==================== block 1
### config.mk
export PLATFORM = sky130hd
export DESIGN_NAME = alarm_ring_ctrl_flat
export DESIGN_NICKNAME = d
export VERILOG_FILES = /design/src/rtl/alarm_ring_pkg.sv /design/src/rtl/alarm_ring_ctrl_if.sv /design/src/rtl/alarm_ring_ctrl_sec_countdown.sv /design/src/rtl/alarm_ring_ctrl.sv /design/src/flat_wrapper.sv
export SDC_FILE = /design/constraint.sdc
export NUM_CORES = 1
export LEC_CHECK = 0
export CORE_MARGIN = 2
export CORE_UTILIZATION = 30
export CTS_BUF_LIST = sky130_fd_sc_hd__clkbuf_4
export DETAILED_ROUTE_END_ITERATION = 16
export GPL_TIMING_DRIVEN = 0
export HOLD_SLACK_MARGIN = 0.08
export PLACE_DENSITY = 0.52
export SLEW_MARGIN = 20
export SYNTH_ARGS = -nofsm -noshare
export SYNTH_HDL_FRONTEND = slang
export SYNTH_SLANG_ARGS = --single-unit
### constraint.sdc
create_clock -name clk -period 3.7 [get_ports clk]
set_clock_uncertainty 0.15 [all_clocks]
set_input_delay 0.74 -clock clk [delete_from_list [all_inputs] [get_ports clk]]
set_output_delay 0.74 -clock clk [all_outputs]
set_load 0.01 [all_outputs]
### src/rtl/alarm_ring_pkg.sv
// Shared constants for the alarm ring controller: state encodings and the
// width of the seconds-remaining counter.
package alarm_ring_pkg;
    localparam int REM_W = 9;

    typedef enum logic [1:0] {
        ST_IDLE    = 2'd0,
        ST_RINGING = 2'd1,
        ST_SNOOZED = 2'd2
    } state_t;
endpackage

### src/rtl/alarm_ring_ctrl_if.sv
// Bus between the alarm controller and its surroundings: compare match, tick,
// user buttons in; buzzer and status out.
interface alarm_ring_ctrl_if;
    import alarm_ring_pkg::*;

    logic             enable;
    logic             tick_1hz;
    logic             match;
    logic             stop_btn;
    logic             snooze_btn;
    logic             buzzer;
    logic             ringing;
    logic             snoozed;
    logic [REM_W-1:0] remaining;
    logic [2:0]       snooze_cnt;

    modport master (
        output enable, tick_1hz, match, stop_btn, snooze_btn,
        input  buzzer, ringing, snoozed, remaining, snooze_cnt
    );
    modport slave (
        input  enable, tick_1hz, match, stop_btn, snooze_btn,
        output buzzer, ringing, snoozed, remaining, snooze_cnt
    );
endinterface

### src/rtl/alarm_ring_ctrl_sec_countdown.sv
// Loadable seconds down-counter shared by the ring and snooze intervals.
// Load wins over tick; the count never wraps below zero.
module sec_countdown
    import alarm_ring_pkg::*;
(
    input  logic             clk,
    input  logic             reset,
    input  logic             load,
    input  logic [REM_W-1:0] load_val,
    input  logic             tick,
    output logic [REM_W-1:0] count,
    output logic             expire
);
    assign expire = tick & (count == REM_W'(1));

    always_ff @(posedge clk) begin
        if (reset)
            count <= '0;
        else if (load)
            count <= load_val;
        else if (tick && count != '0)
            count <= count - REM_W'(1);
    end
endmodule

### src/rtl/alarm_ring_ctrl.sv
// Alarm annunciator sequencer: ring, snooze, stop and auto-timeout.
// Define ALARM_BEEP_PATTERN_EN for a 1 s on / 1 s off buzzer while ringing.
module alarm_ring_ctrl
    import alarm_ring_pkg::*;
#(
    parameter int RING_SECS   = 60,
    parameter int SNOOZE_SECS = 300,
    parameter int MAX_SNOOZES = 3
) (
    input  logic               clk,
    input  logic               reset,
    alarm_ring_ctrl_if.slave   bus
);
    if (RING_SECS < 1 || RING_SECS > 511)     begin : g_bad_ring   $error("RING_SECS out of range");   end
    if (SNOOZE_SECS < 1 || SNOOZE_SECS > 511) begin : g_bad_snooze $error("SNOOZE_SECS out of range"); end
    if (MAX_SNOOZES < 0 || MAX_SNOOZES > 7)   begin : g_bad_max    $error("MAX_SNOOZES out of range"); end

    state_t           state, state_n;
    logic [2:0]       snz, snz_n;
    logic             match_d;
    logic             trigger;
    logic             load, cnt_tick, expire;
    logic [REM_W-1:0] load_val, count;

    assign trigger = bus.enable & bus.match & ~match_d;

    sec_countdown u_cnt (
        .clk      (clk),
        .reset    (reset),
        .load     (load),
        .load_val (load_val),
        .tick     (cnt_tick),
        .count    (count),
        .expire   (expire)
    );

    // match_d keeps sampling through reset so a match still high afterwards
    // is seen as already consumed and cannot retrigger.
    always_ff @(posedge clk) match_d <= bus.match;

    always_ff @(posedge clk) begin
        if (reset) begin
            state <= ST_IDLE;
            snz   <= '0;
        end else begin
            state <= state_n;
            snz   <= snz_n;
        end
    end

    always_comb begin
        state_n  = state;
        snz_n    = snz;
        load     = 1'b0;
        load_val = '0;
        cnt_tick = 1'b0;
        if (!bus.enable) begin
            state_n = ST_IDLE;
            snz_n   = '0;
            load    = 1'b1;
        end else begin
            case (state)
                ST_IDLE: begin
                    if (trigger) begin
                        state_n  = ST_RINGING;
                        snz_n    = '0;
                        load     = 1'b1;
                        load_val = REM_W'(RING_SECS);
                    end
                end
                ST_RINGING: begin
                    if (bus.stop_btn) begin
                        state_n = ST_IDLE;
                        snz_n   = '0;
                        load    = 1'b1;
                    end else if (bus.snooze_btn) begin
                        // A press at the snooze limit still consumes this cycle.
                        if (snz < 3'(MAX_SNOOZES)) begin
                            state_n  = ST_SNOOZED;
                            snz_n    = snz + 3'd1;
                            load     = 1'b1;
                            load_val = REM_W'(SNOOZE_SECS);
                        end
                    end else if (bus.tick_1hz) begin
                        cnt_tick = 1'b1;
                        if (expire) begin
                            state_n = ST_IDLE;
                            snz_n   = '0;
                            load    = 1'b1;
                        end
                    end
                end
                ST_SNOOZED: begin
                    if (bus.stop_btn) begin
                        state_n = ST_IDLE;
                        snz_n   = '0;
                        load    = 1'b1;
                    end else if (bus.tick_1hz) begin
                        cnt_tick = 1'b1;
                        if (expire) begin
                            state_n  = ST_RINGING;
                            load     = 1'b1;
                            load_val = REM_W'(RING_SECS);
                        end
                    end
                end
                default: begin
                    state_n = ST_IDLE;
                    snz_n   = '0;
                    load    = 1'b1;
                end
            endcase
        end
    end

    assign bus.ringing    = (state == ST_RINGING);
    assign bus.snoozed    = (state == ST_SNOOZED);
    assign bus.remaining  = count;
    assign bus.snooze_cnt = snz;

`ifdef ALARM_BEEP_PATTERN_EN
    logic phase;

    always_ff @(posedge clk) begin
        if (reset || state_n != ST_RINGING)
            phase <= 1'b0;
        else if (state != ST_RINGING)
            phase <= 1'b1;
        else if (cnt_tick)
            phase <= ~phase;
    end

    assign bus.buzzer = (state == ST_RINGING) & phase;
`else
    assign bus.buzzer = (state == ST_RINGING);
`endif
endmodule

### src/flat_wrapper.sv
// flat-port wrapper written by rule: the top's interface ports become plain ports
module alarm_ring_ctrl_flat import alarm_ring_pkg::*;
#(
    parameter int RING_SECS   = 60,
    parameter int SNOOZE_SECS = 300,
    parameter int MAX_SNOOZES = 3
)
  (clk, reset, bus_enable, bus_tick_1hz, bus_match, bus_stop_btn, bus_snooze_btn, bus_buzzer, bus_ringing, bus_snoozed, bus_remaining, bus_snooze_cnt);
  alarm_ring_ctrl_if bus_i ();
  input  logic clk;
  input  logic reset;
  input wire logic [$bits(bus_i.enable)-1:0] bus_enable;
  input wire logic [$bits(bus_i.tick_1hz)-1:0] bus_tick_1hz;
  input wire logic [$bits(bus_i.match)-1:0] bus_match;
  input wire logic [$bits(bus_i.stop_btn)-1:0] bus_stop_btn;
  input wire logic [$bits(bus_i.snooze_btn)-1:0] bus_snooze_btn;
  output wire logic [$bits(bus_i.buzzer)-1:0] bus_buzzer;
  output wire logic [$bits(bus_i.ringing)-1:0] bus_ringing;
  output wire logic [$bits(bus_i.snoozed)-1:0] bus_snoozed;
  output wire logic [$bits(bus_i.remaining)-1:0] bus_remaining;
  output wire logic [$bits(bus_i.snooze_cnt)-1:0] bus_snooze_cnt;
  assign bus_i.enable = bus_enable;
  assign bus_i.tick_1hz = bus_tick_1hz;
  assign bus_i.match = bus_match;
  assign bus_i.stop_btn = bus_stop_btn;
  assign bus_i.snooze_btn = bus_snooze_btn;
  assign bus_buzzer = bus_i.buzzer;
  assign bus_ringing = bus_i.ringing;
  assign bus_snoozed = bus_i.snoozed;
  assign bus_remaining = bus_i.remaining;
  assign bus_snooze_cnt = bus_i.snooze_cnt;
  alarm_ring_ctrl #(.RING_SECS(RING_SECS), .SNOOZE_SECS(SNOOZE_SECS), .MAX_SNOOZES(MAX_SNOOZES)) u_core (.clk(clk), .reset(reset), .bus(bus_i));
endmodule
==> block_1/flops_by_reg.png <==
Scale: 6 px per µm. Other sequential cells in the stronger grey, the rest of the logic in the fainter grey.
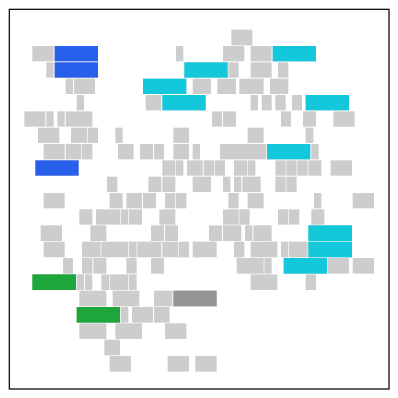
legend:
  `u_core.state`:
    colour: green
    sequential_cells: 2
  `u_core.u_cnt.count`:
    colour: cyan
    sequential_cells: 9
  `u_core.bus.snooze_cnt`:
    colour: blue
    sequential_cells: 3
not coloured: 1
sequential power: 0.174 mW
Util after Layout: 40.0%
fraction of area in registers: 22.5%
register area: 300 µm²

==> block_1/detail.png <==
Window x 19 to 44, y 19 to 44 µm. Cells in grey, sequential cells in the stronger grey; small squares are vias.
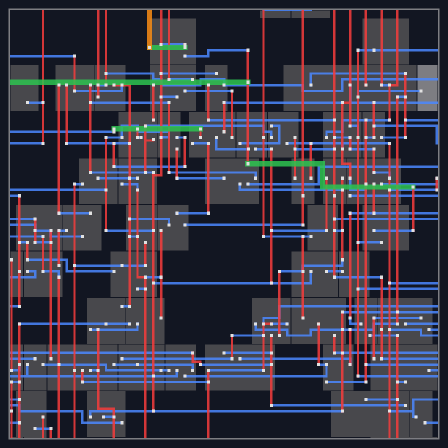
legend:
  metal 4:
    colour: orange
  metal 1:
    colour: blue
  metal 3:
    colour: green
  metal 2:
    colour: red
most frequent: a21oi_1 (6), nand2_1 (4), clkbuf_4 (4)
cells with their middle in the window: 49
sequential cells in the window: 0

==> results.tsv <==
stage	metric	value	unit
outcome	status	finished, final reports clean	
clock_network	htree depth	1	
worst_setup_path	Register-to-Register Path Depth	9	
clock_network	Setup Buffers After CTS	0	
worst_setup_path	delay of the slowest critical-path stage	500	ps
power_and_ir_drop	total power	0.354	mW
grt	Overflow after GRT	0	
layout	Top cell excl fill/tap	clkdlybuf4s50_1	
layout	Layout Cells excl Fill	198	
route	first-pass detailed-route iteration total	4	
power_and_ir_drop	clk pwr	0.108	mW
route	post-route ant nets	0	
yosys	dominant register cell	dfxtp_1	
worst_setup_path	Startpoint Class	input pin	
clock_network	post_cts resized	0	
route	DR top layer	met4	
power_and_ir_drop	LEAKAGE	0.472	nW
grt	largest net degree at the start of global routing	11	
yosys	yosys cell count	128	
clock_network	clock root buffer	clkbuf_4	
sta	RSZ-0062 raised after global routing	false	
place	port bufs	20	
clock_network	CTS sink count	15	
clock_network	Clock Tree Buf Depth	2	
clock_network	Latency at later pin	300	ps
grt	first-pass GRT wire length	4480	µm
sta	Fin Setup TNS	0	ps
worst_setup_path	WP buf/inv	1	
die	die width	63.1	µm
yosys	Post-synth area hogs	dfxtp_1 (29%), ha_1 (9.6%), a21oi_1 (6.2%)	
route	M1 WL	1260	µm
sta	final period utilization	71.4	%
layout	Top Layout Cells	clkdlybuf4s50_1 (20), dfxtp_1 (15), nor2_1 (13), a21oi_1 (13)	
job	tool warnings	31	
sta	Max-slew headroom	60.4	%
route	DR iter-0 viols	29	
layout	diode count	0	
yosys	post-synthesis sequential area ratio	28.7	%
worst_hold_path	HP Class	reg -> reg	
layout	fin nets	168	
power_and_ir_drop	Internal	0.251	mW
route	wire per inst	13.1	µm
die	number of I/O pins	22	
clock_network	clock slew at reported path FFs	100	ps
place	hpwl dp	1970	µm
yosys	area leader, netlist	dfxtp_1	
worst_setup_path	Cell Chain, Critical Path	clkdlybuf4s50_1 -> nand3b_1 -> o21ai_0 -> nand2_1 -> o21ai_2 -> a21oi_1 -> nor4_1	
grt	GRT busiest layer	met2	
worst_setup_path	Reg2Reg Launch Point	u_core.state[0]	
place	Post-Place Cells	194	
clock_network	CTS buffer count	3	
die	Rows	21	
yosys	syn nets	143	
power_and_ir_drop	maximum VDD drop	151	µV
route	Detailed Route WL	2590	µm
grt	initial antenna violation count	0	
job	Max-cap violations	0	
worst_hold_path	worst hold start	u_core.state[0]	
worst_setup_path	r2r endpoint	u_core.u_cnt.count[3]	
worst_setup_path	crit path DRT	3750	ps
yosys	Avg Inst Size Synth	8.17	µm²
clock_network	hold_buf cts	0	
worst_setup_path	CP endpoint	u_core.u_cnt.count[3]	
yosys	Distinct cells, synth	41	
power_and_ir_drop	Comb power frac	20.3	%
place	DP Worst Slack	787	ps
route	metal2 WL	1220	µm
sta	final setup fails	0	
==> block_1/sizes.png <==
Scale: 8 px per µm.
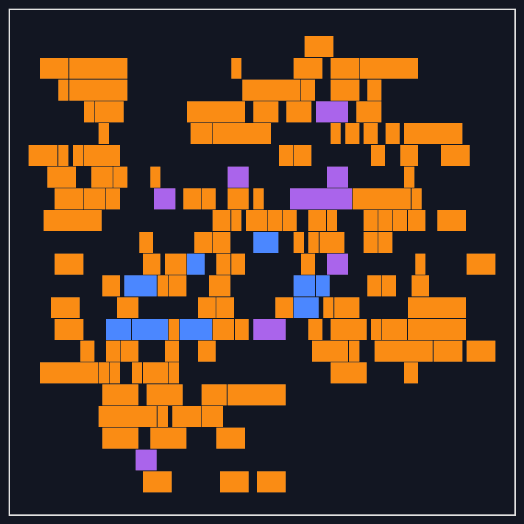
legend:
  _3 and _4 cells:
    colour: purple
    cells: 8
  _2 cells:
    colour: blue
    cells: 9
  _0 and _1 cells:
    colour: orange
    cells: 135
Final Cell Area: 1330 µm²
Buffers excl. clock: 23
Layout Area Growth over Synthesis: 27.5%

-- layout make-up --
cell class	instances	area, µm²
Fill cell	369	2000
Multi-Input combinational cell	104	707
Sequential cell	15	300
Timing Repair Buffer	20	200
Tap cell	46	57.6
Clock buffer	4	30.0
Inverter	6	22.5
Buffer	3	16.3
-- flip-flops by register name, summed over array words and instances, names as in the netlist --
name                   count
u_core.state               2
u_core.u_cnt.count         9
u_core.bus.snooze_cnt      3
u_core.match_d             1
-- worst min-delay path by stage --
stage	cells after the start	to	slack [ps]
2_1_floorplan	2	u_core.state[1]	310
3_3_place_gp	2	u_core.state[0]	340
3_5_place_dp	2	u_core.state[0]	340
4_1_cts	2	u_core.state[0]	360
5_1_grt	2	u_core.state[1]	390
6_report	2	u_core.state[0]	360
-- stage by stage --
step	util (%)	cell area, µm²
floorplan	-	1050
global placement	39.1	1300
detailed placement	39.1	1300
CTS	40.0	1330
global route	40.0	1330
finish	40.0	1330
-- cells by family (layout without fill, tap and decap cells) --
family	Yosys count	count (layout)	synth area share (%)
simple gates	58	58	32.5
compound gates	32	32	20.2
flops	15	15	28.7
buf+inv	9	33	3.71
fa+ha+maj	8	8	9.57
xor+xnor	4	4	3.35
mux	2	2	1.91

==================== block 2
[src/rtl/keyboard_pkg.sv]
// Shared widths, FSM state type and the lowest-set-bit encoder for the keypad
// code FIFO stage.
package keyboard_pkg;

    localparam int unsigned KEY_W  = 16;
    localparam int unsigned CODE_W = 4;

    typedef enum logic [1:0] {
        StIdle,
        StClear,
        StDrain
    } kbd_state_e;

    // Descending scan so the lowest set index is the final assignment.
    function automatic logic [CODE_W-1:0] lowest_set(input logic [KEY_W-1:0] bits);
        logic [CODE_W-1:0] idx;
        idx = '0;
        for (int i = KEY_W - 1; i >= 0; i--) begin
            if (bits[i]) idx = CODE_W'(i);
        end
        return idx;
    endfunction

endpackage

[src/rtl/key_code_fifo.sv]
// Generic synchronous first-word-fall-through FIFO with a registered occupancy
// count and a sticky overflow flag.
module key_code_fifo #(
    parameter int unsigned DEPTH = 8,
    parameter int unsigned WIDTH = 4
) (
    input  logic                       clk_i,
    input  logic                       rst_i,
    input  logic                       push_i,
    input  logic [WIDTH-1:0]           wdata_i,
    input  logic                       pop_i,
    output logic [WIDTH-1:0]           rdata_o,
    output logic                       empty_o,
    output logic                       full_o,
    output logic [$clog2(DEPTH):0]     count_o,
    input  logic                       ovf_clear_i,
    output logic                       overflow_o
);

    localparam int unsigned AW = $clog2(DEPTH);
    localparam int unsigned CW = AW + 1;

    logic [WIDTH-1:0] mem_q [DEPTH];
    logic [AW-1:0]    wr_ptr_q, wr_ptr_d;
    logic [AW-1:0]    rd_ptr_q, rd_ptr_d;
    logic [CW-1:0]    count_q, count_d;
    logic             overflow_q, overflow_d;
    logic             do_push, do_pop, drop;

    assign empty_o    = (count_q == '0);
    assign full_o     = (count_q == CW'(DEPTH));
    assign count_o    = count_q;
    assign overflow_o = overflow_q;
    assign rdata_o    = mem_q[rd_ptr_q];

    // A pop frees the slot in the same cycle, so a push into a full FIFO is
    // accepted whenever a real pop accompanies it.
    assign do_pop  = pop_i && !empty_o;
    assign do_push = push_i && (!full_o || do_pop);
    assign drop    = push_i && !do_push;

    always_comb begin
        wr_ptr_d   = wr_ptr_q;
        rd_ptr_d   = rd_ptr_q;
        count_d    = count_q;
        overflow_d = overflow_q;
        if (do_push) wr_ptr_d = wr_ptr_q + AW'(1);
        if (do_pop)  rd_ptr_d = rd_ptr_q + AW'(1);
        case ({do_push, do_pop})
            2'b10:   count_d = count_q + CW'(1);
            2'b01:   count_d = count_q - CW'(1);
            default: count_d = count_q;
        endcase
        if (drop) begin
            overflow_d = 1'b1;
        end else if (ovf_clear_i) begin
            overflow_d = 1'b0;
        end
    end

    always_ff @(posedge clk_i) begin
        if (rst_i) begin
            wr_ptr_q   <= '0;
            rd_ptr_q   <= '0;
            count_q    <= '0;
            overflow_q <= 1'b0;
        end else begin
            wr_ptr_q   <= wr_ptr_d;
            rd_ptr_q   <= rd_ptr_d;
            count_q    <= count_d;
            overflow_q <= overflow_d;
        end
    end

    always_ff @(posedge clk_i) begin
        if (do_push) mem_q[wr_ptr_q] <= wdata_i;
    end

endmodule

[src/rtl/keyboard_code_fifo.sv]
// Snapshots the latched key bitmap, acknowledges the front end, and drains the
// snapshot lowest-key-first into a code FIFO read by the bus wrapper.
module keyboard_code_fifo
    import keyboard_pkg::*;
#(
    parameter int unsigned DEPTH = 8
) (
    input  logic                     clk,
    input  logic                     rst,
    input  logic [KEY_W-1:0]         key_data,
    output logic                     key_clear,
    input  logic                     rd_en,
    output logic [CODE_W-1:0]        rd_data,
    output logic                     fifo_empty,
    output logic                     fifo_full,
    output logic [$clog2(DEPTH):0]   count,
    output logic                     overflow,
    input  logic                     ovf_clear,
    output logic                     irq
);

    kbd_state_e         state_q, state_d;
    logic [KEY_W-1:0]   snap_q, snap_d;
    logic               key_clear_q, key_clear_d;
    logic               push;
    logic [CODE_W-1:0]  push_code;

    always_comb begin
        state_d     = state_q;
        snap_d      = snap_q;
        key_clear_d = 1'b0;
        push        = 1'b0;
        push_code   = lowest_set(snap_q);
        unique case (state_q)
            StIdle: begin
                if (key_data != '0) begin
                    snap_d      = key_data;
                    key_clear_d = 1'b1;
                    state_d     = StClear;
                end
            end
            StClear: state_d = StDrain;
            StDrain: begin
                push   = 1'b1;
                // Clears the lowest set bit, matching the code just pushed.
                snap_d = snap_q & (snap_q - KEY_W'(1));
                if (snap_d == '0) state_d = StIdle;
            end
            default: state_d = StIdle;
        endcase
    end

    always_ff @(posedge clk) begin
        if (rst) begin
            state_q     <= StIdle;
            snap_q      <= '0;
            key_clear_q <= 1'b0;
        end else begin
            state_q     <= state_d;
            snap_q      <= snap_d;
            key_clear_q <= key_clear_d;
        end
    end

    assign key_clear = key_clear_q;
    assign irq       = !fifo_empty;

    key_code_fifo #(
        .DEPTH (DEPTH),
        .WIDTH (CODE_W)
    ) u_fifo (
        .clk_i       (clk),
        .rst_i       (rst),
        .push_i      (push),
        .wdata_i     (push_code),
        .pop_i       (rd_en),
        .rdata_o     (rd_data),
        .empty_o     (fifo_empty),
        .full_o      (fifo_full),
        .count_o     (count),
        .ovf_clear_i (ovf_clear),
        .overflow_o  (overflow)
    );

endmodule

[config.mk]
export PLATFORM = sky130hd
export DESIGN_NAME = keyboard_code_fifo
export DESIGN_NICKNAME = d
export VERILOG_FILES = /design/src/rtl/keyboard_pkg.sv /design/src/rtl/key_code_fifo.sv /design/src/rtl/keyboard_code_fifo.sv
export SDC_FILE = /design/constraint.sdc
export NUM_CORES = 1
export LEC_CHECK = 0
export CORE_MARGIN = 2
export CORE_UTILIZATION = 45
export CTS_BUF_LIST = sky130_fd_sc_hd__clkbuf_16
export CTS_CLUSTER_DIAMETER = 50
export DETAILED_ROUTE_END_ITERATION = 6
export HOLD_SLACK_MARGIN = 0.05
export PLACE_DENSITY = 0.75
export SLEW_MARGIN = 40
export SYNTH_ARGS = -nofsm -noshare
export SYNTH_HDL_FRONTEND = slang
export SYNTH_SLANG_ARGS = --single-unit
[constraint.sdc]
create_clock -name clk -period 3.7 [get_ports clk]
set_input_delay 0.555 -clock clk [delete_from_list [all_inputs] [get_ports clk]]
set_output_delay 0.555 -clock clk [all_outputs]
set_load 0.02 [all_outputs]
==> block_2/detail.png <==
Window x 31 to 56, y 31 to 56 µm. Cells in grey, sequential cells in the stronger grey; small squares are vias.
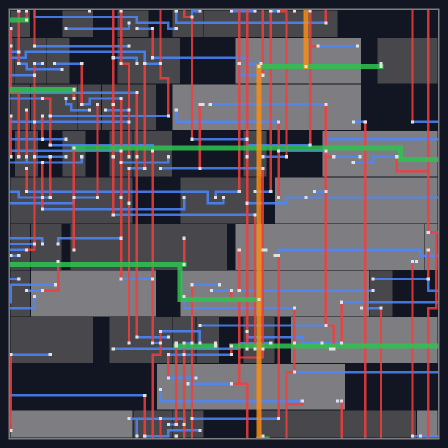
legend:
  metal 4:
    colour: orange
  metal 1:
    colour: blue
  metal 3:
    colour: green
  metal 2:
    colour: red
netlist names of flops here include: `u_fifo.mem_q` (7), `snap_q` (2)
cells with their middle in the window: 42
sequential cells in the window: 10
most frequent: a21oi_1 (7), edfxtp_1 (7), nor2_1 (6)

==> block_2/flops_by_reg.png <==
Scale: 4 px per µm. Other sequential cells in the stronger grey, the rest of the logic in the fainter grey.
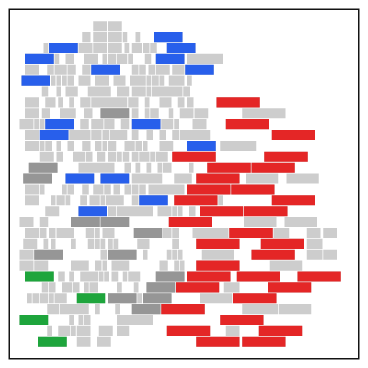
legend:
  `u_fifo.mem_q`:
    colour: red
    sequential_cells: 32
  `u_fifo.count_o`:
    colour: green
    sequential_cells: 4
    where: south-west
  `snap_q`:
    colour: blue
    sequential_cells: 16
sequential power: 1.07 mW
register area: 1620 µm²
Util after Layout: 56.0%

==> results.tsv <==
stage	metric	value	unit
route	M1 WL	2970	µm
sta	final period utilization	79.0	%
layout	clock-cell share of area	7.88	%
outcome	status	finished, final reports clean	
yosys	Avg Inst Size Synth	11.0	µm²
worst_setup_path	Startpoint Class	flop	
route	post-route ant nets	0	
layout	nonclk inv count	13	
job	Max-cap violations	0	
yosys	Post-Synth AOI/OAI Area	15.7	%
yosys	flip-flops with a built-in enable	32	
grt	first-pass GRT wire length	10800	µm
power_and_ir_drop	Internal	1.89	mW
yosys	Top-area cell share	31.0	%
yosys	synth warn	0	
power_and_ir_drop	cell area power density	774	nW/µm²
route	DR iter-0 viols	184	
yosys	yosys cell count	283	
yosys	Yosys Chip Area	3100	µm²
worst_setup_path	WP buf/inv	1	
route	Detailed Route WL	6510	µm
layout	Top Layout Cells	nor2_1 (33), dfxtp_1 (33), clkdlybuf4s50_1 (32), edfxtp_1 (32), a21oi_1 (30)	
grt	met3 Resource Use GR	4.45	%
layout	fin nets	341	
yosys	simple-gate share of the synthesized area	15.9	%
layout	Fill cells	565	
layout	logic share of the area	36.3	%
clock_network	hold_buf cts	0	
die	Tap Cells	80	
place	port bufs	32	
clock_network	Clock Tree Buf Depth	2	
die	die width	87.0	µm
layout	registers	65	
grt	met2 usage	28.9	%
clock_network	CTS sink count	65	
job	tool warnings	26	
worst_setup_path	CP Class	reg -> reg	
grt	GRT busiest layer	met2	
sta	RSZ-0062 raised after global routing	false	
layout	fraction of area in registers	43.1	%
grt	GRT Overall Usage	18.8	%
yosys	Distinct cells, synth	56	
route	first-pass detailed-route iteration total	4	
worst_setup_path	Max FO, Critical Path	11	
yosys	syn nets	309	
clock_network	clock slew at reported path FFs	60	ps
yosys	post-synthesis sequential area ratio	52.3	%
layout	Comb area	1370	µm²
power_and_ir_drop	Flop pwr share	36.9	%
grt	GR Util met1	25.2	%
clock_network	CTS tree	yes	
yosys	yosys adder share	3.31	%
die	FP Util	46.2	%
route	DRC	0	
power_and_ir_drop	switch share	35.0	%
yosys	Yosys reg bits	65	
die	Die Ht	87.0	µm
yosys	mux frac, synth	7.26	%
grt	Overflow after GRT	0	
layout	clk_buf instances	9	
yosys	mapped cell area	3100	µm²
worst_hold_path	HP Class	reg -> reg	
layout	buffer share of cell area	8.72	%
power_and_ir_drop	clk pwr	0.837	mW
power_and_ir_drop	maximum VDD drop	390	µV
## kinds of logic (layout without fill, tap and decap cells)
family,after synthesis,count (layout)
AOI/OAI and AO/OA,74,74
buffers and inverters,25,62
adders and majority gates,8,8
xor gates and xnor gates,6,6
muxes,12,12
DFF,65,65
and+or+nand+nor,93,93
## path summary, 6_finish.rpt
check | startpoint | end | slack, ps
min | u_fifo.overflow_o | u_fifo.overflow_o | 480
max | state_q[1] | u_fifo.count_o[3] | 780
max reg2reg | state_q[1] | u_fifo.count_o[3] | 780
min reg2reg | u_fifo.overflow_o | u_fifo.overflow_o | 480
## tightest hold or removal path, delay by kind of cell, from the launching register on
kind | cells | cell delay [ps]
and+or+nand+nor | 1 | 60
AOI/OAI and AO/OA | 1 | 60
DFF | 1 | 310
## sequential cells by signal (all words and copies together) (netlist names), named ones only
signal,cells
u_fifo.wr_ptr_q,3
key_clear,1
u_fifo.overflow_o,1
u_fifo.mem_q,32
u_fifo.rd_ptr_q,3
u_fifo.count_o,4
state_q,2
snap_q,16
## metrics by stage
stage                     setup WS, ps  area (µm²)  cells
after floorplan                   1060        3100    283
final                              778        3760    400
after CTS                          716        3760    400
after global placement             743        3460    384
after detailed placement           629        3460    384
after global routing               479        3760    400

==================== block 3
==> block_3/flops_by_reg.png <==
Scale: 2 px per µm. Other sequential cells in the stronger grey, the rest of the logic in the fainter grey.
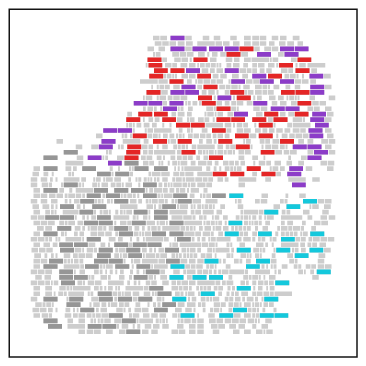
===== config.mk =====
export PLATFORM = sky130hd
export DESIGN_NAME = cpu_mem_ctrl
export DESIGN_NICKNAME = d
export VERILOG_FILES = /design/src/rtl/cpu_mem_ctrl.sv
export SDC_FILE = /design/constraint.sdc
export NUM_CORES = 1
export LEC_CHECK = 0
export CAP_MARGIN = 30
export CORE_MARGIN = 10
export CORE_UTILIZATION = 48
export CTS_CLUSTER_SIZE = 16
export DETAILED_ROUTE_END_ITERATION = 8
export PLACE_DENSITY = 0.86
export SLEW_MARGIN = 20
export SYNTH_ARGS = -nofsm -noshare
export SYNTH_HDL_FRONTEND = slang
export SYNTH_SLANG_ARGS = --single-unit

===== constraint.sdc =====
create_clock -name clk -period 2.99 [get_ports clk]
set_input_delay 0.7475 -clock clk [delete_from_list [all_inputs] [get_ports clk]]
set_output_delay 0.7475 -clock clk [all_outputs]
set_load 0.02 [all_outputs]

===== src/rtl/cpu_mem_ctrl.sv =====
// CPU-side access controller: splits 8/16/32/48-bit CPU accesses into halfword
// memory beats, stalling the CPU through cpu_enable until the access completes.
module cpu_mem_ctrl #(
    parameter int ADDR_WIDTH = 32
) (
    input  logic                  clk,
    input  logic                  rst,
    input  logic                  cpu_req_valid,
    input  logic                  cpu_req_wr,
    input  logic [1:0]            cpu_req_size,
    input  logic [ADDR_WIDTH-1:0] cpu_addr,
    input  logic [47:0]           cpu_wr_data,
    output logic                  cpu_enable,
    output logic [47:0]           cpu_data_in,
    output logic [ADDR_WIDTH-1:0] mem_addr,
    output logic                  mem_rd,
    output logic                  mem_wr,
    output logic [1:0]            mem_byte_en,
    output logic [15:0]           mem_wr_data,
    input  logic [15:0]           mem_rd_data,
    input  logic                  mem_ack
);

    localparam logic [1:0] S_IDLE = 2'd0;
    localparam logic [1:0] S_BEAT = 2'd1;
    localparam logic [1:0] S_DONE = 2'd2;

    logic [1:0]            state_q, state_d;
    logic [1:0]            beat_idx_q, beat_idx_d;
    logic [2:0]            beat_cnt_q, beat_cnt_d;
    logic                  off_q, off_d;
    logic [2:0]            nbytes_q, nbytes_d;
    logic                  wr_q, wr_d;
    logic [63:0]           wbuf_q, wbuf_d;
    logic [63:0]           rbuf_q, rbuf_d;
    logic                  cpu_enable_q, cpu_enable_d;
    logic [47:0]           cpu_data_in_q, cpu_data_in_d;
    logic [ADDR_WIDTH-1:0] mem_addr_q, mem_addr_d;
    logic                  mem_rd_q, mem_rd_d;
    logic                  mem_wr_q, mem_wr_d;
    logic [1:0]            mem_be_q, mem_be_d;
    logic [15:0]           mem_wr_data_q, mem_wr_data_d;

    logic [2:0]            req_nbytes;
    logic [2:0]            req_beats;

    // Lane enables for beat idx: byte k of the halfword window belongs to the
    // access when off <= k < off + nbytes.
    function automatic logic [1:0] lane_en(input logic [1:0] idx, input logic off,
                                           input logic [2:0] nb);
        logic [3:0] lo, hi;
        lo = {1'b0, idx, 1'b0};
        hi = {3'b000, off} + {1'b0, nb};
        lane_en[0] = (lo >= {3'b000, off}) && (lo < hi);
        lane_en[1] = ((lo + 4'd1) >= {3'b000, off}) && ((lo + 4'd1) < hi);
    endfunction

    function automatic logic [47:0] size_mask(input logic [2:0] nb);
        case (nb)
            3'd1:    size_mask = 48'h0000_0000_00FF;
            3'd2:    size_mask = 48'h0000_0000_FFFF;
            3'd4:    size_mask = 48'h0000_FFFF_FFFF;
            default: size_mask = 48'hFFFF_FFFF_FFFF;
        endcase
    endfunction

    always_comb begin
        req_nbytes = 3'd1;
        req_beats  = 3'd1;
        case (cpu_req_size)
            2'd0: begin req_nbytes = 3'd1; req_beats = 3'd1; end
            2'd1: begin req_nbytes = 3'd2; req_beats = cpu_addr[0] ? 3'd2 : 3'd1; end
            2'd2: begin req_nbytes = 3'd4; req_beats = cpu_addr[0] ? 3'd3 : 3'd2; end
            default: begin req_nbytes = 3'd6; req_beats = cpu_addr[0] ? 3'd4 : 3'd3; end
        endcase
    end

    always_comb begin
        state_d       = state_q;
        beat_idx_d    = beat_idx_q;
        beat_cnt_d    = beat_cnt_q;
        off_d         = off_q;
        nbytes_d      = nbytes_q;
        wr_d          = wr_q;
        wbuf_d        = wbuf_q;
        rbuf_d        = rbuf_q;
        cpu_enable_d  = cpu_enable_q;
        cpu_data_in_d = cpu_data_in_q;
        mem_addr_d    = mem_addr_q;
        mem_rd_d      = mem_rd_q;
        mem_wr_d      = mem_wr_q;
        mem_be_d      = mem_be_q;
        mem_wr_data_d = mem_wr_data_q;
        case (state_q)
            S_IDLE: begin
                cpu_enable_d = 1'b1;
                mem_rd_d     = 1'b0;
                mem_wr_d     = 1'b0;
                mem_be_d     = 2'b00;
                if (cpu_req_valid) begin
                    state_d       = S_BEAT;
                    wr_d          = cpu_req_wr;
                    off_d         = cpu_addr[0];
                    nbytes_d      = req_nbytes;
                    beat_cnt_d    = req_beats;
                    beat_idx_d    = 2'd0;
                    // Pre-shift write data so each beat is a plain 16-bit slice.
                    wbuf_d        = cpu_addr[0] ? {8'h00, cpu_wr_data, 8'h00}
                                                : {16'h0000, cpu_wr_data};
                    rbuf_d        = '0;
                    mem_addr_d    = {cpu_addr[ADDR_WIDTH-1:1], 1'b0};
                    mem_rd_d      = !cpu_req_wr;
                    mem_wr_d      = cpu_req_wr;
                    mem_be_d      = lane_en(2'd0, cpu_addr[0], req_nbytes);
                    mem_wr_data_d = wbuf_d[15:0];
                    cpu_enable_d  = 1'b0;
                end
            end
            S_BEAT: begin
                if (mem_ack) begin
                    if (!wr_q) rbuf_d[{beat_idx_q, 4'b0000} +: 16] = mem_rd_data;
                    if (({1'b0, beat_idx_q} + 3'd1) == beat_cnt_q) begin
                        state_d      = S_DONE;
                        mem_rd_d     = 1'b0;
                        mem_wr_d     = 1'b0;
                        mem_be_d     = 2'b00;
                        cpu_enable_d = 1'b1;
                        if (!wr_q)
                            cpu_data_in_d = (off_q ? rbuf_d[55:8] : rbuf_d[47:0])
                                            & size_mask(nbytes_q);
                    end else begin
                        beat_idx_d    = beat_idx_q + 2'd1;
                        mem_addr_d    = mem_addr_q + ADDR_WIDTH'(2);
                        mem_be_d      = lane_en(beat_idx_d, off_q, nbytes_q);
                        mem_wr_data_d = wbuf_q[{beat_idx_d, 4'b0000} +: 16];
                    end
                end
            end
            S_DONE: begin
                state_d      = S_IDLE;
                cpu_enable_d = 1'b1;
            end
            default: state_d = S_IDLE;
        endcase
    end

    always_ff @(posedge clk) begin
        if (rst) begin
            state_q       <= S_IDLE;
            beat_idx_q    <= '0;
            beat_cnt_q    <= '0;
            off_q         <= 1'b0;
            nbytes_q      <= '0;
            wr_q          <= 1'b0;
            wbuf_q        <= '0;
            rbuf_q        <= '0;
            cpu_enable_q  <= 1'b0;
            cpu_data_in_q <= '0;
            mem_addr_q    <= '0;
            mem_rd_q      <= 1'b0;
            mem_wr_q      <= 1'b0;
            mem_be_q      <= 2'b00;
            mem_wr_data_q <= '0;
        end else begin
            state_q       <= state_d;
            beat_idx_q    <= beat_idx_d;
            beat_cnt_q    <= beat_cnt_d;
            off_q         <= off_d;
            nbytes_q      <= nbytes_d;
            wr_q          <= wr_d;
            wbuf_q        <= wbuf_d;
            rbuf_q        <= rbuf_d;
            cpu_enable_q  <= cpu_enable_d;
            cpu_data_in_q <= cpu_data_in_d;
            mem_addr_q    <= mem_addr_d;
            mem_rd_q      <= mem_rd_d;
            mem_wr_q      <= mem_wr_d;
            mem_be_q      <= mem_be_d;
            mem_wr_data_q <= mem_wr_data_d;
        end
    end

    assign cpu_enable  = cpu_enable_q;
    assign cpu_data_in = cpu_data_in_q;
    assign mem_addr    = mem_addr_q;
    assign mem_rd      = mem_rd_q;
    assign mem_wr      = mem_wr_q;
    assign mem_byte_en = mem_be_q;
    assign mem_wr_data = mem_wr_data_q;

endmodule


==> results.tsv <==
stage	metric	value	unit
outcome	status	finished, final reports clean	
layout	Top cell excl fill/tap	dfxtp_1	
grt	largest net degree at the start of global routing	105	
worst_setup_path	Critical Path Slowest Stage Cell	and4_1	
yosys	Distinct cells, synth	71	
worst_hold_path	hold depth	2	
place	Post-DP Area	13500	µm²
route	first-pass detailed-route iteration total	6	
worst_setup_path	Cell Chain, Critical Path	inv_1 -> ha_1 -> buf_4 -> and4_1 -> a22oi_1 -> mux2i_1 -> a22o_1	
layout	Layout Cells excl Fill	1753	
die	core area	22800	µm²
place	hpwl dp	25500	µm
route	Via density	6.30	
yosys	area leader, netlist	dfxtp_1	
layout	fin nets	1541	
yosys	post-synthesis sequential area ratio	39.8	%
grt	initial antenna violation count	2	
worst_hold_path	worst hold start	wbuf_q[48]	
sta	final setup fails	0	
route	post-route ant nets	0	
yosys	yosys adder share	1.78	%
job	tool warnings	36	
yosys	yosys cell count	1275	
yosys	synth warn	0	
worst_setup_path	Max FO, Critical Path	23	
grt	Overflow after GRT	0	
worst_setup_path	flop2flop setup slack	220	ps
sta	Final Hold Viols	0	
power_and_ir_drop	maximum VDD drop	370	µV
yosys	Post-synth area hogs	dfxtp_1 (40%), mux2i_1 (7.5%), a22oi_1 (5.1%)	
sta	RSZ-0062 raised after global routing	false	
worst_setup_path	crit-path leading delay family	simple AND/OR/NAND/NOR gates	
layout	share of cells above drive strength 1	7.78	%
worst_setup_path	r2r endpoint	cpu_data_in[17]	
yosys	simple-gate share of the synthesized area	18.1	%
clock_network	CTS buffer count	24	
clock_network	Setup Buffers After CTS	0	
grt	GRT Overall Usage	23.4	%
clock_network	htree depth	1	
layout	Final Cell Area	14300	µm²
clock_network	CTS sink count	224	
worst_setup_path	delay of the slowest critical-path stage	730	ps
worst_setup_path	crit path capture type	flop	
sta	post-route setup slack	218	ps
worst_setup_path	Register-to-Register Path Depth	7	
worst_setup_path	crit path DRT	3460	ps
worst_setup_path	Reg2Reg Launch Point	beat_idx_q[0]	
yosys	Cells after Synth	1275	
clock_network	hold_buf cts	0	
route	Detailed Route WL	37400	µm
yosys	mapped cell area	11300	µm²
place	RePlAce Congestion	0.908	
worst_setup_path	Levels on crit path	7	
power_and_ir_drop	total power	8.26	mW
yosys	flip-flops with a built-in enable	0	
yosys	Top-area cell share	39.8	%
sta	Final Max Tran Viols	0	
worst_setup_path	Worst EP arrival	3250	ps
sta	WHS	455	ps
sta	Slew @ Worst Pin	931	ps
grt	vias in the first global route	10500	
sta	final period utilization	92.7	%
sta	fmax	0.361	GHz
sta	Fin Setup TNS	0	ps
layout	Layout Area Growth over Synthesis	27.3	%
## Picture notes: block_3/flops_by_reg.png
legend:
  `mem_addr`:
    colour: cyan
    sequential_cells: 31
  `rbuf_q`:
    colour: red
    sequential_cells: 56
  `cpu_data_in`:
    colour: purple
    sequential_cells: 48
Util after Layout: 62.7%
fraction of area in registers: 31.3%
sequential power: 3.34 mW
register area: 4480 µm²

==> cell type report <==
cell class,count,area [µm²]
sequential,224,4480
clock inverter,13,163
timing repair buffer,238,2350
fill,1871,8520
tap,313,392
inverter,14,52.6
multi-input combinational,920,6210
clock buffer,30,674
antenna,1,2.50
==> state kept, by name (all words and copies together) (netlist names) <==
| name | cells |
|---|---|
| rbuf_q | 56 |
| beat_idx_q | 2 |
| cpu_enable | 1 |
| nbytes_q | 3 |
| state_q | 2 |
| wr_q | 1 |
| mem_addr | 31 |
| mem_rd | 1 |
| mem_wr_data | 16 |
| mem_byte_en | 2 |
| beat_cnt_q | 3 |
| off_q | 1 |
| mem_wr | 1 |
| wbuf_q | 56 |
| cpu_data_in | 48 |
==> metal layers <==
layer	track usage, %	up-vias	share of wire, %
met2	37.0	629	46
met3	6.27	107	11
li1	-	5076	-
met5	0	-	0
met4	8.37	0	3.7
met1	30.0	5224	40
==> worst min-delay path: stages (launching register included) <==
cell,delay (ps)
dfxtp_1,310
nand2_1,50
a21oi_1,50
==> where the power goes <==
part           internal (mW)  total (mW)  switching [mW]
Combinational          0.725        1.77            1.05
Clock                   1.87        3.15            1.28
Sequential              3.17        3.34           0.170
Total                   5.76        8.26            2.50

==================== block 4
==> block_4/congestion.png <==
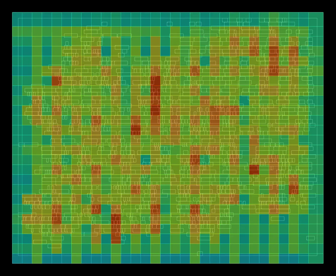
**src/rtl/midi_pkg.sv**
```systemverilog
// Shared definitions for the MIDI button front end: status byte ranges,
// the data-byte count helper and the state encodings.
package midi_pkg;

  // Channel voice status bytes that open a message
  localparam logic [7:0] STATUS_MIN   = 8'h80;
  localparam logic [7:0] STATUS_MAX   = 8'hEF;
  // Program change / channel pressure carry a single data byte
  localparam logic [7:0] ONE_DATA_MIN = 8'hC0;
  localparam logic [7:0] ONE_DATA_MAX = 8'hDF;

  // What the front end currently holds from the MIDI input
  typedef enum logic [1:0] {
    NONE     = 2'd0,
    READY    = 2'd1,
    ASSIGNED = 2'd2
  } midi_in_state_e;

  // Serial receiver phases
  typedef enum logic [2:0] {
    UART_IDLE      = 3'd0,
    UART_START     = 3'd1,
    UART_DATA      = 3'd2,
    UART_STOP      = 3'd3,
    UART_WAIT_HIGH = 3'd4
  } uart_state_e;

  // Number of data bytes that follow a channel status byte
  function automatic logic [1:0] data_byte_count(input logic [7:0] status_byte);
    if (status_byte >= ONE_DATA_MIN && status_byte <= ONE_DATA_MAX) begin
      return 2'd1;
    end
    return 2'd2;
  endfunction

  // True for bytes that start a new channel message
  function automatic logic is_channel_status(input logic [7:0] b);
    return (b >= STATUS_MIN) && (b <= STATUS_MAX);
  endfunction

endpackage

```
**src/rtl/debounce_filter.sv**
```systemverilog
// Two-flop synchronizer followed by a stability counter. The output only
// follows the input after 2^DEBOUNCE_CNT consecutive samples that differ
// from the current output; any sample equal to the output restarts the count.
module debounce_filter
  import midi_pkg::*;
#(
  parameter int DEBOUNCE_CNT = 21
) (
  input  logic clk,
  input  logic rst,
  input  logic din,
  output logic dout
);

  logic                    sync1_q, sync1_d;
  logic                    sync2_q, sync2_d;
  logic                    dout_q, dout_d;
  logic [DEBOUNCE_CNT-1:0] cnt_q, cnt_d;

  // Next-state: shift the synchronizer, count differing samples, flip output when full
  always_comb begin
    sync1_d = din;
    sync2_d = sync1_q;
    dout_d  = dout_q;
    cnt_d   = '0;
    if (sync2_q != dout_q) begin
      if (&cnt_q) begin
        dout_d = sync2_q;
      end else begin
        cnt_d = cnt_q + 1'b1;
      end
    end
  end

  // State registers; inputs are active-low so everything idles high
  always_ff @(posedge clk or negedge rst) begin
    if (!rst) begin
      sync1_q <= 1'b1;
      sync2_q <= 1'b1;
      dout_q  <= 1'b1;
      cnt_q   <= '0;
    end else begin
      sync1_q <= sync1_d;
      sync2_q <= sync2_d;
      dout_q  <= dout_d;
      cnt_q   <= cnt_d;
    end
  end

  assign dout = dout_q;

endmodule

```
**src/rtl/midi_button_frontend.sv**
```systemverilog
// MIDI footswitch front end: debounces the board button and four dual-contact
// footswitches, receives MIDI serial bytes, parses channel messages with
// running status, and lets a footswitch claim the held message in save mode.
module midi_button_frontend
  import midi_pkg::*;
#(
  parameter int CLK_PER_BIT  = 3200,
  parameter int DEBOUNCE_CNT = 21
) (
  input  logic       clk,
  input  logic       rst,
  input  logic       midi_rx,
  input  logic       board_btn,
  input  logic       btn2_pin_1,
  input  logic       btn2_pin_2,
  input  logic       btn3_pin_1,
  input  logic       btn3_pin_2,
  input  logic       btn4_pin_1,
  input  logic       btn4_pin_2,
  input  logic       btn5_pin_1,
  input  logic       btn5_pin_2,
  output logic       save_mode,
  output logic [2:0] btn_index,
  output logic [7:0] status,
  output logic [7:0] data1,
  output logic [7:0] data2,
  output logic [1:0] bytes_cnt,
  output logic       msg_valid,
  output logic [1:0] midi_in_state
);

  localparam int CNT_W = (CLK_PER_BIT > 2) ? $clog2(CLK_PER_BIT) : 1;
  localparam logic [CNT_W-1:0] BIT_LAST  = CNT_W'(CLK_PER_BIT - 1);
  localparam logic [CNT_W-1:0] HALF_LAST = CNT_W'(CLK_PER_BIT / 2 - 1);

  // ---------------------------------------------------------------- buttons
  // Index 0 is the board button, then pin_1/pin_2 pairs of btn2..btn5
  logic [8:0] raw_n;
  logic [8:0] db_n;
  logic [3:0] btn_pressed;

  assign raw_n = {btn5_pin_2, btn5_pin_1, btn4_pin_2, btn4_pin_1,
                  btn3_pin_2, btn3_pin_1, btn2_pin_2, btn2_pin_1, board_btn};

  genvar gi;
  generate
    for (gi = 0; gi < 9; gi++) begin : g_db
      debounce_filter #(
        .DEBOUNCE_CNT(DEBOUNCE_CNT)
      ) u_db (
        .clk  (clk),
        .rst  (rst),
        .din  (raw_n[gi]),
        .dout (db_n[gi])
      );
    end
    for (gi = 0; gi < 4; gi++) begin : g_pressed
      // Either contact closing counts as the switch being pressed
      assign btn_pressed[gi] = ~db_n[2*gi+1] | ~db_n[2*gi+2];
    end
  endgenerate

  logic           board_prev_q, board_prev_d;
  logic [3:0]     btn_prev_q, btn_prev_d;
  logic           save_mode_q, save_mode_d;
  logic [2:0]     btn_index_q, btn_index_d;
  logic           assigned_q, assigned_d;
  logic           msg_valid_q;
  midi_in_state_e mis;
  logic [3:0]     press_evt;
  logic [2:0]     press_idx;

  // Held-message state derived from the registered valid/assigned flags
  always_comb begin
    mis = NONE;
    if (msg_valid_q) begin
      mis = assigned_q ? ASSIGNED : READY;
    end
  end

  // Press edge detection, priority pick, save-mode gating and assignment flag
  always_comb begin
    board_prev_d = db_n[0];
    save_mode_d  = save_mode_q ^ (board_prev_q & ~db_n[0]);
    btn_prev_d   = btn_pressed;
    press_evt    = btn_pressed & ~btn_prev_q;
    press_idx    = 3'd0;
    // Walk downwards so the lowest simultaneous index is the one kept
    for (int i = 3; i >= 0; i--) begin
      if (press_evt[i]) begin
        press_idx = 3'(i + 1);
      end
    end
    btn_index_d = 3'd0;
    if (press_idx != 3'd0 && (!save_mode_q || mis == READY)) begin
      btn_index_d = press_idx;
    end
    assigned_d = assigned_q;
    if (!msg_valid_q) begin
      assigned_d = 1'b0;
    end else if (mis == READY && btn_index_q != 3'd0) begin
      assigned_d = 1'b1;
    end
  end

  // Button-side registers
  always_ff @(posedge clk or negedge rst) begin
    if (!rst) begin
      board_prev_q <= 1'b1;
      btn_prev_q   <= 4'd0;
      save_mode_q  <= 1'b0;
      btn_index_q  <= 3'd0;
      assigned_q   <= 1'b0;
    end else begin
      board_prev_q <= board_prev_d;
      btn_prev_q   <= btn_prev_d;
      save_mode_q  <= save_mode_d;
      btn_index_q  <= btn_index_d;
      assigned_q   <= assigned_d;
    end
  end

  // ---------------------------------------------------------------- UART rx
  logic              rx_sync1_q, rx_sync1_d;
  logic              rx_sync2_q, rx_sync2_d;
  logic              rx_prev_q, rx_prev_d;
  uart_state_e       uart_state_q, uart_state_d;
  logic [CNT_W-1:0]  clk_cnt_q, clk_cnt_d;
  logic [2:0]        bit_cnt_q, bit_cnt_d;
  logic [7:0]        shift_q, shift_d;
  logic              rx_byte_valid_q, rx_byte_valid_d;
  logic [7:0]        rx_byte_q, rx_byte_d;

  // Receiver FSM: mid-start glitch check, 8 data bits LSB first, stop check
  always_comb begin
    rx_sync1_d      = midi_rx;
    rx_sync2_d      = rx_sync1_q;
    rx_prev_d       = rx_sync2_q;
    uart_state_d    = uart_state_q;
    clk_cnt_d       = clk_cnt_q + 1'b1;
    bit_cnt_d       = bit_cnt_q;
    shift_d         = shift_q;
    rx_byte_valid_d = 1'b0;
    rx_byte_d       = rx_byte_q;
    case (uart_state_q)
      UART_IDLE: begin
        clk_cnt_d = '0;
        if (rx_prev_q && !rx_sync2_q) begin
          uart_state_d = UART_START;
        end
      end
      UART_START: begin
        if (clk_cnt_q == HALF_LAST) begin
          clk_cnt_d    = '0;
          bit_cnt_d    = 3'd0;
          uart_state_d = rx_sync2_q ? UART_IDLE : UART_DATA;
        end
      end
      UART_DATA: begin
        if (clk_cnt_q == BIT_LAST) begin
          clk_cnt_d = '0;
          shift_d   = {rx_sync2_q, shift_q[7:1]};
          bit_cnt_d = bit_cnt_q + 1'b1;
          if (bit_cnt_q == 3'd7) begin
            uart_state_d = UART_STOP;
          end
        end
      end
      UART_STOP: begin
        if (clk_cnt_q == BIT_LAST) begin
          clk_cnt_d = '0;
          if (rx_sync2_q) begin
            rx_byte_valid_d = 1'b1;
            rx_byte_d       = shift_q;
            uart_state_d    = UART_IDLE;
          end else begin
            // Framing error: drop the byte and wait for the line to recover
            uart_state_d = UART_WAIT_HIGH;
          end
        end
      end
      UART_WAIT_HIGH: begin
        clk_cnt_d = '0;
        if (rx_sync2_q) begin
          uart_state_d = UART_IDLE;
        end
      end
      default: begin
        clk_cnt_d    = '0;
        uart_state_d = UART_IDLE;
      end
    endcase
  end

  // Receiver registers; reset drops any partially received byte
  always_ff @(posedge clk or negedge rst) begin
    if (!rst) begin
      rx_sync1_q      <= 1'b1;
      rx_sync2_q      <= 1'b1;
      rx_prev_q       <= 1'b1;
      uart_state_q    <= UART_IDLE;
      clk_cnt_q       <= '0;
      bit_cnt_q       <= 3'd0;
      shift_q         <= 8'd0;
      rx_byte_valid_q <= 1'b0;
      rx_byte_q       <= 8'd0;
    end else begin
      rx_sync1_q      <= rx_sync1_d;
      rx_sync2_q      <= rx_sync2_d;
      rx_prev_q       <= rx_prev_d;
      uart_state_q    <= uart_state_d;
      clk_cnt_q       <= clk_cnt_d;
      bit_cnt_q       <= bit_cnt_d;
      shift_q         <= shift_d;
      rx_byte_valid_q <= rx_byte_valid_d;
      rx_byte_q       <= rx_byte_d;
    end
  end

  // ---------------------------------------------------------------- parser
  logic [7:0] run_status_q, run_status_d;
  logic       run_valid_q, run_valid_d;
  logic       in_msg_q, in_msg_d;
  logic       second_q, second_d;
  logic [7:0] data1_tmp_q, data1_tmp_d;
  logic [7:0] status_q, status_d;
  logic [7:0] data1_q, data1_d;
  logic [7:0] data2_q, data2_d;
  logic [1:0] bytes_cnt_q, bytes_cnt_d;
  logic       done_q, done_d;
  logic       msg_valid_d;
  logic       take_data;

  // Message assembly; msg_valid rises the cycle after the final data byte
  always_comb begin
    run_status_d = run_status_q;
    run_valid_d  = run_valid_q;
    in_msg_d     = in_msg_q;
    second_d     = second_q;
    data1_tmp_d  = data1_tmp_q;
    status_d     = status_q;
    data1_d      = data1_q;
    data2_d      = data2_q;
    bytes_cnt_d  = bytes_cnt_q;
    done_d       = 1'b0;
    msg_valid_d  = msg_valid_q | done_q;
    take_data    = 1'b0;
    if (rx_byte_valid_q) begin
      if (rx_byte_q[7]) begin
        // System bytes (0xF0..0xFF) fall through untouched
        if (is_channel_status(rx_byte_q)) begin
          run_status_d = rx_byte_q;
          run_valid_d  = 1'b1;
          in_msg_d     = 1'b1;
          second_d     = 1'b0;
          msg_valid_d  = 1'b0;
        end
      end else if (in_msg_q) begin
        take_data = 1'b1;
      end else if (run_valid_q) begin
        // Running status: this data byte opens a fresh message
        take_data   = 1'b1;
        msg_valid_d = 1'b0;
      end
    end
    if (take_data) begin
      if (second_q) begin
        status_d    = run_status_q;
        data1_d     = data1_tmp_q;
        data2_d     = rx_byte_q;
        bytes_cnt_d = 2'd3;
        done_d      = 1'b1;
        in_msg_d    = 1'b0;
        second_d    = 1'b0;
      end else if (data_byte_count(run_status_q) == 2'd1) begin
        status_d    = run_status_q;
        data1_d     = rx_byte_q;
        data2_d     = 8'd0;
        bytes_cnt_d = 2'd2;
        done_d      = 1'b1;
        in_msg_d    = 1'b0;
      end else begin
        data1_tmp_d = rx_byte_q;
        second_d    = 1'b1;
        in_msg_d    = 1'b1;
      end
    end
  end

  // Parser registers
  always_ff @(posedge clk or negedge rst) begin
    if (!rst) begin
      run_status_q <= 8'd0;
      run_valid_q  <= 1'b0;
      in_msg_q     <= 1'b0;
      second_q     <= 1'b0;
      data1_tmp_q  <= 8'd0;
      status_q     <= 8'd0;
      data1_q      <= 8'd0;
      data2_q      <= 8'd0;
      bytes_cnt_q  <= 2'd0;
      done_q       <= 1'b0;
      msg_valid_q  <= 1'b0;
    end else begin
      run_status_q <= run_status_d;
      run_valid_q  <= run_valid_d;
      in_msg_q     <= in_msg_d;
      second_q     <= second_d;
      data1_tmp_q  <= data1_tmp_d;
      status_q     <= status_d;
      data1_q      <= data1_d;
      data2_q      <= data2_d;
      bytes_cnt_q  <= bytes_cnt_d;
      done_q       <= done_d;
      msg_valid_q  <= msg_valid_d;
    end
  end

  assign save_mode     = save_mode_q;
  assign btn_index     = btn_index_q;
  assign status        = status_q;
  assign data1         = data1_q;
  assign data2         = data2_q;
  assign bytes_cnt     = bytes_cnt_q;
  assign msg_valid     = msg_valid_q;
  assign midi_in_state = mis;

endmodule

```
**config.mk**
```make
export PLATFORM = sky130hd
export DESIGN_NAME = midi_button_frontend
export DESIGN_NICKNAME = d
export VERILOG_FILES = /design/src/rtl/midi_pkg.sv /design/src/rtl/debounce_filter.sv /design/src/rtl/midi_button_frontend.sv
export SDC_FILE = /design/constraint.sdc
export NUM_CORES = 1
export LEC_CHECK = 0
export CAP_MARGIN = 30
export CORE_ASPECT_RATIO = 0.8
export CORE_MARGIN = 4
export CORE_UTILIZATION = 40
export DETAILED_ROUTE_END_ITERATION = 6
export SYNTH_ARGS = -nofsm -noshare
export SYNTH_HDL_FRONTEND = slang
export SYNTH_SLANG_ARGS = --single-unit
```
**constraint.sdc**
```tcl
create_clock -name clk -period 5.8 [get_ports clk]
set_input_delay 1.16 -clock clk [delete_from_list [all_inputs] [get_ports clk]]
set_output_delay 1.16 -clock clk [all_outputs]
set_load 0.02 [all_outputs]
```
==> results.tsv <==
stage	metric	value	unit
clock_network	CTS sink count	310	
outcome	status	finished, final reports clean	
worst_setup_path	crit-path leading delay family	buffers and inverters	
worst_hold_path	hold depth	0	
die	Die Ht	175	µm
layout	diode count	0	
route	first-pass detailed-route iteration total	4	
route	DR iter-0 viols	621	
layout	logic share of the area	37.2	%
sta	Slew @ Worst Pin	922	ps
die	FP Util	40.5	%
worst_setup_path	flop2flop setup slack	3490	ps
route	detailed-route via count	9604	
yosys	Post-Synth AOI/OAI Area	7.67	%
route	metal2 WL	10900	µm
grt	met3 Resource Use GR	2.56	%
layout	buffer share of cell area	3.32	%
power_and_ir_drop	total power	4.46	mW
grt	vias in the first global route	9118	
clock_network	CTS tree	yes	
yosys	Yosys Chip Area	14000	µm²
worst_setup_path	CP endpoint	midi_in_state[0]	
worst_setup_path	Startpoint Class	flop	
layout	top flop regs	g_db.u_db.cnt_q: 189 flops, clk_cnt_q: 12 flops	
layout	Fill cells	3251	
place	Post-DP Area	15000	µm²
power_and_ir_drop	Sw Pwr	0.980	mW
route	Detailed Route WL	25600	µm
yosys	area leader, netlist	dfrtp_1	
route	DRC	0	
route	met3 routed WL	955	µm
sta	final setup fails	0	
grt	GR Util met1	20.5	%
grt	largest net degree at the start of global routing	111	
worst_setup_path	Levels on crit path	3	
layout	number of logic gates	931	
yosys	simple-gate share of the synthesized area	21.2	%
clock_network	htree depth	1	
power_and_ir_drop	Flop pwr share	50.6	%
place	RePlAce Congestion	0.758	
clock_network	Latency at later pin	570	ps
die	number of I/O pins	45	
yosys	xor/xnor share	8.18	%
yosys	Yosys reg bits	310	
yosys	synth cell count leaders	dfrtp_1 (279), nor2_1 (151), nand2_1 (87), nand3_1 (68), xnor2_1 (66)	
yosys	Cells after Synth	1307	
clock_network	Clock Tree Buf Depth	3	
yosys	yosys adder share	1.07	%
place	port bufs	44	
worst_setup_path	CP Class	reg -> out	
worst_hold_path	Min-Delay Endpoint	rx_prev_d	
worst_setup_path	WP buf/inv	2	
sta	RSZ-0062 raised after global routing	false	
worst_setup_path	Reg2Reg Launch Point	g_db[0].u_db.cnt_q[0]	
layout	max reg flops	189	
## Picture notes: block_4/congestion.png
wire per inst: 13.8 µm
GRT busiest layer: met1
GRT Overall Usage: 13.4%

-- power by group through the flow --
| stage | clock, mW | combinational (mW) | sequential (mW) |
|---|---|---|---|
| after floorplan | 0 | 0.0911 | 2.28 |
| after global placement | 0 | 0.162 | 2.29 |
| after detailed placement | 0 | 0.165 | 2.29 |
| after CTS | 2.12 | 0.165 | 2.25 |
| after global routing | 2.21 | 0.186 | 2.26 |
| final | 2.04 | 0.158 | 2.25 |
-- layout by cell type (no fill, tap or decap), types with 12 or more instances in the layout --
cell type | synthesis | layout
clkbuf_16 | 0 | 31
clkdlybuf4s50_1 | 0 | 43
o31ai_1 | 23 | 21
dfrtp_1 | 279 | 279
nand3_1 | 68 | 68
nand4_1 | 58 | 58
o21ai_0 | 36 | 36
or4_1 | 26 | 26
or3_1 | 32 | 32
a21oi_1 | 57 | 57
ha_1 | 12 | 12
mux2_2 | 45 | 45
inv_1 | 29 | 29
and4_1 | 30 | 30
nand2_1 | 87 | 87
xor2_1 | 65 | 65
nor2_1 | 151 | 151
nor3_1 | 38 | 38
xnor2_1 | 66 | 66
dfstp_2 | 31 | 31
and3_1 | 15 | 15
nor4_1 | 19 | 19

==================== block 5
==> block_5/layer_met2.png <==
Scale: 2 px per µm.
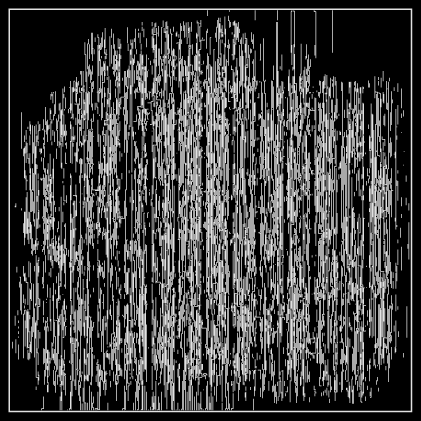
**src/rtl/rv32m_muldiv_unit.sv**
```systemverilog
// RV32 M-extension execute unit: iterative shift-add multiply and restoring divide, UNROLL bits per CALC cycle.
// Build option: define RV32M_FAST_MUL_EN for a single-cycle combinational multiplier (divide stays iterative).
module rv32m_muldiv_unit #(
  parameter int XLEN   = 32,
  parameter int UNROLL = 1
) (
  input  logic            clk,
  input  logic            reset_n,
  input  logic            valid_in,
  output logic            ready_out,
  input  logic [2:0]      funct3_in,
  input  logic [XLEN-1:0] operand1_in,
  input  logic [XLEN-1:0] operand2_in,
  input  logic            flush_in,
  output logic            valid_out,
  input  logic            ready_in,
  output logic [XLEN-1:0] result_out,
  output logic            busy_out
);
  localparam int STEPS = XLEN / UNROLL;
  localparam int CNT_W = $clog2(STEPS + 1);

  localparam logic [2:0] F_MUL    = 3'b000;
  localparam logic [2:0] F_MULH   = 3'b001;
  localparam logic [2:0] F_MULHSU = 3'b010;
  localparam logic [2:0] F_MULHU  = 3'b011;
  localparam logic [2:0] F_DIV    = 3'b100;
  localparam logic [2:0] F_DIVU   = 3'b101;
  localparam logic [2:0] F_REM    = 3'b110;

  typedef enum logic [1:0] {IDLE, CALC, FIX, DONE} state_e;

  state_e            state_q, state_d;
  logic [2:0]        funct3_q;
  logic [XLEN-1:0]   opb_q;
  logic [XLEN-1:0]   result_q;
  logic [2*XLEN-1:0] acc_q, acc_d;
  logic [CNT_W-1:0]  cnt_q;
  logic              neg_quo_q, neg_rem_q;

  logic              accept_w, sgn1_w, sgn2_w, neg1_w, neg2_w;
  logic              div_zero_w, div_ovf_w, special_w;
  logic [XLEN-1:0]   mag1_w, mag2_w;
  logic [CNT_W-1:0]  cnt_init_w;

  assign accept_w = (state_q == IDLE) && valid_in && !flush_in;
  assign sgn1_w   = funct3_in inside {F_MULH, F_MULHSU, F_DIV, F_REM};
  assign sgn2_w   = funct3_in inside {F_MULH, F_DIV, F_REM};
  assign neg1_w   = sgn1_w && operand1_in[XLEN-1];
  assign neg2_w   = sgn2_w && operand2_in[XLEN-1];
  // Negating 100..0 yields 100..0, which read as unsigned is the correct magnitude.
  assign mag1_w   = neg1_w ? -operand1_in : operand1_in;
  assign mag2_w   = neg2_w ? -operand2_in : operand2_in;

  assign div_zero_w = funct3_in[2] && (operand2_in == '0);
  assign div_ovf_w  = sgn2_w && funct3_in[2] &&
                      (operand1_in == {1'b1, {(XLEN-1){1'b0}}}) && (operand2_in == '1);
  assign special_w  = div_zero_w || div_ovf_w;

`ifdef RV32M_FAST_MUL_EN
  assign cnt_init_w = funct3_in[2] ? CNT_W'(STEPS) : CNT_W'(1);
`else
  assign cnt_init_w = CNT_W'(STEPS);
`endif

  // acc holds {partial product, multiplier} for MUL and {remainder, quotient} for DIV.
  logic [2*XLEN-1:0] step_w [UNROLL+1];
  assign step_w[0] = acc_q;

  for (genvar gi = 0; gi < UNROLL; gi++) begin : g_step
    logic [XLEN:0] msum_w, dshift_w, ddiff_w;
    assign msum_w   = {1'b0, step_w[gi][2*XLEN-1:XLEN]} + (step_w[gi][0] ? {1'b0, opb_q} : '0);
    assign dshift_w = step_w[gi][2*XLEN-1:XLEN-1];
    assign ddiff_w  = dshift_w - {1'b0, opb_q};
    assign step_w[gi+1] = !funct3_q[2] ? {msum_w, step_w[gi][XLEN-1:1]} :
                          ddiff_w[XLEN] ? {dshift_w[XLEN-1:0], step_w[gi][XLEN-2:0], 1'b0} :
                                          {ddiff_w[XLEN-1:0], step_w[gi][XLEN-2:0], 1'b1};
  end

  always_comb begin
    acc_d = acc_q;
    if (accept_w) begin
      if (div_zero_w)     acc_d = {operand1_in, {XLEN{1'b1}}};
      else if (div_ovf_w) acc_d = {{XLEN{1'b0}}, operand1_in};
      else                acc_d = {{XLEN{1'b0}}, mag1_w};
    end else if (state_q == CALC) begin
`ifdef RV32M_FAST_MUL_EN
      acc_d = funct3_q[2] ? step_w[UNROLL]
                          : ({{XLEN{1'b0}}, acc_q[XLEN-1:0]} * {{XLEN{1'b0}}, opb_q});
`else
      acc_d = step_w[UNROLL];
`endif
    end
  end

  logic [2*XLEN-1:0] prod_w;
  logic [XLEN-1:0]   quo_w, rem_w, fix_res_w;

  always_comb begin
    prod_w = neg_quo_q ? -acc_q : acc_q;
    quo_w  = neg_quo_q ? -acc_q[XLEN-1:0] : acc_q[XLEN-1:0];
    rem_w  = neg_rem_q ? -acc_q[2*XLEN-1:XLEN] : acc_q[2*XLEN-1:XLEN];
    case (funct3_q)
      F_MUL:                      fix_res_w = prod_w[XLEN-1:0];
      F_MULH, F_MULHSU, F_MULHU:  fix_res_w = prod_w[2*XLEN-1:XLEN];
      F_DIV, F_DIVU:              fix_res_w = quo_w;
      default:                    fix_res_w = rem_w;
    endcase
  end

  always_ff @(posedge clk) begin
    if (!reset_n) state_q <= IDLE;
    else          state_q <= state_d;
  end

  always_comb begin
    state_d = state_q;
    case (state_q)
      IDLE: if (accept_w) state_d = special_w ? FIX : CALC;
      CALC: if (flush_in) state_d = IDLE;
            else if (cnt_q == CNT_W'(1)) state_d = FIX;
      FIX:  state_d = flush_in ? IDLE : DONE;
      DONE: if (flush_in || ready_in) state_d = IDLE;
      default: state_d = IDLE;
    endcase
  end

  always_comb begin
    ready_out  = (state_q == IDLE);
    busy_out   = (state_q != IDLE);
    valid_out  = (state_q == DONE);
    result_out = result_q;
  end

  always_ff @(posedge clk) begin
    if (!reset_n) begin
      funct3_q  <= '0;
      opb_q     <= '0;
      acc_q     <= '0;
      cnt_q     <= '0;
      neg_quo_q <= 1'b0;
      neg_rem_q <= 1'b0;
      result_q  <= '0;
    end else begin
      acc_q <= acc_d;
      if (accept_w) begin
        funct3_q  <= funct3_in;
        opb_q     <= mag2_w;
        cnt_q     <= cnt_init_w;
        neg_quo_q <= !special_w && (neg1_w ^ neg2_w);
        neg_rem_q <= !special_w && funct3_in[2] && neg1_w;
      end else if (state_q == CALC) begin
        cnt_q <= cnt_q - CNT_W'(1);
      end
      if (state_q == FIX && !flush_in) result_q <= fix_res_w;
    end
  end
endmodule

```
**config.mk**
```make
export PLATFORM = sky130hd
export DESIGN_NAME = rv32m_muldiv_unit
export DESIGN_NICKNAME = d
export VERILOG_FILES = /design/src/rtl/rv32m_muldiv_unit.sv
export SDC_FILE = /design/constraint.sdc
export NUM_CORES = 1
export LEC_CHECK = 0
export CELL_PAD_IN_SITES_DETAIL_PLACEMENT = 1
export CELL_PAD_IN_SITES_GLOBAL_PLACEMENT = 2
export CORE_MARGIN = 1.5
export CORE_UTILIZATION = 37
export CTS_BUF_LIST = sky130_fd_sc_hd__clkbuf_16
export CTS_CLUSTER_SIZE = 30
export DETAILED_ROUTE_END_ITERATION = 12
export GPL_TIMING_DRIVEN = 0
export PLACE_DENSITY = 0.95
export SYNTH_ARGS = -nofsm -noshare
export SYNTH_HDL_FRONTEND = slang
export SYNTH_SLANG_ARGS = --single-unit
```
**constraint.sdc**
```tcl
create_clock -name clk -period 5.5 [get_ports clk]
set_input_delay 0.55 -clock clk [delete_from_list [all_inputs] [get_ports clk]]
set_output_delay 0.55 -clock clk [all_outputs]
set_load 0.005 [all_outputs]
```
==> results.tsv <==
stage	metric	value	unit
worst_setup_path	Worst EP arrival	5470	ps
route	wire per inst	26.3	µm
layout	register area	2820	µm²
outcome	status	finished, violations left	
yosys	syn nets	2214	
grt	initial antenna violation count	0	
sta	RSZ-0062 raised after global routing	false	
layout	number of logic gates	1699	
power_and_ir_drop	clk pwr	1.38	mW
layout	buffer share of cell area	10.0	%
worst_setup_path	Max FO, Critical Path	10	
sta	post-route setup slack	420	ps
grt	first-pass GRT wire length	108000	µm
outcome	failing checks	max-capacitance violations	
clock_network	htree depth	4	
yosys	area leader, netlist	dfxtp_1	
sta	clk_skew	18.4	ps
place	Post-Place Cells	2693	
clock_network	Setup Buffers After CTS	0	
place	RePlAce Congestion	0.989	
worst_setup_path	Startpoint Class	flop	
power_and_ir_drop	Sw Pwr	1.82	mW
die	Rows	72	
die	FP Util	37.4	%
power_and_ir_drop	Internal	2.54	mW
sta	Final Hold Viols	0	
power_and_ir_drop	cell area power density	259	nW/µm²
yosys	Main logic family	AND-OR/OR-AND gates	
layout	Final Cell Area	16800	µm²
die	Tap Cells	518	
power_and_ir_drop	Clk pwr share	31.7	%
sta	Fin Setup TNS	0	ps
yosys	yosys cell count	2069	
layout	share of cells above drive strength 1	3.22	%
job	tool warnings	28	
layout	logic share of the area	63.7	%
power_and_ir_drop	Flop pwr share	27.1	%
job	Max-cap violations	1	
power_and_ir_drop	comb pwr	1.80	mW
Notes on block_5/layer_met2.png above:
longest straight run: 100 µm
nets with wire on the layer: 2064
main direction: vertical
share of all routed wire: 44%
wire length on this layer: 31.9 mm
detailed-route via count: 17200
Detailed Route WL: 71800 µm
met2 usage: 56.7%

critical path, stage by stage (launching register included):
cell      delay, ps
dfxtp_1         310
clkbuf_1        470
inv_1           200
ha_1            280
fa_1            390
nand2b_1        220
a21oi_1         320
o21ai_0         280
a211oi_1        620
nor3_1          270
nor2_2          560
clkbuf_1        530
nand4_1         280
a211oi_1        260
worst paths after layout:
path | start | to | slack (ps) | cells after the start
setup reg to reg | acc_q[31] | acc_q[63] | 420 | 13
hold reg to reg | opb_q[22] | opb_q[22] | 460 | 2
setup / recovery | acc_q[31] | acc_q[63] | 420 | 13
hold / removal | opb_q[22] | opb_q[22] | 460 | 2
registers in the layout, indices dropped and copies added, names as in the netlist:
register,count
acc_q,64
cnt_q,6
funct3_q,3
neg_quo_q,1
neg_rem_q,1
opb_q,32
result_out,32
state_q,2
per-layer routing:
layer	GRT usage, %	wire [µm]	up-vias
met1	44.6	30100	8413
met5	0	0	-
met2	56.7	31900	779
met4	20.7	5010	0
met3	4.90	4760	212
li1	-	-	7781
through the flow:
stage	hold slack [ps]	power, mW
finish	462	4.36
global route	515	4.53
global placement	443	2.88
CTS	465	4.29
detailed placement	458	2.93
floorplan	432	2.30

==================== block 6
### src/rtl/punc_mem_pkg.sv
// Shared types and constants for the PUnC unified-memory arbiter.
// Requester IDs double as the last_gnt / read-tag encoding.
package punc_mem_pkg;

    localparam int PUNC_ADDR_W = 16;
    localparam int PUNC_DATA_W = 16;

    localparam logic REQ_CORE = 1'b0;
    localparam logic REQ_LOAD = 1'b1;

    typedef enum logic [1:0] {
        OWN_NONE = 2'd0,
        OWN_CORE = 2'd1,
        OWN_LOAD = 2'd2
    } owner_t;

endpackage

### src/rtl/punc_lock_timer.sv
// Idle counter for a held bus lock; flags expiry on the LOCK_TO-th idle cycle.
// Counts up, clears on clr or expiry, and saturates rather than wrapping.
module punc_lock_timer #(
    parameter int LOCK_TO = 16
) (
    input  logic clk,
    input  logic rst,
    input  logic clr,
    input  logic inc,
    output logic expire
);

    localparam int TW = $clog2(LOCK_TO + 1);

    logic [TW-1:0] count;

    // Expiry lands on the edge that would complete the LOCK_TO-th idle cycle.
    assign expire = inc && !clr && (count == TW'(LOCK_TO - 1));

    always_ff @(posedge clk or negedge rst) begin
        if (!rst) begin
            count <= '0;
        end else if (clr || expire) begin
            count <= '0;
        end else if (inc && (count != TW'(LOCK_TO))) begin
            count <= count + 1'b1;
        end
    end

endmodule

### src/rtl/punc_mem_arbiter.sv
// Round-robin arbiter between the PUnC core and the loader for the single-port memory,
// with a bus lock for atomic LDI/STI and a lock timeout so the loader is never starved.
//
// state    | meaning
// OWN_NONE | bus free, round-robin between requesters
// OWN_CORE | core holds the lock, only core can be granted
// OWN_LOAD | loader holds the lock, only loader can be granted
module punc_mem_arbiter
    import punc_mem_pkg::*;
#(
    parameter int ADDR_W  = PUNC_ADDR_W,
    parameter int DATA_W  = PUNC_DATA_W,
    parameter int LOCK_TO = 16
) (
    input  logic              clk,
    input  logic              rst,

    input  logic              core_req,
    input  logic              core_we,
    input  logic [ADDR_W-1:0] core_addr,
    input  logic [DATA_W-1:0] core_wdata,
    input  logic              core_lock,
    output logic              core_gnt,
    output logic              core_rvalid,
    output logic [DATA_W-1:0] core_rdata,

    input  logic              load_req,
    input  logic              load_we,
    input  logic [ADDR_W-1:0] load_addr,
    input  logic [DATA_W-1:0] load_wdata,
    input  logic              load_lock,
    output logic              load_gnt,
    output logic              load_rvalid,
    output logic [DATA_W-1:0] load_rdata,

    output logic              mem_en,
    output logic              mem_we,
    output logic [ADDR_W-1:0] mem_addr,
    output logic [DATA_W-1:0] mem_wdata,
    input  logic [DATA_W-1:0] mem_rdata
);

    owner_t owner, owner_nxt;
    logic   last_gnt;
    logic   rd_pend;
    logic   rd_id;
    logic   timer_inc;
    logic   expire;

    // Grants are gated by rst so every output reads 0 while reset is held.
    always_comb begin
        core_gnt = 1'b0;
        load_gnt = 1'b0;
        if (rst) begin
            case (owner)
                OWN_NONE: begin
                    core_gnt = core_req && (!load_req || (last_gnt == REQ_LOAD));
                    load_gnt = load_req && (!core_req || (last_gnt == REQ_CORE));
                end
                OWN_CORE: core_gnt = core_req;
                OWN_LOAD: load_gnt = load_req;
                default: ;
            endcase
        end
    end

    always_comb begin
        mem_en    = core_gnt || load_gnt;
        mem_we    = 1'b0;
        mem_addr  = '0;
        mem_wdata = '0;
        if (core_gnt) begin
            mem_we    = core_we;
            mem_addr  = core_addr;
            mem_wdata = core_wdata;
        end else if (load_gnt) begin
            mem_we    = load_we;
            mem_addr  = load_addr;
            mem_wdata = load_wdata;
        end
    end

    always_comb begin
        owner_nxt = owner;
        if (core_gnt) begin
            owner_nxt = core_lock ? OWN_CORE : OWN_NONE;
        end else if (load_gnt) begin
            owner_nxt = load_lock ? OWN_LOAD : OWN_NONE;
        end else if (expire) begin
            owner_nxt = OWN_NONE;
        end
    end

    assign timer_inc = ((owner == OWN_CORE) && !core_req) ||
                       ((owner == OWN_LOAD) && !load_req);

    punc_lock_timer #(
        .LOCK_TO (LOCK_TO)
    ) u_lock_timer (
        .clk    (clk),
        .rst    (rst),
        .clr    (mem_en),
        .inc    (timer_inc),
        .expire (expire)
    );

    always_ff @(posedge clk or negedge rst) begin
        if (!rst) begin
            owner    <= OWN_NONE;
            last_gnt <= REQ_LOAD;
            rd_pend  <= 1'b0;
            rd_id    <= REQ_CORE;
        end else begin
            owner   <= owner_nxt;
            rd_pend <= mem_en && !mem_we;
            if (mem_en) begin
                last_gnt <= load_gnt ? REQ_LOAD : REQ_CORE;
                rd_id    <= load_gnt ? REQ_LOAD : REQ_CORE;
            end
        end
    end

    assign core_rvalid = rd_pend && (rd_id == REQ_CORE);
    assign load_rvalid = rd_pend && (rd_id == REQ_LOAD);
    assign core_rdata  = core_rvalid ? mem_rdata : '0;
    assign load_rdata  = load_rvalid ? mem_rdata : '0;

endmodule

### config.mk
export PLATFORM = sky130hd
export DESIGN_NAME = punc_mem_arbiter
export DESIGN_NICKNAME = d
export VERILOG_FILES = /design/src/rtl/punc_mem_pkg.sv /design/src/rtl/punc_lock_timer.sv /design/src/rtl/punc_mem_arbiter.sv
export SDC_FILE = /design/constraint.sdc
export NUM_CORES = 1
export LEC_CHECK = 0
export CAP_MARGIN = 30
export CORE_ASPECT_RATIO = 1.4
export CORE_MARGIN = 5
export CORE_UTILIZATION = 26
export DETAILED_ROUTE_END_ITERATION = 6
export PLACE_DENSITY = 0.86
export SLEW_MARGIN = 20
export SYNTH_ARGS = -nofsm -noshare
export SYNTH_HDL_FRONTEND = slang
export SYNTH_SLANG_ARGS = --single-unit
### constraint.sdc
create_clock -name clk -period 4.95 [get_ports clk]
set_input_delay 0.99 -clock clk [delete_from_list [all_inputs] [get_ports clk]]
set_output_delay 0.99 -clock clk [all_outputs]
set_load 0.01 [all_outputs]
==> block_6/detail.png <==
Window x 20 to 45, y 31 to 56 µm. Cells in grey, sequential cells in the stronger grey; small squares are vias.
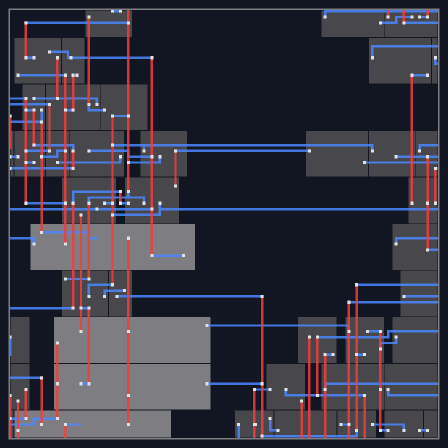
legend:
  metal 1:
    colour: blue
  metal 2:
    colour: red
cells with their middle in the window: 37
most frequent: clkdlybuf4s50_1 (9), buf_4 (4)
sequential cells in the window: 4

==> results.tsv <==
stage	metric	value	unit
route	Detailed Route WL	5750	µm
worst_setup_path	flop2flop setup slack	3220	ps
sta	min cycle time layout	4040	ps
sta	final period utilization	81.5	%
layout	Fill cells	357	
outcome	status	finished, final reports clean	
place	RePlAce Congestion	0.785	
worst_setup_path	Worst EP arrival	3050	ps
layout	Util after Layout	66.5	%
power_and_ir_drop	cell area power density	206	nW/µm²
clock_network	hold_buf cts	0	
grt	vias in the first global route	1624	
clock_network	Clock Tree Buf Depth	2	
power_and_ir_drop	switch share	33.3	%
yosys	simple-gate share of the synthesized area	29.9	%
layout	Comb area	802	µm²
sta	Max-slew headroom	42.0	%
clock_network	CTS sink count	10	
power_and_ir_drop	Sw Pwr	0.192	mW
layout	diode count	0	
job	tool warnings	27	
job	Max-cap violations	0	
worst_setup_path	crit path capture type	output pin	
clock_network	clock slew at reported path FFs	50	ps
grt	GR Util met1	20.0	%
grt	Overflow after GRT	0	
worst_setup_path	CP Class	in -> out	
die	core area	4200	µm²
worst_hold_path	HP Class	reg -> reg	
layout	top flop regs	u_lock_timer.count: 5 flops, owner: 2 flops	
sta	Final Max Tran Viols	0	
worst_setup_path	crit-path leading delay family	buffers and inverters	
place	hpwl dp	4860	µm
clock_network	htree depth	1	
clock_network	clock root buffer	clkbuf_8	
clock_network	CTS tree	yes	
yosys	post-synthesis sequential area ratio	22.5	%
power_and_ir_drop	Top Consumer	combinational cells	
sta	clk_skew	2.16	ps
yosys	ys async rst share	100	%
route	DRC	0	
worst_setup_path	WP buf/inv	3	
power_and_ir_drop	clk pwr	0.104	mW
yosys	dominant register cell	dfrtp_1	
layout	Reg with most FFs	u_lock_timer.count	
yosys	synth cell count leaders	a22o_1 (35), and2_1 (17), and3_1 (17), dfrtp_1 (9)	
route	met3 routed WL	504	µm
power_and_ir_drop	comb pwr	0.346	mW
yosys	Post-Synth AOI/OAI Area	35.7	%
worst_setup_path	Critical Path Slowest Stage Cell	clkdlybuf4s50_1	
place	port bufs	157	
route	wire per inst	17.1	µm
yosys	mux frac, synth	0.895	%
clock_network	Latency at later pin	240	ps
yosys	mapped cell area	1120	µm²
yosys	Main logic family	AND-OR/OR-AND gates	
grt	GRT Overall Usage	18.9	%
yosys	syn nets	226	
==> through the flow <==
stage	area [µm²]	instances	power, mW	hold slack [ps]
floorplan	1120	135	0.260	501
global placement	2740	332	0.469	515
detailed placement	2740	332	0.476	531
CTS	2800	336	0.583	540
global route	2800	336	0.617	556
finish	2800	336	0.577	537
==> cells in the final DEF, fill, tap and decap left out, types with 2 or more instances in the layout <==
master,instances
buf_4,5
nand2_1,7
clkbuf_8,4
nand3b_1,2
a21oi_1,4
and3_1,17
nor2b_1,3
nor3b_2,2
inv_1,6
a21oi_2,2
dfrtp_1,9
ha_1,3
clkdlybuf4s50_1,157
and2_1,17
o21ai_0,2
a22o_1,35
nor2_1,4
==> worst min path at each step <==
stage	endpoint	slack, ps	cells past startpoint
2_1_floorplan	last_gnt	500	1
5_1_grt	last_gnt	560	1
3_5_place_dp	last_gnt	530	1
6_report	last_gnt	540	1
4_1_cts	last_gnt	540	1
3_3_place_gp	last_gnt	520	1
==> final cells by class <==
type	instances	area share (%)
clock buffer	4	1.97
inverter	6	0.805
multi-input combinational	109	28.7
sequential	10	8.99
tap	45	2.01
timing repair buffer	162	57.5

==================== block 7
==> block_7/detail.png <==
Window x 43 to 68, y 96 to 121 µm. Cells in grey, sequential cells in the stronger grey; small squares are vias.
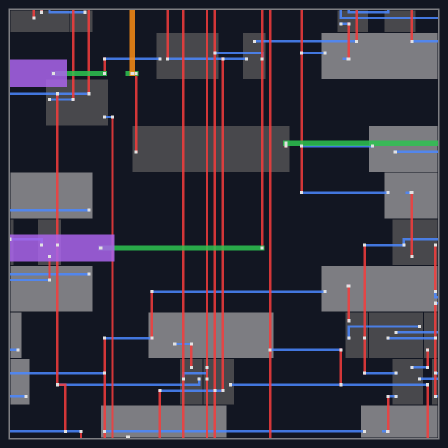
**config.mk**
```make
export PLATFORM = sky130hd
export DESIGN_NAME = trap_commit_tracker
export DESIGN_NICKNAME = d
export VERILOG_FILES = /design/src/rtl/trap_commit_tracker_pkg.sv /design/src/rtl/trap_commit_tracker_commit_slot_select.sv /design/src/rtl/trap_commit_tracker.sv
export SDC_FILE = /design/constraint.sdc
export NUM_CORES = 1
export LEC_CHECK = 0
export CORE_ASPECT_RATIO = 2
export CORE_MARGIN = 2
export CORE_UTILIZATION = 40
export CTS_CLUSTER_DIAMETER = 150
export DETAILED_ROUTE_END_ITERATION = 12
export PLACE_DENSITY = 0.67
export SLEW_MARGIN = 20
export SYNTH_ARGS = -nofsm -noshare
export SYNTH_HDL_FRONTEND = slang
export SYNTH_SLANG_ARGS = --single-unit
```
**constraint.sdc**
```tcl
create_clock -name clk -period 5.9 [get_ports clk]
set_input_delay 1.18 -clock clk [delete_from_list [all_inputs] [get_ports clk]]
set_output_delay 1.18 -clock clk [all_outputs]
set_load 0.02 [all_outputs]
```
**src/rtl/trap_commit_tracker_pkg.sv**
```systemverilog
// trap_pkg: shared state type, widths, default stall code and PC slot helper for the trap commit tracker
package trap_pkg;
   typedef enum logic [1:0] {RUN, REPORT, HALT} trapState_t;
   localparam int XLEN_CNT = 32;
   localparam int MAX_SLOTS = 8;
   localparam int PC_BUS_W = 32 * MAX_SLOTS;
   localparam logic [31:0] DEFAULT_STALL_CODE = 32'h0000_DEAD;
   function automatic logic [31:0] slot_pc(input logic [PC_BUS_W-1:0] pcVec, input int i);
      return 32'(pcVec >> (32 * i));
   endfunction
endpackage

```
**src/rtl/trap_commit_tracker_commit_slot_select.sv**
```systemverilog
// commit_slot_select: locate the oldest trap slot, count the commits that retire with it and find the youngest valid slot
module commit_slot_select #(
   parameter int COMMIT_WIDTH = 2,
   parameter int IDX_W = (COMMIT_WIDTH > 1) ? $clog2(COMMIT_WIDTH) : 1,
   parameter int CNT_W = $clog2(COMMIT_WIDTH + 1)
) (
   input  logic [COMMIT_WIDTH-1:0] valid,
   input  logic [COMMIT_WIDTH-1:0] isTrap,
   output logic                    trapHit,
   output logic [IDX_W-1:0]        trapIdx,
   output logic [CNT_W-1:0]        countedCnt,
   output logic [IDX_W-1:0]        lastIdx
);
   // Scan downward so the lowest trap slot wins, then count valid slots up to it
   always_comb begin
      trapHit = 1'b0;
      trapIdx = '0;
      countedCnt = '0;
      lastIdx = '0;
      for (int i = COMMIT_WIDTH - 1; i >= 0; i--)
         if (valid[i] && isTrap[i]) begin
            trapHit = 1'b1;
            trapIdx = IDX_W'(i);
         end
      for (int i = 0; i < COMMIT_WIDTH; i++) begin
         if (valid[i] && (!trapHit || i <= int'(trapIdx))) countedCnt = countedCnt + CNT_W'(1);
         if (valid[i]) lastIdx = IDX_W'(i);
      end
   end
endmodule

```
**src/rtl/trap_commit_tracker.sv**
```systemverilog
// trap_commit_tracker: counts cycles and commits, catches the good trap or a commit stall, strobes the trap monitor once
module trap_commit_tracker
   import trap_pkg::*;
#(
   parameter int          COMMIT_WIDTH = 2,
   parameter int          STALL_LIMIT  = 5000,
   parameter logic [31:0] STALL_CODE   = DEFAULT_STALL_CODE
) (
   input  logic                      clk,
   input  logic                      reset,
   input  logic [COMMIT_WIDTH-1:0]   commit_valid,
   input  logic [32*COMMIT_WIDTH-1:0] commit_pc,
   input  logic [COMMIT_WIDTH-1:0]   commit_is_trap,
   input  logic [31:0]               trap_code_in,
   output logic                      is_noop_trap,
   output logic [31:0]               trap_code,
   output logic [31:0]               trap_pc,
   output logic [XLEN_CNT-1:0]       cycle_cnt,
   output logic [XLEN_CNT-1:0]       instr_cnt,
   output logic                      halted
);
   localparam int IDX_W = (COMMIT_WIDTH > 1) ? $clog2(COMMIT_WIDTH) : 1;
   localparam int CNT_W = $clog2(COMMIT_WIDTH + 1);
   trapState_t state;
   logic trapHit, anyCommit, stallFire;
   logic [IDX_W-1:0] trapIdx, lastIdx;
   logic [CNT_W-1:0] countedCnt;
   logic [31:0] stallCnt, lastPc;
   logic [PC_BUS_W-1:0] pcWide;
   assign pcWide = PC_BUS_W'(commit_pc);
   assign anyCommit = |commit_valid;
   assign stallFire = (STALL_LIMIT != 0) && !anyCommit && (stallCnt == 32'(STALL_LIMIT - 1));
   commit_slot_select #(.COMMIT_WIDTH(COMMIT_WIDTH), .IDX_W(IDX_W), .CNT_W(CNT_W)) slotSel (
      .valid(commit_valid),
      .isTrap(commit_is_trap),
      .trapHit(trapHit),
      .trapIdx(trapIdx),
      .countedCnt(countedCnt),
      .lastIdx(lastIdx)
   );
   // Run/report/halt sequencing with counters, watchdog and latched trap fields all held in registers
   always_ff @(posedge clk) begin
      if (reset) begin
         state <= RUN;
         is_noop_trap <= 1'b0;
         halted <= 1'b0;
         trap_code <= '0;
         trap_pc <= '0;
         cycle_cnt <= '0;
         instr_cnt <= '0;
         stallCnt <= '0;
         lastPc <= '0;
      end else begin
         case (state)
            RUN: begin
               cycle_cnt <= cycle_cnt + XLEN_CNT'(1);
               instr_cnt <= instr_cnt + XLEN_CNT'(countedCnt);
               stallCnt <= anyCommit ? '0 : stallCnt + 32'd1;
               if (anyCommit && !trapHit) lastPc <= slot_pc(pcWide, int'(lastIdx));
               if (trapHit || stallFire) begin
                  trap_code <= trapHit ? trap_code_in : STALL_CODE;
                  trap_pc <= trapHit ? slot_pc(pcWide, int'(trapIdx)) : lastPc;
                  is_noop_trap <= 1'b1;
                  halted <= 1'b1;
                  state <= REPORT;
               end
            end
            REPORT: begin
               is_noop_trap <= 1'b0;
               state <= HALT;
            end
            default: ;
         endcase
      end
   end
endmodule

```
==> results.tsv <==
stage	metric	value	unit
worst_setup_path	most frequent CP cell	ha_1	
sta	Slew @ Worst Pin	1020	ps
layout	buffer share of cell area	19.9	%
outcome	status	finished, final reports clean	
layout	Comb area	4830	µm²
worst_setup_path	Cell Chain, Critical Path	clkdlybuf4s50_1 -> nand2_1 -> and2_1 -> ha_1 -> ha_1 -> inv_1 -> fa_1 -> nor4b_1 -> nand4_1 -> nor4_1 -> xnor2_1 -> nor2_1	
grt	first-pass GRT wire length	43200	µm
grt	met2 usage	34.4	%
clock_network	Latency at later pin	430	ps
layout	Layout Area Growth over Synthesis	34.1	%
sta	Final Hold Viols	0	
clock_network	clock slew at reported path FFs	70	ps
yosys	xor/xnor share	7.14	%
power_and_ir_drop	Comb power frac	16.1	%
clock_network	CTS tree	yes	
route	post-route ant nets	0	
layout	clock-cell share of area	5.19	%
worst_setup_path	Startpoint Class	input pin	
route	Via density	5.63	
## Picture notes: block_7/detail.png
legend:
  metal 3:
    colour: green
  metal 4:
    colour: orange
  metal 1:
    colour: blue
  metal 5:
    colour: purple
  metal 2:
    colour: red
most frequent: dfxtp_1 (8), nor2_1 (3), clkdlybuf4s50_1 (2)
cells with their middle in the window: 19
netlist names of flops here include: `cycle_cnt` (3), `instr_cnt` (2)
sequential cells in the window: 8

## flip-flops by register name, summed over array words and instances, names as in the netlist
signal     flops
state          2
cycle_cnt     32
stallCnt      32
trap_code     32
instr_cnt     32
halted         1
lastPc        32
trap_pc       32
## Yosys cell counts, drive strengths merged
master / number
dfxtp: 195
nand3: 147
nor2: 131
a21oi: 76
nand2: 69
clkbuf: 52
o21ai: 45
xor2: 45
nor3: 38
nand4: 34
a211oi: 33
mux2i: 32
o221ai: 32
xnor2: 29
buf: 28
nor4: 16
and3: 14
or3: 14
and4: 12
and2: 11
inv: 8
ha: 5
nor4b: 5
or2: 3
and4bb: 2
nand3b: 2
a21o: 1
a31o: 1
fa: 1
mux2: 1
nand4b: 1
nand4bb: 1
nor2b: 1
o21ba: 1
o21bai: 1
or3b: 1
or4: 1
## metrics by stage
| stage | hold slack, ps | setup WS (ps) | utilization, % |
|---|---|---|---|
| global route | 486 | 1770 | 54.2 |
| detailed placement | 456 | 1450 | 51.3 |
| CTS | 466 | 1920 | 54.1 |
| floorplan | 458 | 1950 | - |
| global placement | 450 | 1560 | 51.3 |
| finish | 465 | 1910 | 54.2 |

==================== block 8
==> block_8/layer_met2.png <==
Scale: 1 px per µm.
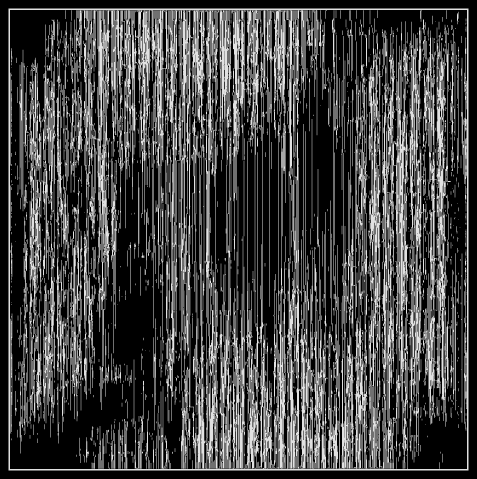
### config.mk
export PLATFORM = sky130hd
export DESIGN_NAME = l2_dcache_resp
export DESIGN_NICKNAME = d
export VERILOG_FILES = /design/src/rtl/l2_pkg.sv /design/src/rtl/l2_line_buf.sv /design/src/rtl/l2_dcache_resp.sv
export SDC_FILE = /design/constraint.sdc
export NUM_CORES = 2
export LEC_CHECK = 0
export ABC_AREA = 1
export CAP_MARGIN = 30
export CORE_AREA = 5 5 452 454
export CTS_CLUSTER_DIAMETER = 150
export DETAILED_ROUTE_END_ITERATION = 6
export DIE_AREA = 0 0 457 459
export PLACE_DENSITY_LB_ADDON = 0.08
export SYNTH_ARGS = -nofsm -noshare
export SYNTH_HDL_FRONTEND = slang
export SYNTH_SLANG_ARGS = --single-unit
### constraint.sdc
create_clock -name clk -period 26.9 [get_ports clk]
set_clock_uncertainty 0.2 [all_clocks]
set_input_delay 5.38 -clock clk [delete_from_list [all_inputs] [get_ports clk]]
set_output_delay 5.38 -clock clk [all_outputs]
set_load 0.05 [all_outputs]
### src/rtl/l2_pkg.sv
// Shared constants and encodings for the L2 D-cache line responder.
// Line geometry, FSM state encoding and D-cache op encoding.
package l2_pkg;

  localparam int LINE_W   = 512;
  localparam int MEM_W    = 32;
  localparam int BEATS    = LINE_W / MEM_W;
  localparam int BEAT_W   = $clog2(BEATS);
  localparam int OFFSET_W = 6;

  typedef enum logic [2:0] {
    IDLE,
    WR_BEAT,
    RD_ADDR,
    RD_DATA,
    ACK
  } state_e;

  typedef enum logic {
    OP_READ  = 1'b0,
    OP_WRITE = 1'b1
  } op_e;

endpackage

### src/rtl/l2_line_buf.sv
// 16 x 32-bit line buffer: parallel line load, per-word write,
// per-word read mux and the full line as a flat vector.
module l2_line_buf
  import l2_pkg::*;
(
  input  logic              clk,
  input  logic              rst,
  input  logic              load,
  input  logic [LINE_W-1:0] load_data,
  input  logic              we,
  input  logic [BEAT_W-1:0] widx,
  input  logic [MEM_W-1:0]  wdata,
  input  logic [BEAT_W-1:0] ridx,
  output logic [MEM_W-1:0]  rdata,
  output logic [LINE_W-1:0] line
);

  logic [MEM_W-1:0] mem [BEATS];

  always_ff @(posedge clk or posedge rst) begin
    if (rst) begin
      for (int i = 0; i < BEATS; i++)
        mem[i] <= '0;
    end else if (load) begin
      for (int i = 0; i < BEATS; i++)
        mem[i] <= load_data[i*MEM_W +: MEM_W];
    end else if (we) begin
      mem[widx] <= wdata;
    end
  end

  assign rdata = mem[ridx];

  for (genvar g = 0; g < BEATS; g++) begin : g_line
    assign line[g*MEM_W +: MEM_W] = mem[g];
  end

endmodule

### src/rtl/l2_dcache_resp.sv
// L2 responder: D-cache line read/write as 16 word beats on a memory port.
// Define L2_RESP_CRIT_WORD_EN to start reads at the requested word.
module l2_dcache_resp
  import l2_pkg::*;
#(
  parameter int ADDR_W = 32
) (
  input  logic              clk,
  input  logic              rst,
  input  logic              D_cache_req,
  input  logic              D_cache_req_op,
  input  logic [ADDR_W-1:0] D_cache_req_addr,
  input  logic [LINE_W-1:0] D_cache_wr_data,
  output logic              L2_cache_ack_D_cache,
  output logic [LINE_W-1:0] D_cache_rd_data,
  output logic              mem_valid,
  output logic              mem_we,
  output logic [ADDR_W-1:0] mem_addr,
  output logic [MEM_W-1:0]  mem_wdata,
  input  logic              mem_ready,
  input  logic              mem_rvalid,
  input  logic [MEM_W-1:0]  mem_rdata
);

  localparam int TAG_W = ADDR_W - OFFSET_W;

  state_e            state, state_n;
  logic [BEAT_W-1:0] beat, idx;
  logic [TAG_W-1:0]  line_addr;
  logic [MEM_W-1:0]  buf_rdata;
  logic              accept, beat_inc;
  logic              buf_load, buf_we;
  logic              is_wr;

  assign is_wr = op_e'(D_cache_req_op) == OP_WRITE;

`ifdef L2_RESP_CRIT_WORD_EN
  logic [BEAT_W-1:0] start;
  logic              unused_addr;

  // Writes always run from word 0; reads begin at the requested word.
  always_ff @(posedge clk or posedge rst) begin
    if (rst)
      start <= '0;
    else if (accept)
      start <= is_wr ? '0 : D_cache_req_addr[OFFSET_W-1:2];
  end

  assign idx = beat + start;
  assign unused_addr = ^D_cache_req_addr[1:0];
`else
  logic unused_addr;

  assign idx = beat;
  assign unused_addr = ^D_cache_req_addr[OFFSET_W-1:0];
`endif

  always_ff @(posedge clk or posedge rst) begin
    if (rst) begin
      state                <= IDLE;
      beat                 <= '0;
      line_addr            <= '0;
      L2_cache_ack_D_cache <= 1'b0;
    end else begin
      state                <= state_n;
      L2_cache_ack_D_cache <= state_n == ACK;
      if (accept) begin
        line_addr <= D_cache_req_addr[ADDR_W-1:OFFSET_W];
        beat      <= '0;
      end else if (beat_inc) begin
        beat <= beat + BEAT_W'(1);
      end
    end
  end

  always_comb begin
    state_n   = state;
    mem_valid = 1'b0;
    mem_we    = 1'b0;
    accept    = 1'b0;
    beat_inc  = 1'b0;
    buf_load  = 1'b0;
    buf_we    = 1'b0;
    unique case (state)
      IDLE: begin
        if (D_cache_req) begin
          accept   = 1'b1;
          buf_load = is_wr;
          state_n  = is_wr ? WR_BEAT : RD_ADDR;
        end
      end
      WR_BEAT: begin
        mem_valid = 1'b1;
        mem_we    = 1'b1;
        if (mem_ready) begin
          beat_inc = 1'b1;
          if (beat == BEAT_W'(BEATS - 1))
            state_n = ACK;
        end
      end
      RD_ADDR: begin
        mem_valid = 1'b1;
        if (mem_ready)
          state_n = RD_DATA;
      end
      RD_DATA: begin
        if (mem_rvalid) begin
          buf_we   = 1'b1;
          beat_inc = 1'b1;
          state_n  = (beat == BEAT_W'(BEATS - 1)) ? ACK : RD_ADDR;
        end
      end
      ACK:     state_n = IDLE;
      default: state_n = IDLE;
    endcase
  end

  assign mem_addr  = {line_addr, idx, 2'b00};
  assign mem_wdata = mem_we ? buf_rdata : '0;

  l2_line_buf u_buf (
    .clk       (clk),
    .rst       (rst),
    .load      (buf_load),
    .load_data (D_cache_wr_data),
    .we        (buf_we),
    .widx      (idx),
    .wdata     (mem_rdata),
    .ridx      (idx),
    .rdata     (buf_rdata),
    .line      (D_cache_rd_data)
  );

endmodule
==> results.tsv <==
stage	metric	value	unit
sta	final setup fails	0	
power_and_ir_drop	comb pwr	4.75	mW
layout	share of cells above drive strength 1	5.34	%
die	Tap Cells	2656	
grt	initial antenna violation count	121	
yosys	area leader, netlist	dfrtp_1	
worst_setup_path	r2r endpoint	u_buf.line[5]	
job	Max-cap violations	0	
route	post-route ant nets	0	
clock_network	Latency at later pin	710	ps
die	number of I/O pins	1161	
worst_setup_path	flop2flop setup slack	20880	ps
place	Post-Place Cells	8231	
sta	Fin Setup TNS	0	ps
clock_network	htree depth	3	
clock_network	CTS buffer count	84	
worst_setup_path	WP buf/inv	5	
power_and_ir_drop	Sw Pwr	4.26	mW
die	FP Util	15.8	%
layout	clk_buf instances	130	
worst_setup_path	Critical Path Slowest Stage Cell	clkdlybuf4s50_1	
power_and_ir_drop	Top Consumer	combinational cells	
sta	min cycle time layout	11560	ps
outcome	status	finished, final reports clean	
worst_setup_path	Worst EP arrival	5980	ps
layout	Top cell excl fill/tap	nand2_1	
grt	GRT Overall Usage	26.3	%
layout	Top Layout Cells	nand2_1 (2009), clkdlybuf4s50_1 (1152), inv_1 (564)	
layout	Comb area	14100	µm²
job	tool warnings	38	
worst_hold_path	hold depth	2	
layout	number of logic gates	3183	
power_and_ir_drop	Internal	3.16	mW
layout	diode count	37	
sta	Max-slew headroom	29.5	%
layout	Layout Area Growth over Synthesis	55.1	%
worst_setup_path	delay of the slowest critical-path stage	920	ps
yosys	Cells after Synth	4636	
clock_network	post_cts resized	0	
layout	logic share of the area	29.0	%
yosys	synth cell count leaders	nand2_1 (2015), inv_1 (571), dfrtp_1 (546), nand3_1 (473), o211ai_1 (250)	
Notes on block_8/layer_met2.png above:
wire length on this layer: 135 mm
share of all routed wire: 47%
nets with wire on the layer: 4996
longest straight run: 244 µm
main direction: vertical
Detailed Route WL: 287000 µm
met2 usage: 44.0%
detailed-route via count: 36700

[routing by layer]
metal	GRT usage [%]	vias up	part of all wire, %
met5	0	-	0.12
met4	7.69	56	2.9
met3	7.95	322	8.2
met2	44.0	1540	47
met1	32.7	18200	42
li1	-	16600	-
[registers in the layout (all words and copies together), names as in the netlist]
signal,cells
u_buf.line,512
line_addr,26
beat,4
state,3
L2_cache_ack_D_cache,1
[tightest hold or removal path, cell delays in order (launching register included)]
cell and delay [ps]:
dfrtp_1 340, nand2_1 50, nand2_1 60
[kinds of logic after synthesis]
kind of cell / count (synthesis) / share of synthesized area (%)
flops: 546 / 43.5
fa+ha+maj: 4 / 0.159
buf+inv: 908 / 11.7
xor+xnor: 2 / 0.0557
simple gates: 2608 / 33.6
compound gates: 567 / 11.1
other cells: 1 / 0.0119
[through the flow]
| step | util (%) | hold WS, ps | setup slack, ps | cell area [µm²] |
|---|---|---|---|---|
| final | 24.5 | 275 | 15340 | 48800 |
| after global routing | 24.4 | 291 | 15080 | 48700 |
| after CTS | 24.4 | 281 | 15090 | 48600 |
| after detailed placement | 23.0 | 264 | 15920 | 45900 |
| after global placement | 22.9 | 265 | 15910 | 45600 |
| after floorplan | - | 431 | 6060 | 31400 |

==================== block 9
==> block_9/flops_by_reg.png <==
Scale: 4 px per µm. Other sequential cells in the stronger grey, the rest of the logic in the fainter grey.
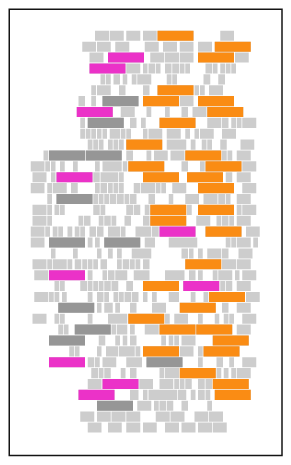
## src/rtl/instruction_fetch_unit_pkg.sv

```systemverilog
// Shared definitions for the fetch stage: widths, opcodes, field helpers and FSM states.
package instruction_fetch_unit_pkg;

  localparam int ADDR_W   = 10;
  localparam int INSTR_W  = 32;
  localparam int OPC_W    = 8;
  localparam int JTGT_LSB = 16;

  localparam logic [OPC_W-1:0] OPC_NOP = 8'h00;
  localparam logic [OPC_W-1:0] OPC_STO = 8'h01;
  localparam logic [OPC_W-1:0] OPC_LED = 8'h02;
  localparam logic [OPC_W-1:0] OPC_JMP = 8'h04;

  typedef logic [ADDR_W-1:0]  addr_t;
  typedef logic [INSTR_W-1:0] instr_t;

  typedef enum logic {
    ST_HALT = 1'b0,
    ST_RUN  = 1'b1
  } fetch_state_e;

  function automatic logic [OPC_W-1:0] opcode_of(instr_t w);
    return w[INSTR_W-1 -: OPC_W];
  endfunction

  function automatic addr_t jmp_target_of(instr_t w);
    return w[JTGT_LSB +: ADDR_W];
  endfunction

endpackage

```

## src/rtl/instruction_fetch_unit_if.sv

```systemverilog
// Fetch-stage bus: PC/ROM port, execute redirect and decoder valid/ready handshake.
interface instruction_fetch_unit_if;
  import instruction_fetch_unit_pkg::*;

  logic   i_enable;
  addr_t  o_address;
  instr_t i_instruction;
  logic   i_branch_taken;
  addr_t  i_branch_target;
  instr_t o_instruction;
  addr_t  o_pc;
  logic   o_valid;
  logic   i_ready;

  modport slave (
    input  i_enable, i_instruction, i_branch_taken, i_branch_target, i_ready,
    output o_address, o_instruction, o_pc, o_valid
  );

  modport master (
    output i_enable, i_instruction, i_branch_taken, i_branch_target, i_ready,
    input  o_address, o_instruction, o_pc, o_valid
  );

endinterface

```

## src/rtl/instruction_fetch_unit_fetch_next_pc.sv

```systemverilog
// Next-PC selection: redirect beats JMP, JMP beats sequential, no fetch holds.
module instruction_fetch_unit_fetch_next_pc
  import instruction_fetch_unit_pkg::*;
(
  input  addr_t i_pc,
  input  logic  i_branch_taken,
  input  addr_t i_branch_target,
  input  logic  i_fetch,
  input  logic  i_is_jmp,
  input  addr_t i_jmp_target,
  output addr_t o_next_pc
);

  always_comb begin
    o_next_pc = i_pc;
    if (i_branch_taken)
      o_next_pc = i_branch_target;
    else if (i_fetch && i_is_jmp)
      o_next_pc = i_jmp_target;
    else if (i_fetch)
      o_next_pc = i_pc + addr_t'(1);
  end

endmodule

```

## src/rtl/instruction_fetch_unit.sv

```systemverilog
// Fetch stage: drives ROM address, registers the ROM word and hands it to the decoder.
// JMPs are resolved here and never issued; execute redirects flush the held slot.
module instruction_fetch_unit
  import instruction_fetch_unit_pkg::*;
(
  input  logic                     clk,
  input  logic                     rst,
  instruction_fetch_unit_if.slave  bus
);

  fetch_state_e r_state;
  addr_t        r_pc;
  instr_t       r_instr;
  addr_t        r_opc;
  logic         r_valid;

  logic  w_slot_free;
  logic  w_fetch;
  logic  w_is_jmp;
  logic  w_handshake;
  addr_t w_jmp_target;
  addr_t w_next_pc;

  assign w_slot_free  = !r_valid || bus.i_ready;
  assign w_fetch      = (r_state == ST_RUN) && w_slot_free;
  assign w_handshake  = r_valid && bus.i_ready;
  assign w_is_jmp     = (opcode_of(bus.i_instruction) == OPC_JMP);
  assign w_jmp_target = jmp_target_of(bus.i_instruction);

  instruction_fetch_unit_fetch_next_pc u_next_pc (
    .i_pc            (r_pc),
    .i_branch_taken  (bus.i_branch_taken),
    .i_branch_target (bus.i_branch_target),
    .i_fetch         (w_fetch),
    .i_is_jmp        (w_is_jmp),
    .i_jmp_target    (w_jmp_target),
    .o_next_pc       (w_next_pc)
  );

  assign bus.o_address     = r_pc;
  assign bus.o_instruction = r_instr;
  assign bus.o_pc          = r_opc;
  assign bus.o_valid       = r_valid;

  always_ff @(posedge clk or posedge rst) begin
    if (rst) begin
      r_state <= ST_HALT;
      r_pc    <= '0;
      r_instr <= '0;
      r_opc   <= '0;
      r_valid <= 1'b0;
    end else begin
      case (r_state)
        ST_HALT: if (bus.i_enable)  r_state <= ST_RUN;
        ST_RUN:  if (!bus.i_enable) r_state <= ST_HALT;
      endcase

      r_pc <= w_next_pc;

      // A redirect flushes the slot even when the decoder is stalling it.
      if (bus.i_branch_taken) begin
        r_valid <= 1'b0;
      end else if (!w_fetch) begin
        if (w_handshake)
          r_valid <= 1'b0;
      end else if (w_is_jmp) begin
        r_valid <= 1'b0;
      end else begin
        r_instr <= bus.i_instruction;
        r_opc   <= r_pc;
        r_valid <= 1'b1;
      end
    end
  end

endmodule

```

## src/flat_wrapper.sv

```systemverilog
// flat-port wrapper written by rule: the top's interface ports become plain ports
module instruction_fetch_unit_flat import instruction_fetch_unit_pkg::*;
  (clk, rst, bus_i_enable, bus_i_instruction, bus_i_branch_taken, bus_i_branch_target, bus_i_ready, bus_o_address, bus_o_instruction, bus_o_pc, bus_o_valid);
  instruction_fetch_unit_if bus_i ();
  input  logic clk;
  input  logic rst;
  input wire logic [$bits(bus_i.i_enable)-1:0] bus_i_enable;
  input wire logic [$bits(bus_i.i_instruction)-1:0] bus_i_instruction;
  input wire logic [$bits(bus_i.i_branch_taken)-1:0] bus_i_branch_taken;
  input wire logic [$bits(bus_i.i_branch_target)-1:0] bus_i_branch_target;
  input wire logic [$bits(bus_i.i_ready)-1:0] bus_i_ready;
  output wire logic [$bits(bus_i.o_address)-1:0] bus_o_address;
  output wire logic [$bits(bus_i.o_instruction)-1:0] bus_o_instruction;
  output wire logic [$bits(bus_i.o_pc)-1:0] bus_o_pc;
  output wire logic [$bits(bus_i.o_valid)-1:0] bus_o_valid;
  assign bus_i.i_enable = bus_i_enable;
  assign bus_i.i_instruction = bus_i_instruction;
  assign bus_i.i_branch_taken = bus_i_branch_taken;
  assign bus_i.i_branch_target = bus_i_branch_target;
  assign bus_i.i_ready = bus_i_ready;
  assign bus_o_address = bus_i.o_address;
  assign bus_o_instruction = bus_i.o_instruction;
  assign bus_o_pc = bus_i.o_pc;
  assign bus_o_valid = bus_i.o_valid;
  instruction_fetch_unit u_core (.clk(clk), .rst(rst), .bus(bus_i));
endmodule
```

## config.mk

```make
export PLATFORM = sky130hd
export DESIGN_NAME = instruction_fetch_unit_flat
export DESIGN_NICKNAME = d
export VERILOG_FILES = /design/src/rtl/instruction_fetch_unit_pkg.sv /design/src/rtl/instruction_fetch_unit_if.sv /design/src/rtl/instruction_fetch_unit_fetch_next_pc.sv /design/src/rtl/instruction_fetch_unit.sv /design/src/flat_wrapper.sv
export SDC_FILE = /design/constraint.sdc
export NUM_CORES = 1
export LEC_CHECK = 0
export ABC_AREA = 1
export CAP_MARGIN = 20
export CORE_ASPECT_RATIO = 1.75
export CORE_MARGIN = 5
export CORE_UTILIZATION = 44
export CTS_CLUSTER_DIAMETER = 80
export DETAILED_ROUTE_END_ITERATION = 16
export PLACE_DENSITY = 0.81
export REMOVE_ABC_BUFFERS = 1
export SLEW_MARGIN = 5
export SYNTH_ARGS = -nofsm -noshare
export SYNTH_HDL_FRONTEND = slang
export SYNTH_SLANG_ARGS = --single-unit
```

## constraint.sdc

```tcl
create_clock -name clk -period 2.8 [get_ports clk]
set_input_delay 0.7 -clock clk [delete_from_list [all_inputs] [get_ports clk]]
set_output_delay 0.7 -clock clk [all_outputs]
set_load 0.01 [all_outputs]
```

==> results.tsv <==
stage	metric	value	unit
outcome	status	finished, final reports clean	
layout	diode count	0	
clock_network	Setup Buffers After CTS	0	
grt	vias in the first global route	2246	
worst_setup_path	Max FO, Critical Path	51	
power_and_ir_drop	Top Consumer	registers	
worst_setup_path	Worst EP arrival	2340	ps
place	DP Worst Slack	241	ps
yosys	Top-area cell share	52.5	%
sta	Final Max Tran Viols	0	
power_and_ir_drop	comb pwr	0.651	mW
power_and_ir_drop	maximum VDD drop	349	µV
clock_network	CTS buffer count	5	
grt	met3 Resource Use GR	2.94	%
yosys	Avg Inst Size Synth	7.99	µm²
sta	final period utilization	77.5	%
layout	Fill cells	493	
yosys	most common cell in the netlist	nand2_1	
## Picture notes: block_9/flops_by_reg.png
legend:
  `u_core.bus.o_pc`:
    colour: magenta
    sequential_cells: 10
  `u_core.bus.o_instruction`:
    colour: orange
    sequential_cells: 32
not coloured: 12
register area: 1350 µm²
Util after Layout: 63.6%
sequential power: 0.994 mW
fraction of area in registers: 36.7%

## layer usage
layer | vias up | wire length [µm]
met2 | 71 | 3700
met1 | 1118 | 2500
met5 | - | 0
met4 | 0 | 305
met3 | 17 | 360
li1 | 1214 | -
## area by class of cell
cell class,count,area [µm²],area share (%)
multi-input combinational,240,1070,29.1
tap,78,97.6,2.65
clock inverter,2,15.0,0.408
clock buffer,5,68.8,1.87
inverter,14,52.6,1.43
sequential,54,1350,36.7
timing repair buffer,102,1030,27.9
## layout by cell type (no fill, tap or decap), types with 2 or more instances in the layout
| cell | count |
|---|---|
| inv_2 | 3 |
| nand2_4 | 2 |
| clkinvlp_4 | 2 |
| buf_4 | 2 |
| inv_1 | 11 |
| nor2_4 | 2 |
| nor2_1 | 29 |
| nand2_2 | 2 |
| clkdlybuf4s50_1 | 99 |
| o21ai_0 | 4 |
| xor2_1 | 2 |
| dfrtp_1 | 54 |
| clkbuf_8 | 5 |
| nand3_1 | 57 |
| nand2_1 | 129 |
| o21ai_1 | 7 |
## critical path, cell delays in order
cell,delay (ps)
clkdlybuf4s50_1,420
nor2_1,150
nand3_2,140
nor2_8,180
nand2_4,150
nand2_4,410
o21ai_0,170

==================== block 10
==> block_10/flops_by_reg.png <==
Scale: 1.5 px per µm. Other sequential cells in the stronger grey, the rest of the logic in the fainter grey.
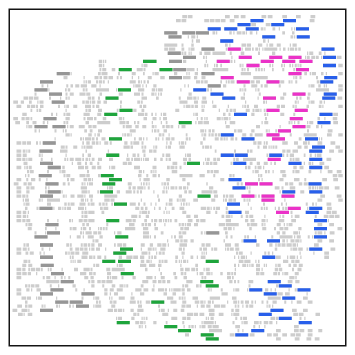
==> block_10/congestion.png <==
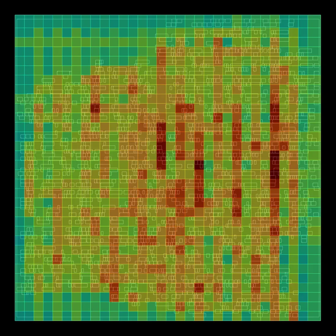
===== src/rtl/div_seq.sv =====
// -----------------------------------------------------------------------------
// div_seq : sequential 32-bit signed integer divider (DIV slot of the ALU).
//
// Radix-2 non-restoring division on operand magnitudes, one quotient bit per
// clock. Result layout matches the multiplier's HI/LO packing:
//     C = {remainder[31:0], quotient[31:0]}
// Quotient truncates toward zero; remainder takes the sign of the dividend.
// Divide-by-zero short-circuits straight to DONE with C = {A, 32'hFFFF_FFFF}.
//
// Ports
//   clock  in   1   rising-edge clock
//   clear  in   1   asynchronous active-high reset
//   start  in   1   request, sampled only while idle (or on the DONE exit edge)
//   A      in  32   dividend, signed two's complement
//   B      in  32   divisor, signed two's complement
//   busy   out  1   high while a division is in progress (CALC/FIX)
//   done   out  1   one-cycle pulse, C valid and updated
//   dbz    out  1   divide-by-zero flag of the last result
//   C      out 64   {remainder, quotient}
// -----------------------------------------------------------------------------
module div_seq (
    input  logic        clock,
    input  logic        clear,
    input  logic        start,
    input  logic [31:0] A,
    input  logic [31:0] B,
    output logic        busy,
    output logic        done,
    output logic        dbz,
    output logic [63:0] C
);

    localparam logic [1:0] ST_IDLE = 2'd0;
    localparam logic [1:0] ST_CALC = 2'd1;
    localparam logic [1:0] ST_FIX  = 2'd2;
    localparam logic [1:0] ST_DONE = 2'd3;

    // Two's-complement magnitude; -2^31 maps to 32'h8000_0000 (unsigned).
    function automatic logic [31:0] mag32(input logic [31:0] v);
        logic [31:0] m;
        if (v[31]) begin
            m = ~v + 32'd1;
        end else begin
            m = v;
        end
        return m;
    endfunction

    logic [1:0]  state_q, state_d;
    logic [5:0]  count_q, count_d;
    logic [32:0] r_q,     r_d;       // signed partial remainder
    logic [31:0] q_q,     q_d;       // dividend magnitude shifting into quotient
    logic [31:0] bmag_q,  bmag_d;
    logic        asign_q, asign_d;
    logic        qsign_q, qsign_d;
    logic [63:0] c_q,     c_d;
    logic        dbz_q,   dbz_d;
    logic        busy_q,  busy_d;
    logic        done_q,  done_d;

    logic [32:0] r_sh_s;
    logic [32:0] r_step_s;
    logic [32:0] r_fix_s;
    logic [31:0] q_out_s;
    logic [31:0] r_out_s;

    // Next-state and datapath logic for the divider FSM.
    always_comb begin
        state_d  = state_q;
        count_d  = count_q;
        r_d      = r_q;
        q_d      = q_q;
        bmag_d   = bmag_q;
        asign_d  = asign_q;
        qsign_d  = qsign_q;
        c_d      = c_q;
        dbz_d    = dbz_q;
        r_sh_s   = {r_q[31:0], q_q[31]};
        r_step_s = 33'd0;
        r_fix_s  = 33'd0;
        q_out_s  = 32'd0;
        r_out_s  = 32'd0;

        case (state_q)
            // DONE accepts a new request on its exit edge, giving 34-cycle throughput.
            ST_IDLE, ST_DONE: begin
                if (start) begin
                    if (B != 32'd0) begin
                        r_d     = 33'd0;
                        q_d     = mag32(A);
                        bmag_d  = mag32(B);
                        asign_d = A[31];
                        qsign_d = A[31] ^ B[31];
                        count_d = 6'd0;
                        dbz_d   = 1'b0;
                        state_d = ST_CALC;
                    end else begin
                        c_d     = {A, 32'hFFFF_FFFF};
                        dbz_d   = 1'b1;
                        state_d = ST_DONE;
                    end
                end else begin
                    state_d = ST_IDLE;
                end
            end
            ST_CALC: begin
                // Subtract while the remainder is non-negative, add it back otherwise.
                if (!r_q[32]) begin
                    r_step_s = r_sh_s - {1'b0, bmag_q};
                end else begin
                    r_step_s = r_sh_s + {1'b0, bmag_q};
                end
                r_d     = r_step_s;
                q_d     = {q_q[30:0], ~r_step_s[32]};
                count_d = count_q + 6'd1;
                if (count_q == 6'd31) begin
                    state_d = ST_FIX;
                end else begin
                    state_d = ST_CALC;
                end
            end
            ST_FIX: begin
                if (r_q[32]) begin
                    r_fix_s = r_q + {1'b0, bmag_q};
                end else begin
                    r_fix_s = r_q;
                end
                if (qsign_q) begin
                    q_out_s = ~q_q + 32'd1;
                end else begin
                    q_out_s = q_q;
                end
                if (asign_q) begin
                    r_out_s = ~r_fix_s[31:0] + 32'd1;
                end else begin
                    r_out_s = r_fix_s[31:0];
                end
                r_d     = r_fix_s;
                c_d     = {r_out_s, q_out_s};
                state_d = ST_DONE;
            end
            default: begin
                state_d = ST_IDLE;
            end
        endcase

        busy_d = (state_d == ST_CALC) || (state_d == ST_FIX);
        done_d = (state_d == ST_DONE);
    end

    // State and output registers; clear aborts any operation in flight.
    always_ff @(posedge clock or posedge clear) begin
        if (clear) begin
            state_q <= ST_IDLE;
            count_q <= 6'd0;
            r_q     <= 33'd0;
            q_q     <= 32'd0;
            bmag_q  <= 32'd0;
            asign_q <= 1'b0;
            qsign_q <= 1'b0;
            c_q     <= 64'd0;
            dbz_q   <= 1'b0;
            busy_q  <= 1'b0;
            done_q  <= 1'b0;
        end else begin
            state_q <= state_d;
            count_q <= count_d;
            r_q     <= r_d;
            q_q     <= q_d;
            bmag_q  <= bmag_d;
            asign_q <= asign_d;
            qsign_q <= qsign_d;
            c_q     <= c_d;
            dbz_q   <= dbz_d;
            busy_q  <= busy_d;
            done_q  <= done_d;
        end
    end

    assign busy = busy_q;
    assign done = done_q;
    assign dbz  = dbz_q;
    assign C    = c_q;

endmodule


===== config.mk =====
export PLATFORM = sky130hd
export DESIGN_NAME = div_seq
export DESIGN_NICKNAME = d
export VERILOG_FILES = /design/src/rtl/div_seq.sv
export SDC_FILE = /design/constraint.sdc
export NUM_CORES = 1
export LEC_CHECK = 0
export ABC_AREA = 0
export CORE_UTILIZATION = 30
export CTS_BUF_LIST = sky130_fd_sc_hd__clkbuf_4 sky130_fd_sc_hd__clkbuf_8 sky130_fd_sc_hd__clkbuf_16
export DETAILED_ROUTE_END_ITERATION = 16
export GPL_ROUTABILITY_DRIVEN = 0
export PLACE_DENSITY = 0.44
export SLEW_MARGIN = 25
export SYNTH_ARGS = -nofsm -noshare
export SYNTH_HDL_FRONTEND = slang
export SYNTH_SLANG_ARGS = --single-unit

===== constraint.sdc =====
create_clock -name clock -period 6.8 [get_ports clock]
set_input_delay 1.02 -clock clock [delete_from_list [all_inputs] [get_ports clock]]
set_output_delay 1.02 -clock clock [all_outputs]
set_load 0.05 [all_outputs]

==> results.tsv <==
stage	metric	value	unit
layout	fraction of area in registers	25.3	%
yosys	synth warn	0	
clock_network	clock root buffer	clkbuf_16	
sta	Max-slew headroom	33.1	%
power_and_ir_drop	Flop pwr share	24.5	%
power_and_ir_drop	Comb power frac	61.1	%
clock_network	hold_buf cts	0	
route	DRC	0	
layout	Buffers excl. clock	154	
yosys	Avg Inst Size Synth	8.04	µm²
yosys	dominant register cell	dfrtp_1	
sta	final setup fails	0	
place	Post-DP Area	16600	µm²
worst_setup_path	crit path DRT	7220	ps
worst_setup_path	WP buf/inv	0	
grt	Overflow after GRT	0	
power_and_ir_drop	switch share	51.4	%
sta	post-route setup slack	1940	ps
die	die width	223	µm
worst_setup_path	delay of the slowest critical-path stage	660	ps
grt	first-pass GRT wire length	79700	µm
clock_network	htree depth	4	
route	Detailed Route WL	51000	µm
die	Rows	80	
grt	initial antenna violation count	0	
yosys	most common cell in the netlist	nand2_1	
layout	max reg flops	64	
layout	Top cell excl fill/tap	nand2_1	
layout	logic share of the area	57.3	%
yosys	synth cell count leaders	nand2_1 (207), nor2_1 (178), dfrtp_1 (174), a21oi_1 (143), xor2_1 (130)	
layout	Max-area cell class	multi-input combinational cells	
layout	share of cells above drive strength 1	5.85	%
power_and_ir_drop	clk pwr	1.03	mW
yosys	syn nets	1971	
yosys	ys async rst share	100	%
worst_setup_path	Worst EP arrival	5280	ps
die	core area	48000	µm²
yosys	Top-area cell share	29.6	%
layout	nonclk inv count	40	
worst_setup_path	crit path capture type	flop	
power_and_ir_drop	LEAKAGE	7.10	nW
job	Max-cap violations	0	
layout	buffer share of cell area	8.74	%
yosys	flip-flops with a built-in enable	0	
outcome	status	finished, final reports clean	
worst_setup_path	Max FO, Critical Path	6	
yosys	post-synthesis sequential area ratio	29.6	%
clock_network	CTS sink count	174	
die	Die ar.	49900	µm²
worst_setup_path	Cell Chain, Critical Path	ha_1 -> fa_1 -> a211o_1 -> a211oi_1 -> o31ai_1 -> xnor2_1 -> mux2i_1 -> nand3_1 -> nor4_2 -> nand4_1 -> mux2_1 -> o22ai_1	
yosys	mapped cell area	14700	µm²
power_and_ir_drop	cell area power density	414	nW/µm²
power_and_ir_drop	Top Consumer	combinational cells	
yosys	Cells after Synth	1827	
sta	min cycle time layout	4860	ps
layout	diode count	0	
route	Via density	5.45	
job	tool warnings	29	
sta	WHS	508	ps
route	detailed-route via count	13800	
sta	RSZ-0062 raised after global routing	false	
clock_network	CTS tree	yes	
yosys	Yosys reg bits	174	
Notes on block_10/flops_by_reg.png above:
legend:
  `q_q`:
    colour: magenta
    sequential_cells: 32
  `r_q`:
    colour: green
    sequential_cells: 33
  `C`:
    colour: blue
    sequential_cells: 64
not coloured: 45
Util after Layout: 35.8%
sequential power: 1.75 mW

Notes on block_10/congestion.png above:
wire per inst: 20.1 µm
GR Util met1: 28.9%
GRT Overall Usage: 20.8%
met2 usage: 33.0%

-- final timing paths --
kind                           start         end  slack, ps  cells after the start
setup reg to reg           bmag_q[0]       C[58]       1940                     12
max in group asynchronous      clear  bmag_q[20]       4680                      3
hold / removal                 C[34]       C[34]        510                      2
min in group asynchronous      clear       C[38]        920                      2
hold reg to reg                C[34]       C[34]        510                      2
setup / recovery           bmag_q[0]       C[58]       1940                     12
-- cell families (layout without fill, tap and decap cells) --
family / Yosys count / in the layout / synth area share, %
muxes: 36 / 36 / 2.52
xor gates and xnor gates: 169 / 169 / 10.1
buffers and inverters: 136 / 225 / 3.55
and+or+nand+nor: 641 / 641 / 21.4
adders and majority gates: 77 / 77 / 6.66
AOI/OAI and AO/OA: 594 / 594 / 26.2
DFF: 174 / 174 / 29.6
-- layer usage --
| metal | routed length [µm] | vias up | GRT usage, % | share of wire (%) |
|---|---|---|---|---|
| li1 | - | 6888 | - | - |
| met5 | 0 | - | 0 | 0 |
| met1 | 24900 | 6560 | 28.9 | 49 |
| met4 | 1080 | 0 | 6.36 | 2.1 |
| met2 | 22800 | 305 | 33.0 | 45 |
| met3 | 2180 | 40 | 3.33 | 4.3 |

==================== block 11
==> block_11/layer_met2.png <==
Scale: 1 px per µm.
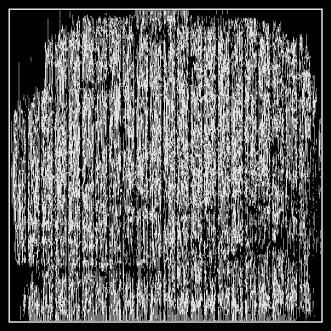
==> block_11/congestion.png <==
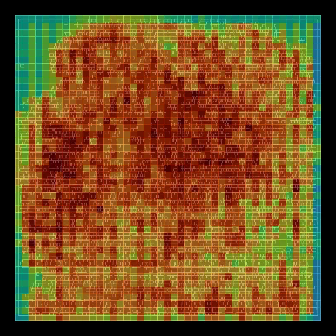
==> src/rtl/exec_pkg.sv <==
// exec_pkg
// Shared types and defaults for the multi-cycle execute stage.
//   op_t    : 5-bit ALU opcode; codes above OP_ASR behave as NOP.
//   state_t : sequencing FSM states for multi-cycle operations.
//   DEF_XLEN, DEF_MUL_LAT : default datapath width and multiply latency.
package exec_pkg;

    localparam int DEF_XLEN    = 32;
    localparam int DEF_MUL_LAT = 3;

    typedef enum logic [4:0] {
        OP_ADD = 5'd0,
        OP_SUB = 5'd1,
        OP_MUL = 5'd2,
        OP_DIV = 5'd3,
        OP_MOD = 5'd4,
        OP_CMP = 5'd5,
        OP_AND = 5'd6,
        OP_OR  = 5'd7,
        OP_NOT = 5'd8,
        OP_MOV = 5'd9,
        OP_LSL = 5'd10,
        OP_LSR = 5'd11,
        OP_ASR = 5'd12
    } op_t;

    typedef enum logic [1:0] {
        IDLE = 2'd0,
        MULT = 2'd1,
        DIVI = 2'd2,
        WAIT = 2'd3
    } state_t;

endpackage

==> src/rtl/div_iter.sv <==
// div_iter
// Iterative signed restoring divider, one quotient bit per cycle.
//   clk, rst       : clock, synchronous active-low reset
//   start          : latch operands and begin (ignored while abort is high)
//   abort          : drop any division in progress
//   dividend       : signed dividend
//   divisor        : signed divisor
//   done           : high in the final iteration cycle (XLEN cycles after start)
//   quotient       : signed quotient, truncated toward zero (valid with done)
//   remainder      : signed remainder, sign of dividend (valid with done)
// Divide by zero yields quotient all-ones and remainder equal to the dividend.
module div_iter #(
    parameter int XLEN = 32
) (
    input  logic            clk,
    input  logic            rst,
    input  logic            start,
    input  logic            abort,
    input  logic [XLEN-1:0] dividend,
    input  logic [XLEN-1:0] divisor,
    output logic            done,
    output logic [XLEN-1:0] quotient,
    output logic [XLEN-1:0] remainder
);

    localparam int CW = $clog2(XLEN + 1);

    logic            running;
    logic [CW-1:0]   cnt;
    logic [XLEN-1:0] rem;
    logic [XLEN-1:0] quo;
    logic [XLEN-1:0] dvs;
    logic [XLEN-1:0] dividend_q;
    logic            neg_q;
    logic            neg_r;
    logic            div_zero;

    logic [XLEN:0]   rem_sh;
    logic [XLEN:0]   diff;
    logic [XLEN-1:0] rem_n;
    logic [XLEN-1:0] quo_n;

    // One restoring step on magnitudes. The final step's result is exposed
    // combinationally so the caller can register it in the same cycle.
    always_comb begin
        rem_sh = {rem, quo[XLEN-1]};
        diff   = rem_sh - {1'b0, dvs};
        rem_n  = rem_sh[XLEN-1:0];
        quo_n  = {quo[XLEN-2:0], 1'b0};
        if (!diff[XLEN]) begin
            rem_n = diff[XLEN-1:0];
            quo_n = {quo[XLEN-2:0], 1'b1};
        end
    end

    // Sign fix-up; INT_MIN / -1 falls out naturally as INT_MIN rem 0.
    always_comb begin
        done      = running && (cnt == CW'(1));
        quotient  = neg_q ? -quo_n : quo_n;
        remainder = neg_r ? -rem_n : rem_n;
        if (div_zero) begin
            quotient  = '1;
            remainder = dividend_q;
        end
    end

    always_ff @(posedge clk) begin
        if (!rst) begin
            running    <= 1'b0;
            cnt        <= '0;
            rem        <= '0;
            quo        <= '0;
            dvs        <= '0;
            dividend_q <= '0;
            neg_q      <= 1'b0;
            neg_r      <= 1'b0;
            div_zero   <= 1'b0;
        end else if (abort) begin
            running <= 1'b0;
        end else if (start) begin
            running    <= 1'b1;
            cnt        <= CW'(XLEN);
            rem        <= '0;
            quo        <= dividend[XLEN-1] ? -dividend : dividend;
            dvs        <= divisor[XLEN-1] ? -divisor : divisor;
            dividend_q <= dividend;
            neg_q      <= dividend[XLEN-1] ^ divisor[XLEN-1];
            neg_r      <= dividend[XLEN-1];
            div_zero   <= (divisor == '0);
        end else if (running) begin
            rem <= rem_n;
            quo <= quo_n;
            cnt <= cnt - CW'(1);
            if (cnt == CW'(1)) begin
                running <= 1'b0;
            end
        end
    end

endmodule

==> src/rtl/execute_stage_mc.sv <==
// execute_stage_mc
// Execute stage with operand forwarding, ALU/compare/branch resolution,
// multi-cycle MUL/DIV/MOD and an elastic EX/MEM output buffer.
//   clk, rst                 : clock, synchronous active-low reset
//   flush                    : kill the accepting or in-flight instruction
//   in_valid / in_ready      : handshake with decode
//   in_pc, in_a, in_b        : pc and operands (B already has imm muxed in)
//   in_rd2, in_target        : store data and branch target
//   in_op                    : opcode (exec_pkg::op_t)
//   in_fsel_a/_b/_st         : forward select, 0 = own value, k = source k-1
//   fwd_data                 : forwarding sources, source k at [k*XLEN +: XLEN]
//   in_is_ret/beq/bgt/ub     : branch class
//   in_ctrl                  : opaque control passed through to MEM
//   br_taken, pc_branch      : branch resolution in the accept cycle
//   busy                     : multi-cycle operation in flight
//   out_valid / out_ready    : handshake with MEM
//   out_pc, out_result, out_rd2, out_ctrl : registered EX/MEM buffer
module execute_stage_mc
    import exec_pkg::*;
#(
    parameter int  XLEN    = DEF_XLEN,
    parameter int  NFWD    = 3,
    parameter int  CTRLW   = 12,
    parameter int  MUL_LAT = DEF_MUL_LAT,
    localparam int FSW     = $clog2(NFWD + 1)
) (
    input  logic                 clk,
    input  logic                 rst,
    input  logic                 flush,
    input  logic                 in_valid,
    output logic                 in_ready,
    input  logic [XLEN-1:0]      in_pc,
    input  logic [XLEN-1:0]      in_a,
    input  logic [XLEN-1:0]      in_b,
    input  logic [XLEN-1:0]      in_rd2,
    input  logic [XLEN-1:0]      in_target,
    input  logic [4:0]           in_op,
    input  logic [FSW-1:0]       in_fsel_a,
    input  logic [FSW-1:0]       in_fsel_b,
    input  logic [FSW-1:0]       in_fsel_st,
    input  logic [NFWD*XLEN-1:0] fwd_data,
    input  logic                 in_is_ret,
    input  logic                 in_is_beq,
    input  logic                 in_is_bgt,
    input  logic                 in_is_ub,
    input  logic [CTRLW-1:0]     in_ctrl,
    output logic                 br_taken,
    output logic [XLEN-1:0]      pc_branch,
    output logic                 busy,
    output logic                 out_valid,
    input  logic                 out_ready,
    output logic [XLEN-1:0]      out_pc,
    output logic [XLEN-1:0]      out_result,
    output logic [XLEN-1:0]      out_rd2,
    output logic [CTRLW-1:0]     out_ctrl
);

    localparam int SHW = $clog2(XLEN);
    localparam int CW  = (MUL_LAT > 2) ? $clog2(MUL_LAT - 1) : 1;

    state_t state, state_n;

    logic [XLEN-1:0]  fa, fb, fst, alu_res;
    logic [SHW-1:0]   shamt;
    logic             free, accept, load, is_mul, is_div;
    logic             gt_flag, eq_flag;
    logic [CW-1:0]    mul_cnt;
    logic [XLEN-1:0]  hold_pc, hold_res, hold_rd2;
    logic [CTRLW-1:0] hold_ctrl;
    logic             hold_is_mod;
    logic [XLEN-1:0]  load_pc, load_res, load_rd2;
    logic [CTRLW-1:0] load_ctrl;
    logic             div_start, div_done;
    logic [XLEN-1:0]  div_q, div_r, div_sel;

    function automatic logic [XLEN-1:0] pick(input logic [FSW-1:0]       sel,
                                             input logic [XLEN-1:0]      own,
                                             input logic [NFWD*XLEN-1:0] fwd);
        logic [XLEN-1:0] r;
        r = own;
        for (int k = 1; k <= NFWD; k++) begin
            if (sel == FSW'(k)) begin
                r = fwd[(k-1)*XLEN +: XLEN];
            end
        end
        return r;
    endfunction

    assign fa    = pick(in_fsel_a, in_a, fwd_data);
    assign fb    = pick(in_fsel_b, in_b, fwd_data);
    assign fst   = pick(in_fsel_st, in_rd2, fwd_data);
    assign shamt = fb[SHW-1:0];

    assign free      = !out_valid || out_ready;
    assign in_ready  = (state == IDLE) && free;
    assign accept    = in_valid && in_ready && !flush;
    assign busy      = (state != IDLE);
    assign is_mul    = (in_op == OP_MUL);
    assign is_div    = (in_op == OP_DIV) || (in_op == OP_MOD);
    assign div_sel   = hold_is_mod ? div_r : div_q;

    // Flags are the registered values, so a CMP accepted one cycle earlier is visible.
    assign br_taken  = accept && (in_is_ub || (in_is_beq && eq_flag) || (in_is_bgt && gt_flag));
    assign pc_branch = in_is_ret ? fa : in_target;

    // Single-cycle results; multi-cycle ops, CMP and NOP codes produce 0 here.
    always_comb begin
        alu_res = '0;
        case (in_op)
            OP_ADD:  alu_res = fa + fb;
            OP_SUB:  alu_res = fa - fb;
            OP_AND:  alu_res = fa & fb;
            OP_OR:   alu_res = fa | fb;
            OP_NOT:  alu_res = ~fa;
            OP_MOV:  alu_res = fb;
            OP_LSL:  alu_res = fa << shamt;
            OP_LSR:  alu_res = fa >> shamt;
            OP_ASR:  alu_res = $signed(fa) >>> shamt;
            default: alu_res = '0;
        endcase
    end

    // Sequencing and buffer-load selection. Flush discards in-flight work
    // before any load decision is made.
    always_comb begin
        state_n   = state;
        load      = 1'b0;
        div_start = 1'b0;
        load_pc   = hold_pc;
        load_rd2  = hold_rd2;
        load_ctrl = hold_ctrl;
        load_res  = hold_res;
        case (state)
            IDLE: begin
                load_pc   = in_pc;
                load_rd2  = fst;
                load_ctrl = in_ctrl;
                load_res  = alu_res;
                if (accept) begin
                    if (is_mul) begin
                        state_n = MULT;
                    end else if (is_div) begin
                        state_n   = DIVI;
                        div_start = 1'b1;
                    end else begin
                        load = 1'b1;
                    end
                end
            end
            MULT: begin
                if (flush) begin
                    state_n = IDLE;
                end else if (mul_cnt == '0) begin
                    load    = free;
                    state_n = free ? IDLE : WAIT;
                end
            end
            DIVI: begin
                load_res = div_sel;
                if (flush) begin
                    state_n = IDLE;
                end else if (div_done) begin
                    load    = free;
                    state_n = free ? IDLE : WAIT;
                end
            end
            WAIT: begin
                if (flush) begin
                    state_n = IDLE;
                end else if (free) begin
                    load    = 1'b1;
                    state_n = IDLE;
                end
            end
            default: state_n = IDLE;
        endcase
    end

    always_ff @(posedge clk) begin
        if (!rst) begin
            state       <= IDLE;
            gt_flag     <= 1'b0;
            eq_flag     <= 1'b0;
            mul_cnt     <= '0;
            hold_pc     <= '0;
            hold_res    <= '0;
            hold_rd2    <= '0;
            hold_ctrl   <= '0;
            hold_is_mod <= 1'b0;
            out_valid   <= 1'b0;
            out_pc      <= '0;
            out_result  <= '0;
            out_rd2     <= '0;
            out_ctrl    <= '0;
        end else begin
            state <= state_n;
            if (accept) begin
                hold_pc     <= in_pc;
                hold_rd2    <= fst;
                hold_ctrl   <= in_ctrl;
                hold_is_mod <= (in_op == OP_MOD);
                hold_res    <= fa * fb;
                mul_cnt     <= CW'(MUL_LAT - 2);
                if (in_op == OP_CMP) begin
                    gt_flag <= ($signed(fa) > $signed(fb));
                    eq_flag <= (fa == fb);
                end
            end
            if (state == MULT && mul_cnt != '0) begin
                mul_cnt <= mul_cnt - CW'(1);
            end
            // Park the quotient/remainder when MEM is stalled at completion.
            if (state == DIVI && div_done) begin
                hold_res <= div_sel;
            end
            if (load) begin
                out_valid  <= 1'b1;
                out_pc     <= load_pc;
                out_result <= load_res;
                out_rd2    <= load_rd2;
                out_ctrl   <= load_ctrl;
            end else if (out_ready) begin
                out_valid <= 1'b0;
            end
        end
    end

    div_iter #(.XLEN(XLEN)) u_div (
        .clk       (clk),
        .rst       (rst),
        .start     (div_start),
        .abort     (flush),
        .dividend  (fa),
        .divisor   (fb),
        .done      (div_done),
        .quotient  (div_q),
        .remainder (div_r)
    );

endmodule
==> config.mk <==
export PLATFORM = sky130hd
export DESIGN_NAME = execute_stage_mc
export DESIGN_NICKNAME = d
export VERILOG_FILES = /design/src/rtl/exec_pkg.sv /design/src/rtl/div_iter.sv /design/src/rtl/execute_stage_mc.sv
export SDC_FILE = /design/constraint.sdc
export NUM_CORES = 2
export LEC_CHECK = 0
export CAP_MARGIN = 40
export CORE_MARGIN = 3
export CORE_UTILIZATION = 50
export CTS_BUF_LIST = sky130_fd_sc_hd__clkbuf_4 sky130_fd_sc_hd__clkbuf_8 sky130_fd_sc_hd__clkbuf_16
export CTS_CLUSTER_DIAMETER = 50
export DETAILED_ROUTE_END_ITERATION = 10
export GPL_TIMING_DRIVEN = 1
export HOLD_SLACK_MARGIN = 0.06
export PLACE_DENSITY = 0.76
export SLEW_MARGIN = 20
export SYNTH_ARGS = -nofsm -noshare
export SYNTH_HDL_FRONTEND = slang
export SYNTH_SLANG_ARGS = --single-unit
==> constraint.sdc <==
create_clock -name clk -period 8.7 [get_ports clk]
set_clock_uncertainty 0.05 [all_clocks]
set_input_delay 0.87 -clock clk [delete_from_list [all_inputs] [get_ports clk]]
set_output_delay 0.87 -clock clk [all_outputs]
set_load 0.05 [all_outputs]
==> results.tsv <==
stage	metric	value	unit
worst_setup_path	Critical Path Slowest Stage Cell	clkdlybuf4s50_1	
worst_setup_path	worst setup path start	fwd_data[3]	
layout	registers	360	
worst_setup_path	Startpoint Class	input pin	
worst_setup_path	CP Class	in -> reg	
layout	nonclk inv count	504	
clock_network	CTS sink count	360	
sta	Slew @ Worst Pin	1090	ps
layout	logic share of the area	64.1	%
worst_setup_path	flop2flop setup slack	1410	ps
worst_setup_path	CP endpoint	hold_res[29]	
job	Max-cap violations	0	
outcome	status	finished, final reports clean	
Notes on block_11/layer_met2.png above:
nets with wire on the layer: 6205
share of all routed wire: 40%
longest straight run: 101 µm
main direction: vertical
Detailed Route WL: 229000 µm
met2 usage: 63.6%
detailed-route via count: 50600

Notes on block_11/congestion.png above:
GRT Overall Usage: 45.4%
GR Util met1: 58.5%
wire per inst: 29.5 µm
met3 Resource Use GR: 15.4%
GRT busiest layer: met2

## cell usage after synthesis, types with 161 or more instances
cell / n / share of area [%]
nor2_1: 817 / 6.6
nand2_1: 762 / 6.1
inv_1: 476 / 3.8
a21oi_1: 411 / 4.4
fa_1: 411 / 18
dfxtp_1: 360 / 15
clkbuf_1: 353 / 2.8
ha_1: 262 / 7.0
o21ai_0: 261 / 2.8
mux2i_1: 233 / 5.0
a211oi_1: 187 / 3.0
xnor2_1: 161 / 3.0
## cells by family after synthesis
family                     Yosys count  synth area share (%)
adders and majority gates          673                  24.7
DFF                                360                  15.5
xor gates and xnor gates           231                  4.34
AOI/OAI and AO/OA                 1451                  20.5
and+or+nand+nor                   1937                  17.4
muxes                              379                  9.69
buffers and inverters              961                  7.92
## per-layer routing
layer	vias to the layer above	global-route usage, %	routed length (µm)
li1	21600	-	-
met1	24200	58.5	84700
met2	3852	63.6	91000
met3	994	15.4	32400
met4	14	31.3	20400
met5	-	0	92

==================== block 12
[config.mk]
export PLATFORM = sky130hd
export DESIGN_NAME = ramreader
export DESIGN_NICKNAME = d
export VERILOG_FILES = /design/src/rtl/ramreader.sv
export SDC_FILE = /design/constraint.sdc
export NUM_CORES = 1
export LEC_CHECK = 0
export ABC_AREA = 1
export ABC_CLOCK_PERIOD_IN_PS = 3000
export CAP_MARGIN = 40
export CORE_MARGIN = 5
export CORE_UTILIZATION = 35
export CTS_CLUSTER_DIAMETER = 150
export CTS_CLUSTER_SIZE = 30
export DETAILED_ROUTE_END_ITERATION = 8
export HOLD_SLACK_MARGIN = 0.08
export PLACE_DENSITY = 0.6
export SYNTH_ARGS = -nofsm -noshare
export SYNTH_HDL_FRONTEND = slang
export SYNTH_SLANG_ARGS = --single-unit
[constraint.sdc]
create_clock -name i_clk -period 3 [get_ports i_clk]
set_input_delay 0.3 -clock i_clk [delete_from_list [all_inputs] [get_ports i_clk]]
set_output_delay 0.3 -clock i_clk [all_outputs]
set_load 0.01 [all_outputs]
[src/rtl/ramreader.sv]
// Drains committed 64-bit words from a ring RAM and hands them to a consumer
// as four signed 16-bit samples (oldest lane first) over a valid/ready handshake.
module ramreader #(
  parameter int RD_LATENCY = 2,
  parameter int DEPTH      = 2048
) (
  input  logic        i_clk,
  input  logic        i_rst_n,
  input  logic        i_wbit,
  input  logic [63:0] i_rd_data,
  output logic [13:0] o_rd_address,
  output logic        o_rd_en,
  output logic [15:0] o_sample,
  output logic        o_sample_valid,
  input  logic        i_sample_ready,
  output logic [11:0] o_fill,
  output logic        o_overrun
);

  typedef enum logic [1:0] {
    IDLE      = 2'd0,
    READ_REQ  = 2'd1,
    WAIT_DATA = 2'd2,
    SHIFT_OUT = 2'd3
  } state_t;

  localparam logic [11:0] FILL_MAX  = 12'(DEPTH);
  localparam logic [13:0] LAST_ADDR = 14'(DEPTH - 1);
  localparam logic [2:0]  LAST_WAIT = 3'(RD_LATENCY - 1);

  state_t      state_reg;
  logic        wbit_reg;
  logic        commit;
  logic        rd_req;
  logic [63:0] hold_reg;
  logic [1:0]  lane_reg;
  logic [2:0]  wait_cnt_reg;
  logic [15:0] lane_word [4];

  // Lane 0 is the oldest sample, held in the top 16 bits of the word.
  generate
    for (genvar gi = 0; gi < 4; gi++) begin : g_lane
      assign lane_word[gi] = hold_reg[63-16*gi -: 16];
    end
  endgenerate

  assign commit = wbit_reg & ~i_wbit;
  assign rd_req = (state_reg == READ_REQ);

  always_ff @(posedge i_clk or negedge i_rst_n) begin
    if (!i_rst_n) begin
      wbit_reg <= 1'b0;
    end else begin
      wbit_reg <= i_wbit;
    end
  end

  // A commit landing in the request cycle cancels the decrement.
  always_ff @(posedge i_clk or negedge i_rst_n) begin
    if (!i_rst_n) begin
      o_fill    <= 12'd0;
      o_overrun <= 1'b0;
    end else if (commit && !rd_req) begin
      if (o_fill == FILL_MAX) begin
        o_overrun <= 1'b1;
      end else begin
        o_fill <= o_fill + 12'd1;
      end
    end else if (rd_req && !commit && o_fill != 12'd0) begin
      o_fill <= o_fill - 12'd1;
    end
  end

  always_ff @(posedge i_clk or negedge i_rst_n) begin
    if (!i_rst_n) begin
      state_reg      <= IDLE;
      o_rd_address   <= 14'd0;
      o_rd_en        <= 1'b0;
      o_sample       <= 16'd0;
      o_sample_valid <= 1'b0;
      hold_reg       <= 64'd0;
      lane_reg       <= 2'd0;
      wait_cnt_reg   <= 3'd0;
    end else begin
      case (state_reg)
        IDLE: begin
          o_sample_valid <= 1'b0;
          if (o_fill != 12'd0) begin
            o_rd_en   <= 1'b1;
            state_reg <= READ_REQ;
          end
        end
        READ_REQ: begin
          o_rd_en      <= 1'b0;
          wait_cnt_reg <= 3'd0;
          state_reg    <= WAIT_DATA;
        end
        WAIT_DATA: begin
          if (wait_cnt_reg == LAST_WAIT) begin
            hold_reg       <= i_rd_data;
            o_sample       <= i_rd_data[63:48];
            o_sample_valid <= 1'b1;
            lane_reg       <= 2'd0;
            wait_cnt_reg   <= 3'd0;
            state_reg      <= SHIFT_OUT;
          end else begin
            wait_cnt_reg <= wait_cnt_reg + 3'd1;
          end
        end
        SHIFT_OUT: begin
          if (o_sample_valid && i_sample_ready) begin
            if (lane_reg == 2'd3) begin
              o_sample_valid <= 1'b0;
              o_rd_address   <= (o_rd_address == LAST_ADDR) ? 14'd0 : o_rd_address + 14'd1;
              lane_reg       <= 2'd0;
              state_reg      <= IDLE;
            end else begin
              lane_reg <= lane_reg + 2'd1;
              o_sample <= lane_word[lane_reg + 2'd1];
            end
          end
        end
        default: state_reg <= IDLE;
      endcase
    end
  end

endmodule

==> block_12/congestion.png <==
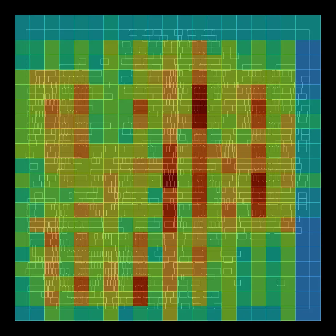
GRT busiest layer: met2
GR Util met1: 22.8%
wire per inst: 14.9 µm
GRT Overall Usage: 16.6%

==> block_12/flops_by_reg.png <==
Scale: 2 px per µm. Other sequential cells in the stronger grey, the rest of the logic in the fainter grey.
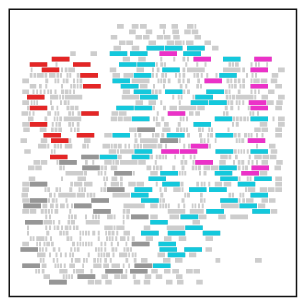
legend:
  `o_rd_address`:
    colour: red
    sequential_cells: 14
  `hold_reg`:
    colour: cyan
    sequential_cells: 64
  `o_sample`:
    colour: magenta
    sequential_cells: 16
register area: 2930 µm²
fraction of area in registers: 36.2%
Util after Layout: 46.7%
sequential power: 2.78 mW

==> results.tsv <==
stage	metric	value	unit
worst_setup_path	most frequent CP cell	nand2_1	
route	post-route ant nets	0	
worst_setup_path	delay of the slowest critical-path stage	400	ps
worst_setup_path	Register-to-Register Path Depth	13	
clock_network	htree depth	4	
yosys	post-synthesis sequential area ratio	47.4	%
worst_setup_path	Levels on crit path	13	
power_and_ir_drop	comb pwr	3.90	mW
die	die width	143	µm
route	DRC	0	
outcome	status	finished, final reports clean	
place	RePlAce Congestion	0.828	
route	Via density	4.70	
power_and_ir_drop	clk pwr	1.83	mW
yosys	Cells after Synth	740	
sta	final period utilization	76.2	%
layout	share of cells above drive strength 1	12.0	%
grt	vias in the first global route	5057	
layout	Top cell excl fill/tap	nand2_1	
layout	fin nets	943	
worst_setup_path	Max FO, Critical Path	14	
sta	Slew @ Worst Pin	564	ps
clock_network	post_cts resized	0	
sta	Max-slew headroom	62.2	%
layout	diode count	0	
yosys	dominant register cell	dfrtp_1	
sta	fmax	0.438	GHz
clock_network	Latency at later pin	410	ps
power_and_ir_drop	switch share	39.2	%
sta	RSZ-0062 raised after global routing	false	
clock_network	clock slew at reported path FFs	60	ps
power_and_ir_drop	cell area power density	1050	nW/µm²
yosys	Avg Inst Size Synth	8.35	µm²
power_and_ir_drop	maximum VDD drop	522	µV
yosys	synth warn	0	
yosys	Yosys reg bits	117	
route	first-pass detailed-route iteration total	4	
power_and_ir_drop	Internal	5.17	mW
die	FP Util	35.7	%
clock_network	Setup Buffers After CTS	0	
power_and_ir_drop	Top Consumer	combinational cells	
yosys	Top-area cell share	47.4	%
worst_setup_path	worst setup path start	state_reg[1]	
die	core area	17300	µm²
place	port bufs	112	
sta	post-route setup slack	715	ps
yosys	Post-Synth AOI/OAI Area	5.35	%
sta	clk_skew	8.13	ps
yosys	ys async rst share	100	%
route	detailed-route via count	5137	
clock_network	hold_buf cts	1	
worst_setup_path	WP buf/inv	3	
## how the worst min path moves through the flow
stage | end | depth (start not counted) | startpoint
2_1_floorplan | hold_reg[0] | 0 | i_rst_n
3_3_place_gp | hold_reg[4] | 1 | i_rst_n
3_5_place_dp | hold_reg[2] | 1 | i_rst_n
4_1_cts | wbit_reg | 1 | i_wbit
5_1_grt | wbit_reg | 1 | i_wbit
6_report | wbit_reg | 1 | i_wbit
## stage by stage
step                      instance area [µm²]  power [mW]  std cells  util, %  hold slack (ps)
final                                    8080        8.50       1092     46.7              358
after global routing                     8080        9.27       1092     46.7              348
after CTS                                8080        8.61       1092     46.7              339
after detailed placement                 7550        6.73       1062     43.6              255
after global placement                   7550        6.68       1062     43.6              256
after floorplan                          6180        5.40        740        -             4.41
## routing by layer
metal	vias to the layer above	track usage (%)	part of all wire, %
li1	2620	-	-
met1	2375	22.8	48
met2	113	25.5	45
met3	25	4.96	5.4
met4	4	4.80	1.3
met5	-	0	0.16
## cell type report
type	instances	area, µm²	share of cell area [%]
multi-input combinational	520	2820	34.9
inverter	78	297	3.67
sequential	117	2930	36.2
tap	225	282	3.48
clock inverter	6	55.1	0.681
timing repair buffer	123	1230	15.2
clock buffer	23	468	5.79

==================== block 13
==> block_13/layer_met2.png <==
Scale: 2 px per µm.
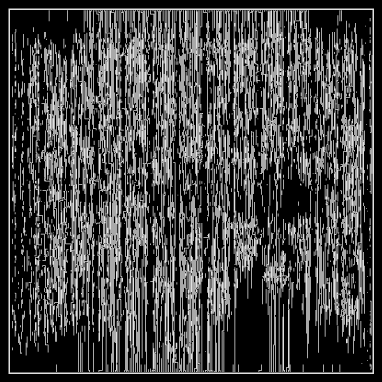
==> block_13/detail.png <==
Window x 78 to 103, y 78 to 103 µm. Cells in grey, sequential cells in the stronger grey; small squares are vias.
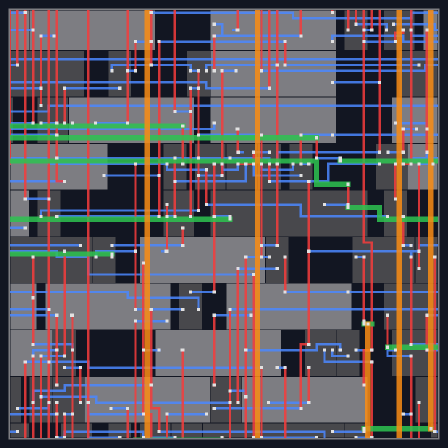
## config.mk

```make
export PLATFORM = sky130hd
export DESIGN_NAME = idma_reg32_3d_driver
export DESIGN_NICKNAME = d
export VERILOG_FILES = /design/src/rtl/idma_reg32_3d_driver.sv
export SDC_FILE = /design/constraint.sdc
export NUM_CORES = 1
export LEC_CHECK = 0
export CAP_MARGIN = 10
export CORE_MARGIN = 2
export CORE_UTILIZATION = 52
export CTS_CLUSTER_SIZE = 16
export DETAILED_ROUTE_END_ITERATION = 6
export PLACE_DENSITY = 0.95
export SETUP_SLACK_MARGIN = 0.5
export SLEW_MARGIN = 5
export SYNTH_ARGS = -nofsm -noshare
export SYNTH_HDL_FRONTEND = slang
export SYNTH_SLANG_ARGS = --single-unit
```

## constraint.sdc

```tcl
create_clock -name clk_i -period 5.3 [get_ports clk_i]
set_input_delay 1.06 -clock clk_i [delete_from_list [all_inputs] [get_ports clk_i]]
set_output_delay 1.06 -clock clk_i [all_outputs]
set_load 0.005 [all_outputs]
```

## src/rtl/idma_reg32_3d_driver.sv

```systemverilog
`default_nettype none
// ============================================================================
// Module   : idma_reg32_3d_driver
// Brief    : Register-interface initiator that programs and launches one
//            idma_reg32_3d front-end job, optionally waiting for completion.
// Revision : 1.0
// ============================================================================

package idma_reg32_3d_reg_pkg;
    localparam logic [31:0] IDMA_REG32_3D_CONF_OFFSET         = 32'h0000_0000;
    localparam logic [31:0] IDMA_REG32_3D_NEXT_ID_0_OFFSET    = 32'h0000_0044;
    localparam logic [31:0] IDMA_REG32_3D_DONE_ID_0_OFFSET    = 32'h0000_0084;
    localparam logic [31:0] IDMA_REG32_3D_DST_ADDR_OFFSET     = 32'h0000_00C4;
    localparam logic [31:0] IDMA_REG32_3D_SRC_ADDR_OFFSET     = 32'h0000_00C8;
    localparam logic [31:0] IDMA_REG32_3D_LENGTH_OFFSET       = 32'h0000_00CC;
    localparam logic [31:0] IDMA_REG32_3D_DST_STRIDE_2_OFFSET = 32'h0000_00D0;
    localparam logic [31:0] IDMA_REG32_3D_SRC_STRIDE_2_OFFSET = 32'h0000_00D4;
    localparam logic [31:0] IDMA_REG32_3D_REPS_2_OFFSET       = 32'h0000_00D8;
    localparam logic [31:0] IDMA_REG32_3D_DST_STRIDE_3_OFFSET = 32'h0000_00DC;
    localparam logic [31:0] IDMA_REG32_3D_SRC_STRIDE_3_OFFSET = 32'h0000_00E0;
    localparam logic [31:0] IDMA_REG32_3D_REPS_3_OFFSET       = 32'h0000_00E4;

    typedef struct packed {
        logic [31:0] addr;
        logic        write;
        logic [31:0] wdata;
        logic [3:0]  wstrb;
        logic        valid;
    } reg_req_t;

    typedef struct packed {
        logic [31:0] rdata;
        logic        error;
        logic        ready;
    } reg_rsp_t;
endpackage

module idma_reg32_3d_driver #(
    parameter int unsigned NumStreams = 1,
    parameter bit          WaitDone   = 1'b0,
    parameter type         reg_req_t  = idma_reg32_3d_reg_pkg::reg_req_t,
    parameter type         reg_rsp_t  = idma_reg32_3d_reg_pkg::reg_rsp_t
) (
    input  logic        clk_i,
    input  logic        rst_i,
    input  logic        desc_valid_i,
    output logic        desc_ready_o,
    input  logic [31:0] conf_i,
    input  logic [31:0] src_addr_i,
    input  logic [31:0] dst_addr_i,
    input  logic [31:0] length_i,
    input  logic [31:0] src_str2_i,
    input  logic [31:0] dst_str2_i,
    input  logic [31:0] reps2_i,
    input  logic [31:0] src_str3_i,
    input  logic [31:0] dst_str3_i,
    input  logic [31:0] reps3_i,
    input  logic [3:0]  stream_i,
    output reg_req_t    reg_req_o,
    input  reg_rsp_t    reg_rsp_i,
    output logic        id_valid_o,
    input  logic        id_ready_i,
    output logic [31:0] id_o,
    output logic        err_o
);

    typedef enum logic [2:0] {
        ST_IDLE   = 3'd0,
        ST_WRITE  = 3'd1,
        ST_LAUNCH = 3'd2,
        ST_POLL   = 3'd3,
        ST_RESP   = 3'd4
    } state_e;

    state_e            state_q, state_d;
    logic              gap_q, gap_d;
    logic [3:0]        idx_q, idx_d;
    logic [3:0]        stream_q, stream_d;
    logic [31:0]       id_q, id_d;
    logic              err_q, err_d;
    logic [9:0][31:0]  words_q, words_d;

    logic        req_valid;
    logic        hs;
    logic [31:0] stream_off;

    // Word k of words_q is the k-th register written.
    function automatic logic [31:0] write_addr(input logic [3:0] idx);
        case (idx)
            4'd1:    write_addr = idma_reg32_3d_reg_pkg::IDMA_REG32_3D_SRC_ADDR_OFFSET;
            4'd2:    write_addr = idma_reg32_3d_reg_pkg::IDMA_REG32_3D_DST_ADDR_OFFSET;
            4'd3:    write_addr = idma_reg32_3d_reg_pkg::IDMA_REG32_3D_LENGTH_OFFSET;
            4'd4:    write_addr = idma_reg32_3d_reg_pkg::IDMA_REG32_3D_DST_STRIDE_2_OFFSET;
            4'd5:    write_addr = idma_reg32_3d_reg_pkg::IDMA_REG32_3D_SRC_STRIDE_2_OFFSET;
            4'd6:    write_addr = idma_reg32_3d_reg_pkg::IDMA_REG32_3D_REPS_2_OFFSET;
            4'd7:    write_addr = idma_reg32_3d_reg_pkg::IDMA_REG32_3D_DST_STRIDE_3_OFFSET;
            4'd8:    write_addr = idma_reg32_3d_reg_pkg::IDMA_REG32_3D_SRC_STRIDE_3_OFFSET;
            4'd9:    write_addr = idma_reg32_3d_reg_pkg::IDMA_REG32_3D_REPS_3_OFFSET;
            default: write_addr = idma_reg32_3d_reg_pkg::IDMA_REG32_3D_CONF_OFFSET;
        endcase
    endfunction

    assign stream_off = {26'd0, stream_q, 2'b00};
    // gap_q inserts the idle cycle after every completed access.
    assign req_valid  = ((state_q == ST_WRITE) || (state_q == ST_LAUNCH) || (state_q == ST_POLL))
                        && !gap_q && !rst_i;
    assign hs         = req_valid && reg_rsp_i.ready;

    always_comb begin
        state_d   = state_q;
        gap_d     = 1'b0;
        idx_d     = idx_q;
        stream_d  = stream_q;
        id_d      = id_q;
        err_d     = err_q;
        words_d   = words_q;
        reg_req_o = '0;
        reg_req_o.valid = req_valid;

        case (state_q)
            ST_IDLE: begin
                if (desc_valid_i) begin
                    words_d  = {reps3_i, src_str3_i, dst_str3_i, reps2_i, src_str2_i,
                                dst_str2_i, length_i, dst_addr_i, src_addr_i, conf_i};
                    err_d    = 1'b0;
                    id_d     = '0;
                    idx_d    = '0;
                    stream_d = stream_i;
                    if (32'(stream_i) >= NumStreams) begin
                        err_d   = 1'b1;
                        state_d = ST_RESP;
                    end else begin
                        state_d = ST_WRITE;
                    end
                end
            end
            ST_WRITE: begin
                reg_req_o.addr  = write_addr(idx_q);
                reg_req_o.write = 1'b1;
                reg_req_o.wdata = words_q[idx_q];
                reg_req_o.wstrb = req_valid ? 4'hF : 4'h0;
                if (hs) begin
                    gap_d = 1'b1;
                    if (reg_rsp_i.error) begin
                        err_d   = 1'b1;
                        state_d = ST_RESP;
                    end else if (idx_q == 4'd9) begin
                        state_d = ST_LAUNCH;
                    end else begin
                        idx_d = idx_q + 4'd1;
                    end
                end
            end
            ST_LAUNCH: begin
                reg_req_o.addr = idma_reg32_3d_reg_pkg::IDMA_REG32_3D_NEXT_ID_0_OFFSET + stream_off;
                if (hs) begin
                    gap_d = 1'b1;
                    if (reg_rsp_i.error) begin
                        err_d   = 1'b1;
                        id_d    = '0;
                        state_d = ST_RESP;
                    end else begin
                        id_d    = reg_rsp_i.rdata;
                        state_d = WaitDone ? ST_POLL : ST_RESP;
                    end
                end
            end
            ST_POLL: begin
                reg_req_o.addr = idma_reg32_3d_reg_pkg::IDMA_REG32_3D_DONE_ID_0_OFFSET + stream_off;
                if (hs) begin
                    gap_d = 1'b1;
                    if (reg_rsp_i.error) begin
                        err_d   = 1'b1;
                        state_d = ST_RESP;
                    end else if (reg_rsp_i.rdata == id_q) begin
                        state_d = ST_RESP;
                    end
                end
            end
            ST_RESP: begin
                if (id_ready_i) begin
                    state_d = ST_IDLE;
                end
            end
            default: state_d = ST_IDLE;
        endcase
    end

    always_ff @(posedge clk_i) begin
        if (rst_i) begin
            state_q  <= ST_IDLE;
            gap_q    <= 1'b0;
            idx_q    <= '0;
            stream_q <= '0;
            id_q     <= '0;
            err_q    <= 1'b0;
            words_q  <= '0;
        end else begin
            state_q  <= state_d;
            gap_q    <= gap_d;
            idx_q    <= idx_d;
            stream_q <= stream_d;
            id_q     <= id_d;
            err_q    <= err_d;
            words_q  <= words_d;
        end
    end

    assign desc_ready_o = (state_q == ST_IDLE);
    assign id_valid_o   = (state_q == ST_RESP);
    assign id_o         = id_q;
    assign err_o        = err_q;

endmodule

`default_nettype wire

```

==> results.tsv <==
stage	metric	value	unit
yosys	Yosys reg bits	370	
die	Die Ht	181	µm
clock_network	Latency at later pin	530	ps
yosys	most common cell in the netlist	nand2_1	
power_and_ir_drop	Top Consumer	registers	
layout	clock-cell share of area	5.79	%
sta	RSZ-0062 raised after global routing	false	
yosys	yosys cell count	1975	
worst_setup_path	Worst EP arrival	3430	ps
layout	Reg with most FFs	words_q	
worst_setup_path	crit path DRT	4240	ps
yosys	xor/xnor share	1.88	%
power_and_ir_drop	sequential power	3.13	mW
clock_network	htree depth	2	
power_and_ir_drop	switch share	26.5	%
layout	Top cell excl fill/tap	nand2_1	
job	tool warnings	42	
layout	clk_buf instances	60	
grt	initial antenna violation count	12	
layout	nonclk inv count	7	
worst_setup_path	crit path capture type	output pin	
grt	GRT Overall Usage	33.7	%
power_and_ir_drop	Clk pwr share	39.1	%
sta	fmax	0.223	GHz
layout	share of cells above drive strength 1	6.64	%
yosys	ys async rst share	0	%
layout	Buffers excl. clock	456	
yosys	simple-gate share of the synthesized area	19.8	%
worst_setup_path	Register-to-Register Path Depth	7	
power_and_ir_drop	clk pwr	2.69	mW
yosys	flip-flops with a built-in enable	0	
worst_setup_path	Startpoint Class	flop	
place	port bufs	440	
clock_network	Clock Tree Buf Depth	3	
die	number of I/O pins	467	
yosys	Cells after Synth	1975	
yosys	synth warn	0	
worst_hold_path	Min-Delay Endpoint	words_q[114]	
power_and_ir_drop	Comb power frac	15.4	%
sta	Max-slew headroom	30.9	%
power_and_ir_drop	Flop pwr share	45.5	%
clock_network	clock slew at reported path FFs	60	ps
yosys	Main logic family	simple AND/OR/NAND/NOR gates	
sta	Slew @ Worst Pin	1040	ps
outcome	status	finished, final reports clean	
grt	largest net degree at the start of global routing	230	
About block_13/layer_met2.png:
wire length on this layer: 28.4 mm
main direction: vertical
nets with wire on the layer: 2324
share of all routed wire: 49%
longest straight run: 96.9 µm
Detailed Route WL: 57600 µm
detailed-route via count: 16000
met2 usage: 57.6%

About block_13/detail.png:
legend:
  metal 2:
    colour: red
  metal 4:
    colour: orange
  metal 1:
    colour: blue
  metal 3:
    colour: green
cells with their middle in the window: 40
netlist names of flops here include: `words_q` (12)
sequential cells in the window: 12
most frequent: nand2_1 (14), dfxtp_1 (12), a21oi_1 (10)

[critical path: cells and delay by family, from the launching register on]
family / cells / cell delay (ps)
AOI/OAI and AO/OA: 1 / 200
muxes: 2 / 870
buffers and inverters: 2 / 1000
and+or+nand+nor: 1 / 50
DFF: 1 / 760
[per-stage QoR]
step           std cells  setup WS [ps]
3_5_place_dp        2663           1390
2_1_floorplan       2000           2060
6_report            2744            812
5_1_grt             2743            710
4_1_cts             2732            824
3_3_place_gp        2663           1410
[worst max path at each step]
stage,start,end,slack (ps),cells past startpoint
floorplan,rst_i,reg_req_o[2],2060,5
global placement,idx_q[1],reg_req_o[14],1410,5
detailed placement,idx_q[1],reg_req_o[14],1390,5
CTS,idx_q[0],reg_req_o[10],820,6
global route,idx_q[0],reg_req_o[5],710,6
finish,idx_q[0],reg_req_o[5],810,6
[metal layers]
metal / vias to the layer above / GRT usage, % / wire length [µm]
li1: 7271 / - / -
met5: - / 0 / 12
met2: 962 / 57.6 / 28400
met3: 210 / 6.61 / 5230
met4: 2 / 22.3 / 3980
met1: 7562 / 38.2 / 20000

==================== block 14
==> block_14/detail.png <==
Window x 18 to 43, y 18 to 43 µm. Cells in grey, sequential cells in the stronger grey; small squares are vias.
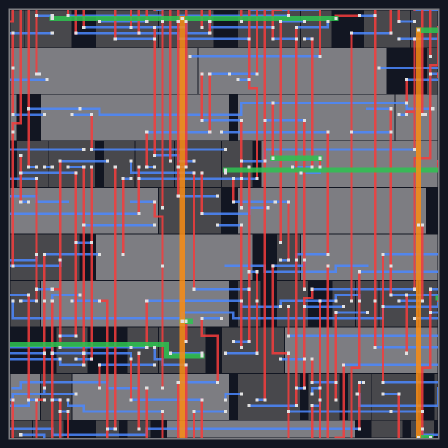
==> block_14/flops_by_reg.png <==
Scale: 6 px per µm. Other sequential cells in the stronger grey, the rest of the logic in the fainter grey.
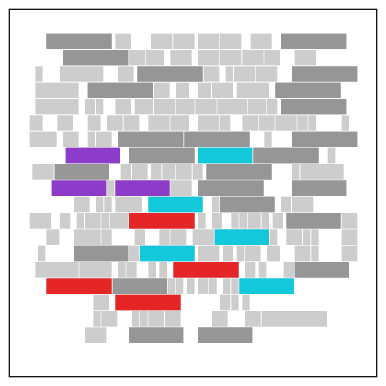
==> block_14/sizes.png <==
Scale: 8 px per µm.
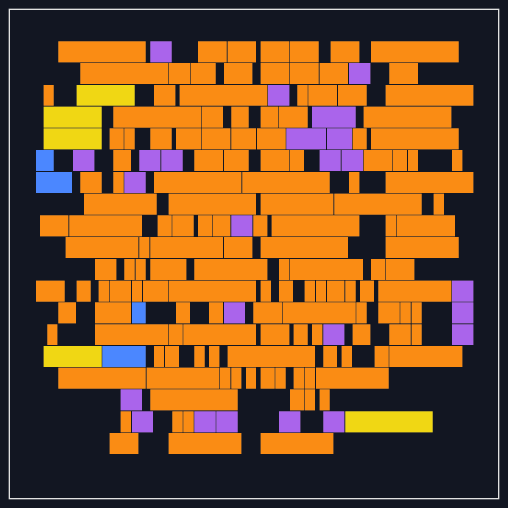
**src/rtl/sumador_serial_acc.sv**
```systemverilog
// Digit-serial add/subtract unit with a running accumulator.
// It accepts one operation through a valid/ready handshake, produces DIGIT result bits per clock, and returns the result through a valid/ready handshake.
module sumador_serial_acc #(
    parameter int WIDTH = 5,
    parameter int DIGIT = 1
) (
    input  logic             clk,
    input  logic             rst,
    input  logic             in_valid,
    output logic             in_ready,
    input  logic [WIDTH-1:0] a,
    input  logic [WIDTH-1:0] b,
    input  logic [1:0]       mode,
    output logic             out_valid,
    input  logic             out_ready,
    output logic [WIDTH-1:0] sum,
    output logic             carry,
    output logic             overflow,
    output logic             busy
);

    localparam int N     = WIDTH / DIGIT;
    localparam int CNT_W = (N > 1) ? $clog2(N) : 1;
    localparam logic [CNT_W-1:0] LAST = CNT_W'(N - 1);

    generate
        if ((WIDTH % DIGIT) != 0) begin : g_bad_digit
            $error("sumador_serial_acc: WIDTH must be a multiple of DIGIT");
        end
    endgenerate

    typedef enum logic [1:0] {
        IDLE = 2'b00,
        RUN  = 2'b01,
        DONE = 2'b10
    } state_t;

    state_t state, state_next;

    logic [WIDTH-1:0]       op_a, op_b, res, acc;
    logic [WIDTH-1:0]       op_a_in, op_b_in;
    logic                   cy;
    logic [CNT_W-1:0]       cnt;
    logic [1:0]             mode_r;
    logic                   sign_a, sign_b;
    logic                   accept, release_out, last_digit;
    logic [DIGIT:0]         dsum;
    logic [WIDTH+DIGIT-1:0] res_cat;
    logic [WIDTH-1:0]       res_next;

    function automatic logic [DIGIT:0] digit_add(input logic [DIGIT-1:0] x,
                                                 input logic [DIGIT-1:0] y,
                                                 input logic             c);
        return {1'b0, x} + {1'b0, y} + {{DIGIT{1'b0}}, c};
    endfunction

    assign in_ready    = (state == IDLE);
    assign out_valid   = (state == DONE);
    assign busy        = (state != IDLE);
    assign accept      = in_valid && (state == IDLE);
    assign release_out = out_ready && (state == DONE);
    assign last_digit  = (state == RUN) && (cnt == LAST);

    // The new digit enters from the MSB side, so after N digits the LSB digit is at the bottom.
    assign dsum     = digit_add(op_a[DIGIT-1:0], op_b[DIGIT-1:0], cy);
    assign res_cat  = {dsum[DIGIT-1:0], res};
    assign res_next = res_cat[WIDTH+DIGIT-1:DIGIT];

    always_comb begin
        op_a_in = a;
        op_b_in = '0;
        case (mode)
            2'b00:   op_b_in = b;
            2'b01:   op_b_in = ~b;
            2'b10: begin
                op_a_in = acc;
                op_b_in = a;
            end
            default: op_b_in = '0;
        endcase
    end

    always_ff @(posedge clk or posedge rst) begin
        if (rst) begin
            state <= IDLE;
        end else begin
            state <= state_next;
        end
    end

    always_comb begin
        state_next = state;
        case (state)
            IDLE:    if (in_valid) state_next = RUN;
            RUN:     if (cnt == LAST) state_next = DONE;
            DONE:    if (out_ready) state_next = IDLE;
            default: state_next = IDLE;
        endcase
    end

    // Operand shift registers. Stale contents are harmless because the result is taken only after N shifts.
    always_ff @(posedge clk) begin
        if (accept) begin
            op_a   <= op_a_in;
            op_b   <= op_b_in;
            cy     <= (mode == 2'b01);
            mode_r <= mode;
            sign_a <= op_a_in[WIDTH-1];
            sign_b <= op_b_in[WIDTH-1];
        end else if (state == RUN) begin
            op_a <= op_a >> DIGIT;
            op_b <= op_b >> DIGIT;
            cy   <= dsum[DIGIT];
            res  <= res_next;
        end
    end

    always_ff @(posedge clk or posedge rst) begin
        if (rst) begin
            cnt      <= '0;
            sum      <= '0;
            carry    <= 1'b0;
            overflow <= 1'b0;
            acc      <= '0;
        end else begin
            if (accept) begin
                cnt <= '0;
            end else if (state == RUN) begin
                cnt <= cnt + CNT_W'(1);
            end

            // Visible results update only as out_valid rises.
            if (last_digit) begin
                if (mode_r == 2'b11) begin
                    sum      <= '0;
                    carry    <= 1'b0;
                    overflow <= 1'b0;
                end else begin
                    sum      <= res_next;
                    carry    <= dsum[DIGIT];
                    overflow <= (sign_a == sign_b) && (res_next[WIDTH-1] != sign_a);
                end
            end

            if (release_out) begin
                case (mode_r)
                    2'b10:   acc <= sum;
                    2'b11:   acc <= '0;
                    default: acc <= acc;
                endcase
            end
        end
    end

endmodule

```
**config.mk**
```make
export PLATFORM = sky130hd
export DESIGN_NAME = sumador_serial_acc
export DESIGN_NICKNAME = d
export VERILOG_FILES = /design/src/rtl/sumador_serial_acc.sv
export SDC_FILE = /design/constraint.sdc
export NUM_CORES = 1
export LEC_CHECK = 0
export ABC_CLOCK_PERIOD_IN_PS = 1700
export CORE_MARGIN = 3
export CORE_UTILIZATION = 55
export CTS_BUF_LIST = sky130_fd_sc_hd__clkbuf_4
export DETAILED_ROUTE_END_ITERATION = 10
export PLACE_DENSITY = 0.9
export SYNTH_ARGS = -nofsm -noshare
export SYNTH_HDL_FRONTEND = slang
export SYNTH_SLANG_ARGS = --single-unit
```
**constraint.sdc**
```tcl
create_clock -name clk -period 1.7 [get_ports clk]
set_input_delay 0.255 -clock clk [delete_from_list [all_inputs] [get_ports clk]]
set_output_delay 0.255 -clock clk [all_outputs]
set_load 0.05 [all_outputs]
```
==> results.tsv <==
stage	metric	value	unit
outcome	status	finished, final reports clean	
yosys	syn nets	161	
route	metal2 WL	1840	µm
grt	Overflow after GRT	0	
route	DR top layer	met4	
die	Die ar.	3720	µm²
yosys	area leader, netlist	edfxtp_1	
grt	vias in the first global route	1174	
die	FP Util	58.8	%
yosys	mux frac, synth	6.92	%
place	Post-DP Area	2010	µm²
grt	initial antenna violation count	0	
layout	share of cells above drive strength 1	18.4	%
yosys	xor/xnor share	0	%
worst_setup_path	Register-to-Register Path Depth	5	
worst_setup_path	worst setup path start	op_b[0]	
clock_network	CTS sink count	36	
layout	Layout Cells excl Fill	210	
route	first-pass detailed-route iteration total	4	
route	post-route ant nets	0	
worst_setup_path	CP Class	reg -> reg	
layout	Max-area cell class	flip-flops and latches	
grt	GR Util met1	26.6	%
clock_network	CTS tree	yes	
worst_setup_path	r2r endpoint	overflow	
job	tool warnings	27	
power_and_ir_drop	LEAKAGE	0.940	nW
worst_setup_path	crit path DRT	1920	ps
layout	diode count	0	
die	core area	2830	µm²
layout	nonclk inv count	11	
route	DR iter-0 viols	62	
sta	clk_skew	6.49	ps
route	wire per inst	16.7	µm
## Picture notes: block_14/detail.png
legend:
  metal 2:
    colour: red
  metal 3:
    colour: green
  metal 1:
    colour: blue
  metal 4:
    colour: orange
netlist names of flops here include: `acc` (4), `op_a` (2)
most frequent: dfrtp_1 (6), edfxtp_1 (6), o21ai_0 (5)
cells with their middle in the window: 44
sequential cells in the window: 12

## Picture notes: block_14/flops_by_reg.png
legend:
  `acc`:
    colour: cyan
    sequential_cells: 5
  `res`:
    colour: red
    sequential_cells: 4
    where: south
  `cnt`:
    colour: purple
    sequential_cells: 3
fraction of area in registers: 47.7%
Util after Layout: 73.8%
register area: 996 µm²
sequential power: 1.68 mW

## Picture notes: block_14/sizes.png
legend:
  _2 cells:
    colour: blue
    cells: 4
  _3 and _4 cells:
    colour: purple
    cells: 24
  _0 and _1 cells:
    colour: orange
    cells: 146
  _6 and larger:
    colour: yellow
    cells: 5
post-route setup slack: 143 ps
Final Cell Area: 2090 µm²
Buffers excl. clock: 34
Layout Area Growth over Synthesis: 25.5%

-- repair_timing --
action,4_1_cts,5_1_grt
setup buffers,0,0
gates resized,0,1
setup endpoints to repair,0,1
hold buffers,0,0
-- worst max-delay path: stages (launching register included) --
cell and delay, ps:
edfxtp_1 390, inv_1 120, fa_1 490, and3_1 180
o21ai_0 180, o21ai_1 90
-- report_power, final --
part | switching [mW] | internal [mW]
logic | 1.05 | 0.685
clock network | 0.279 | 0.324
registers | 0.246 | 1.44
-- synth_stat cells --
cell / number
a21o_1: 1
a21oi_1: 6
and2_1: 2
and2_4: 1
and3_1: 1
buf_2: 2
buf_4: 1
buf_6: 2
dfrtp_1: 17
edfxtp_1: 19
fa_1: 1
ha_1: 2
inv_1: 11
mux2_4: 1
mux2i_1: 10
nand2_1: 25
nand2b_1: 3
nand2b_4: 1
nand4b_1: 1
nand4b_2: 1
nor2_1: 5
nor3_1: 1
nor3b_2: 1
o21a_1: 5
o21ai_0: 13
o21bai_1: 1
o221ai_1: 4
o22ai_1: 1
o31ai_1: 3

==================== block 15
==> block_15/layer_met2.png <==
Scale: 4 px per µm.
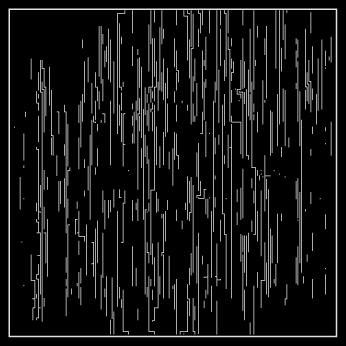
==> block_15/flops_by_reg.png <==
Scale: 4 px per µm. Other sequential cells in the stronger grey, the rest of the logic in the fainter grey.
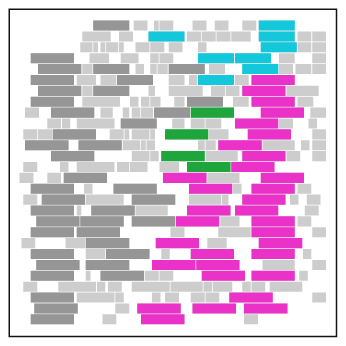
==> src/rtl/mem_req_queue.sv <==
// mem_req_queue: in-order memory request queue.
// Accepted {we, addr, data} requests are held in a circular FIFO and issued
// one per cycle to a combinational-read memory. Read results are captured
// into a single response register that holds until consumed.
// Optional feature: define MEM_REQ_BYPASS_EN to let a request arriving at an
// empty queue issue in its accept cycle without passing through the FIFO.
module mem_req_queue #(
  parameter int ASIZE = 8,
  parameter int DSIZE = 8,
  parameter int DEPTH = 4
) (
  input  logic                         clk,
  input  logic                         rst,
  input  logic                         req_valid,
  output logic                         req_ready,
  input  logic                         req_we,
  input  logic [ASIZE-1:0]             req_addr,
  input  logic [DSIZE-1:0]             req_data,
  output logic                         we,
  output logic [ASIZE-1:0]             addr,
  output logic [DSIZE-1:0]             mem_in,
  input  logic [DSIZE-1:0]             mem_out,
  output logic                         rsp_valid,
  input  logic                         rsp_ready,
  output logic [DSIZE-1:0]             rsp_data,
  output logic [$clog2(DEPTH+1)-1:0]   count
);

  localparam int PW = $clog2(DEPTH);
  localparam int CW = $clog2(DEPTH+1);
  localparam logic [CW-1:0] FULL = CW'(DEPTH);

  // Queue storage; only the head entry is ever read, combinationally.
  logic [DEPTH-1:0] q_we_reg;
  logic [ASIZE-1:0] q_addr_reg [DEPTH];
  logic [DSIZE-1:0] q_data_reg [DEPTH];

  logic [PW-1:0]    wr_ptr_reg, wr_ptr_next;
  logic [PW-1:0]    rd_ptr_reg, rd_ptr_next;
  logic [CW-1:0]    count_reg, count_next;
  logic             rsp_valid_reg;
  logic [DSIZE-1:0] rsp_data_reg;

  logic             head_we;
  logic [ASIZE-1:0] head_addr;
  logic [DSIZE-1:0] head_data;
  logic             accept;
  logic             fifo_issue;
  logic             bypass_issue;
  logic             push;
  logic             pop;
  logic             issue;
  logic             issue_we;
  logic [ASIZE-1:0] issue_addr;
  logic [DSIZE-1:0] issue_data;

  assign head_we   = q_we_reg[rd_ptr_reg];
  assign head_addr = q_addr_reg[rd_ptr_reg];
  assign head_data = q_data_reg[rd_ptr_reg];

  // Full blocks acceptance even when the head pops in the same cycle.
  assign req_ready = (count_reg < FULL);
  assign accept    = req_valid && req_ready;

  // Writes never wait on the response slot; reads need it free or draining.
  assign fifo_issue = (count_reg != '0) && (head_we || !rsp_valid_reg || rsp_ready);

`ifdef MEM_REQ_BYPASS_EN
  assign bypass_issue = accept && (count_reg == '0) && (req_we || !rsp_valid_reg || rsp_ready);
`else
  assign bypass_issue = 1'b0;
`endif

  // A bypassed request never occupies a slot; the two issue sources are
  // exclusive because bypass needs an empty queue.
  assign push  = accept && !bypass_issue;
  assign pop   = fifo_issue;
  assign issue = (fifo_issue || bypass_issue) && !rst;

  // Select the issuing request and drive the memory port, idle at zero.
  always_comb begin
    issue_we   = 1'b0;
    issue_addr = '0;
    issue_data = '0;
    if (fifo_issue) begin
      issue_we   = head_we;
      issue_addr = head_addr;
      issue_data = head_data;
    end else if (bypass_issue) begin
      issue_we   = req_we;
      issue_addr = req_addr;
      issue_data = req_data;
    end
    we     = 1'b0;
    addr   = '0;
    mem_in = '0;
    if (issue) begin
      we     = issue_we;
      addr   = issue_addr;
      mem_in = issue_we ? issue_data : '0;
    end
  end

  // Per-entry storage write at the write pointer.
  generate
    for (genvar gi = 0; gi < DEPTH; gi++) begin : g_entry
      // Capture the pushed request into this slot.
      always_ff @(posedge clk) begin
        if (push && (wr_ptr_reg == PW'(gi))) begin
          q_we_reg[gi]   <= req_we;
          q_addr_reg[gi] <= req_addr;
          q_data_reg[gi] <= req_data;
        end
      end
    end
  endgenerate

  // Pointer and occupancy next-state; pointers wrap naturally (power of two).
  always_comb begin
    wr_ptr_next = wr_ptr_reg;
    rd_ptr_next = rd_ptr_reg;
    count_next  = count_reg;
    if (push) wr_ptr_next = wr_ptr_reg + PW'(1);
    if (pop)  rd_ptr_next = rd_ptr_reg + PW'(1);
    if (push && !pop)      count_next = count_reg + CW'(1);
    else if (pop && !push) count_next = count_reg - CW'(1);
  end

  // Queue control registers.
  always_ff @(posedge clk or posedge rst) begin
    if (rst) begin
      wr_ptr_reg <= '0;
      rd_ptr_reg <= '0;
      count_reg  <= '0;
    end else begin
      wr_ptr_reg <= wr_ptr_next;
      rd_ptr_reg <= rd_ptr_next;
      count_reg  <= count_next;
    end
  end

  // Response slot: load on a read issue, clear when consumed with no reload.
  always_ff @(posedge clk or posedge rst) begin
    if (rst) begin
      rsp_valid_reg <= 1'b0;
      rsp_data_reg  <= '0;
    end else if (issue && !issue_we) begin
      rsp_valid_reg <= 1'b1;
      rsp_data_reg  <= mem_out;
    end else if (rsp_ready) begin
      rsp_valid_reg <= 1'b0;
    end
  end

  assign rsp_valid = rsp_valid_reg;
  assign rsp_data  = rsp_data_reg;
  assign count     = count_reg;

endmodule

==> config.mk <==
export PLATFORM = sky130hd
export DESIGN_NAME = mem_req_queue
export DESIGN_NICKNAME = d
export VERILOG_FILES = /design/src/rtl/mem_req_queue.sv
export SDC_FILE = /design/constraint.sdc
export NUM_CORES = 1
export LEC_CHECK = 0
export CAP_MARGIN = 15
export CORE_MARGIN = 2
export CORE_UTILIZATION = 56
export DETAILED_ROUTE_END_ITERATION = 10
export PLACE_DENSITY_LB_ADDON = 0.15
export REMOVE_ABC_BUFFERS = 1
export SLEW_MARGIN = 10
export SYNTH_ARGS = -nofsm -noshare
export SYNTH_HDL_FRONTEND = slang
export SYNTH_SLANG_ARGS = --single-unit
==> constraint.sdc <==
create_clock -name clk -period 5.7 [get_ports clk]
set_input_delay 0.57 -clock clk [delete_from_list [all_inputs] [get_ports clk]]
set_output_delay 0.57 -clock clk [all_outputs]
set_load 0.02 [all_outputs]
==> results.tsv <==
stage	metric	value	unit
outcome	status	finished, final reports clean	
worst_setup_path	flop2flop setup slack	2810	ps
worst_setup_path	delay of the slowest critical-path stage	860	ps
sta	clk_skew	8.17	ps
sta	Slew @ Worst Pin	922	ps
yosys	yosys adder share	2.46	%
grt	vias in the first global route	1789	
route	met3 routed WL	294	µm
yosys	flip-flops with a built-in enable	68	
yosys	synth cell count leaders	edfxtp_1 (68), dfrtp_1 (16), and2_1 (12), mux4_2 (10)	
worst_setup_path	crit-path leading delay family	flip-flops	
worst_hold_path	Min-Delay Endpoint	rsp_data[5]	
grt	met3 Resource Use GR	3.85	%
layout	Final Cell Area	4180	µm²
clock_network	clock slew at reported path FFs	80	ps
route	DR top layer	met4	
yosys	mapped cell area	3360	µm²
yosys	Main logic family	multiplexers	
grt	first-pass GRT wire length	8960	µm
worst_setup_path	CP Class	reg -> out	
## Picture notes: block_15/layer_met2.png
nets with wire on the layer: 240
wire length on this layer: 3080 µm
share of all routed wire: 53%
main direction: vertical
detailed-route via count: 1719
met2 usage: 31.2%
Detailed Route WL: 5840 µm

## Picture notes: block_15/flops_by_reg.png
legend:
  `q_data_reg`:
    colour: magenta
    sequential_cells: 32
  `rsp_data`:
    colour: cyan
    sequential_cells: 8
    where: north-east
  `q_we_reg`:
    colour: green
    sequential_cells: 4
    where: centre
not coloured: 40
register area: 2440 µm²
sequential power: 0.880 mW

==> cell usage in the layout (no fill, tap or decap), drive strengths merged, types with 2 or more instances in the layout <==
| cell type | Yosys | routed |
|---|---|---|
| clkdlybuf4s50 | 0 | 58 |
| inv | 5 | 5 |
| edfxtp | 68 | 68 |
| clkinvlp | 0 | 2 |
| and2 | 12 | 12 |
| mux2 | 9 | 9 |
| xnor2 | 5 | 5 |
| mux4 | 17 | 17 |
| nor2b | 9 | 9 |
| o21ai | 2 | 2 |
| clkbuf | 4 | 12 |
| clkinv | 0 | 2 |
| ha | 5 | 5 |
| dfrtp | 16 | 16 |
| o211ai | 2 | 2 |
==> power breakdown <==
| group | internal (mW) | leakage (nW) | switching, mW | total [mW] |
|---|---|---|---|---|
| Combinational | 0.408 | 0.562 | 0.370 | 0.778 |
| Clock | 0.169 | 0.0824 | 0.193 | 0.362 |
| Sequential | 0.798 | 0.806 | 0.0818 | 0.880 |
==> area by class of cell <==
cell class | instances | area, µm²
tap | 75 | 93.8
sequential | 84 | 2440
timing repair buffer | 59 | 588
inverter | 5 | 18.8
clock inverter | 4 | 25.0
fill | 369 | 1670
clock buffer | 12 | 145
multi-input combinational | 71 | 865

==================== block 16
==> block_16/layer_met2.png <==
Scale: 2 px per µm.
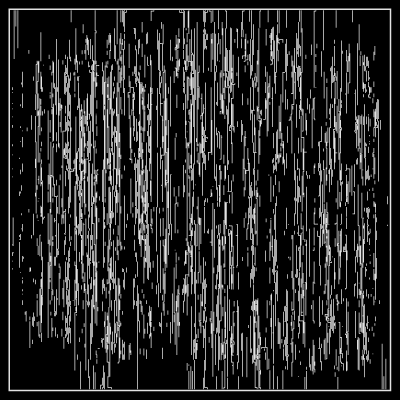
<file path="src/rtl/fetch_unit.sv">
// Instruction fetch unit: credit-limited request issue, in-order prefetch queue,
// redirect flush with stale-response drop. Optional FETCH_MISALIGN_CHECK_EN.
module fetch_unit #(
    parameter int          QDEPTH   = 4,
    parameter logic [31:0] RESET_PC = 32'h0000_0000
) (
    input  logic        clk,
    input  logic        rst,
    input  logic        stall,
    output logic        imemReqValid,
    input  logic        imemReqReady,
    output logic [31:0] imemReqAddr,
    input  logic        imemRespValid,
    input  logic [31:0] imemRespData,
    input  logic        redirect,
    input  logic [31:0] redirectPc,
    output logic        instValid,
    input  logic        instReady,
    output logic [31:0] instruction,
    output logic [31:0] pc,
    output logic        misalign
);

    localparam int CW = $clog2(QDEPTH + 1);
    localparam int PW = $clog2(QDEPTH);

    logic [31:0]   fpc;
    logic [CW-1:0] inflight;
    logic [CW-1:0] inflight_nxt;
    logic [CW-1:0] count;
    logic [CW-1:0] count_nxt;
    logic [CW-1:0] drop;
    logic [PW-1:0] head;
    logic [PW-1:0] tail;
    logic [31:0]   qpc [QDEPTH];
    logic [31:0]   qins [QDEPTH];

    logic hold;
    logic credit;
    logic accept;
    logic push;
    logic pop;

    function automatic logic [PW-1:0] inc(input logic [PW-1:0] p);
        return (p == PW'(QDEPTH - 1)) ? '0 : p + 1'b1;
    endfunction

`ifdef FETCH_MISALIGN_CHECK_EN
    logic mis_q;

    always_ff @(posedge clk) begin
        if (rst)
            mis_q <= 1'b0;
        else if (redirect)
            mis_q <= |redirectPc[1:0];
    end

    assign hold = mis_q;
`else
    assign hold = 1'b0;
`endif

    assign misalign = hold;

    // Queued entries and outstanding requests share one credit pool
    assign credit = ((CW+1)'(inflight) + (CW+1)'(count)) < (CW+1)'(QDEPTH);

    assign imemReqValid = !rst && !redirect && !hold && credit;
    assign imemReqAddr  = fpc;
    assign accept       = imemReqValid && imemReqReady;

    assign push = imemRespValid && !redirect && (drop == '0);
    assign pop  = instValid && instReady && !stall && !redirect;

    assign instValid   = (count != '0);
    assign instruction = qins[head];
    assign pc          = qpc[head];

    always_comb begin
        inflight_nxt = inflight;
        unique case ({accept, imemRespValid})
            2'b10:   inflight_nxt = inflight + 1'b1;
            2'b01:   inflight_nxt = inflight - 1'b1;
            default: inflight_nxt = inflight;
        endcase
    end

    always_comb begin
        count_nxt = count;
        unique case ({push, pop})
            2'b10:   count_nxt = count + 1'b1;
            2'b01:   count_nxt = count - 1'b1;
            default: count_nxt = count;
        endcase
    end

    always_ff @(posedge clk) begin
        if (rst) begin
            fpc      <= RESET_PC;
            inflight <= '0;
            count    <= '0;
            drop     <= '0;
            head     <= '0;
            tail     <= '0;
        end else begin
            inflight <= inflight_nxt;
            if (redirect) begin
                // Everything still outstanding after this cycle is stale
                fpc   <= {redirectPc[31:2], redirectPc[1:0] & 2'b00};
                count <= '0;
                head  <= '0;
                tail  <= '0;
                drop  <= inflight_nxt;
            end else begin
                if (accept)
                    fpc <= fpc + 32'd4;
                if (imemRespValid && (drop != '0))
                    drop <= drop - 1'b1;
                if (push)
                    tail <= inc(tail);
                if (pop)
                    head <= inc(head);
                count <= count_nxt;
            end
        end
    end

    always_ff @(posedge clk) begin
        if (push) begin
            qpc[tail]  <= fpc_of_resp();
            qins[tail] <= imemRespData;
        end
    end

    // PC of the returning response: issue address minus words still in flight
    function automatic logic [31:0] fpc_of_resp();
        return fpc - {{(30-CW){1'b0}}, inflight, 2'b00};
    endfunction

endmodule

</file>
<file path="config.mk">
export PLATFORM = sky130hd
export DESIGN_NAME = fetch_unit
export DESIGN_NICKNAME = d
export VERILOG_FILES = /design/src/rtl/fetch_unit.sv
export SDC_FILE = /design/constraint.sdc
export NUM_CORES = 1
export LEC_CHECK = 0
export ABC_AREA = 1
export CAP_MARGIN = 40
export CELL_PAD_IN_SITES_DETAIL_PLACEMENT = 1
export CELL_PAD_IN_SITES_GLOBAL_PLACEMENT = 1
export CORE_MARGIN = 4
export CORE_UTILIZATION = 39
export CTS_CLUSTER_SIZE = 8
export DETAILED_ROUTE_END_ITERATION = 10
export GPL_ROUTABILITY_DRIVEN = 0
export PLACE_DENSITY_LB_ADDON = 0.1
export SYNTH_ARGS = -nofsm -noshare
export SYNTH_HDL_FRONTEND = slang
export SYNTH_SLANG_ARGS = --single-unit
</file>
<file path="constraint.sdc">
create_clock -name clk -period 3.95 [get_ports clk]
set_input_delay 0.5925 -clock clk [delete_from_list [all_inputs] [get_ports clk]]
set_output_delay 0.5925 -clock clk [all_outputs]
set_load 0.05 [all_outputs]
</file>
==> results.tsv <==
stage	metric	value	unit
layout	Layout Cells excl Fill	1838	
power_and_ir_drop	maximum VDD drop	281	µV
layout	Util after Layout	49.2	%
clock_network	post_cts resized	0	
sta	Fin Setup TNS	0	ps
job	tool warnings	33	
worst_hold_path	HP Class	reg -> reg	
yosys	Yosys reg bits	293	
sta	Final Hold Viols	0	
worst_setup_path	Reg2Reg Launch Point	imemReqAddr[2]	
layout	diode count	0	
yosys	Distinct cells, synth	43	
clock_network	CTS tree	yes	
yosys	post-synthesis sequential area ratio	64.7	%
route	first-pass detailed-route iteration total	4	
clock_network	htree depth	2	
layout	Top Layout Cells	edfxtp_1 (248), nor2_1 (215), o21ai_0 (152), nand2_1 (152), clkdlybuf4s50_1 (99)	
layout	Top cell excl fill/tap	edfxtp_1	
worst_hold_path	hold depth	2	
worst_setup_path	crit path capture type	output pin	
outcome	status	finished, final reports clean	
## Picture notes: block_16/layer_met2.png
nets with wire on the layer: 1217
share of all routed wire: 49%
wire length on this layer: 17200 µm
main direction: vertical
longest straight run: 86.7 µm
met2 usage: 33.6%
Detailed Route WL: 35200 µm
detailed-route via count: 9378

cells by family (layout without fill, tap and decap cells):
kind of cell / Yosys count / after routing / share of synthesized area [%]
buffers and inverters: 152 / 328 / 5.06
AND-OR/OR-AND: 257 / 257 / 10.9
adder cells (fa/ha/maj): 18 / 18 / 1.92
other: 1 / 5 / 0.0291
flip-flops: 293 / 293 / 64.7
XOR/XNOR: 37 / 37 / 2.51
AND/OR/NAND/NOR: 458 / 458 / 14.9
per-layer routing:
layer	global-route usage (%)	vias up	share of wire, %
li1	-	4543	-
met1	25.8	4608	45
met2	33.6	174	49
met3	2.97	53	4.0
met4	4.87	0	2.0
met5	0	-	0
cell type report:
class	instances	area [µm²]
clock buffer	58	1140
clock inverter	1	8.76
fill	3530	16600
inverter	90	339
multi-input combinational	775	3950
sequential	293	8350
tap	442	553
timing repair buffer	179	1690
where the power goes:
group	leakage [nW]	internal (mW)	total [mW]	switching, mW
registers	2.63	3.50	3.56	0.0662
clock network	0.558	1.97	3.18	1.21
logic	2.64	0.281	0.895	0.614
total	5.83	5.75	7.64	1.89

==================== block 17
==> block_17/sizes.png <==
Scale: 6 px per µm.
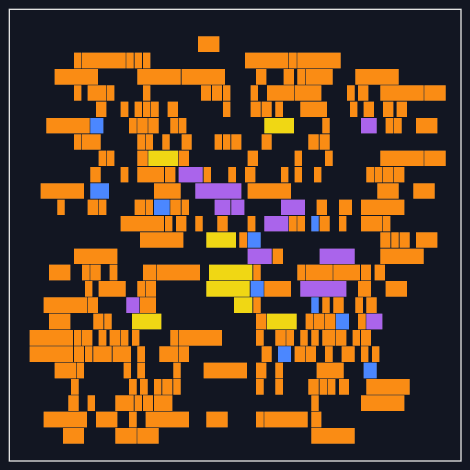
==> block_17/congestion.png <==
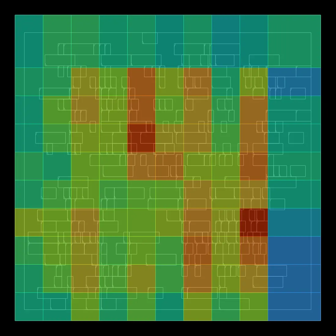
==> block_17/flops_by_reg.png <==
Scale: 4 px per µm. Other sequential cells in the stronger grey, the rest of the logic in the fainter grey.
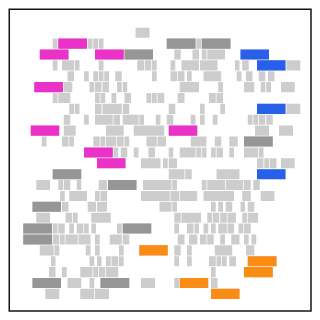
[config.mk]
export PLATFORM = sky130hd
export DESIGN_NAME = reset_sequencer_flat
export DESIGN_NICKNAME = d
export VERILOG_FILES = /design/src/rtl/reset_sequencer_if.sv /design/src/rtl/reset_sequencer.sv /design/src/flat_wrapper.sv
export SDC_FILE = /design/constraint.sdc
export NUM_CORES = 1
export LEC_CHECK = 0
export ABC_AREA = 1
export CAP_MARGIN = 40
export CORE_MARGIN = 2
export CORE_UTILIZATION = 35
export CTS_CLUSTER_DIAMETER = 30
export DETAILED_ROUTE_END_ITERATION = 10
export GPL_ROUTABILITY_DRIVEN = 0
export PLACE_DENSITY_LB_ADDON = 0.05
export SLEW_MARGIN = 20
export SYNTH_ARGS = -nofsm -noshare
export SYNTH_HDL_FRONTEND = slang
export SYNTH_SLANG_ARGS = --single-unit
[constraint.sdc]
create_clock -name i_clk -period 2 [get_ports i_clk]
set_clock_uncertainty 0.05 [all_clocks]
set_input_delay 0.2 -clock i_clk [delete_from_list [all_inputs] [get_ports i_clk]]
set_output_delay 0.2 -clock i_clk [all_outputs]
set_load 0.005 [all_outputs]
[src/rtl/reset_sequencer_if.sv]
// Control and status bundle between the reset sequencer and the logic that supervises it.
// The master drives the hold and request inputs; the slave side is the sequencer itself.
interface reset_sequencer_if #(
    parameter int NUM_STAGES = 4
);
    logic                  i_extHold;
    logic                  i_swRstReq;
    logic                  o_swRstAck;
    logic [NUM_STAGES-1:0] o_outRst;
    logic                  o_rstDone;
    logic [7:0]            o_seqCount;

    modport master (
        output i_extHold,
        output i_swRstReq,
        input  o_swRstAck,
        input  o_outRst,
        input  o_rstDone,
        input  o_seqCount
    );

    modport slave (
        input  i_extHold,
        input  i_swRstReq,
        output o_swRstAck,
        output o_outRst,
        output o_rstDone,
        output o_seqCount
    );
endinterface

[src/rtl/reset_sequencer.sv]
// Holds every downstream reset domain, then releases them one by one, lowest index first.
// The sequence restarts on an external hold or an accepted software request.
module reset_sequencer #(
    parameter int NUM_STAGES  = 4,
    parameter int HOLD_CYCLES = 16,
    parameter int STAGE_GAP   = 8,
    parameter int CNT_W       = 8
) (
    input logic              i_clk,
    input logic              i_rst,
    reset_sequencer_if.slave bus
);
    localparam int IDX_W = 5;
    localparam logic [CNT_W-1:0] HOLD_LAST = CNT_W'(HOLD_CYCLES - 1);
    localparam logic [CNT_W-1:0] GAP_LAST  = CNT_W'(STAGE_GAP - 1);
    // r_idx reaching NUM_STAGES means every bit is released and completion is due next edge
    localparam logic [IDX_W-1:0] ALL_IDX   = IDX_W'(NUM_STAGES);

    typedef enum logic [1:0] {HOLD, RELEASE, DONE} state_t;

    state_t                r_state;
    logic [CNT_W-1:0]      r_cnt;
    logic [IDX_W-1:0]      r_idx;
    logic [NUM_STAGES-1:0] r_outRst;
    logic                  r_rstDone;
    logic                  r_swAck;
    logic [7:0]            r_seqCount;

    state_t                w_stateNext;
    logic [CNT_W-1:0]      w_cntNext;
    logic [IDX_W-1:0]      w_idxNext;
    logic [NUM_STAGES-1:0] w_outRstNext;
    logic                  w_rstDoneNext;
    logic                  w_swAckNext;
    logic [7:0]            w_seqCountNext;

    always_ff @(posedge i_clk) begin
        if (i_rst) begin
            r_state    <= HOLD;
            r_cnt      <= '0;
            r_idx      <= '0;
            r_outRst   <= '1;
            r_rstDone  <= 1'b0;
            r_swAck    <= 1'b0;
            r_seqCount <= '0;
        end else begin
            r_state    <= w_stateNext;
            r_cnt      <= w_cntNext;
            r_idx      <= w_idxNext;
            r_outRst   <= w_outRstNext;
            r_rstDone  <= w_rstDoneNext;
            r_swAck    <= w_swAckNext;
            r_seqCount <= w_seqCountNext;
        end
    end

    always_comb begin
        w_stateNext = r_state;
        unique case (r_state)
            HOLD: begin
                if (!bus.i_extHold && r_cnt == HOLD_LAST) w_stateNext = RELEASE;
            end
            RELEASE: begin
                if (bus.i_extHold)          w_stateNext = HOLD;
                else if (r_idx == ALL_IDX)  w_stateNext = DONE;
            end
            DONE: begin
                if (bus.i_extHold || bus.i_swRstReq) w_stateNext = HOLD;
            end
            default: w_stateNext = HOLD;
        endcase
    end

    always_comb begin
        w_cntNext      = r_cnt;
        w_idxNext      = r_idx;
        w_outRstNext   = r_outRst;
        w_rstDoneNext  = r_rstDone;
        w_swAckNext    = 1'b0;
        w_seqCountNext = r_seqCount;
        unique case (r_state)
            HOLD: begin
                w_outRstNext  = '1;
                w_rstDoneNext = 1'b0;
                if (bus.i_extHold) begin
                    w_cntNext = '0;
                    w_idxNext = '0;
                end else if (r_cnt == HOLD_LAST) begin
                    w_cntNext       = '0;
                    w_outRstNext[0] = 1'b0;
                    w_idxNext       = IDX_W'(1);
                end else begin
                    w_cntNext = r_cnt + CNT_W'(1);
                end
            end
            RELEASE: begin
                if (bus.i_extHold) begin
                    w_cntNext     = '0;
                    w_idxNext     = '0;
                    w_outRstNext  = '1;
                    w_rstDoneNext = 1'b0;
                end else if (r_idx == ALL_IDX) begin
                    w_cntNext      = '0;
                    w_rstDoneNext  = 1'b1;
                    w_seqCountNext = r_seqCount + 8'd1;
                end else if (r_cnt == GAP_LAST) begin
                    w_cntNext = '0;
                    w_idxNext = r_idx + IDX_W'(1);
                    for (int i = 0; i < NUM_STAGES; i++) begin
                        if (IDX_W'(i) == r_idx) w_outRstNext[i] = 1'b0;
                    end
                end else begin
                    w_cntNext = r_cnt + CNT_W'(1);
                end
            end
            DONE: begin
                w_outRstNext  = '0;
                w_rstDoneNext = 1'b1;
                // External hold outranks a software request; the request stays pending
                if (bus.i_extHold || bus.i_swRstReq) begin
                    w_swAckNext   = !bus.i_extHold;
                    w_cntNext     = '0;
                    w_idxNext     = '0;
                    w_outRstNext  = '1;
                    w_rstDoneNext = 1'b0;
                end
            end
            default: begin
                w_cntNext     = '0;
                w_idxNext     = '0;
                w_outRstNext  = '1;
                w_rstDoneNext = 1'b0;
            end
        endcase
    end

    assign bus.o_swRstAck = r_swAck;
    assign bus.o_outRst   = r_outRst;
    assign bus.o_rstDone  = r_rstDone;
    assign bus.o_seqCount = r_seqCount;
endmodule

[src/flat_wrapper.sv]
// flat-port wrapper written by rule: the top's interface ports become plain ports
module reset_sequencer_flat 
#(
    parameter int NUM_STAGES  = 4,
    parameter int HOLD_CYCLES = 16,
    parameter int STAGE_GAP   = 8,
    parameter int CNT_W       = 8
)
  (i_clk, i_rst, bus_i_extHold, bus_i_swRstReq, bus_o_swRstAck, bus_o_outRst, bus_o_rstDone, bus_o_seqCount);
  reset_sequencer_if #(.NUM_STAGES(NUM_STAGES)) bus_i ();
  input logic i_clk;
  input logic i_rst;
  input wire logic [$bits(bus_i.i_extHold)-1:0] bus_i_extHold;
  input wire logic [$bits(bus_i.i_swRstReq)-1:0] bus_i_swRstReq;
  output wire logic [$bits(bus_i.o_swRstAck)-1:0] bus_o_swRstAck;
  output wire logic [$bits(bus_i.o_outRst)-1:0] bus_o_outRst;
  output wire logic [$bits(bus_i.o_rstDone)-1:0] bus_o_rstDone;
  output wire logic [$bits(bus_i.o_seqCount)-1:0] bus_o_seqCount;
  assign bus_i.i_extHold = bus_i_extHold;
  assign bus_i.i_swRstReq = bus_i_swRstReq;
  assign bus_o_swRstAck = bus_i.o_swRstAck;
  assign bus_o_outRst = bus_i.o_outRst;
  assign bus_o_rstDone = bus_i.o_rstDone;
  assign bus_o_seqCount = bus_i.o_seqCount;
  reset_sequencer #(.NUM_STAGES(NUM_STAGES), .HOLD_CYCLES(HOLD_CYCLES), .STAGE_GAP(STAGE_GAP), .CNT_W(CNT_W)) u_core (.i_clk(i_clk), .i_rst(i_rst), .bus(bus_i));
endmodule
==> results.tsv <==
stage	metric	value	unit
layout	Max-area cell class	multi-input combinational cells	
yosys	synth warn	0	
layout	buffer share of cell area	9.18	%
yosys	Post-Synth AOI/OAI Area	11.8	%
sta	Slew @ Worst Pin	417	ps
sta	fmax	0.580	GHz
sta	Final Max Tran Viols	0	
layout	fin nets	281	
worst_setup_path	flop2flop setup slack	280	ps
worst_setup_path	r2r endpoint	u_core.bus.o_seqCount[0]	
worst_setup_path	crit path capture type	flop	
route	M1 WL	1920	µm
yosys	yosys adder share	7.79	%
yosys	Cells after Synth	243	
layout	clock-cell share of area	3.82	%
power_and_ir_drop	clk pwr	0.470	mW
worst_setup_path	crit-path leading delay family	simple AND/OR/NAND/NOR gates	
worst_hold_path	worst hold start	u_core.bus.o_outRst[1]	
route	DRC	0	
layout	diode count	0	
route	detailed-route via count	1567	
power_and_ir_drop	total power	1.66	mW
route	DR top layer	met4	
die	Rows	25	
layout	Top cell excl fill/tap	nand2_1	
die	FP Util	36.9	%
outcome	status	finished, final reports clean	
sta	WHS	425	ps
yosys	yosys cell count	243	
worst_hold_path	hold depth	2	
layout	share of cells above drive strength 1	11.2	%
layout	Final Cell Area	2100	µm²
place	Post-DP Area	2020	µm²
clock_network	CTS sink count	29	
layout	Comb area	1050	µm²
power_and_ir_drop	comb pwr	0.493	mW
place	DP Worst Slack	146	ps
route	Via density	4.69	
sta	final period utilization	86.2	%
grt	initial antenna violation count	0	
power_and_ir_drop	Top Consumer	registers	
power_and_ir_drop	Clk pwr share	28.3	%
place	hpwl dp	2840	µm
clock_network	htree depth	2	
worst_setup_path	Levels on crit path	9	
route	metal2 WL	1750	µm
worst_setup_path	Startpoint Class	flop	
power_and_ir_drop	LEAKAGE	0.868	nW
layout	registers	29	
worst_setup_path	most frequent CP cell	inv_1	
yosys	Avg Inst Size Synth	7.27	µm²
sta	RSZ-0062 raised after global routing	false	
worst_setup_path	Worst EP arrival	1840	ps
die	number of I/O pins	18	
yosys	Yosys reg bits	29	
sta	Final Hold Viols	0	
Notes on block_17/sizes.png above:
legend:
  _0 and _1 cells:
    colour: orange
    cells: 237
  _6 and larger:
    colour: yellow
    cells: 8
  _2 cells:
    colour: blue
    cells: 10
  _3 and _4 cells:
    colour: purple
    cells: 12
post-route setup slack: 276 ps
Buffers excl. clock: 20

Notes on block_17/congestion.png above:
Util after Layout: 43.8%
GRT busiest layer: met2
met2 usage: 24.5%
met3 Resource Use GR: 4.69%
wire per inst: 11.7 µm

Notes on block_17/flops_by_reg.png above:
legend:
  `u_core.r_idx`:
    colour: orange
    sequential_cells: 5
  `u_core.bus.o_outRst`:
    colour: blue
    sequential_cells: 4
  `u_core.r_cnt`:
    colour: magenta
    sequential_cells: 8
not coloured: 12
register area: 581 µm²
sequential power: 0.699 mW
fraction of area in registers: 27.7%

-- synthesized netlist by cell type --
library cell | instances | area (µm²)
a21oi_2 | 1 | 8.76
nand2_8 | 1 | 20.0
nor2_2 | 1 | 6.26
nand2_1 | 52 | 195
buf_2 | 2 | 10.0
o211ai_4 | 1 | 21.3
nor3_1 | 4 | 20.0
nand4_4 | 1 | 21.3
and3_1 | 1 | 6.26
dfxtp_1 | 29 | 581
a31oi_1 | 1 | 6.26
and3_2 | 1 | 7.51
nand2_2 | 3 | 18.8
nor3_4 | 1 | 16.3
nand4_1 | 2 | 12.5
nand3_1 | 28 | 140
or2_2 | 2 | 12.5
nor2_1 | 26 | 97.6
ha_1 | 11 | 138
nor2_8 | 1 | 20.0
nor4_1 | 1 | 6.26
xnor2_1 | 1 | 8.76
nor2_4 | 4 | 45.0
buf_6 | 1 | 11.3
clkbuf_1 | 1 | 3.75
xor2_1 | 6 | 52.6
inv_2 | 2 | 7.51
o21bai_1 | 1 | 7.51
a21oi_1 | 21 | 105
inv_6 | 1 | 8.76
o21ai_0 | 12 | 60.1
inv_1 | 21 | 78.8
inv_4 | 2 | 12.5

==================== block 18
--- config.mk ---
export PLATFORM = sky130hd
export DESIGN_NAME = step_ctrl_flat
export DESIGN_NICKNAME = d
export VERILOG_FILES = /design/src/rtl/step_ctrl_if.sv /design/src/rtl/step_ctrl.sv /design/src/flat_wrapper.sv
export SDC_FILE = /design/constraint.sdc
export NUM_CORES = 1
export LEC_CHECK = 0
export CORE_MARGIN = 4
export CORE_UTILIZATION = 35
export DETAILED_ROUTE_END_ITERATION = 10
export GPL_TIMING_DRIVEN = 1
export PLACE_DENSITY = 0.53
export SYNTH_ARGS = -nofsm -noshare
export SYNTH_HDL_FRONTEND = slang
export SYNTH_SLANG_ARGS = --single-unit
export TNS_END_PERCENT = 100
--- constraint.sdc ---
create_clock -name clk_500ms -period 3.7 [get_ports clk_500ms]
set_input_delay 0.37 -clock clk_500ms [delete_from_list [all_inputs] [get_ports clk_500ms]]
set_output_delay 0.37 -clock clk_500ms [all_outputs]
set_load 0.03 [all_outputs]
--- src/rtl/step_ctrl_if.sv ---
// Switch/button and step-strobe bundle between the switch side and step_ctrl.
//   time_s, up, hold, sstep : raw slide switches and buttons (into step_ctrl)
//   step_en, step_up        : one-tick step strobe and committed direction
//   dir_chg                 : one-tick pulse on each committed direction change
//   running, fast           : run/pause status and debounced rate switch
// master = switch/board side, slave = step_ctrl.
interface step_ctrl_if;
  logic time_s;
  logic up;
  logic hold;
  logic sstep;
  logic step_en;
  logic step_up;
  logic dir_chg;
  logic running;
  logic fast;

  modport master (
    output time_s, up, hold, sstep,
    input  step_en, step_up, dir_chg, running, fast
  );

  modport slave (
    input  time_s, up, hold, sstep,
    output step_en, step_up, dir_chg, running, fast
  );
endinterface

--- src/rtl/step_ctrl.sv ---
// Upstream step controller for the sequence-display datapath (2 Hz domain).
// Conditions the raw switches/buttons and issues one-tick step strobes with a
// committed direction. All rate, pause, single-step and direction-turn policy
// lives here; the downstream stepper only advances on step_en.
//   clk_500ms : step-domain clock (2 Hz tick)
//   reset     : asynchronous, active-high reset
//   bus       : step_ctrl_if.slave (raw inputs in, step/status outputs out)
//   SLOW_DIV  : ticks per step in slow mode (>= 2)
module step_ctrl #(
  parameter int SLOW_DIV = 2
) (
  input logic         clk_500ms,
  input logic         reset,
  step_ctrl_if.slave  bus
);

  localparam int PW = $clog2(SLOW_DIV);
  localparam logic [PW-1:0] PHASE_LAST = PW'(SLOW_DIV - 1);

  // Conditioning vector bit order: [3]=time_s [2]=up [1]=hold [0]=sstep.
  // Only the direction switch idles high out of reset.
  localparam logic [3:0] COND_RST = 4'b0100;

  typedef enum logic [1:0] {
    ST_RUN,
    ST_TURN,
    ST_PAUSE
  } state_t;

  logic [3:0]    raw;
  logic [3:0]    s0, s1, deb;
  logic [1:0]    deb_d;
  logic [1:0]    settle_cnt;
  logic          settle_done;
  logic          hold_rise, sstep_rise;
  logic          deb_fast, deb_up, dir_diff;

  state_t        state, state_n;
  logic [PW-1:0] phase, phase_n;
  logic          step_en_r, step_en_n;
  logic          step_up_r, step_up_n;
  logic          dir_chg_r, dir_chg_n;
  logic          running_r;

  assign raw = {bus.time_s, bus.up, bus.hold, bus.sstep};

  assign deb_fast    = deb[3];
  assign deb_up      = deb[2];
  assign hold_rise   = deb[1] & ~deb_d[1];
  assign sstep_rise  = deb[0] & ~deb_d[0];
  assign dir_diff    = (deb_up != step_up_r);
  // The FSM stays frozen until the conditioning chain has had three edges to
  // flush its reset values, so no step can fire on stale switch state.
  assign settle_done = (settle_cnt == 2'd3);

  // NOTE: registered state uses non-blocking assignments so every flop samples
  // pre-edge values; blocking here would let s1 see the new s0 in the same edge.
  always_ff @(posedge clk_500ms or posedge reset) begin
    if (reset) begin
      s0         <= COND_RST;
      s1         <= COND_RST;
      deb        <= COND_RST;
      deb_d      <= 2'b00;
      settle_cnt <= 2'd0;
    end else begin
      s0         <= raw;
      s1         <= s0;
      // A bit only updates once two consecutive samples agree.
      for (int i = 0; i < 4; i++) begin
        if (s0[i] == s1[i]) deb[i] <= s1[i];
      end
      deb_d      <= deb[1:0];
      if (!settle_done) settle_cnt <= settle_cnt + 2'd1;
    end
  end

  always_ff @(posedge clk_500ms or posedge reset) begin
    if (reset) begin
      state     <= ST_RUN;
      phase     <= '0;
      step_en_r <= 1'b0;
      step_up_r <= 1'b1;
      dir_chg_r <= 1'b0;
      running_r <= 1'b1;
    end else begin
      state     <= state_n;
      phase     <= phase_n;
      step_en_r <= step_en_n;
      step_up_r <= step_up_n;
      dir_chg_r <= dir_chg_n;
      running_r <= (state_n != ST_PAUSE);
    end
  end

  // NOTE: every combinational output gets a default before the case so that
  // no path leaves a signal unassigned, which would infer a latch.
  always_comb begin
    state_n   = state;
    phase_n   = phase;
    step_en_n = 1'b0;
    step_up_n = step_up_r;
    dir_chg_n = 1'b0;

    if (settle_done) begin
      case (state)
        ST_RUN: begin
          if (hold_rise) begin
            // Pause wins over a turn, but a pending direction is still committed.
            state_n = ST_PAUSE;
            phase_n = '0;
            if (dir_diff) begin
              step_up_n = deb_up;
              dir_chg_n = 1'b1;
            end
          end else if (dir_diff) begin
            state_n   = ST_TURN;
            phase_n   = '0;
            step_up_n = deb_up;
            dir_chg_n = 1'b1;
          end else begin
            // Phase keeps counting in fast mode so a switch to slow mode lands
            // on the existing cadence rather than restarting it.
            phase_n   = (phase == PHASE_LAST) ? '0 : phase + PW'(1);
            step_en_n = deb_fast || (phase == PHASE_LAST);
          end
        end

        ST_TURN: begin
          phase_n = '0;
          state_n = hold_rise ? ST_PAUSE : ST_RUN;
        end

        ST_PAUSE: begin
          phase_n = '0;
          // Direction is committed first so a same-tick single step uses it.
          if (dir_diff) begin
            step_up_n = deb_up;
            dir_chg_n = 1'b1;
          end
          if (hold_rise) state_n = ST_RUN;
          else if (sstep_rise) step_en_n = 1'b1;
        end

        default: begin
          state_n = ST_RUN;
          phase_n = '0;
        end
      endcase
    end
  end

  assign bus.step_en = step_en_r;
  assign bus.step_up = step_up_r;
  assign bus.dir_chg = dir_chg_r;
  assign bus.running = running_r;
  assign bus.fast    = deb_fast;

endmodule

--- src/flat_wrapper.sv ---
// flat-port wrapper written by rule: the top's interface ports become plain ports
module step_ctrl_flat 
#(
  parameter int SLOW_DIV = 2
)
  (clk_500ms, reset, bus_time_s, bus_up, bus_hold, bus_sstep, bus_step_en, bus_step_up, bus_dir_chg, bus_running, bus_fast);
  step_ctrl_if bus_i ();
  input logic clk_500ms;
  input logic reset;
  input wire logic [$bits(bus_i.time_s)-1:0] bus_time_s;
  input wire logic [$bits(bus_i.up)-1:0] bus_up;
  input wire logic [$bits(bus_i.hold)-1:0] bus_hold;
  input wire logic [$bits(bus_i.sstep)-1:0] bus_sstep;
  output wire logic [$bits(bus_i.step_en)-1:0] bus_step_en;
  output wire logic [$bits(bus_i.step_up)-1:0] bus_step_up;
  output wire logic [$bits(bus_i.dir_chg)-1:0] bus_dir_chg;
  output wire logic [$bits(bus_i.running)-1:0] bus_running;
  output wire logic [$bits(bus_i.fast)-1:0] bus_fast;
  assign bus_i.time_s = bus_time_s;
  assign bus_i.up = bus_up;
  assign bus_i.hold = bus_hold;
  assign bus_i.sstep = bus_sstep;
  assign bus_step_en = bus_i.step_en;
  assign bus_step_up = bus_i.step_up;
  assign bus_dir_chg = bus_i.dir_chg;
  assign bus_running = bus_i.running;
  assign bus_fast = bus_i.fast;
  step_ctrl #(.SLOW_DIV(SLOW_DIV)) u_core (.clk_500ms(clk_500ms), .reset(reset), .bus(bus_i));
endmodule
==> block_18/layer_met2.png <==
Scale: 6 px per µm.
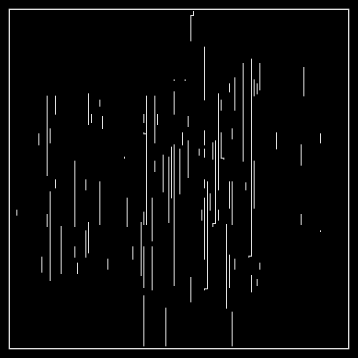
share of all routed wire: 48%
main direction: vertical
wire length on this layer: 485 µm
longest straight run: 32.8 µm
detailed-route via count: 432
met2 usage: 12.9%
Detailed Route WL: 1020 µm

==> results.tsv <==
stage	metric	value	unit
outcome	status	finished, final reports clean	
clock_network	hold_buf cts	0	
power_and_ir_drop	cell area power density	650	nW/µm²
die	core area	2210	µm²
die	Die Ht	56.3	µm
yosys	simple-gate share of the synthesized area	9.19	%
yosys	synth warn	0	
worst_setup_path	r2r endpoint	u_core.phase	
clock_network	clock slew at reported path FFs	120	ps
worst_setup_path	delay of the slowest critical-path stage	670	ps
route	DRC	0	
yosys	Avg Inst Size Synth	15.4	µm²
sta	Slew @ Worst Pin	832	ps
clock_network	clock root buffer	clkbuf_4	
layout	Fill cells	209	
place	RePlAce Congestion	0.718	
power_and_ir_drop	Sw Pwr	0.196	mW
sta	Max-slew headroom	44.4	%
route	M1 WL	439	µm
power_and_ir_drop	maximum VDD drop	282	µV
die	Die ar.	3170	µm²
yosys	Cells after Synth	53	
power_and_ir_drop	Comb power frac	28.2	%
yosys	dominant register cell	dfrtp_1	
power_and_ir_drop	Internal	0.435	mW
clock_network	htree depth	1	
power_and_ir_drop	Flop pwr share	53.1	%
worst_hold_path	Min-Delay Endpoint	u_core.s1[2]	
clock_network	post_cts resized	0	
worst_setup_path	CP endpoint	bus_step_up	
worst_setup_path	CP Class	reg -> out	
layout	share of cells above drive strength 1	18.2	%
yosys	Main logic family	simple AND/OR/NAND/NOR gates	
route	wire per inst	10.8	µm
layout	Layout Cells excl Fill	94	
worst_setup_path	crit path capture type	output pin	
worst_setup_path	Critical Path Slowest Stage Cell	clkdlybuf4s50_1	
sta	final setup fails	0	
power_and_ir_drop	total power	0.631	mW
job	Max-cap violations	0	
grt	largest net degree at the start of global routing	24	
clock_network	CTS buffer count	3	
layout	Layout Area Growth over Synthesis	18.8	%
grt	met3 Resource Use GR	4.14	%
worst_hold_path	HP Class	reg -> reg	
sta	Final Max Tran Viols	0	
yosys	ys async rst share	100	%
yosys	yosys cell count	53	
==> stage by stage <==
| step | utilization (%) | setup slack [ps] | instance area [µm²] | hold WS (ps) |
|---|---|---|---|---|
| after global placement | 42.5 | 2120 | 941 | 364 |
| after global routing | 43.9 | 1690 | 971 | 382 |
| after detailed placement | 42.5 | 2110 | 941 | 360 |
| final | 43.9 | 1760 | 971 | 377 |
| after floorplan | - | 2420 | 817 | 356 |
| after CTS | 43.9 | 1730 | 971 | 379 |
==> registers in the layout (all words and copies together) (netlist names) <==
register	count
u_core.state	2
u_core.bus.step_en	1
u_core.bus.step_up	1
u_core.s1	4
u_core.s0	4
u_core.deb_d	2
u_core.settle_cnt	2
u_core.deb	4
u_core.bus.running	1
u_core.bus.dir_chg	1
u_core.phase	1
==> cell type report <==
class	count	area, µm²	share of cell area [%]
tap	28	35.0	3.61
sequential	23	582	59.9
clock inverter	1	7.51	0.773
clock buffer	3	22.5	2.32
timing repair buffer	10	100	10.3
inverter	2	7.51	0.773
multi-input combinational	27	216	22.3
==> Yosys cell counts, types with 2 or more instances <==
cell type and count:
nor2_1 3, dfrtp_1 18, maj3_1 4, xnor2_1 2, inv_1 2, a21oi_1 2
nand2b_1 2, dfstp_2 5

==================== block 19
==> block_19/layer_met2.png <==
Scale: 4 px per µm.
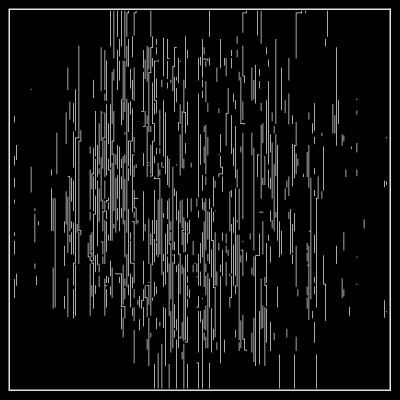
==> block_19/sizes.png <==
Scale: 4 px per µm.
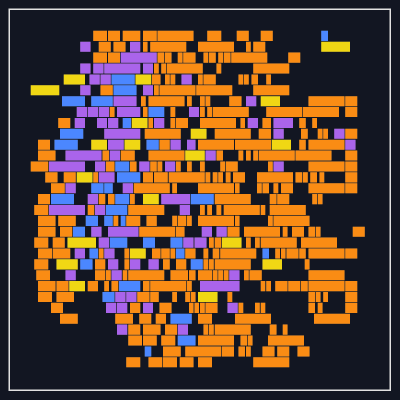
## src/rtl/ksa_pipe.sv

```systemverilog
// ksa_pipe -- pipelined Kogge-Stone adder/subtractor with valid/ready flow control.
//
// Computes {cout,sum} = a + b' + c0, where b' = sub ? ~b : b and c0 = sub ? 1 : cin.
// ovf is the two's-complement overflow flag: carry into the MSB xor carry out of it.
// STAGES register stages are spread over the log2(BITS) prefix levels; the last one
// is always the output register. A single global stall (out_valid && !out_ready)
// freezes every stage, so in_ready is simply its complement.
//
// Ports:
//   clk        rising-edge clock
//   rst_n      asynchronous active-low reset; clears every stage valid and the outputs
//   in_valid   operands a/b/cin/sub present
//   in_ready   pipe accepts operands this cycle (combinational from out_ready)
//   a, b       BITS-wide operands
//   cin        carry-in, ignored when sub=1
//   sub        0: a+b+cin, 1: a-b
//   out_valid  sum/cout/ovf hold a result
//   out_ready  downstream accepts the result
//   sum        result modulo 2^BITS
//   cout       carry out of the MSB (sub=1: 1 means no borrow)
//   ovf        signed overflow
module ksa_pipe #(
  parameter int BITS   = 16,
  parameter int STAGES = 2
) (
  input  logic            clk,
  input  logic            rst_n,
  input  logic            in_valid,
  output logic            in_ready,
  input  logic [BITS-1:0] a,
  input  logic [BITS-1:0] b,
  input  logic            cin,
  input  logic            sub,
  output logic            out_valid,
  input  logic            out_ready,
  output logic [BITS-1:0] sum,
  output logic            cout,
  output logic            ovf
);

  localparam int LEVELS = $clog2(BITS);
  // Registers available for placement between prefix levels (the output register is separate).
  localparam int INNER  = STAGES - 1;

  if (BITS < 2 || BITS > 64) begin : g_bad_bits
    $error("ksa_pipe: BITS=%0d is outside 2..64", BITS);
  end
  if (STAGES < 1 || STAGES > LEVELS + 1) begin : g_bad_stages
    $error("ksa_pipe: STAGES=%0d is outside 1..%0d", STAGES, LEVELS + 1);
  end

  logic stall_s;

  // Global stall: a result held at the output freezes every stage.
  always_comb begin
    stall_s  = out_valid & ~out_ready;
    in_ready = ~stall_s;
  end

  logic [BITS-1:0] bx_s;
  logic [BITS-1:0] p0_s;
  logic [BITS-1:0] g0_s;
  logic            c0_s;

  // Operand conditioning and bitwise generate/propagate. The carry-in is folded into
  // the bit-0 generate so that every prefix result G[i] is directly the carry into bit i+1.
  always_comb begin
    bx_s    = sub ? ~b : b;
    c0_s    = sub ? 1'b1 : cin;
    p0_s    = a ^ bx_s;
    g0_s    = a & bx_s;
    g0_s[0] = g0_s[0] | (p0_s[0] & c0_s);
  end

  for (genvar k = 0; k < LEVELS; k++) begin : g_lvl
    localparam int SPAN   = 1 << k;
    // Spread INNER registers evenly: level k gets one when the running share ticks over.
    localparam bit IS_REG = (((k + 1) * INNER) / LEVELS) > ((k * INNER) / LEVELS);

    logic [BITS-1:0] gi_s, pi_s, pb_s;
    logic            ci_s, vi_s;
    logic [BITS-1:0] gn_s, pn_s;
    logic [BITS-1:0] go_s, po_s, pbo_s;
    logic            co_s, vo_s;

    if (k == 0) begin : g_src
      assign gi_s = g0_s;
      assign pi_s = p0_s;
      assign pb_s = p0_s;
      assign ci_s = c0_s;
      assign vi_s = in_valid;
    end else begin : g_src
      assign gi_s = g_lvl[k-1].go_s;
      assign pi_s = g_lvl[k-1].po_s;
      assign pb_s = g_lvl[k-1].pbo_s;
      assign ci_s = g_lvl[k-1].co_s;
      assign vi_s = g_lvl[k-1].vo_s;
    end

    // Prefix combine at distance SPAN; the lowest SPAN positions are already final.
    always_comb begin
      gn_s = gi_s;
      pn_s = pi_s;
      for (int i = SPAN; i < BITS; i++) begin
        gn_s[i] = gi_s[i] | (pi_s[i] & gi_s[i-SPAN]);
        pn_s[i] = pi_s[i] & pi_s[i-SPAN];
      end
    end

    if (IS_REG) begin : g_reg
      logic [BITS-1:0] g_r, p_r, pb_r;
      logic            c_r, v_r;

      // Pipeline register after this level; data and valid advance together unless stalled.
      always_ff @(posedge clk or negedge rst_n) begin
        if (!rst_n) begin
          g_r  <= '0;
          p_r  <= '0;
          pb_r <= '0;
          c_r  <= 1'b0;
          v_r  <= 1'b0;
        end else if (!stall_s) begin
          g_r  <= gn_s;
          p_r  <= pn_s;
          pb_r <= pb_s;
          c_r  <= ci_s;
          v_r  <= vi_s;
        end
      end

      assign go_s  = g_r;
      assign po_s  = p_r;
      assign pbo_s = pb_r;
      assign co_s  = c_r;
      assign vo_s  = v_r;
    end else begin : g_wire
      assign go_s  = gn_s;
      assign po_s  = pn_s;
      assign pbo_s = pb_s;
      assign co_s  = ci_s;
      assign vo_s  = vi_s;
    end
  end

  logic [BITS-1:0] gf_s, pbf_s;
  logic            cf_s, vf_s;
  logic            unused_pf_s;
  logic [BITS-1:0] sum_s;
  logic            cout_s, ovf_s;

  assign gf_s        = g_lvl[LEVELS-1].go_s;
  assign pbf_s       = g_lvl[LEVELS-1].pbo_s;
  assign cf_s        = g_lvl[LEVELS-1].co_s;
  assign vf_s        = g_lvl[LEVELS-1].vo_s;
  // Group propagate is not needed after the last prefix level.
  assign unused_pf_s = ^g_lvl[LEVELS-1].po_s;

  // Sum and flags: carry into bit i is G[i-1] (c0 for bit 0).
  always_comb begin
    sum_s  = pbf_s ^ {gf_s[BITS-2:0], cf_s};
    cout_s = gf_s[BITS-1];
    ovf_s  = gf_s[BITS-1] ^ gf_s[BITS-2];
  end

  // Output register: holds while stalled, zeroes its data when it loads a bubble.
  always_ff @(posedge clk or negedge rst_n) begin
    if (!rst_n) begin
      out_valid <= 1'b0;
      sum       <= '0;
      cout      <= 1'b0;
      ovf       <= 1'b0;
    end else if (!stall_s) begin
      out_valid <= vf_s;
      if (vf_s) begin
        sum  <= sum_s;
        cout <= cout_s;
        ovf  <= ovf_s;
      end else begin
        sum  <= '0;
        cout <= 1'b0;
        ovf  <= 1'b0;
      end
    end
  end

endmodule

```

## config.mk

```make
export PLATFORM = sky130hd
export DESIGN_NAME = ksa_pipe
export DESIGN_NICKNAME = d
export VERILOG_FILES = /design/src/rtl/ksa_pipe.sv
export SDC_FILE = /design/constraint.sdc
export NUM_CORES = 1
export LEC_CHECK = 0
export ABC_AREA = 0
export ABC_CLOCK_PERIOD_IN_PS = 1600
export CORE_MARGIN = 5
export CORE_UTILIZATION = 40
export CTS_CLUSTER_DIAMETER = 80
export DETAILED_ROUTE_END_ITERATION = 8
export GPL_ROUTABILITY_DRIVEN = 0
export PLACE_DENSITY = 0.67
export SLEW_MARGIN = 20
export SYNTH_ARGS = -nofsm -noshare
export SYNTH_HDL_FRONTEND = slang
export SYNTH_SLANG_ARGS = --single-unit
export TNS_END_PERCENT = 10
```

## constraint.sdc

```tcl
create_clock -name clk -period 1.6 [get_ports clk]
set_clock_uncertainty 0.05 [all_clocks]
set_input_delay 0.4 -clock clk [delete_from_list [all_inputs] [get_ports clk]]
set_output_delay 0.4 -clock clk [all_outputs]
set_load 0.005 [all_outputs]
```

==> results.tsv <==
stage	metric	value	unit
yosys	ys async rst share	100	%
worst_hold_path	HP Class	in -> async	
outcome	failing checks	negative setup slack	
layout	Buffers excl. clock	125	
worst_setup_path	WP buf/inv	1	
worst_setup_path	most frequent CP cell	a21o_1	
outcome	status	finished, violations left	
yosys	Distinct cells, synth	42	
route	wire per inst	14.4	µm
layout	fin nets	482	
grt	vias in the first global route	2603	
route	first-pass detailed-route iteration total	4	
worst_setup_path	Cell Chain, Critical Path	clkdlybuf4s50_1 -> xor2_1 -> ha_1 -> a21o_1 -> a21o_1 -> a211oi_2 -> o32ai_2	
sta	final setup fails	13	
layout	logic share of the area	38.8	%
die	Die Ht	94.9	µm
route	M1 WL	3250	µm
power_and_ir_drop	Internal	2.95	mW
sta	post-route setup slack	-328	ps
Notes on block_19/layer_met2.png above:
main direction: vertical
nets with wire on the layer: 397
met2 usage: 28.9%
detailed-route via count: 2604
Detailed Route WL: 7630 µm

Notes on block_19/sizes.png above:
legend:
  _3 and _4 cells:
    colour: purple
    cells: 72
  _6 and larger:
    colour: yellow
    cells: 20
  _2 cells:
    colour: blue
    cells: 35
  _0 and _1 cells:
    colour: orange
    cells: 302
post-route setup slack: -328 ps
Layout Area Growth over Synthesis: 52.8%

[Yosys cell counts (2+ instances only)]
cell type | number | share of area (%)
xor2_1 | 16 | 4.9
a211oi_1 | 3 | 0.78
dfrtp_1 | 53 | 46
nand2_1 | 91 | 12
and3_1 | 2 | 0.43
ha_1 | 16 | 6.9
a31oi_1 | 4 | 0.87
xnor2_1 | 17 | 5.2
clkbuf_1 | 4 | 0.52
o21ai_0 | 23 | 4.0
inv_1 | 2 | 0.26
o21a_1 | 2 | 0.52
nand2b_1 | 2 | 0.43
buf_2 | 4 | 0.69
buf_6 | 2 | 0.78
nor2_1 | 17 | 2.2
nand3_1 | 6 | 1.0
a21oi_1 | 13 | 2.3
a221o_1 | 2 | 0.69
o221ai_2 | 2 | 1.0
buf_1 | 2 | 0.26
a21o_1 | 7 | 1.8
[through the flow]
step / std cells / hold slack [ps] / util (%)
after floorplan: 310 / 54.4 / -
after global placement: 493 / 363 / 53.7
after detailed placement: 493 / 365 / 53.7
after CTS: 522 / 25.6 / 58.8
after global routing: 528 / 30.7 / 61.7
final: 528 / 18.0 / 61.7

==================== block 20
==> block_20/sizes.png <==
Scale: 4 px per µm.
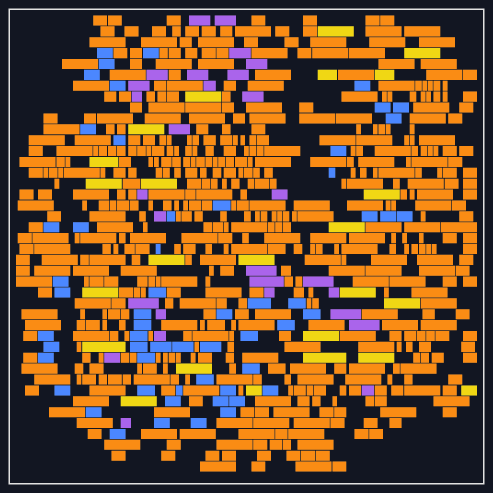
==> block_20/cell_density.png <==
Scale: 3 px per µm. 12 x 12 tiles, from black (low) to pale yellow (high), 0 to 100% covered.
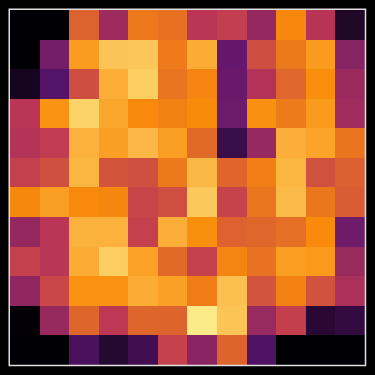
==> block_20/congestion.png <==
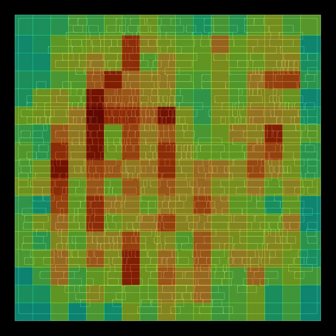
[src/rtl/ov_pkg.sv]
// Shared definitions for the OV DVP capture front end.
//   ov_state_e : capture FSM states (wait for first vsync, in vsync, active video)
//   MODE_*     : pixel packing modes selected by pair_mode
//   *_DEFAULT  : default bus / counter widths
package ov_pkg;

    typedef enum logic [1:0] {
        S_WAIT = 2'd0,
        S_VS   = 2'd1,
        S_ACT  = 2'd2
    } ov_state_e;

    localparam logic MODE_BYTE = 1'b0;
    localparam logic MODE_PAIR = 1'b1;

    localparam int unsigned DW_DEFAULT = 8;
    localparam int unsigned CW_DEFAULT = 16;

endpackage

[src/rtl/ov_sync_edge.sv]
// Two-flop synchroniser with rise/fall detection on the synchronised value.
//   clk_sys, rst_n : system clock, async active-low reset
//   async_i        : asynchronous input bits
//   sync_o         : synchronised bits (2 flops)
//   rise_o/fall_o  : one-cycle edge strobes, valid alongside sync_o
module ov_sync_edge #(
    parameter int unsigned W = 1
) (
    input  logic         clk_sys,
    input  logic         rst_n,
    input  logic [W-1:0] async_i,
    output logic [W-1:0] sync_o,
    output logic [W-1:0] rise_o,
    output logic [W-1:0] fall_o
);

    logic [W-1:0] meta_q, meta_d;
    logic [W-1:0] sync_q, sync_d;
    logic [W-1:0] prev_q, prev_d;

    always_comb begin
        meta_d = async_i;
        sync_d = meta_q;
        prev_d = sync_q;
    end

    always_ff @(posedge clk_sys or negedge rst_n) begin
        if (!rst_n) begin
            meta_q <= '0;
            sync_q <= '0;
            prev_q <= '0;
        end else begin
            meta_q <= meta_d;
            sync_q <= sync_d;
            prev_q <= prev_d;
        end
    end

    assign sync_o = sync_q;
    assign rise_o = sync_q & ~prev_q;
    assign fall_o = ~sync_q & prev_q;

endmodule

[src/rtl/ov_capture_mon.sv]
// DVP capture front end: oversamples the sensor pins in clk_sys, glitch-filters
// vsync, packs bytes into 1- or 2-byte pixels and tracks frame/line geometry.
//   clk_sys, rst_n               : system clock (>= 4x pclk), async active-low reset
//   ov_data/href/vsync/pclk      : asynchronous sensor pins
//   pair_mode                    : 0 one byte per pixel, 1 two bytes (first in MSBs)
//   clr_err                      : clears sticky error flags
//   pix_data/pix_vld/pix_sof     : pixel stream to the downstream FIFO
//   line_done/frame_done         : one-cycle event pulses
//   line_len/frame_lines/frame_cnt : geometry for the register block
//   err_len/err_odd              : sticky line-length / odd-byte-count errors
module ov_capture_mon
    import ov_pkg::*;
#(
    parameter int unsigned DW      = DW_DEFAULT,
    parameter int unsigned CW      = CW_DEFAULT,
    parameter int unsigned VS_FILT = 8
) (
    input  logic            clk_sys,
    input  logic            rst_n,
    input  logic [DW-1:0]   ov_data,
    input  logic            ov_href,
    input  logic            ov_vsync,
    input  logic            ov_pclk,
    input  logic            pair_mode,
    input  logic            clr_err,
    output logic [2*DW-1:0] pix_data,
    output logic            pix_vld,
    output logic            pix_sof,
    output logic            line_done,
    output logic [CW-1:0]   line_len,
    output logic [CW-1:0]   frame_lines,
    output logic [CW-1:0]   frame_cnt,
    output logic            frame_done,
    output logic            err_len,
    output logic            err_odd
);

    // Synchronised control pins and their edges
    logic pclk_s, pclk_rise, pclk_fall;
    logic href_s, href_rise, href_fall;
    logic vs_s, vs_srise, vs_sfall;
    logic unused_edges;

    ov_sync_edge #(.W(1)) u_sync_pclk (
        .clk_sys (clk_sys),
        .rst_n   (rst_n),
        .async_i (ov_pclk),
        .sync_o  (pclk_s),
        .rise_o  (pclk_rise),
        .fall_o  (pclk_fall)
    );

    ov_sync_edge #(.W(1)) u_sync_href (
        .clk_sys (clk_sys),
        .rst_n   (rst_n),
        .async_i (ov_href),
        .sync_o  (href_s),
        .rise_o  (href_rise),
        .fall_o  (href_fall)
    );

    ov_sync_edge #(.W(1)) u_sync_vs (
        .clk_sys (clk_sys),
        .rst_n   (rst_n),
        .async_i (ov_vsync),
        .sync_o  (vs_s),
        .rise_o  (vs_srise),
        .fall_o  (vs_sfall)
    );

    // vsync uses the filtered level, not the raw synchronised edges
    assign unused_edges = ^{pclk_s, pclk_fall, vs_srise, vs_sfall};

    ov_state_e          state_q, state_d;
    logic [DW-1:0]      data_meta_q, data_meta_d;
    logic [DW-1:0]      data_s_q, data_s_d;
    logic [VS_FILT-1:0] vs_shift_q, vs_shift_d;
    logic               vs_f_q, vs_f_d;
    logic               vs_rise, vs_fall;
    logic [CW-1:0]      line_cnt_q, line_cnt_d;
    logic [CW-1:0]      byte_cnt_q, byte_cnt_d;
    logic               first_done_q, first_done_d;
    logic               pair_q, pair_d;
    logic               phase_q, phase_d;
    logic [DW-1:0]      hi_q, hi_d;
    logic               sof_pend_q, sof_pend_d;
    logic [2*DW-1:0]    pix_data_q, pix_data_d;
    logic               pix_vld_q, pix_vld_d;
    logic               pix_sof_q, pix_sof_d;
    logic               line_done_q, line_done_d;
    logic [CW-1:0]      line_len_q, line_len_d;
    logic [CW-1:0]      frame_lines_q, frame_lines_d;
    logic [CW-1:0]      frame_cnt_q, frame_cnt_d;
    logic               frame_done_q, frame_done_d;
    logic               err_len_q, err_len_d;
    logic               err_odd_q, err_odd_d;
    logic               err_len_set, err_odd_set;
    logic               emit;
    logic [2*DW-1:0]    emit_data;

    always_comb begin
        state_d       = state_q;
        data_meta_d   = ov_data;
        data_s_d      = data_meta_q;
        vs_shift_d    = {vs_shift_q[VS_FILT-2:0], vs_s};
        line_cnt_d    = line_cnt_q;
        byte_cnt_d    = byte_cnt_q;
        first_done_d  = first_done_q;
        pair_d        = pair_q;
        phase_d       = phase_q;
        hi_d          = hi_q;
        sof_pend_d    = sof_pend_q;
        pix_data_d    = pix_data_q;
        pix_vld_d     = 1'b0;
        pix_sof_d     = 1'b0;
        line_done_d   = 1'b0;
        line_len_d    = line_len_q;
        frame_lines_d = frame_lines_q;
        frame_cnt_d   = frame_cnt_q;
        frame_done_d  = 1'b0;
        err_len_set   = 1'b0;
        err_odd_set   = 1'b0;
        emit          = 1'b0;
        emit_data     = '0;

        // Filtered vsync only moves on a full run of equal samples
        if (&vs_shift_q) begin
            vs_f_d = 1'b1;
        end else if (~|vs_shift_q) begin
            vs_f_d = 1'b0;
        end else begin
            vs_f_d = vs_f_q;
        end
        vs_rise = vs_f_d & ~vs_f_q;
        vs_fall = ~vs_f_d & vs_f_q;

        unique case (state_q)
            S_WAIT: begin
                if (vs_rise) begin
                    state_d = S_VS;
                end
            end
            S_VS: begin
                if (vs_fall) begin
                    state_d      = S_ACT;
                    line_cnt_d   = '0;
                    byte_cnt_d   = '0;
                    first_done_d = 1'b0;
                    pair_d       = pair_mode;
                    phase_d      = 1'b0;
                    sof_pend_d   = 1'b1;
                end
            end
            S_ACT: begin
                if (vs_rise) begin
                    // Any line still open is abandoned without line_done
                    state_d       = S_VS;
                    frame_lines_d = line_cnt_q;
                    frame_cnt_d   = frame_cnt_q + CW'(1);
                    frame_done_d  = 1'b1;
                end else begin
                    if (href_rise) begin
                        if (line_cnt_q != {CW{1'b1}}) begin
                            line_cnt_d = line_cnt_q + CW'(1);
                        end
                        byte_cnt_d = '0;
                        phase_d    = 1'b0;
                    end
                    if (href_fall) begin
                        line_done_d = 1'b1;
                        if (!first_done_q) begin
                            line_len_d   = byte_cnt_q;
                            first_done_d = 1'b1;
                        end else if (byte_cnt_q != line_len_q) begin
                            err_len_set = 1'b1;
                        end
                        if (pair_q == MODE_PAIR && byte_cnt_q[0]) begin
                            err_odd_set = 1'b1;
                        end
                    end
                    // href_s is already low on the falling-edge cycle, so a
                    // coincident pclk edge carries no byte
                    if (pclk_rise && href_s) begin
                        if (byte_cnt_d != {CW{1'b1}}) begin
                            byte_cnt_d = byte_cnt_d + CW'(1);
                        end
                        if (pair_q == MODE_BYTE) begin
                            emit      = 1'b1;
                            emit_data = {{DW{1'b0}}, data_s_q};
                        end else if (!phase_d) begin
                            hi_d    = data_s_q;
                            phase_d = 1'b1;
                        end else begin
                            emit      = 1'b1;
                            emit_data = {hi_q, data_s_q};
                            phase_d   = 1'b0;
                        end
                    end
                end
            end
            default: state_d = S_WAIT;
        endcase

        if (emit) begin
            pix_vld_d  = 1'b1;
            pix_data_d = emit_data;
            pix_sof_d  = sof_pend_q;
            sof_pend_d = 1'b0;
        end

        // A new error wins over a same-cycle clear
        err_len_d = (clr_err ? 1'b0 : err_len_q) | err_len_set;
        err_odd_d = (clr_err ? 1'b0 : err_odd_q) | err_odd_set;
    end

    always_ff @(posedge clk_sys or negedge rst_n) begin
        if (!rst_n) begin
            state_q       <= S_WAIT;
            data_meta_q   <= '0;
            data_s_q      <= '0;
            vs_shift_q    <= '0;
            vs_f_q        <= 1'b0;
            line_cnt_q    <= '0;
            byte_cnt_q    <= '0;
            first_done_q  <= 1'b0;
            pair_q        <= MODE_BYTE;
            phase_q       <= 1'b0;
            hi_q          <= '0;
            sof_pend_q    <= 1'b0;
            pix_data_q    <= '0;
            pix_vld_q     <= 1'b0;
            pix_sof_q     <= 1'b0;
            line_done_q   <= 1'b0;
            line_len_q    <= '0;
            frame_lines_q <= '0;
            frame_cnt_q   <= '0;
            frame_done_q  <= 1'b0;
            err_len_q     <= 1'b0;
            err_odd_q     <= 1'b0;
        end else begin
            state_q       <= state_d;
            data_meta_q   <= data_meta_d;
            data_s_q      <= data_s_d;
            vs_shift_q    <= vs_shift_d;
            vs_f_q        <= vs_f_d;
            line_cnt_q    <= line_cnt_d;
            byte_cnt_q    <= byte_cnt_d;
            first_done_q  <= first_done_d;
            pair_q        <= pair_d;
            phase_q       <= phase_d;
            hi_q          <= hi_d;
            sof_pend_q    <= sof_pend_d;
            pix_data_q    <= pix_data_d;
            pix_vld_q     <= pix_vld_d;
            pix_sof_q     <= pix_sof_d;
            line_done_q   <= line_done_d;
            line_len_q    <= line_len_d;
            frame_lines_q <= frame_lines_d;
            frame_cnt_q   <= frame_cnt_d;
            frame_done_q  <= frame_done_d;
            err_len_q     <= err_len_d;
            err_odd_q     <= err_odd_d;
        end
    end

    assign pix_data    = pix_data_q;
    assign pix_vld     = pix_vld_q;
    assign pix_sof     = pix_sof_q;
    assign line_done   = line_done_q;
    assign line_len    = line_len_q;
    assign frame_lines = frame_lines_q;
    assign frame_cnt   = frame_cnt_q;
    assign frame_done  = frame_done_q;
    assign err_len     = err_len_q;
    assign err_odd     = err_odd_q;

endmodule

[config.mk]
export PLATFORM = sky130hd
export DESIGN_NAME = ov_capture_mon
export DESIGN_NICKNAME = d
export VERILOG_FILES = /design/src/rtl/ov_pkg.sv /design/src/rtl/ov_sync_edge.sv /design/src/rtl/ov_capture_mon.sv
export SDC_FILE = /design/constraint.sdc
export NUM_CORES = 1
export LEC_CHECK = 0
export CAP_MARGIN = 20
export CORE_UTILIZATION = 50
export CTS_CLUSTER_DIAMETER = 30
export CTS_CLUSTER_SIZE = 25
export DETAILED_ROUTE_END_ITERATION = 10
export GPL_ROUTABILITY_DRIVEN = 0
export PLACE_DENSITY = 0.77
export SLEW_MARGIN = 25
export SYNTH_ARGS = -nofsm -noshare
export SYNTH_HDL_FRONTEND = slang
export SYNTH_SLANG_ARGS = --single-unit
[constraint.sdc]
create_clock -name clk_sys -period 6.4 [get_ports clk_sys]
set_clock_uncertainty 0.2 [all_clocks]
set_input_delay 0.64 -clock clk_sys [delete_from_list [all_inputs] [get_ports clk_sys]]
set_output_delay 0.64 -clock clk_sys [all_outputs]
set_load 0.02 [all_outputs]
==> results.tsv <==
stage	metric	value	unit
power_and_ir_drop	Sw Pwr	0.427	mW
power_and_ir_drop	clk pwr	0.978	mW
route	detailed-route via count	4661	
power_and_ir_drop	Internal	1.56	mW
yosys	Yosys reg bits	149	
power_and_ir_drop	switch share	21.4	%
sta	final period utilization	51.1	%
grt	initial antenna violation count	0	
yosys	flip-flops with a built-in enable	0	
clock_network	CTS tree	yes	
worst_setup_path	crit-path leading delay family	simple AND/OR/NAND/NOR gates	
worst_setup_path	WP buf/inv	1	
layout	share of cells above drive strength 1	16.5	%
power_and_ir_drop	cell area power density	241	nW/µm²
die	Rows	42	
die	Die ar.	14000	µm²
sta	WHS	10.8	ps
route	DRC	0	
clock_network	htree depth	4	
yosys	synth warn	0	
place	Post-Place Cells	800	
power_and_ir_drop	comb pwr	0.0444	mW
clock_network	hold_buf cts	0	
sta	Final Hold Viols	0	
outcome	status	finished, final reports clean	
worst_hold_path	HP Class	in -> async	
yosys	simple-gate share of the synthesized area	16.2	%
sta	RSZ-0062 raised after global routing	false	
sta	Fin Setup TNS	0	ps
power_and_ir_drop	maximum VDD drop	185	µV
layout	Top cell excl fill/tap	dfrtp_1	
yosys	Avg Inst Size Synth	11.9	µm²
clock_network	clock slew at reported path FFs	60	ps
power_and_ir_drop	Comb power frac	2.2	%
yosys	mux frac, synth	9.80	%
clock_network	Setup Buffers After CTS	0	
worst_setup_path	Startpoint Class	flop	
route	DR iter-0 viols	396	
job	Max-cap violations	0	
sta	post-route setup slack	3130	ps
layout	Top Layout Cells	dfrtp_1 (149), clkdlybuf4s50_1 (83), nand2_1 (77)	
clock_network	CTS buffer count	17	
worst_setup_path	crit path DRT	6540	ps
power_and_ir_drop	Flop pwr share	48.6	%
About block_20/sizes.png:
legend:
  _2 cells:
    colour: blue
    cells: 56
  _3 and _4 cells:
    colour: purple
    cells: 28
  _6 and larger:
    colour: yellow
    cells: 24
  _0 and _1 cells:
    colour: orange
    cells: 548
Layout Area Growth over Synthesis: 22.2%
Buffers excl. clock: 88
Final Cell Area: 8250 µm²

About block_20/cell_density.png:
tiles over 75% full: 28%
nearly empty tiles: 6.2%
fullest tile: 96%
Util after Layout: 62.5%
FP Util: 51.2%

About block_20/congestion.png:
GRT busiest layer: met2
GR Util met1: 26.7%

[cell type report]
type | count | area, µm² | share of cell area [%]
Multi-Input combinational cell | 376 | 2800 | 33.9
Clock inverter | 11 | 128 | 1.55
Inverter | 11 | 41.3 | 0.500
Tap cell | 176 | 220 | 2.67
Sequential cell | 149 | 3730 | 45.2
Timing Repair Buffer | 88 | 876 | 10.6
Clock buffer | 21 | 460 | 5.58
[per-layer routing]
layer	track usage [%]	vias to the layer above	routed length, µm
met5	0	-	0
met4	9.05	0	238
met3	4.68	26	594
met2	34.6	151	6770
met1	26.7	2298	5990
li1	-	2186	-
[worst paths after layout]
check / slack (ps) / cells past startpoint / start / endpoint
min in group clk_sys: 150 / 0 / data_meta_q[5] / data_s_q[5]
setup reg to reg: 3130 / 6 / vs_shift_q[5] / line_cnt_q[7]
max in group asynchronous: 4810 / 2 / rst_n / line_cnt_q[15]
setup / recovery: 3130 / 6 / vs_shift_q[5] / line_cnt_q[7]
hold reg to reg: 150 / 0 / data_meta_q[5] / data_s_q[5]
hold / removal: 10 / 1 / rst_n / frame_cnt[15]

==================== block 21
===== config.mk =====
export PLATFORM = sky130hd
export DESIGN_NAME = dec_scan
export DESIGN_NICKNAME = d
export VERILOG_FILES = /design/src/rtl/dec_pkg.sv /design/src/rtl/dec_onehot.sv /design/src/rtl/dec_scan.sv
export SDC_FILE = /design/constraint.sdc
export NUM_CORES = 1
export LEC_CHECK = 0
export CAP_MARGIN = 20
export CORE_UTILIZATION = 40
export DETAILED_ROUTE_END_ITERATION = 7
export PLACE_DENSITY = 0.67
export SLEW_MARGIN = 20
export SYNTH_ARGS = -nofsm -noshare
export SYNTH_HDL_FRONTEND = slang
export SYNTH_HIERARCHICAL = 1
export SYNTH_SLANG_ARGS = --single-unit

===== constraint.sdc =====
create_clock -name clk -period 2.4 [get_ports clk]
set_input_delay 0.48 -clock clk [delete_from_list [all_inputs] [get_ports clk]]
set_output_delay 0.48 -clock clk [all_outputs]
set_load 0.005 [all_outputs]

===== src/rtl/dec_pkg.sv =====
// Shared definitions for the one-hot decoder / scanner: FSM states and mode encoding.
package dec_pkg;

  typedef enum logic [1:0] {
    IDLE = 2'd0,
    SCAN = 2'd1,
    DONE = 2'd2
  } state_t;

  localparam logic MODE_DIRECT = 1'b0;
  localparam logic MODE_SCAN   = 1'b1;

endpackage


===== src/rtl/dec_onehot.sv =====
// Combinational binary-to-one-hot decoder; all-zero output when en is low.
module dec_onehot #(
  parameter  int IN_W  = 4,
  localparam int OUT_W = 2**IN_W
) (
  input  logic             en,
  input  logic [IN_W-1:0]  in,
  output logic [OUT_W-1:0] out
);

  always_comb begin
    out = '0;
    if (en) out[in] = 1'b1;
  end

endmodule


===== src/rtl/dec_scan.sv =====
// Registered one-hot decoder with a direct mode and a timed scan mode that
// steps the code through every value, holding each for HOLD cycles.
module dec_scan
  import dec_pkg::*;
#(
  parameter  int IN_W  = 4,
  parameter  int HOLD  = 10,
  localparam int OUT_W = 2**IN_W
) (
  input  logic             clk,
  input  logic             rst,
  input  logic             en,
  input  logic             mode,
  input  logic             start,
  input  logic             stop,
  input  logic             wrap,
  input  logic [IN_W-1:0]  in,
  output logic [OUT_W-1:0] out,
  output logic             out_valid,
  output logic [IN_W-1:0]  code,
  output logic             busy,
  output logic             done,
  output logic [1:0]       dbg_state
);

  localparam int                CNT_W     = $clog2(HOLD+1);
  localparam logic [CNT_W-1:0]  CNT_LAST  = CNT_W'(HOLD-1);
  localparam logic [IN_W-1:0]   CODE_LAST = '1;

  state_t           r_state, w_state_nxt;
  logic [IN_W-1:0]  r_code, w_code_nxt;
  logic [CNT_W-1:0] r_cnt, w_cnt_nxt;
  logic [OUT_W-1:0] r_out, w_dec_out;
  logic             r_valid;
  logic             w_dec_en;
  logic             w_last_hold;

  assign w_last_hold = (r_cnt == CNT_LAST);

  // The decoder sees the code for the coming cycle, so out and code stay aligned.
  always_comb begin
    w_state_nxt = r_state;
    w_code_nxt  = r_code;
    w_cnt_nxt   = r_cnt;
    w_dec_en    = 1'b0;
    case (r_state)
      IDLE: begin
        w_cnt_nxt = '0;
        if (mode == MODE_DIRECT) begin
          w_code_nxt = in;
          w_dec_en   = en;
        end else begin
          w_code_nxt = '0;
          if (start && !stop) begin
            w_state_nxt = SCAN;
            w_dec_en    = en;
          end
        end
      end
      SCAN: begin
        if (stop) begin
          w_state_nxt = IDLE;
          w_code_nxt  = '0;
          w_cnt_nxt   = '0;
        end else if (w_last_hold) begin
          w_cnt_nxt = '0;
          if (r_code == CODE_LAST) begin
            w_code_nxt = '0;
            if (wrap) begin
              w_dec_en = en;
            end else begin
              w_state_nxt = DONE;
            end
          end else begin
            w_code_nxt = r_code + IN_W'(1);
            w_dec_en   = en;
          end
        end else begin
          w_cnt_nxt = r_cnt + CNT_W'(1);
          w_dec_en  = en;
        end
      end
      DONE: begin
        w_state_nxt = IDLE;
        w_code_nxt  = '0;
        w_cnt_nxt   = '0;
      end
      default: begin
        w_state_nxt = IDLE;
        w_code_nxt  = '0;
        w_cnt_nxt   = '0;
      end
    endcase
  end

  dec_onehot #(.IN_W(IN_W)) u_onehot (
    .en  (w_dec_en),
    .in  (w_code_nxt),
    .out (w_dec_out)
  );

  always_ff @(posedge clk or posedge rst) begin
    if (rst) begin
      r_state <= IDLE;
      r_code  <= '0;
      r_cnt   <= '0;
      r_out   <= '0;
      r_valid <= 1'b0;
    end else begin
      r_state <= w_state_nxt;
      r_code  <= w_code_nxt;
      r_cnt   <= w_cnt_nxt;
      r_out   <= w_dec_out;
      r_valid <= w_dec_en;
    end
  end

  assign out       = r_out;
  assign out_valid = r_valid;
  assign code      = r_code;
  assign busy      = (r_state == SCAN);
  assign done      = (r_state == DONE);
  assign dbg_state = r_state;

endmodule


==> block_21/flops_by_reg.png <==
Scale: 6 px per µm. Other sequential cells in the stronger grey, the rest of the logic in the fainter grey.
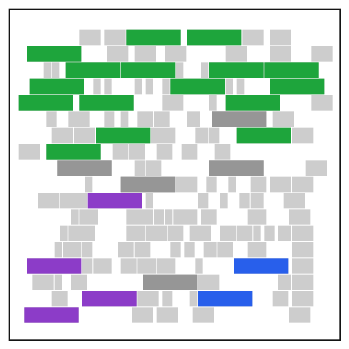
legend:
  `out`:
    colour: green
    sequential_cells: 16
  `r_cnt`:
    colour: purple
    sequential_cells: 4
    where: south-west
  `dbg_state`:
    colour: blue
    sequential_cells: 2
Util after Layout: 61.7%
fraction of area in registers: 42.6%
sequential power: 0.480 mW
register area: 676 µm²

==> block_21/detail.png <==
Window x 15 to 40, y 15 to 40 µm. Cells in grey, sequential cells in the stronger grey; small squares are vias.
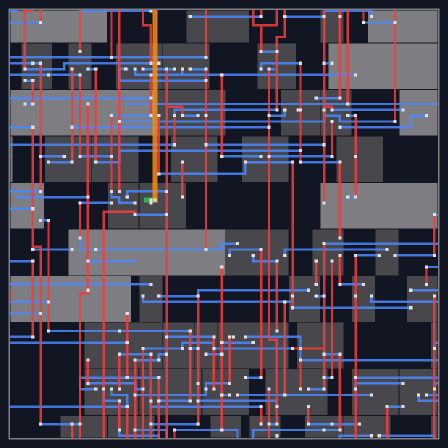
legend:
  metal 3:
    colour: green
  metal 2:
    colour: red
  metal 1:
    colour: blue
  metal 4:
    colour: orange
netlist names of flops here include: `code` (2), `out` (2)
cells with their middle in the window: 41
most frequent: dfrtp_1 (6), buf_4 (6), nand2_1 (5)
sequential cells in the window: 6

==> block_21/layer_met2.png <==
Scale: 6 px per µm.
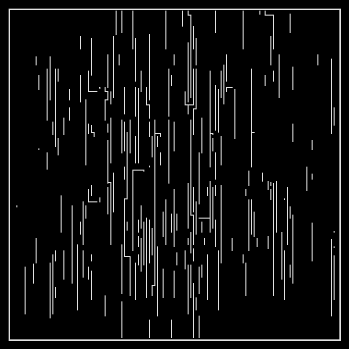
share of all routed wire: 44%
longest straight run: 27.5 µm
wire length on this layer: 1070 µm
met2 usage: 29.3%
detailed-route via count: 887
Detailed Route WL: 2410 µm

==> results.tsv <==
stage	metric	value	unit
yosys	most common cell in the netlist	dfrtp_1	
yosys	post-synthesis sequential area ratio	60.3	%
worst_setup_path	Critical Path Slowest Stage Cell	or4_4	
yosys	Avg Inst Size Synth	11.3	µm²
route	DR iter-0 viols	11	
yosys	ys async rst share	100	%
layout	Layout Cells excl Fill	174	
power_and_ir_drop	Comb power frac	14.7	%
route	DRC	0	
route	Via density	5.10	
yosys	Top-area cell share	60.3	%
yosys	syn nets	113	
route	met3 routed WL	131	µm
layout	max reg flops	16	
route	M1 WL	1190	µm
sta	Slew @ Worst Pin	464	ps
yosys	flip-flops with a built-in enable	0	
clock_network	CTS sink count	27	
clock_network	CTS tree	yes	
yosys	Distinct cells, synth	33	
layout	buffer share of cell area	25.4	%
layout	Comb area	428	µm²
yosys	Post-synth area hogs	dfrtp_1 (60%), nor2_1 (5.0%), ha_1 (3.4%)	
power_and_ir_drop	switch share	25.2	%
outcome	status	finished, final reports clean	
clock_network	Clock Tree Buf Depth	2	
layout	logic share of the area	27.0	%
clock_network	Setup Buffers After CTS	0	
sta	final period utilization	87.4	%
place	port bufs	35	
clock_network	post_cts resized	0	
yosys	xor/xnor share	1.56	%
layout	nonclk inv count	3	
grt	first-pass GRT wire length	3970	µm
worst_setup_path	CP Class	in -> reg	
layout	registers	27	
sta	Max-slew headroom	68.9	%
yosys	Cells after Synth	99	
sta	Final Max Tran Viols	0	
die	Die Ht	54.9	µm
place	Post-Place Cells	170	
sta	fmax	0.477	GHz
power_and_ir_drop	comb pwr	0.117	mW
power_and_ir_drop	LEAKAGE	0.711	nW
worst_setup_path	CP endpoint	out[12]	
clock_network	Latency at later pin	320	ps
power_and_ir_drop	maximum VDD drop	325	µV
yosys	mapped cell area	1120	µm²
layout	Fill cells	246	
worst_setup_path	r2r endpoint	out[2]	
worst_setup_path	worst setup path start	stop	
place	RePlAce Congestion	0.759	
sta	post-route setup slack	303	ps
grt	Overflow after GRT	0	
worst_hold_path	HP Class	in -> async	
layout	diode count	0	
route	wire per inst	13.9	µm
yosys	Post-Synth AOI/OAI Area	6.15	%
die	core area	2570	µm²
## how the worst min path moves through the flow
| stage | from | to | slack (ps) | cells after the start |
|---|---|---|---|---|
| after floorplan | r_cnt[0] | r_cnt[0] | 470 | 1 |
| after global placement | r_cnt[0] | r_cnt[0] | 480 | 1 |
| after detailed placement | r_cnt[0] | r_cnt[0] | 510 | 1 |
| after CTS | rst | out[7] | 490 | 3 |
| after global routing | rst | out[7] | 530 | 3 |
| final | rst | out[8] | 490 | 3 |
## stage by stage
stage | hold WS, ps | utilization [%] | total power, mW | setup TNS (ps) | cell area [µm²]
6_report | 491 | 61.7 | 0.796 | 0 | 1590
5_1_grt | 525 | 61.7 | 0.835 | 0 | 1590
4_1_cts | 495 | 61.7 | 0.805 | 0 | 1590
3_5_place_dp | 511 | 60.6 | 0.606 | -28.3 | 1560
3_3_place_gp | 482 | 60.6 | 0.605 | -29.9 | 1560
2_1_floorplan | 465 | - | 0.536 | 0 | 1120
## per-layer routing
metal | vias to the layer above | GRT usage, %
li1 | 431 | -
met1 | 431 | 26.4
met2 | 23 | 29.3
met3 | 2 | 4.10
met4 | 0 | 5.42
met5 | - | 0

==================== block 22
==> block_22/flops_by_reg.png <==
Scale: 2 px per µm. Other sequential cells in the stronger grey, the rest of the logic in the fainter grey.
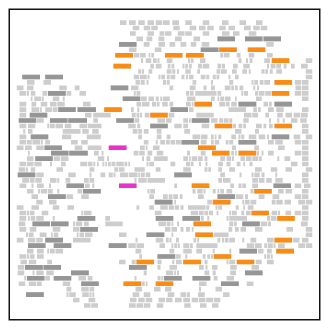
`src/rtl/fetch_unit.sv`:
```
// -----------------------------------------------------------------------------
// fetch_unit
//
// Instruction-fetch stage feeding the fetch-side inputs of the IF/ID pipeline
// register. It owns the program counter and talks to a variable-latency
// instruction memory over a request/ready handshake. It also honours stall
// requests from the hazard unit and redirect requests from the execute stage.
//
// Ports
//   clk         in   1   single clock, all state updates on the rising edge
//   reset       in   1   asynchronous, active-high; clears all state at once
//   StallF      in   1   hazard-unit hold request; the PC must not advance
//   PCSrcE      in   1   taken branch/jump redirect from the execute stage
//   PCTargetE   in  32   redirect target; bits [1:0] are forced to 00
//   ImemReq     out  1   instruction memory request, held until ImemReady
//   ImemAddr    out 32   request address, stable while ImemReq is high
//   ImemReady   in   1   response valid this cycle (zero-wait allowed)
//   ImemRdata   in  32   instruction word, valid when ImemReady is high
//   InstrF      out 32   fetched instruction presented to IF/ID
//   PCF         out 32   PC of InstrF
//   PCPlus4F    out 32   PCF + 4, modulo 2^32
//   FetchStall  out  1   no valid instruction on InstrF this cycle
//
// States
//   S_FETCH  request outstanding at the PC; a response completes it
//   S_HOLD   word captured while stalled; memory idle, word replayed from buf
//   S_DRAIN  redirect arrived before the response; the in-flight request must
//            finish at its original address before the new PC is requested
// -----------------------------------------------------------------------------
module fetch_unit #(
  parameter logic [31:0] RESET_PC = 32'h0000_0000,
  parameter logic [31:0] NOP      = 32'h0000_0013
) (
  input  logic        clk,
  input  logic        reset,
  input  logic        StallF,
  input  logic        PCSrcE,
  input  logic [31:0] PCTargetE,
  output logic        ImemReq,
  output logic [31:0] ImemAddr,
  input  logic        ImemReady,
  input  logic [31:0] ImemRdata,
  output logic [31:0] InstrF,
  output logic [31:0] PCF,
  output logic [31:0] PCPlus4F,
  output logic        FetchStall
);

  typedef enum logic [1:0] {
    S_FETCH = 2'd0,
    S_HOLD  = 2'd1,
    S_DRAIN = 2'd2
  } state_t;

  state_t      state_q, state_d;
  logic [31:0] pc_q,    pc_d;
  logic [31:0] buf_q,   buf_d;
  logic [31:0] redir_q, redir_d;

  logic [31:0] target_s;
  logic [31:0] pc_plus4_s;

  // Redirect targets are word aligned; masking keeps every input bit in use.
  assign target_s   = PCTargetE & 32'hFFFF_FFFC;
  assign pc_plus4_s = pc_q + 32'd4;

  // PC-derived outputs come straight from the PC register.
  assign PCF      = pc_q;
  assign PCPlus4F = pc_plus4_s;
  assign ImemAddr = pc_q;

  // Next-state logic for the FSM and the PC / buffer / redirect registers.
  always_comb begin
    state_d = state_q;
    pc_d    = pc_q;
    buf_d   = buf_q;
    redir_d = redir_q;
    case (state_q)
      S_FETCH: begin
        if (PCSrcE && ImemReady) begin
          // Word belongs to the wrong path; the hazard unit flushes ID.
          pc_d = target_s;
        end else if (PCSrcE) begin
          // Cannot move the address mid-request: remember where to go.
          redir_d = target_s;
          state_d = S_DRAIN;
        end else if (ImemReady && !StallF) begin
          pc_d = pc_plus4_s;
        end else if (ImemReady) begin
          // Response arrived while stalled: park it so memory can go idle.
          buf_d   = ImemRdata;
          state_d = S_HOLD;
        end else begin
          state_d = S_FETCH;
        end
      end
      S_HOLD: begin
        if (PCSrcE) begin
          // A redirect overrides the stall.
          pc_d    = target_s;
          state_d = S_FETCH;
        end else if (!StallF) begin
          pc_d    = pc_plus4_s;
          state_d = S_FETCH;
        end else begin
          state_d = S_HOLD;
        end
      end
      S_DRAIN: begin
        if (ImemReady) begin
          // A redirect in the completing cycle is newer than the saved one.
          pc_d    = PCSrcE ? target_s : redir_q;
          state_d = S_FETCH;
        end else if (PCSrcE) begin
          redir_d = target_s;
        end else begin
          state_d = S_DRAIN;
        end
      end
      default: begin
        state_d = S_FETCH;
      end
    endcase
  end

  // State registers with asynchronous reset.
  always_ff @(posedge clk or posedge reset) begin
    if (reset) begin
      state_q <= S_FETCH;
      pc_q    <= RESET_PC;
      buf_q   <= NOP;
      redir_q <= RESET_PC;
    end else begin
      state_q <= state_d;
      pc_q    <= pc_d;
      buf_q   <= buf_d;
      redir_q <= redir_d;
    end
  end

  // Handshake and instruction outputs. Reset forces the idle values so a
  // pending request is dropped the moment reset rises.
  always_comb begin
    ImemReq    = 1'b0;
    InstrF     = NOP;
    FetchStall = 1'b1;
    if (reset) begin
      ImemReq    = 1'b0;
      InstrF     = NOP;
      FetchStall = 1'b1;
    end else begin
      case (state_q)
        S_FETCH: begin
          ImemReq    = 1'b1;
          InstrF     = ImemReady ? ImemRdata : NOP;
          FetchStall = ~ImemReady;
        end
        S_HOLD: begin
          ImemReq    = 1'b0;
          InstrF     = buf_q;
          FetchStall = 1'b0;
        end
        S_DRAIN: begin
          ImemReq    = 1'b1;
          InstrF     = NOP;
          FetchStall = 1'b1;
        end
        default: begin
          ImemReq    = 1'b0;
          InstrF     = NOP;
          FetchStall = 1'b1;
        end
      endcase
    end
  end

endmodule
```
`config.mk`:
```
export PLATFORM = sky130hd
export DESIGN_NAME = fetch_unit
export DESIGN_NICKNAME = d
export VERILOG_FILES = /design/src/rtl/fetch_unit.sv
export SDC_FILE = /design/constraint.sdc
export NUM_CORES = 1
export LEC_CHECK = 0
export CAP_MARGIN = 20
export CORE_MARGIN = 3
export CORE_UTILIZATION = 30
export DETAILED_ROUTE_END_ITERATION = 8
export GPL_ROUTABILITY_DRIVEN = 0
export PLACE_DENSITY = 0.54
export SYNTH_ARGS = -nofsm -noshare
export SYNTH_HDL_FRONTEND = slang
export SYNTH_SLANG_ARGS = --single-unit
export TNS_END_PERCENT = 5
```
`constraint.sdc`:
```
create_clock -name clk -period 5.3 [get_ports clk]
set_input_delay 1.06 -clock clk [delete_from_list [all_inputs] [get_ports clk]]
set_output_delay 1.06 -clock clk [all_outputs]
set_load 0.05 [all_outputs]
```
==> results.tsv <==
stage	metric	value	unit
outcome	status	finished, final reports clean	
yosys	Post-synth area hogs	dfrtp_1 (36%), mux2_2 (11%), a22oi_1 (4.0%)	
yosys	yosys cell count	729	
clock_network	CTS tree	yes	
die	number of I/O pins	199	
yosys	flip-flops with a built-in enable	0	
worst_setup_path	Max FO, Critical Path	12	
yosys	Top-area cell share	35.9	%
clock_network	Latency at later pin	350	ps
worst_setup_path	crit-path leading delay family	simple AND/OR/NAND/NOR gates	
layout	diode count	0	
worst_setup_path	worst setup path start	ImemAddr[11]	
power_and_ir_drop	Sw Pwr	3.24	mW
yosys	simple-gate share of the synthesized area	16.8	%
worst_setup_path	delay of the slowest critical-path stage	820	ps
layout	Layout Cells excl Fill	1148	
die	FP Util	31.0	%
power_and_ir_drop	Top Consumer	combinational cells	
die	Die Ht	155	µm
grt	initial antenna violation count	0	
grt	first-pass GRT wire length	35800	µm
route	Detailed Route WL	22600	µm
yosys	synth warn	0	
job	tool warnings	31	
route	detailed-route via count	6299	
place	Post-DP Area	8670	µm²
route	DR iter-0 viols	390	
worst_setup_path	Cell Chain, Critical Path	nand4_1 -> or4_1 -> nor3_1 -> xor2_1 -> clkdlybuf4s50_1	
worst_setup_path	Worst EP arrival	3530	ps
layout	Top Layout Cells	clkdlybuf4s50_1 (191), dfrtp_1 (95), nor2_1 (65), mux2_2 (65), nand2_1 (49)	
yosys	Distinct cells, synth	68	
yosys	Cells after Synth	729	
worst_hold_path	hold depth	1	
clock_network	htree depth	3	
layout	share of cells above drive strength 1	14.8	%
sta	clk_skew	10.6	ps
route	wire per inst	19.6	µm
route	first-pass detailed-route iteration total	5	
power_and_ir_drop	Comb power frac	64.0	%
power_and_ir_drop	switch share	51.8	%
yosys	Yosys reg bits	98	
worst_hold_path	worst hold start	redir_q[1]	
sta	Slew @ Worst Pin	976	ps
power_and_ir_drop	Internal	3.01	mW
sta	final setup fails	0	
Notes on block_22/flops_by_reg.png above:
legend:
  `ImemAddr`:
    colour: orange
    sequential_cells: 32
  `state_q`:
    colour: magenta
    sequential_cells: 2
not coloured: 64
sequential power: 1.53 mW
fraction of area in registers: 27.3%
register area: 2460 µm²
Util after Layout: 42.1%

final timing paths:
path | endpoint
setup / recovery | PCPlus4F[31]
hold / removal | redir_q[1]
setup reg to reg | ImemAddr[30]
max in group asynchronous | redir_q[29]
min in group asynchronous | buf_q[11]
hold reg to reg | redir_q[1]
per-layer routing:
layer / wire, µm / part of all wire, % / track usage [%] / vias to the layer above
met2: 10200 / 45 / 29.3 / 256
met1: 9960 / 44 / 24.8 / 3054
met3: 1980 / 8.8 / 5.85 / 22
met5: 0 / 0 / 0 / -
li1: - / - / - / 2967
met4: 376 / 1.7 / 5.42 / 0
final cells by class:
type	instances	area, µm²	area share, %
clock inverters	4	75.1	0.835
clock buffers	12	246	2.74
flip-flops and latches	98	2460	27.3
multi-input cells	520	3620	40.3
inverters	17	67.6	0.751
well taps	275	344	3.83
repair buffers	222	2180	24.3
sequential cells by signal, summed over array words and instances, names as in the netlist:
| register | flops |
|---|---|
| state_q | 2 |
| ImemAddr | 32 |
| redir_q | 32 |
| buf_q | 32 |
cells in the mapped netlist, drive strengths merged, types with 19 or more instances:
cell and instances:
nand3 23, clkbuf 43, o21ai 25, buf 51, dfrtp 95, nand2 49, xnor2 19, a22oi 35
nor2 65, mux2 65, a21oi 31


==> screenshots <==
Drive-strength map.
panel A
Scale: 3 px per µm.
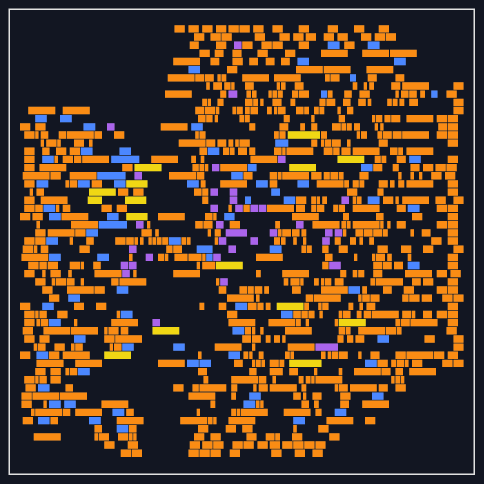
panel B
Scale: 3 px per µm.
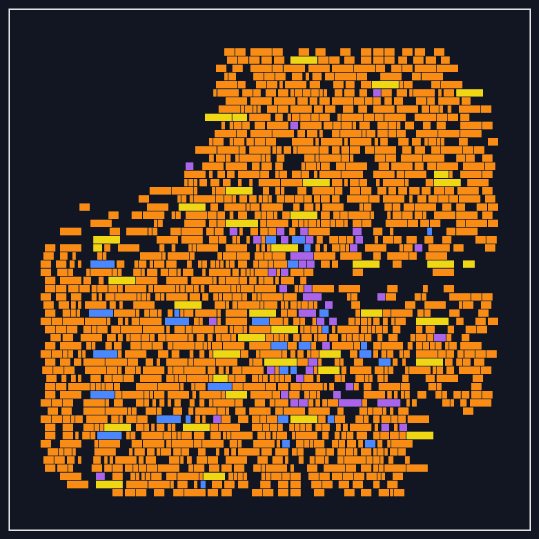
panel C
Scale: 6 px per µm.
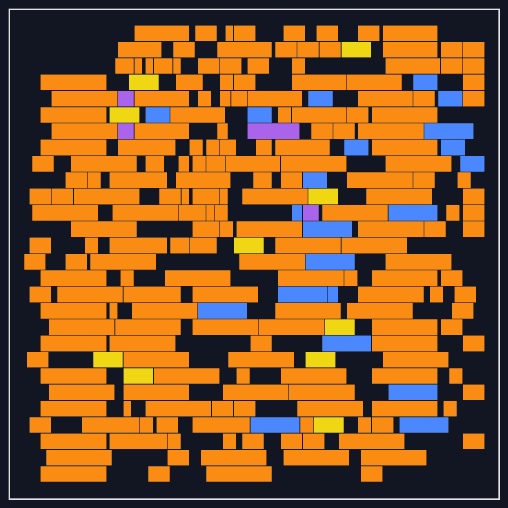
panel D
Scale: 2 px per µm.
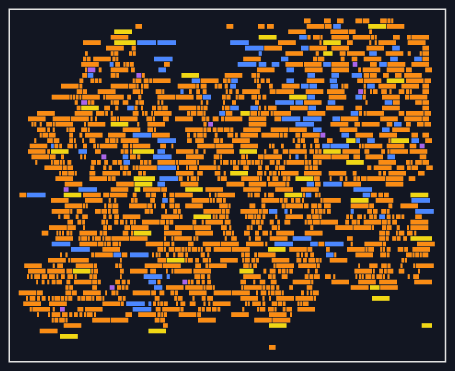
panel E
Scale: 2 px per µm.
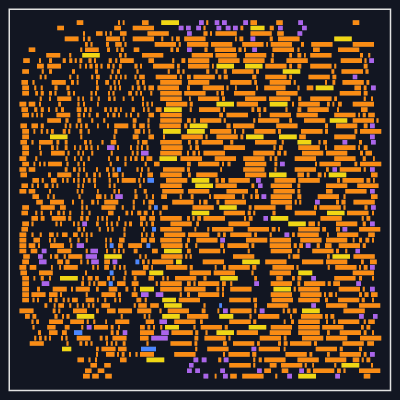
panel F
Scale: 3 px per µm.
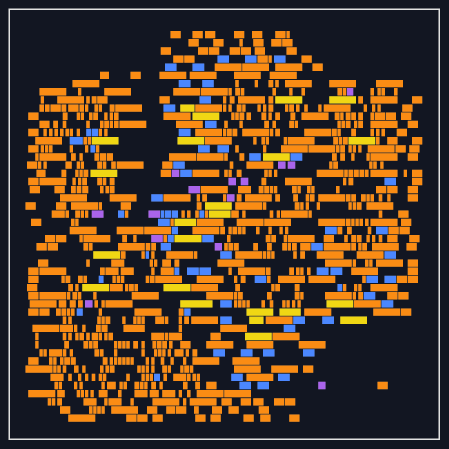
panel F: block 12
panel A: block 22
panel B: block 3
panel E: block 16
panel C: block 15
panel D: block 4
The one with the smallest die is panel C.
The one with the fewest cells is panel C.


==> gallery <==
A small window of the routed layout.
image #1
Window x 59 to 84, y 59 to 84 µm. Cells in grey, sequential cells in the stronger grey; small squares are vias.
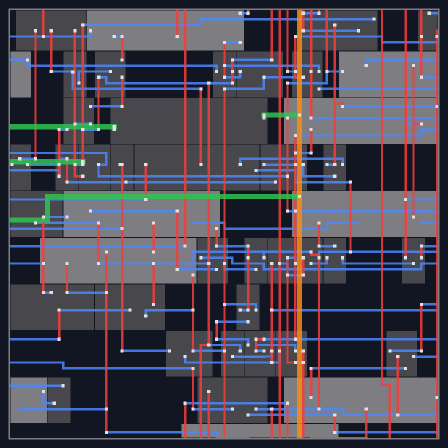
image #2
Window x 143 to 168, y 143 to 168 µm. Cells in grey, sequential cells in the stronger grey; small squares are vias.
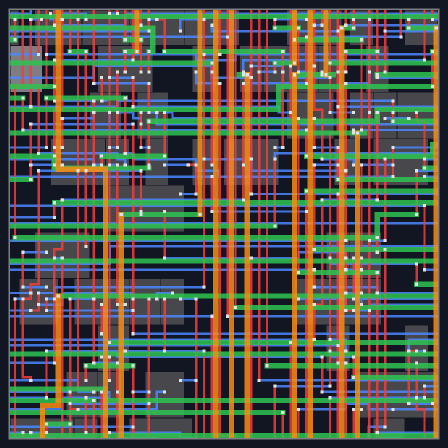
image #3
Window x 35 to 60, y 35 to 60 µm. Cells in grey, sequential cells in the stronger grey; small squares are vias.
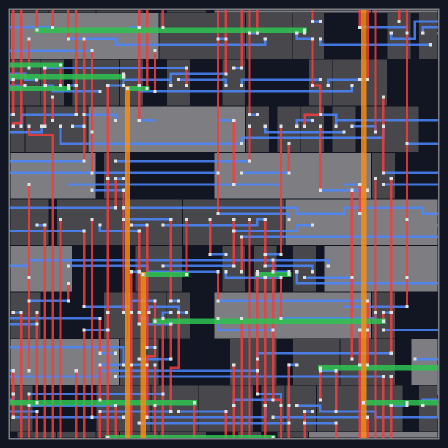
image #4
Window x 25 to 50, y 25 to 50 µm. Cells in grey, sequential cells in the stronger grey; small squares are vias.
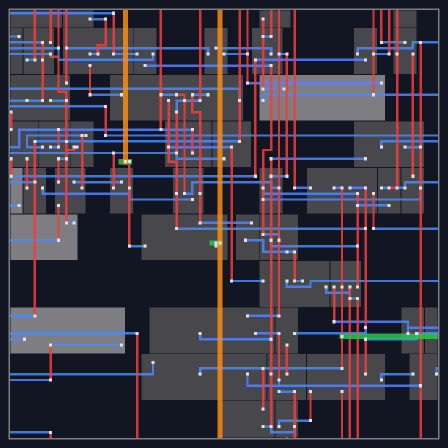
image #5
Window x 88 to 113, y 88 to 113 µm. Cells in grey, sequential cells in the stronger grey; small squares are vias.
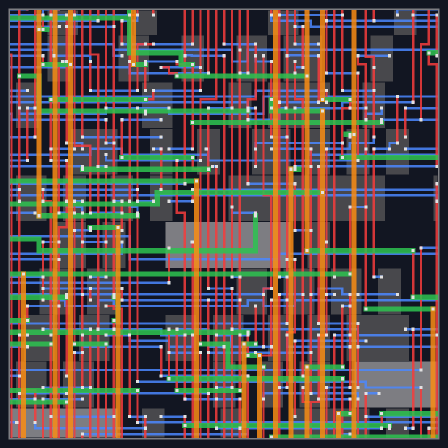
image #6
Window x 216 to 241, y 217 to 242 µm. Cells in grey, sequential cells in the stronger grey; small squares are vias.
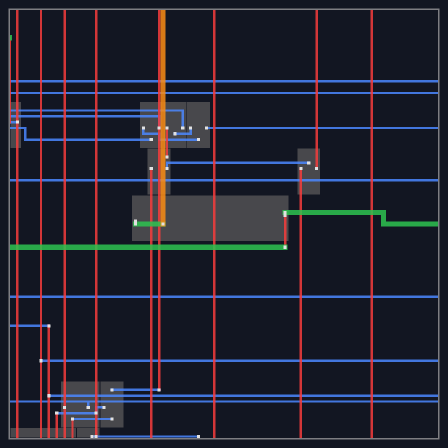
Image #2 comes from block 11.
Image #3 comes from block 19.
Image #6 comes from block 8.
Image #4 comes from block 17.
Image #1 comes from block 12.
Image #5 comes from block 5.

Power is estimated from default activity; no workload was simulated.
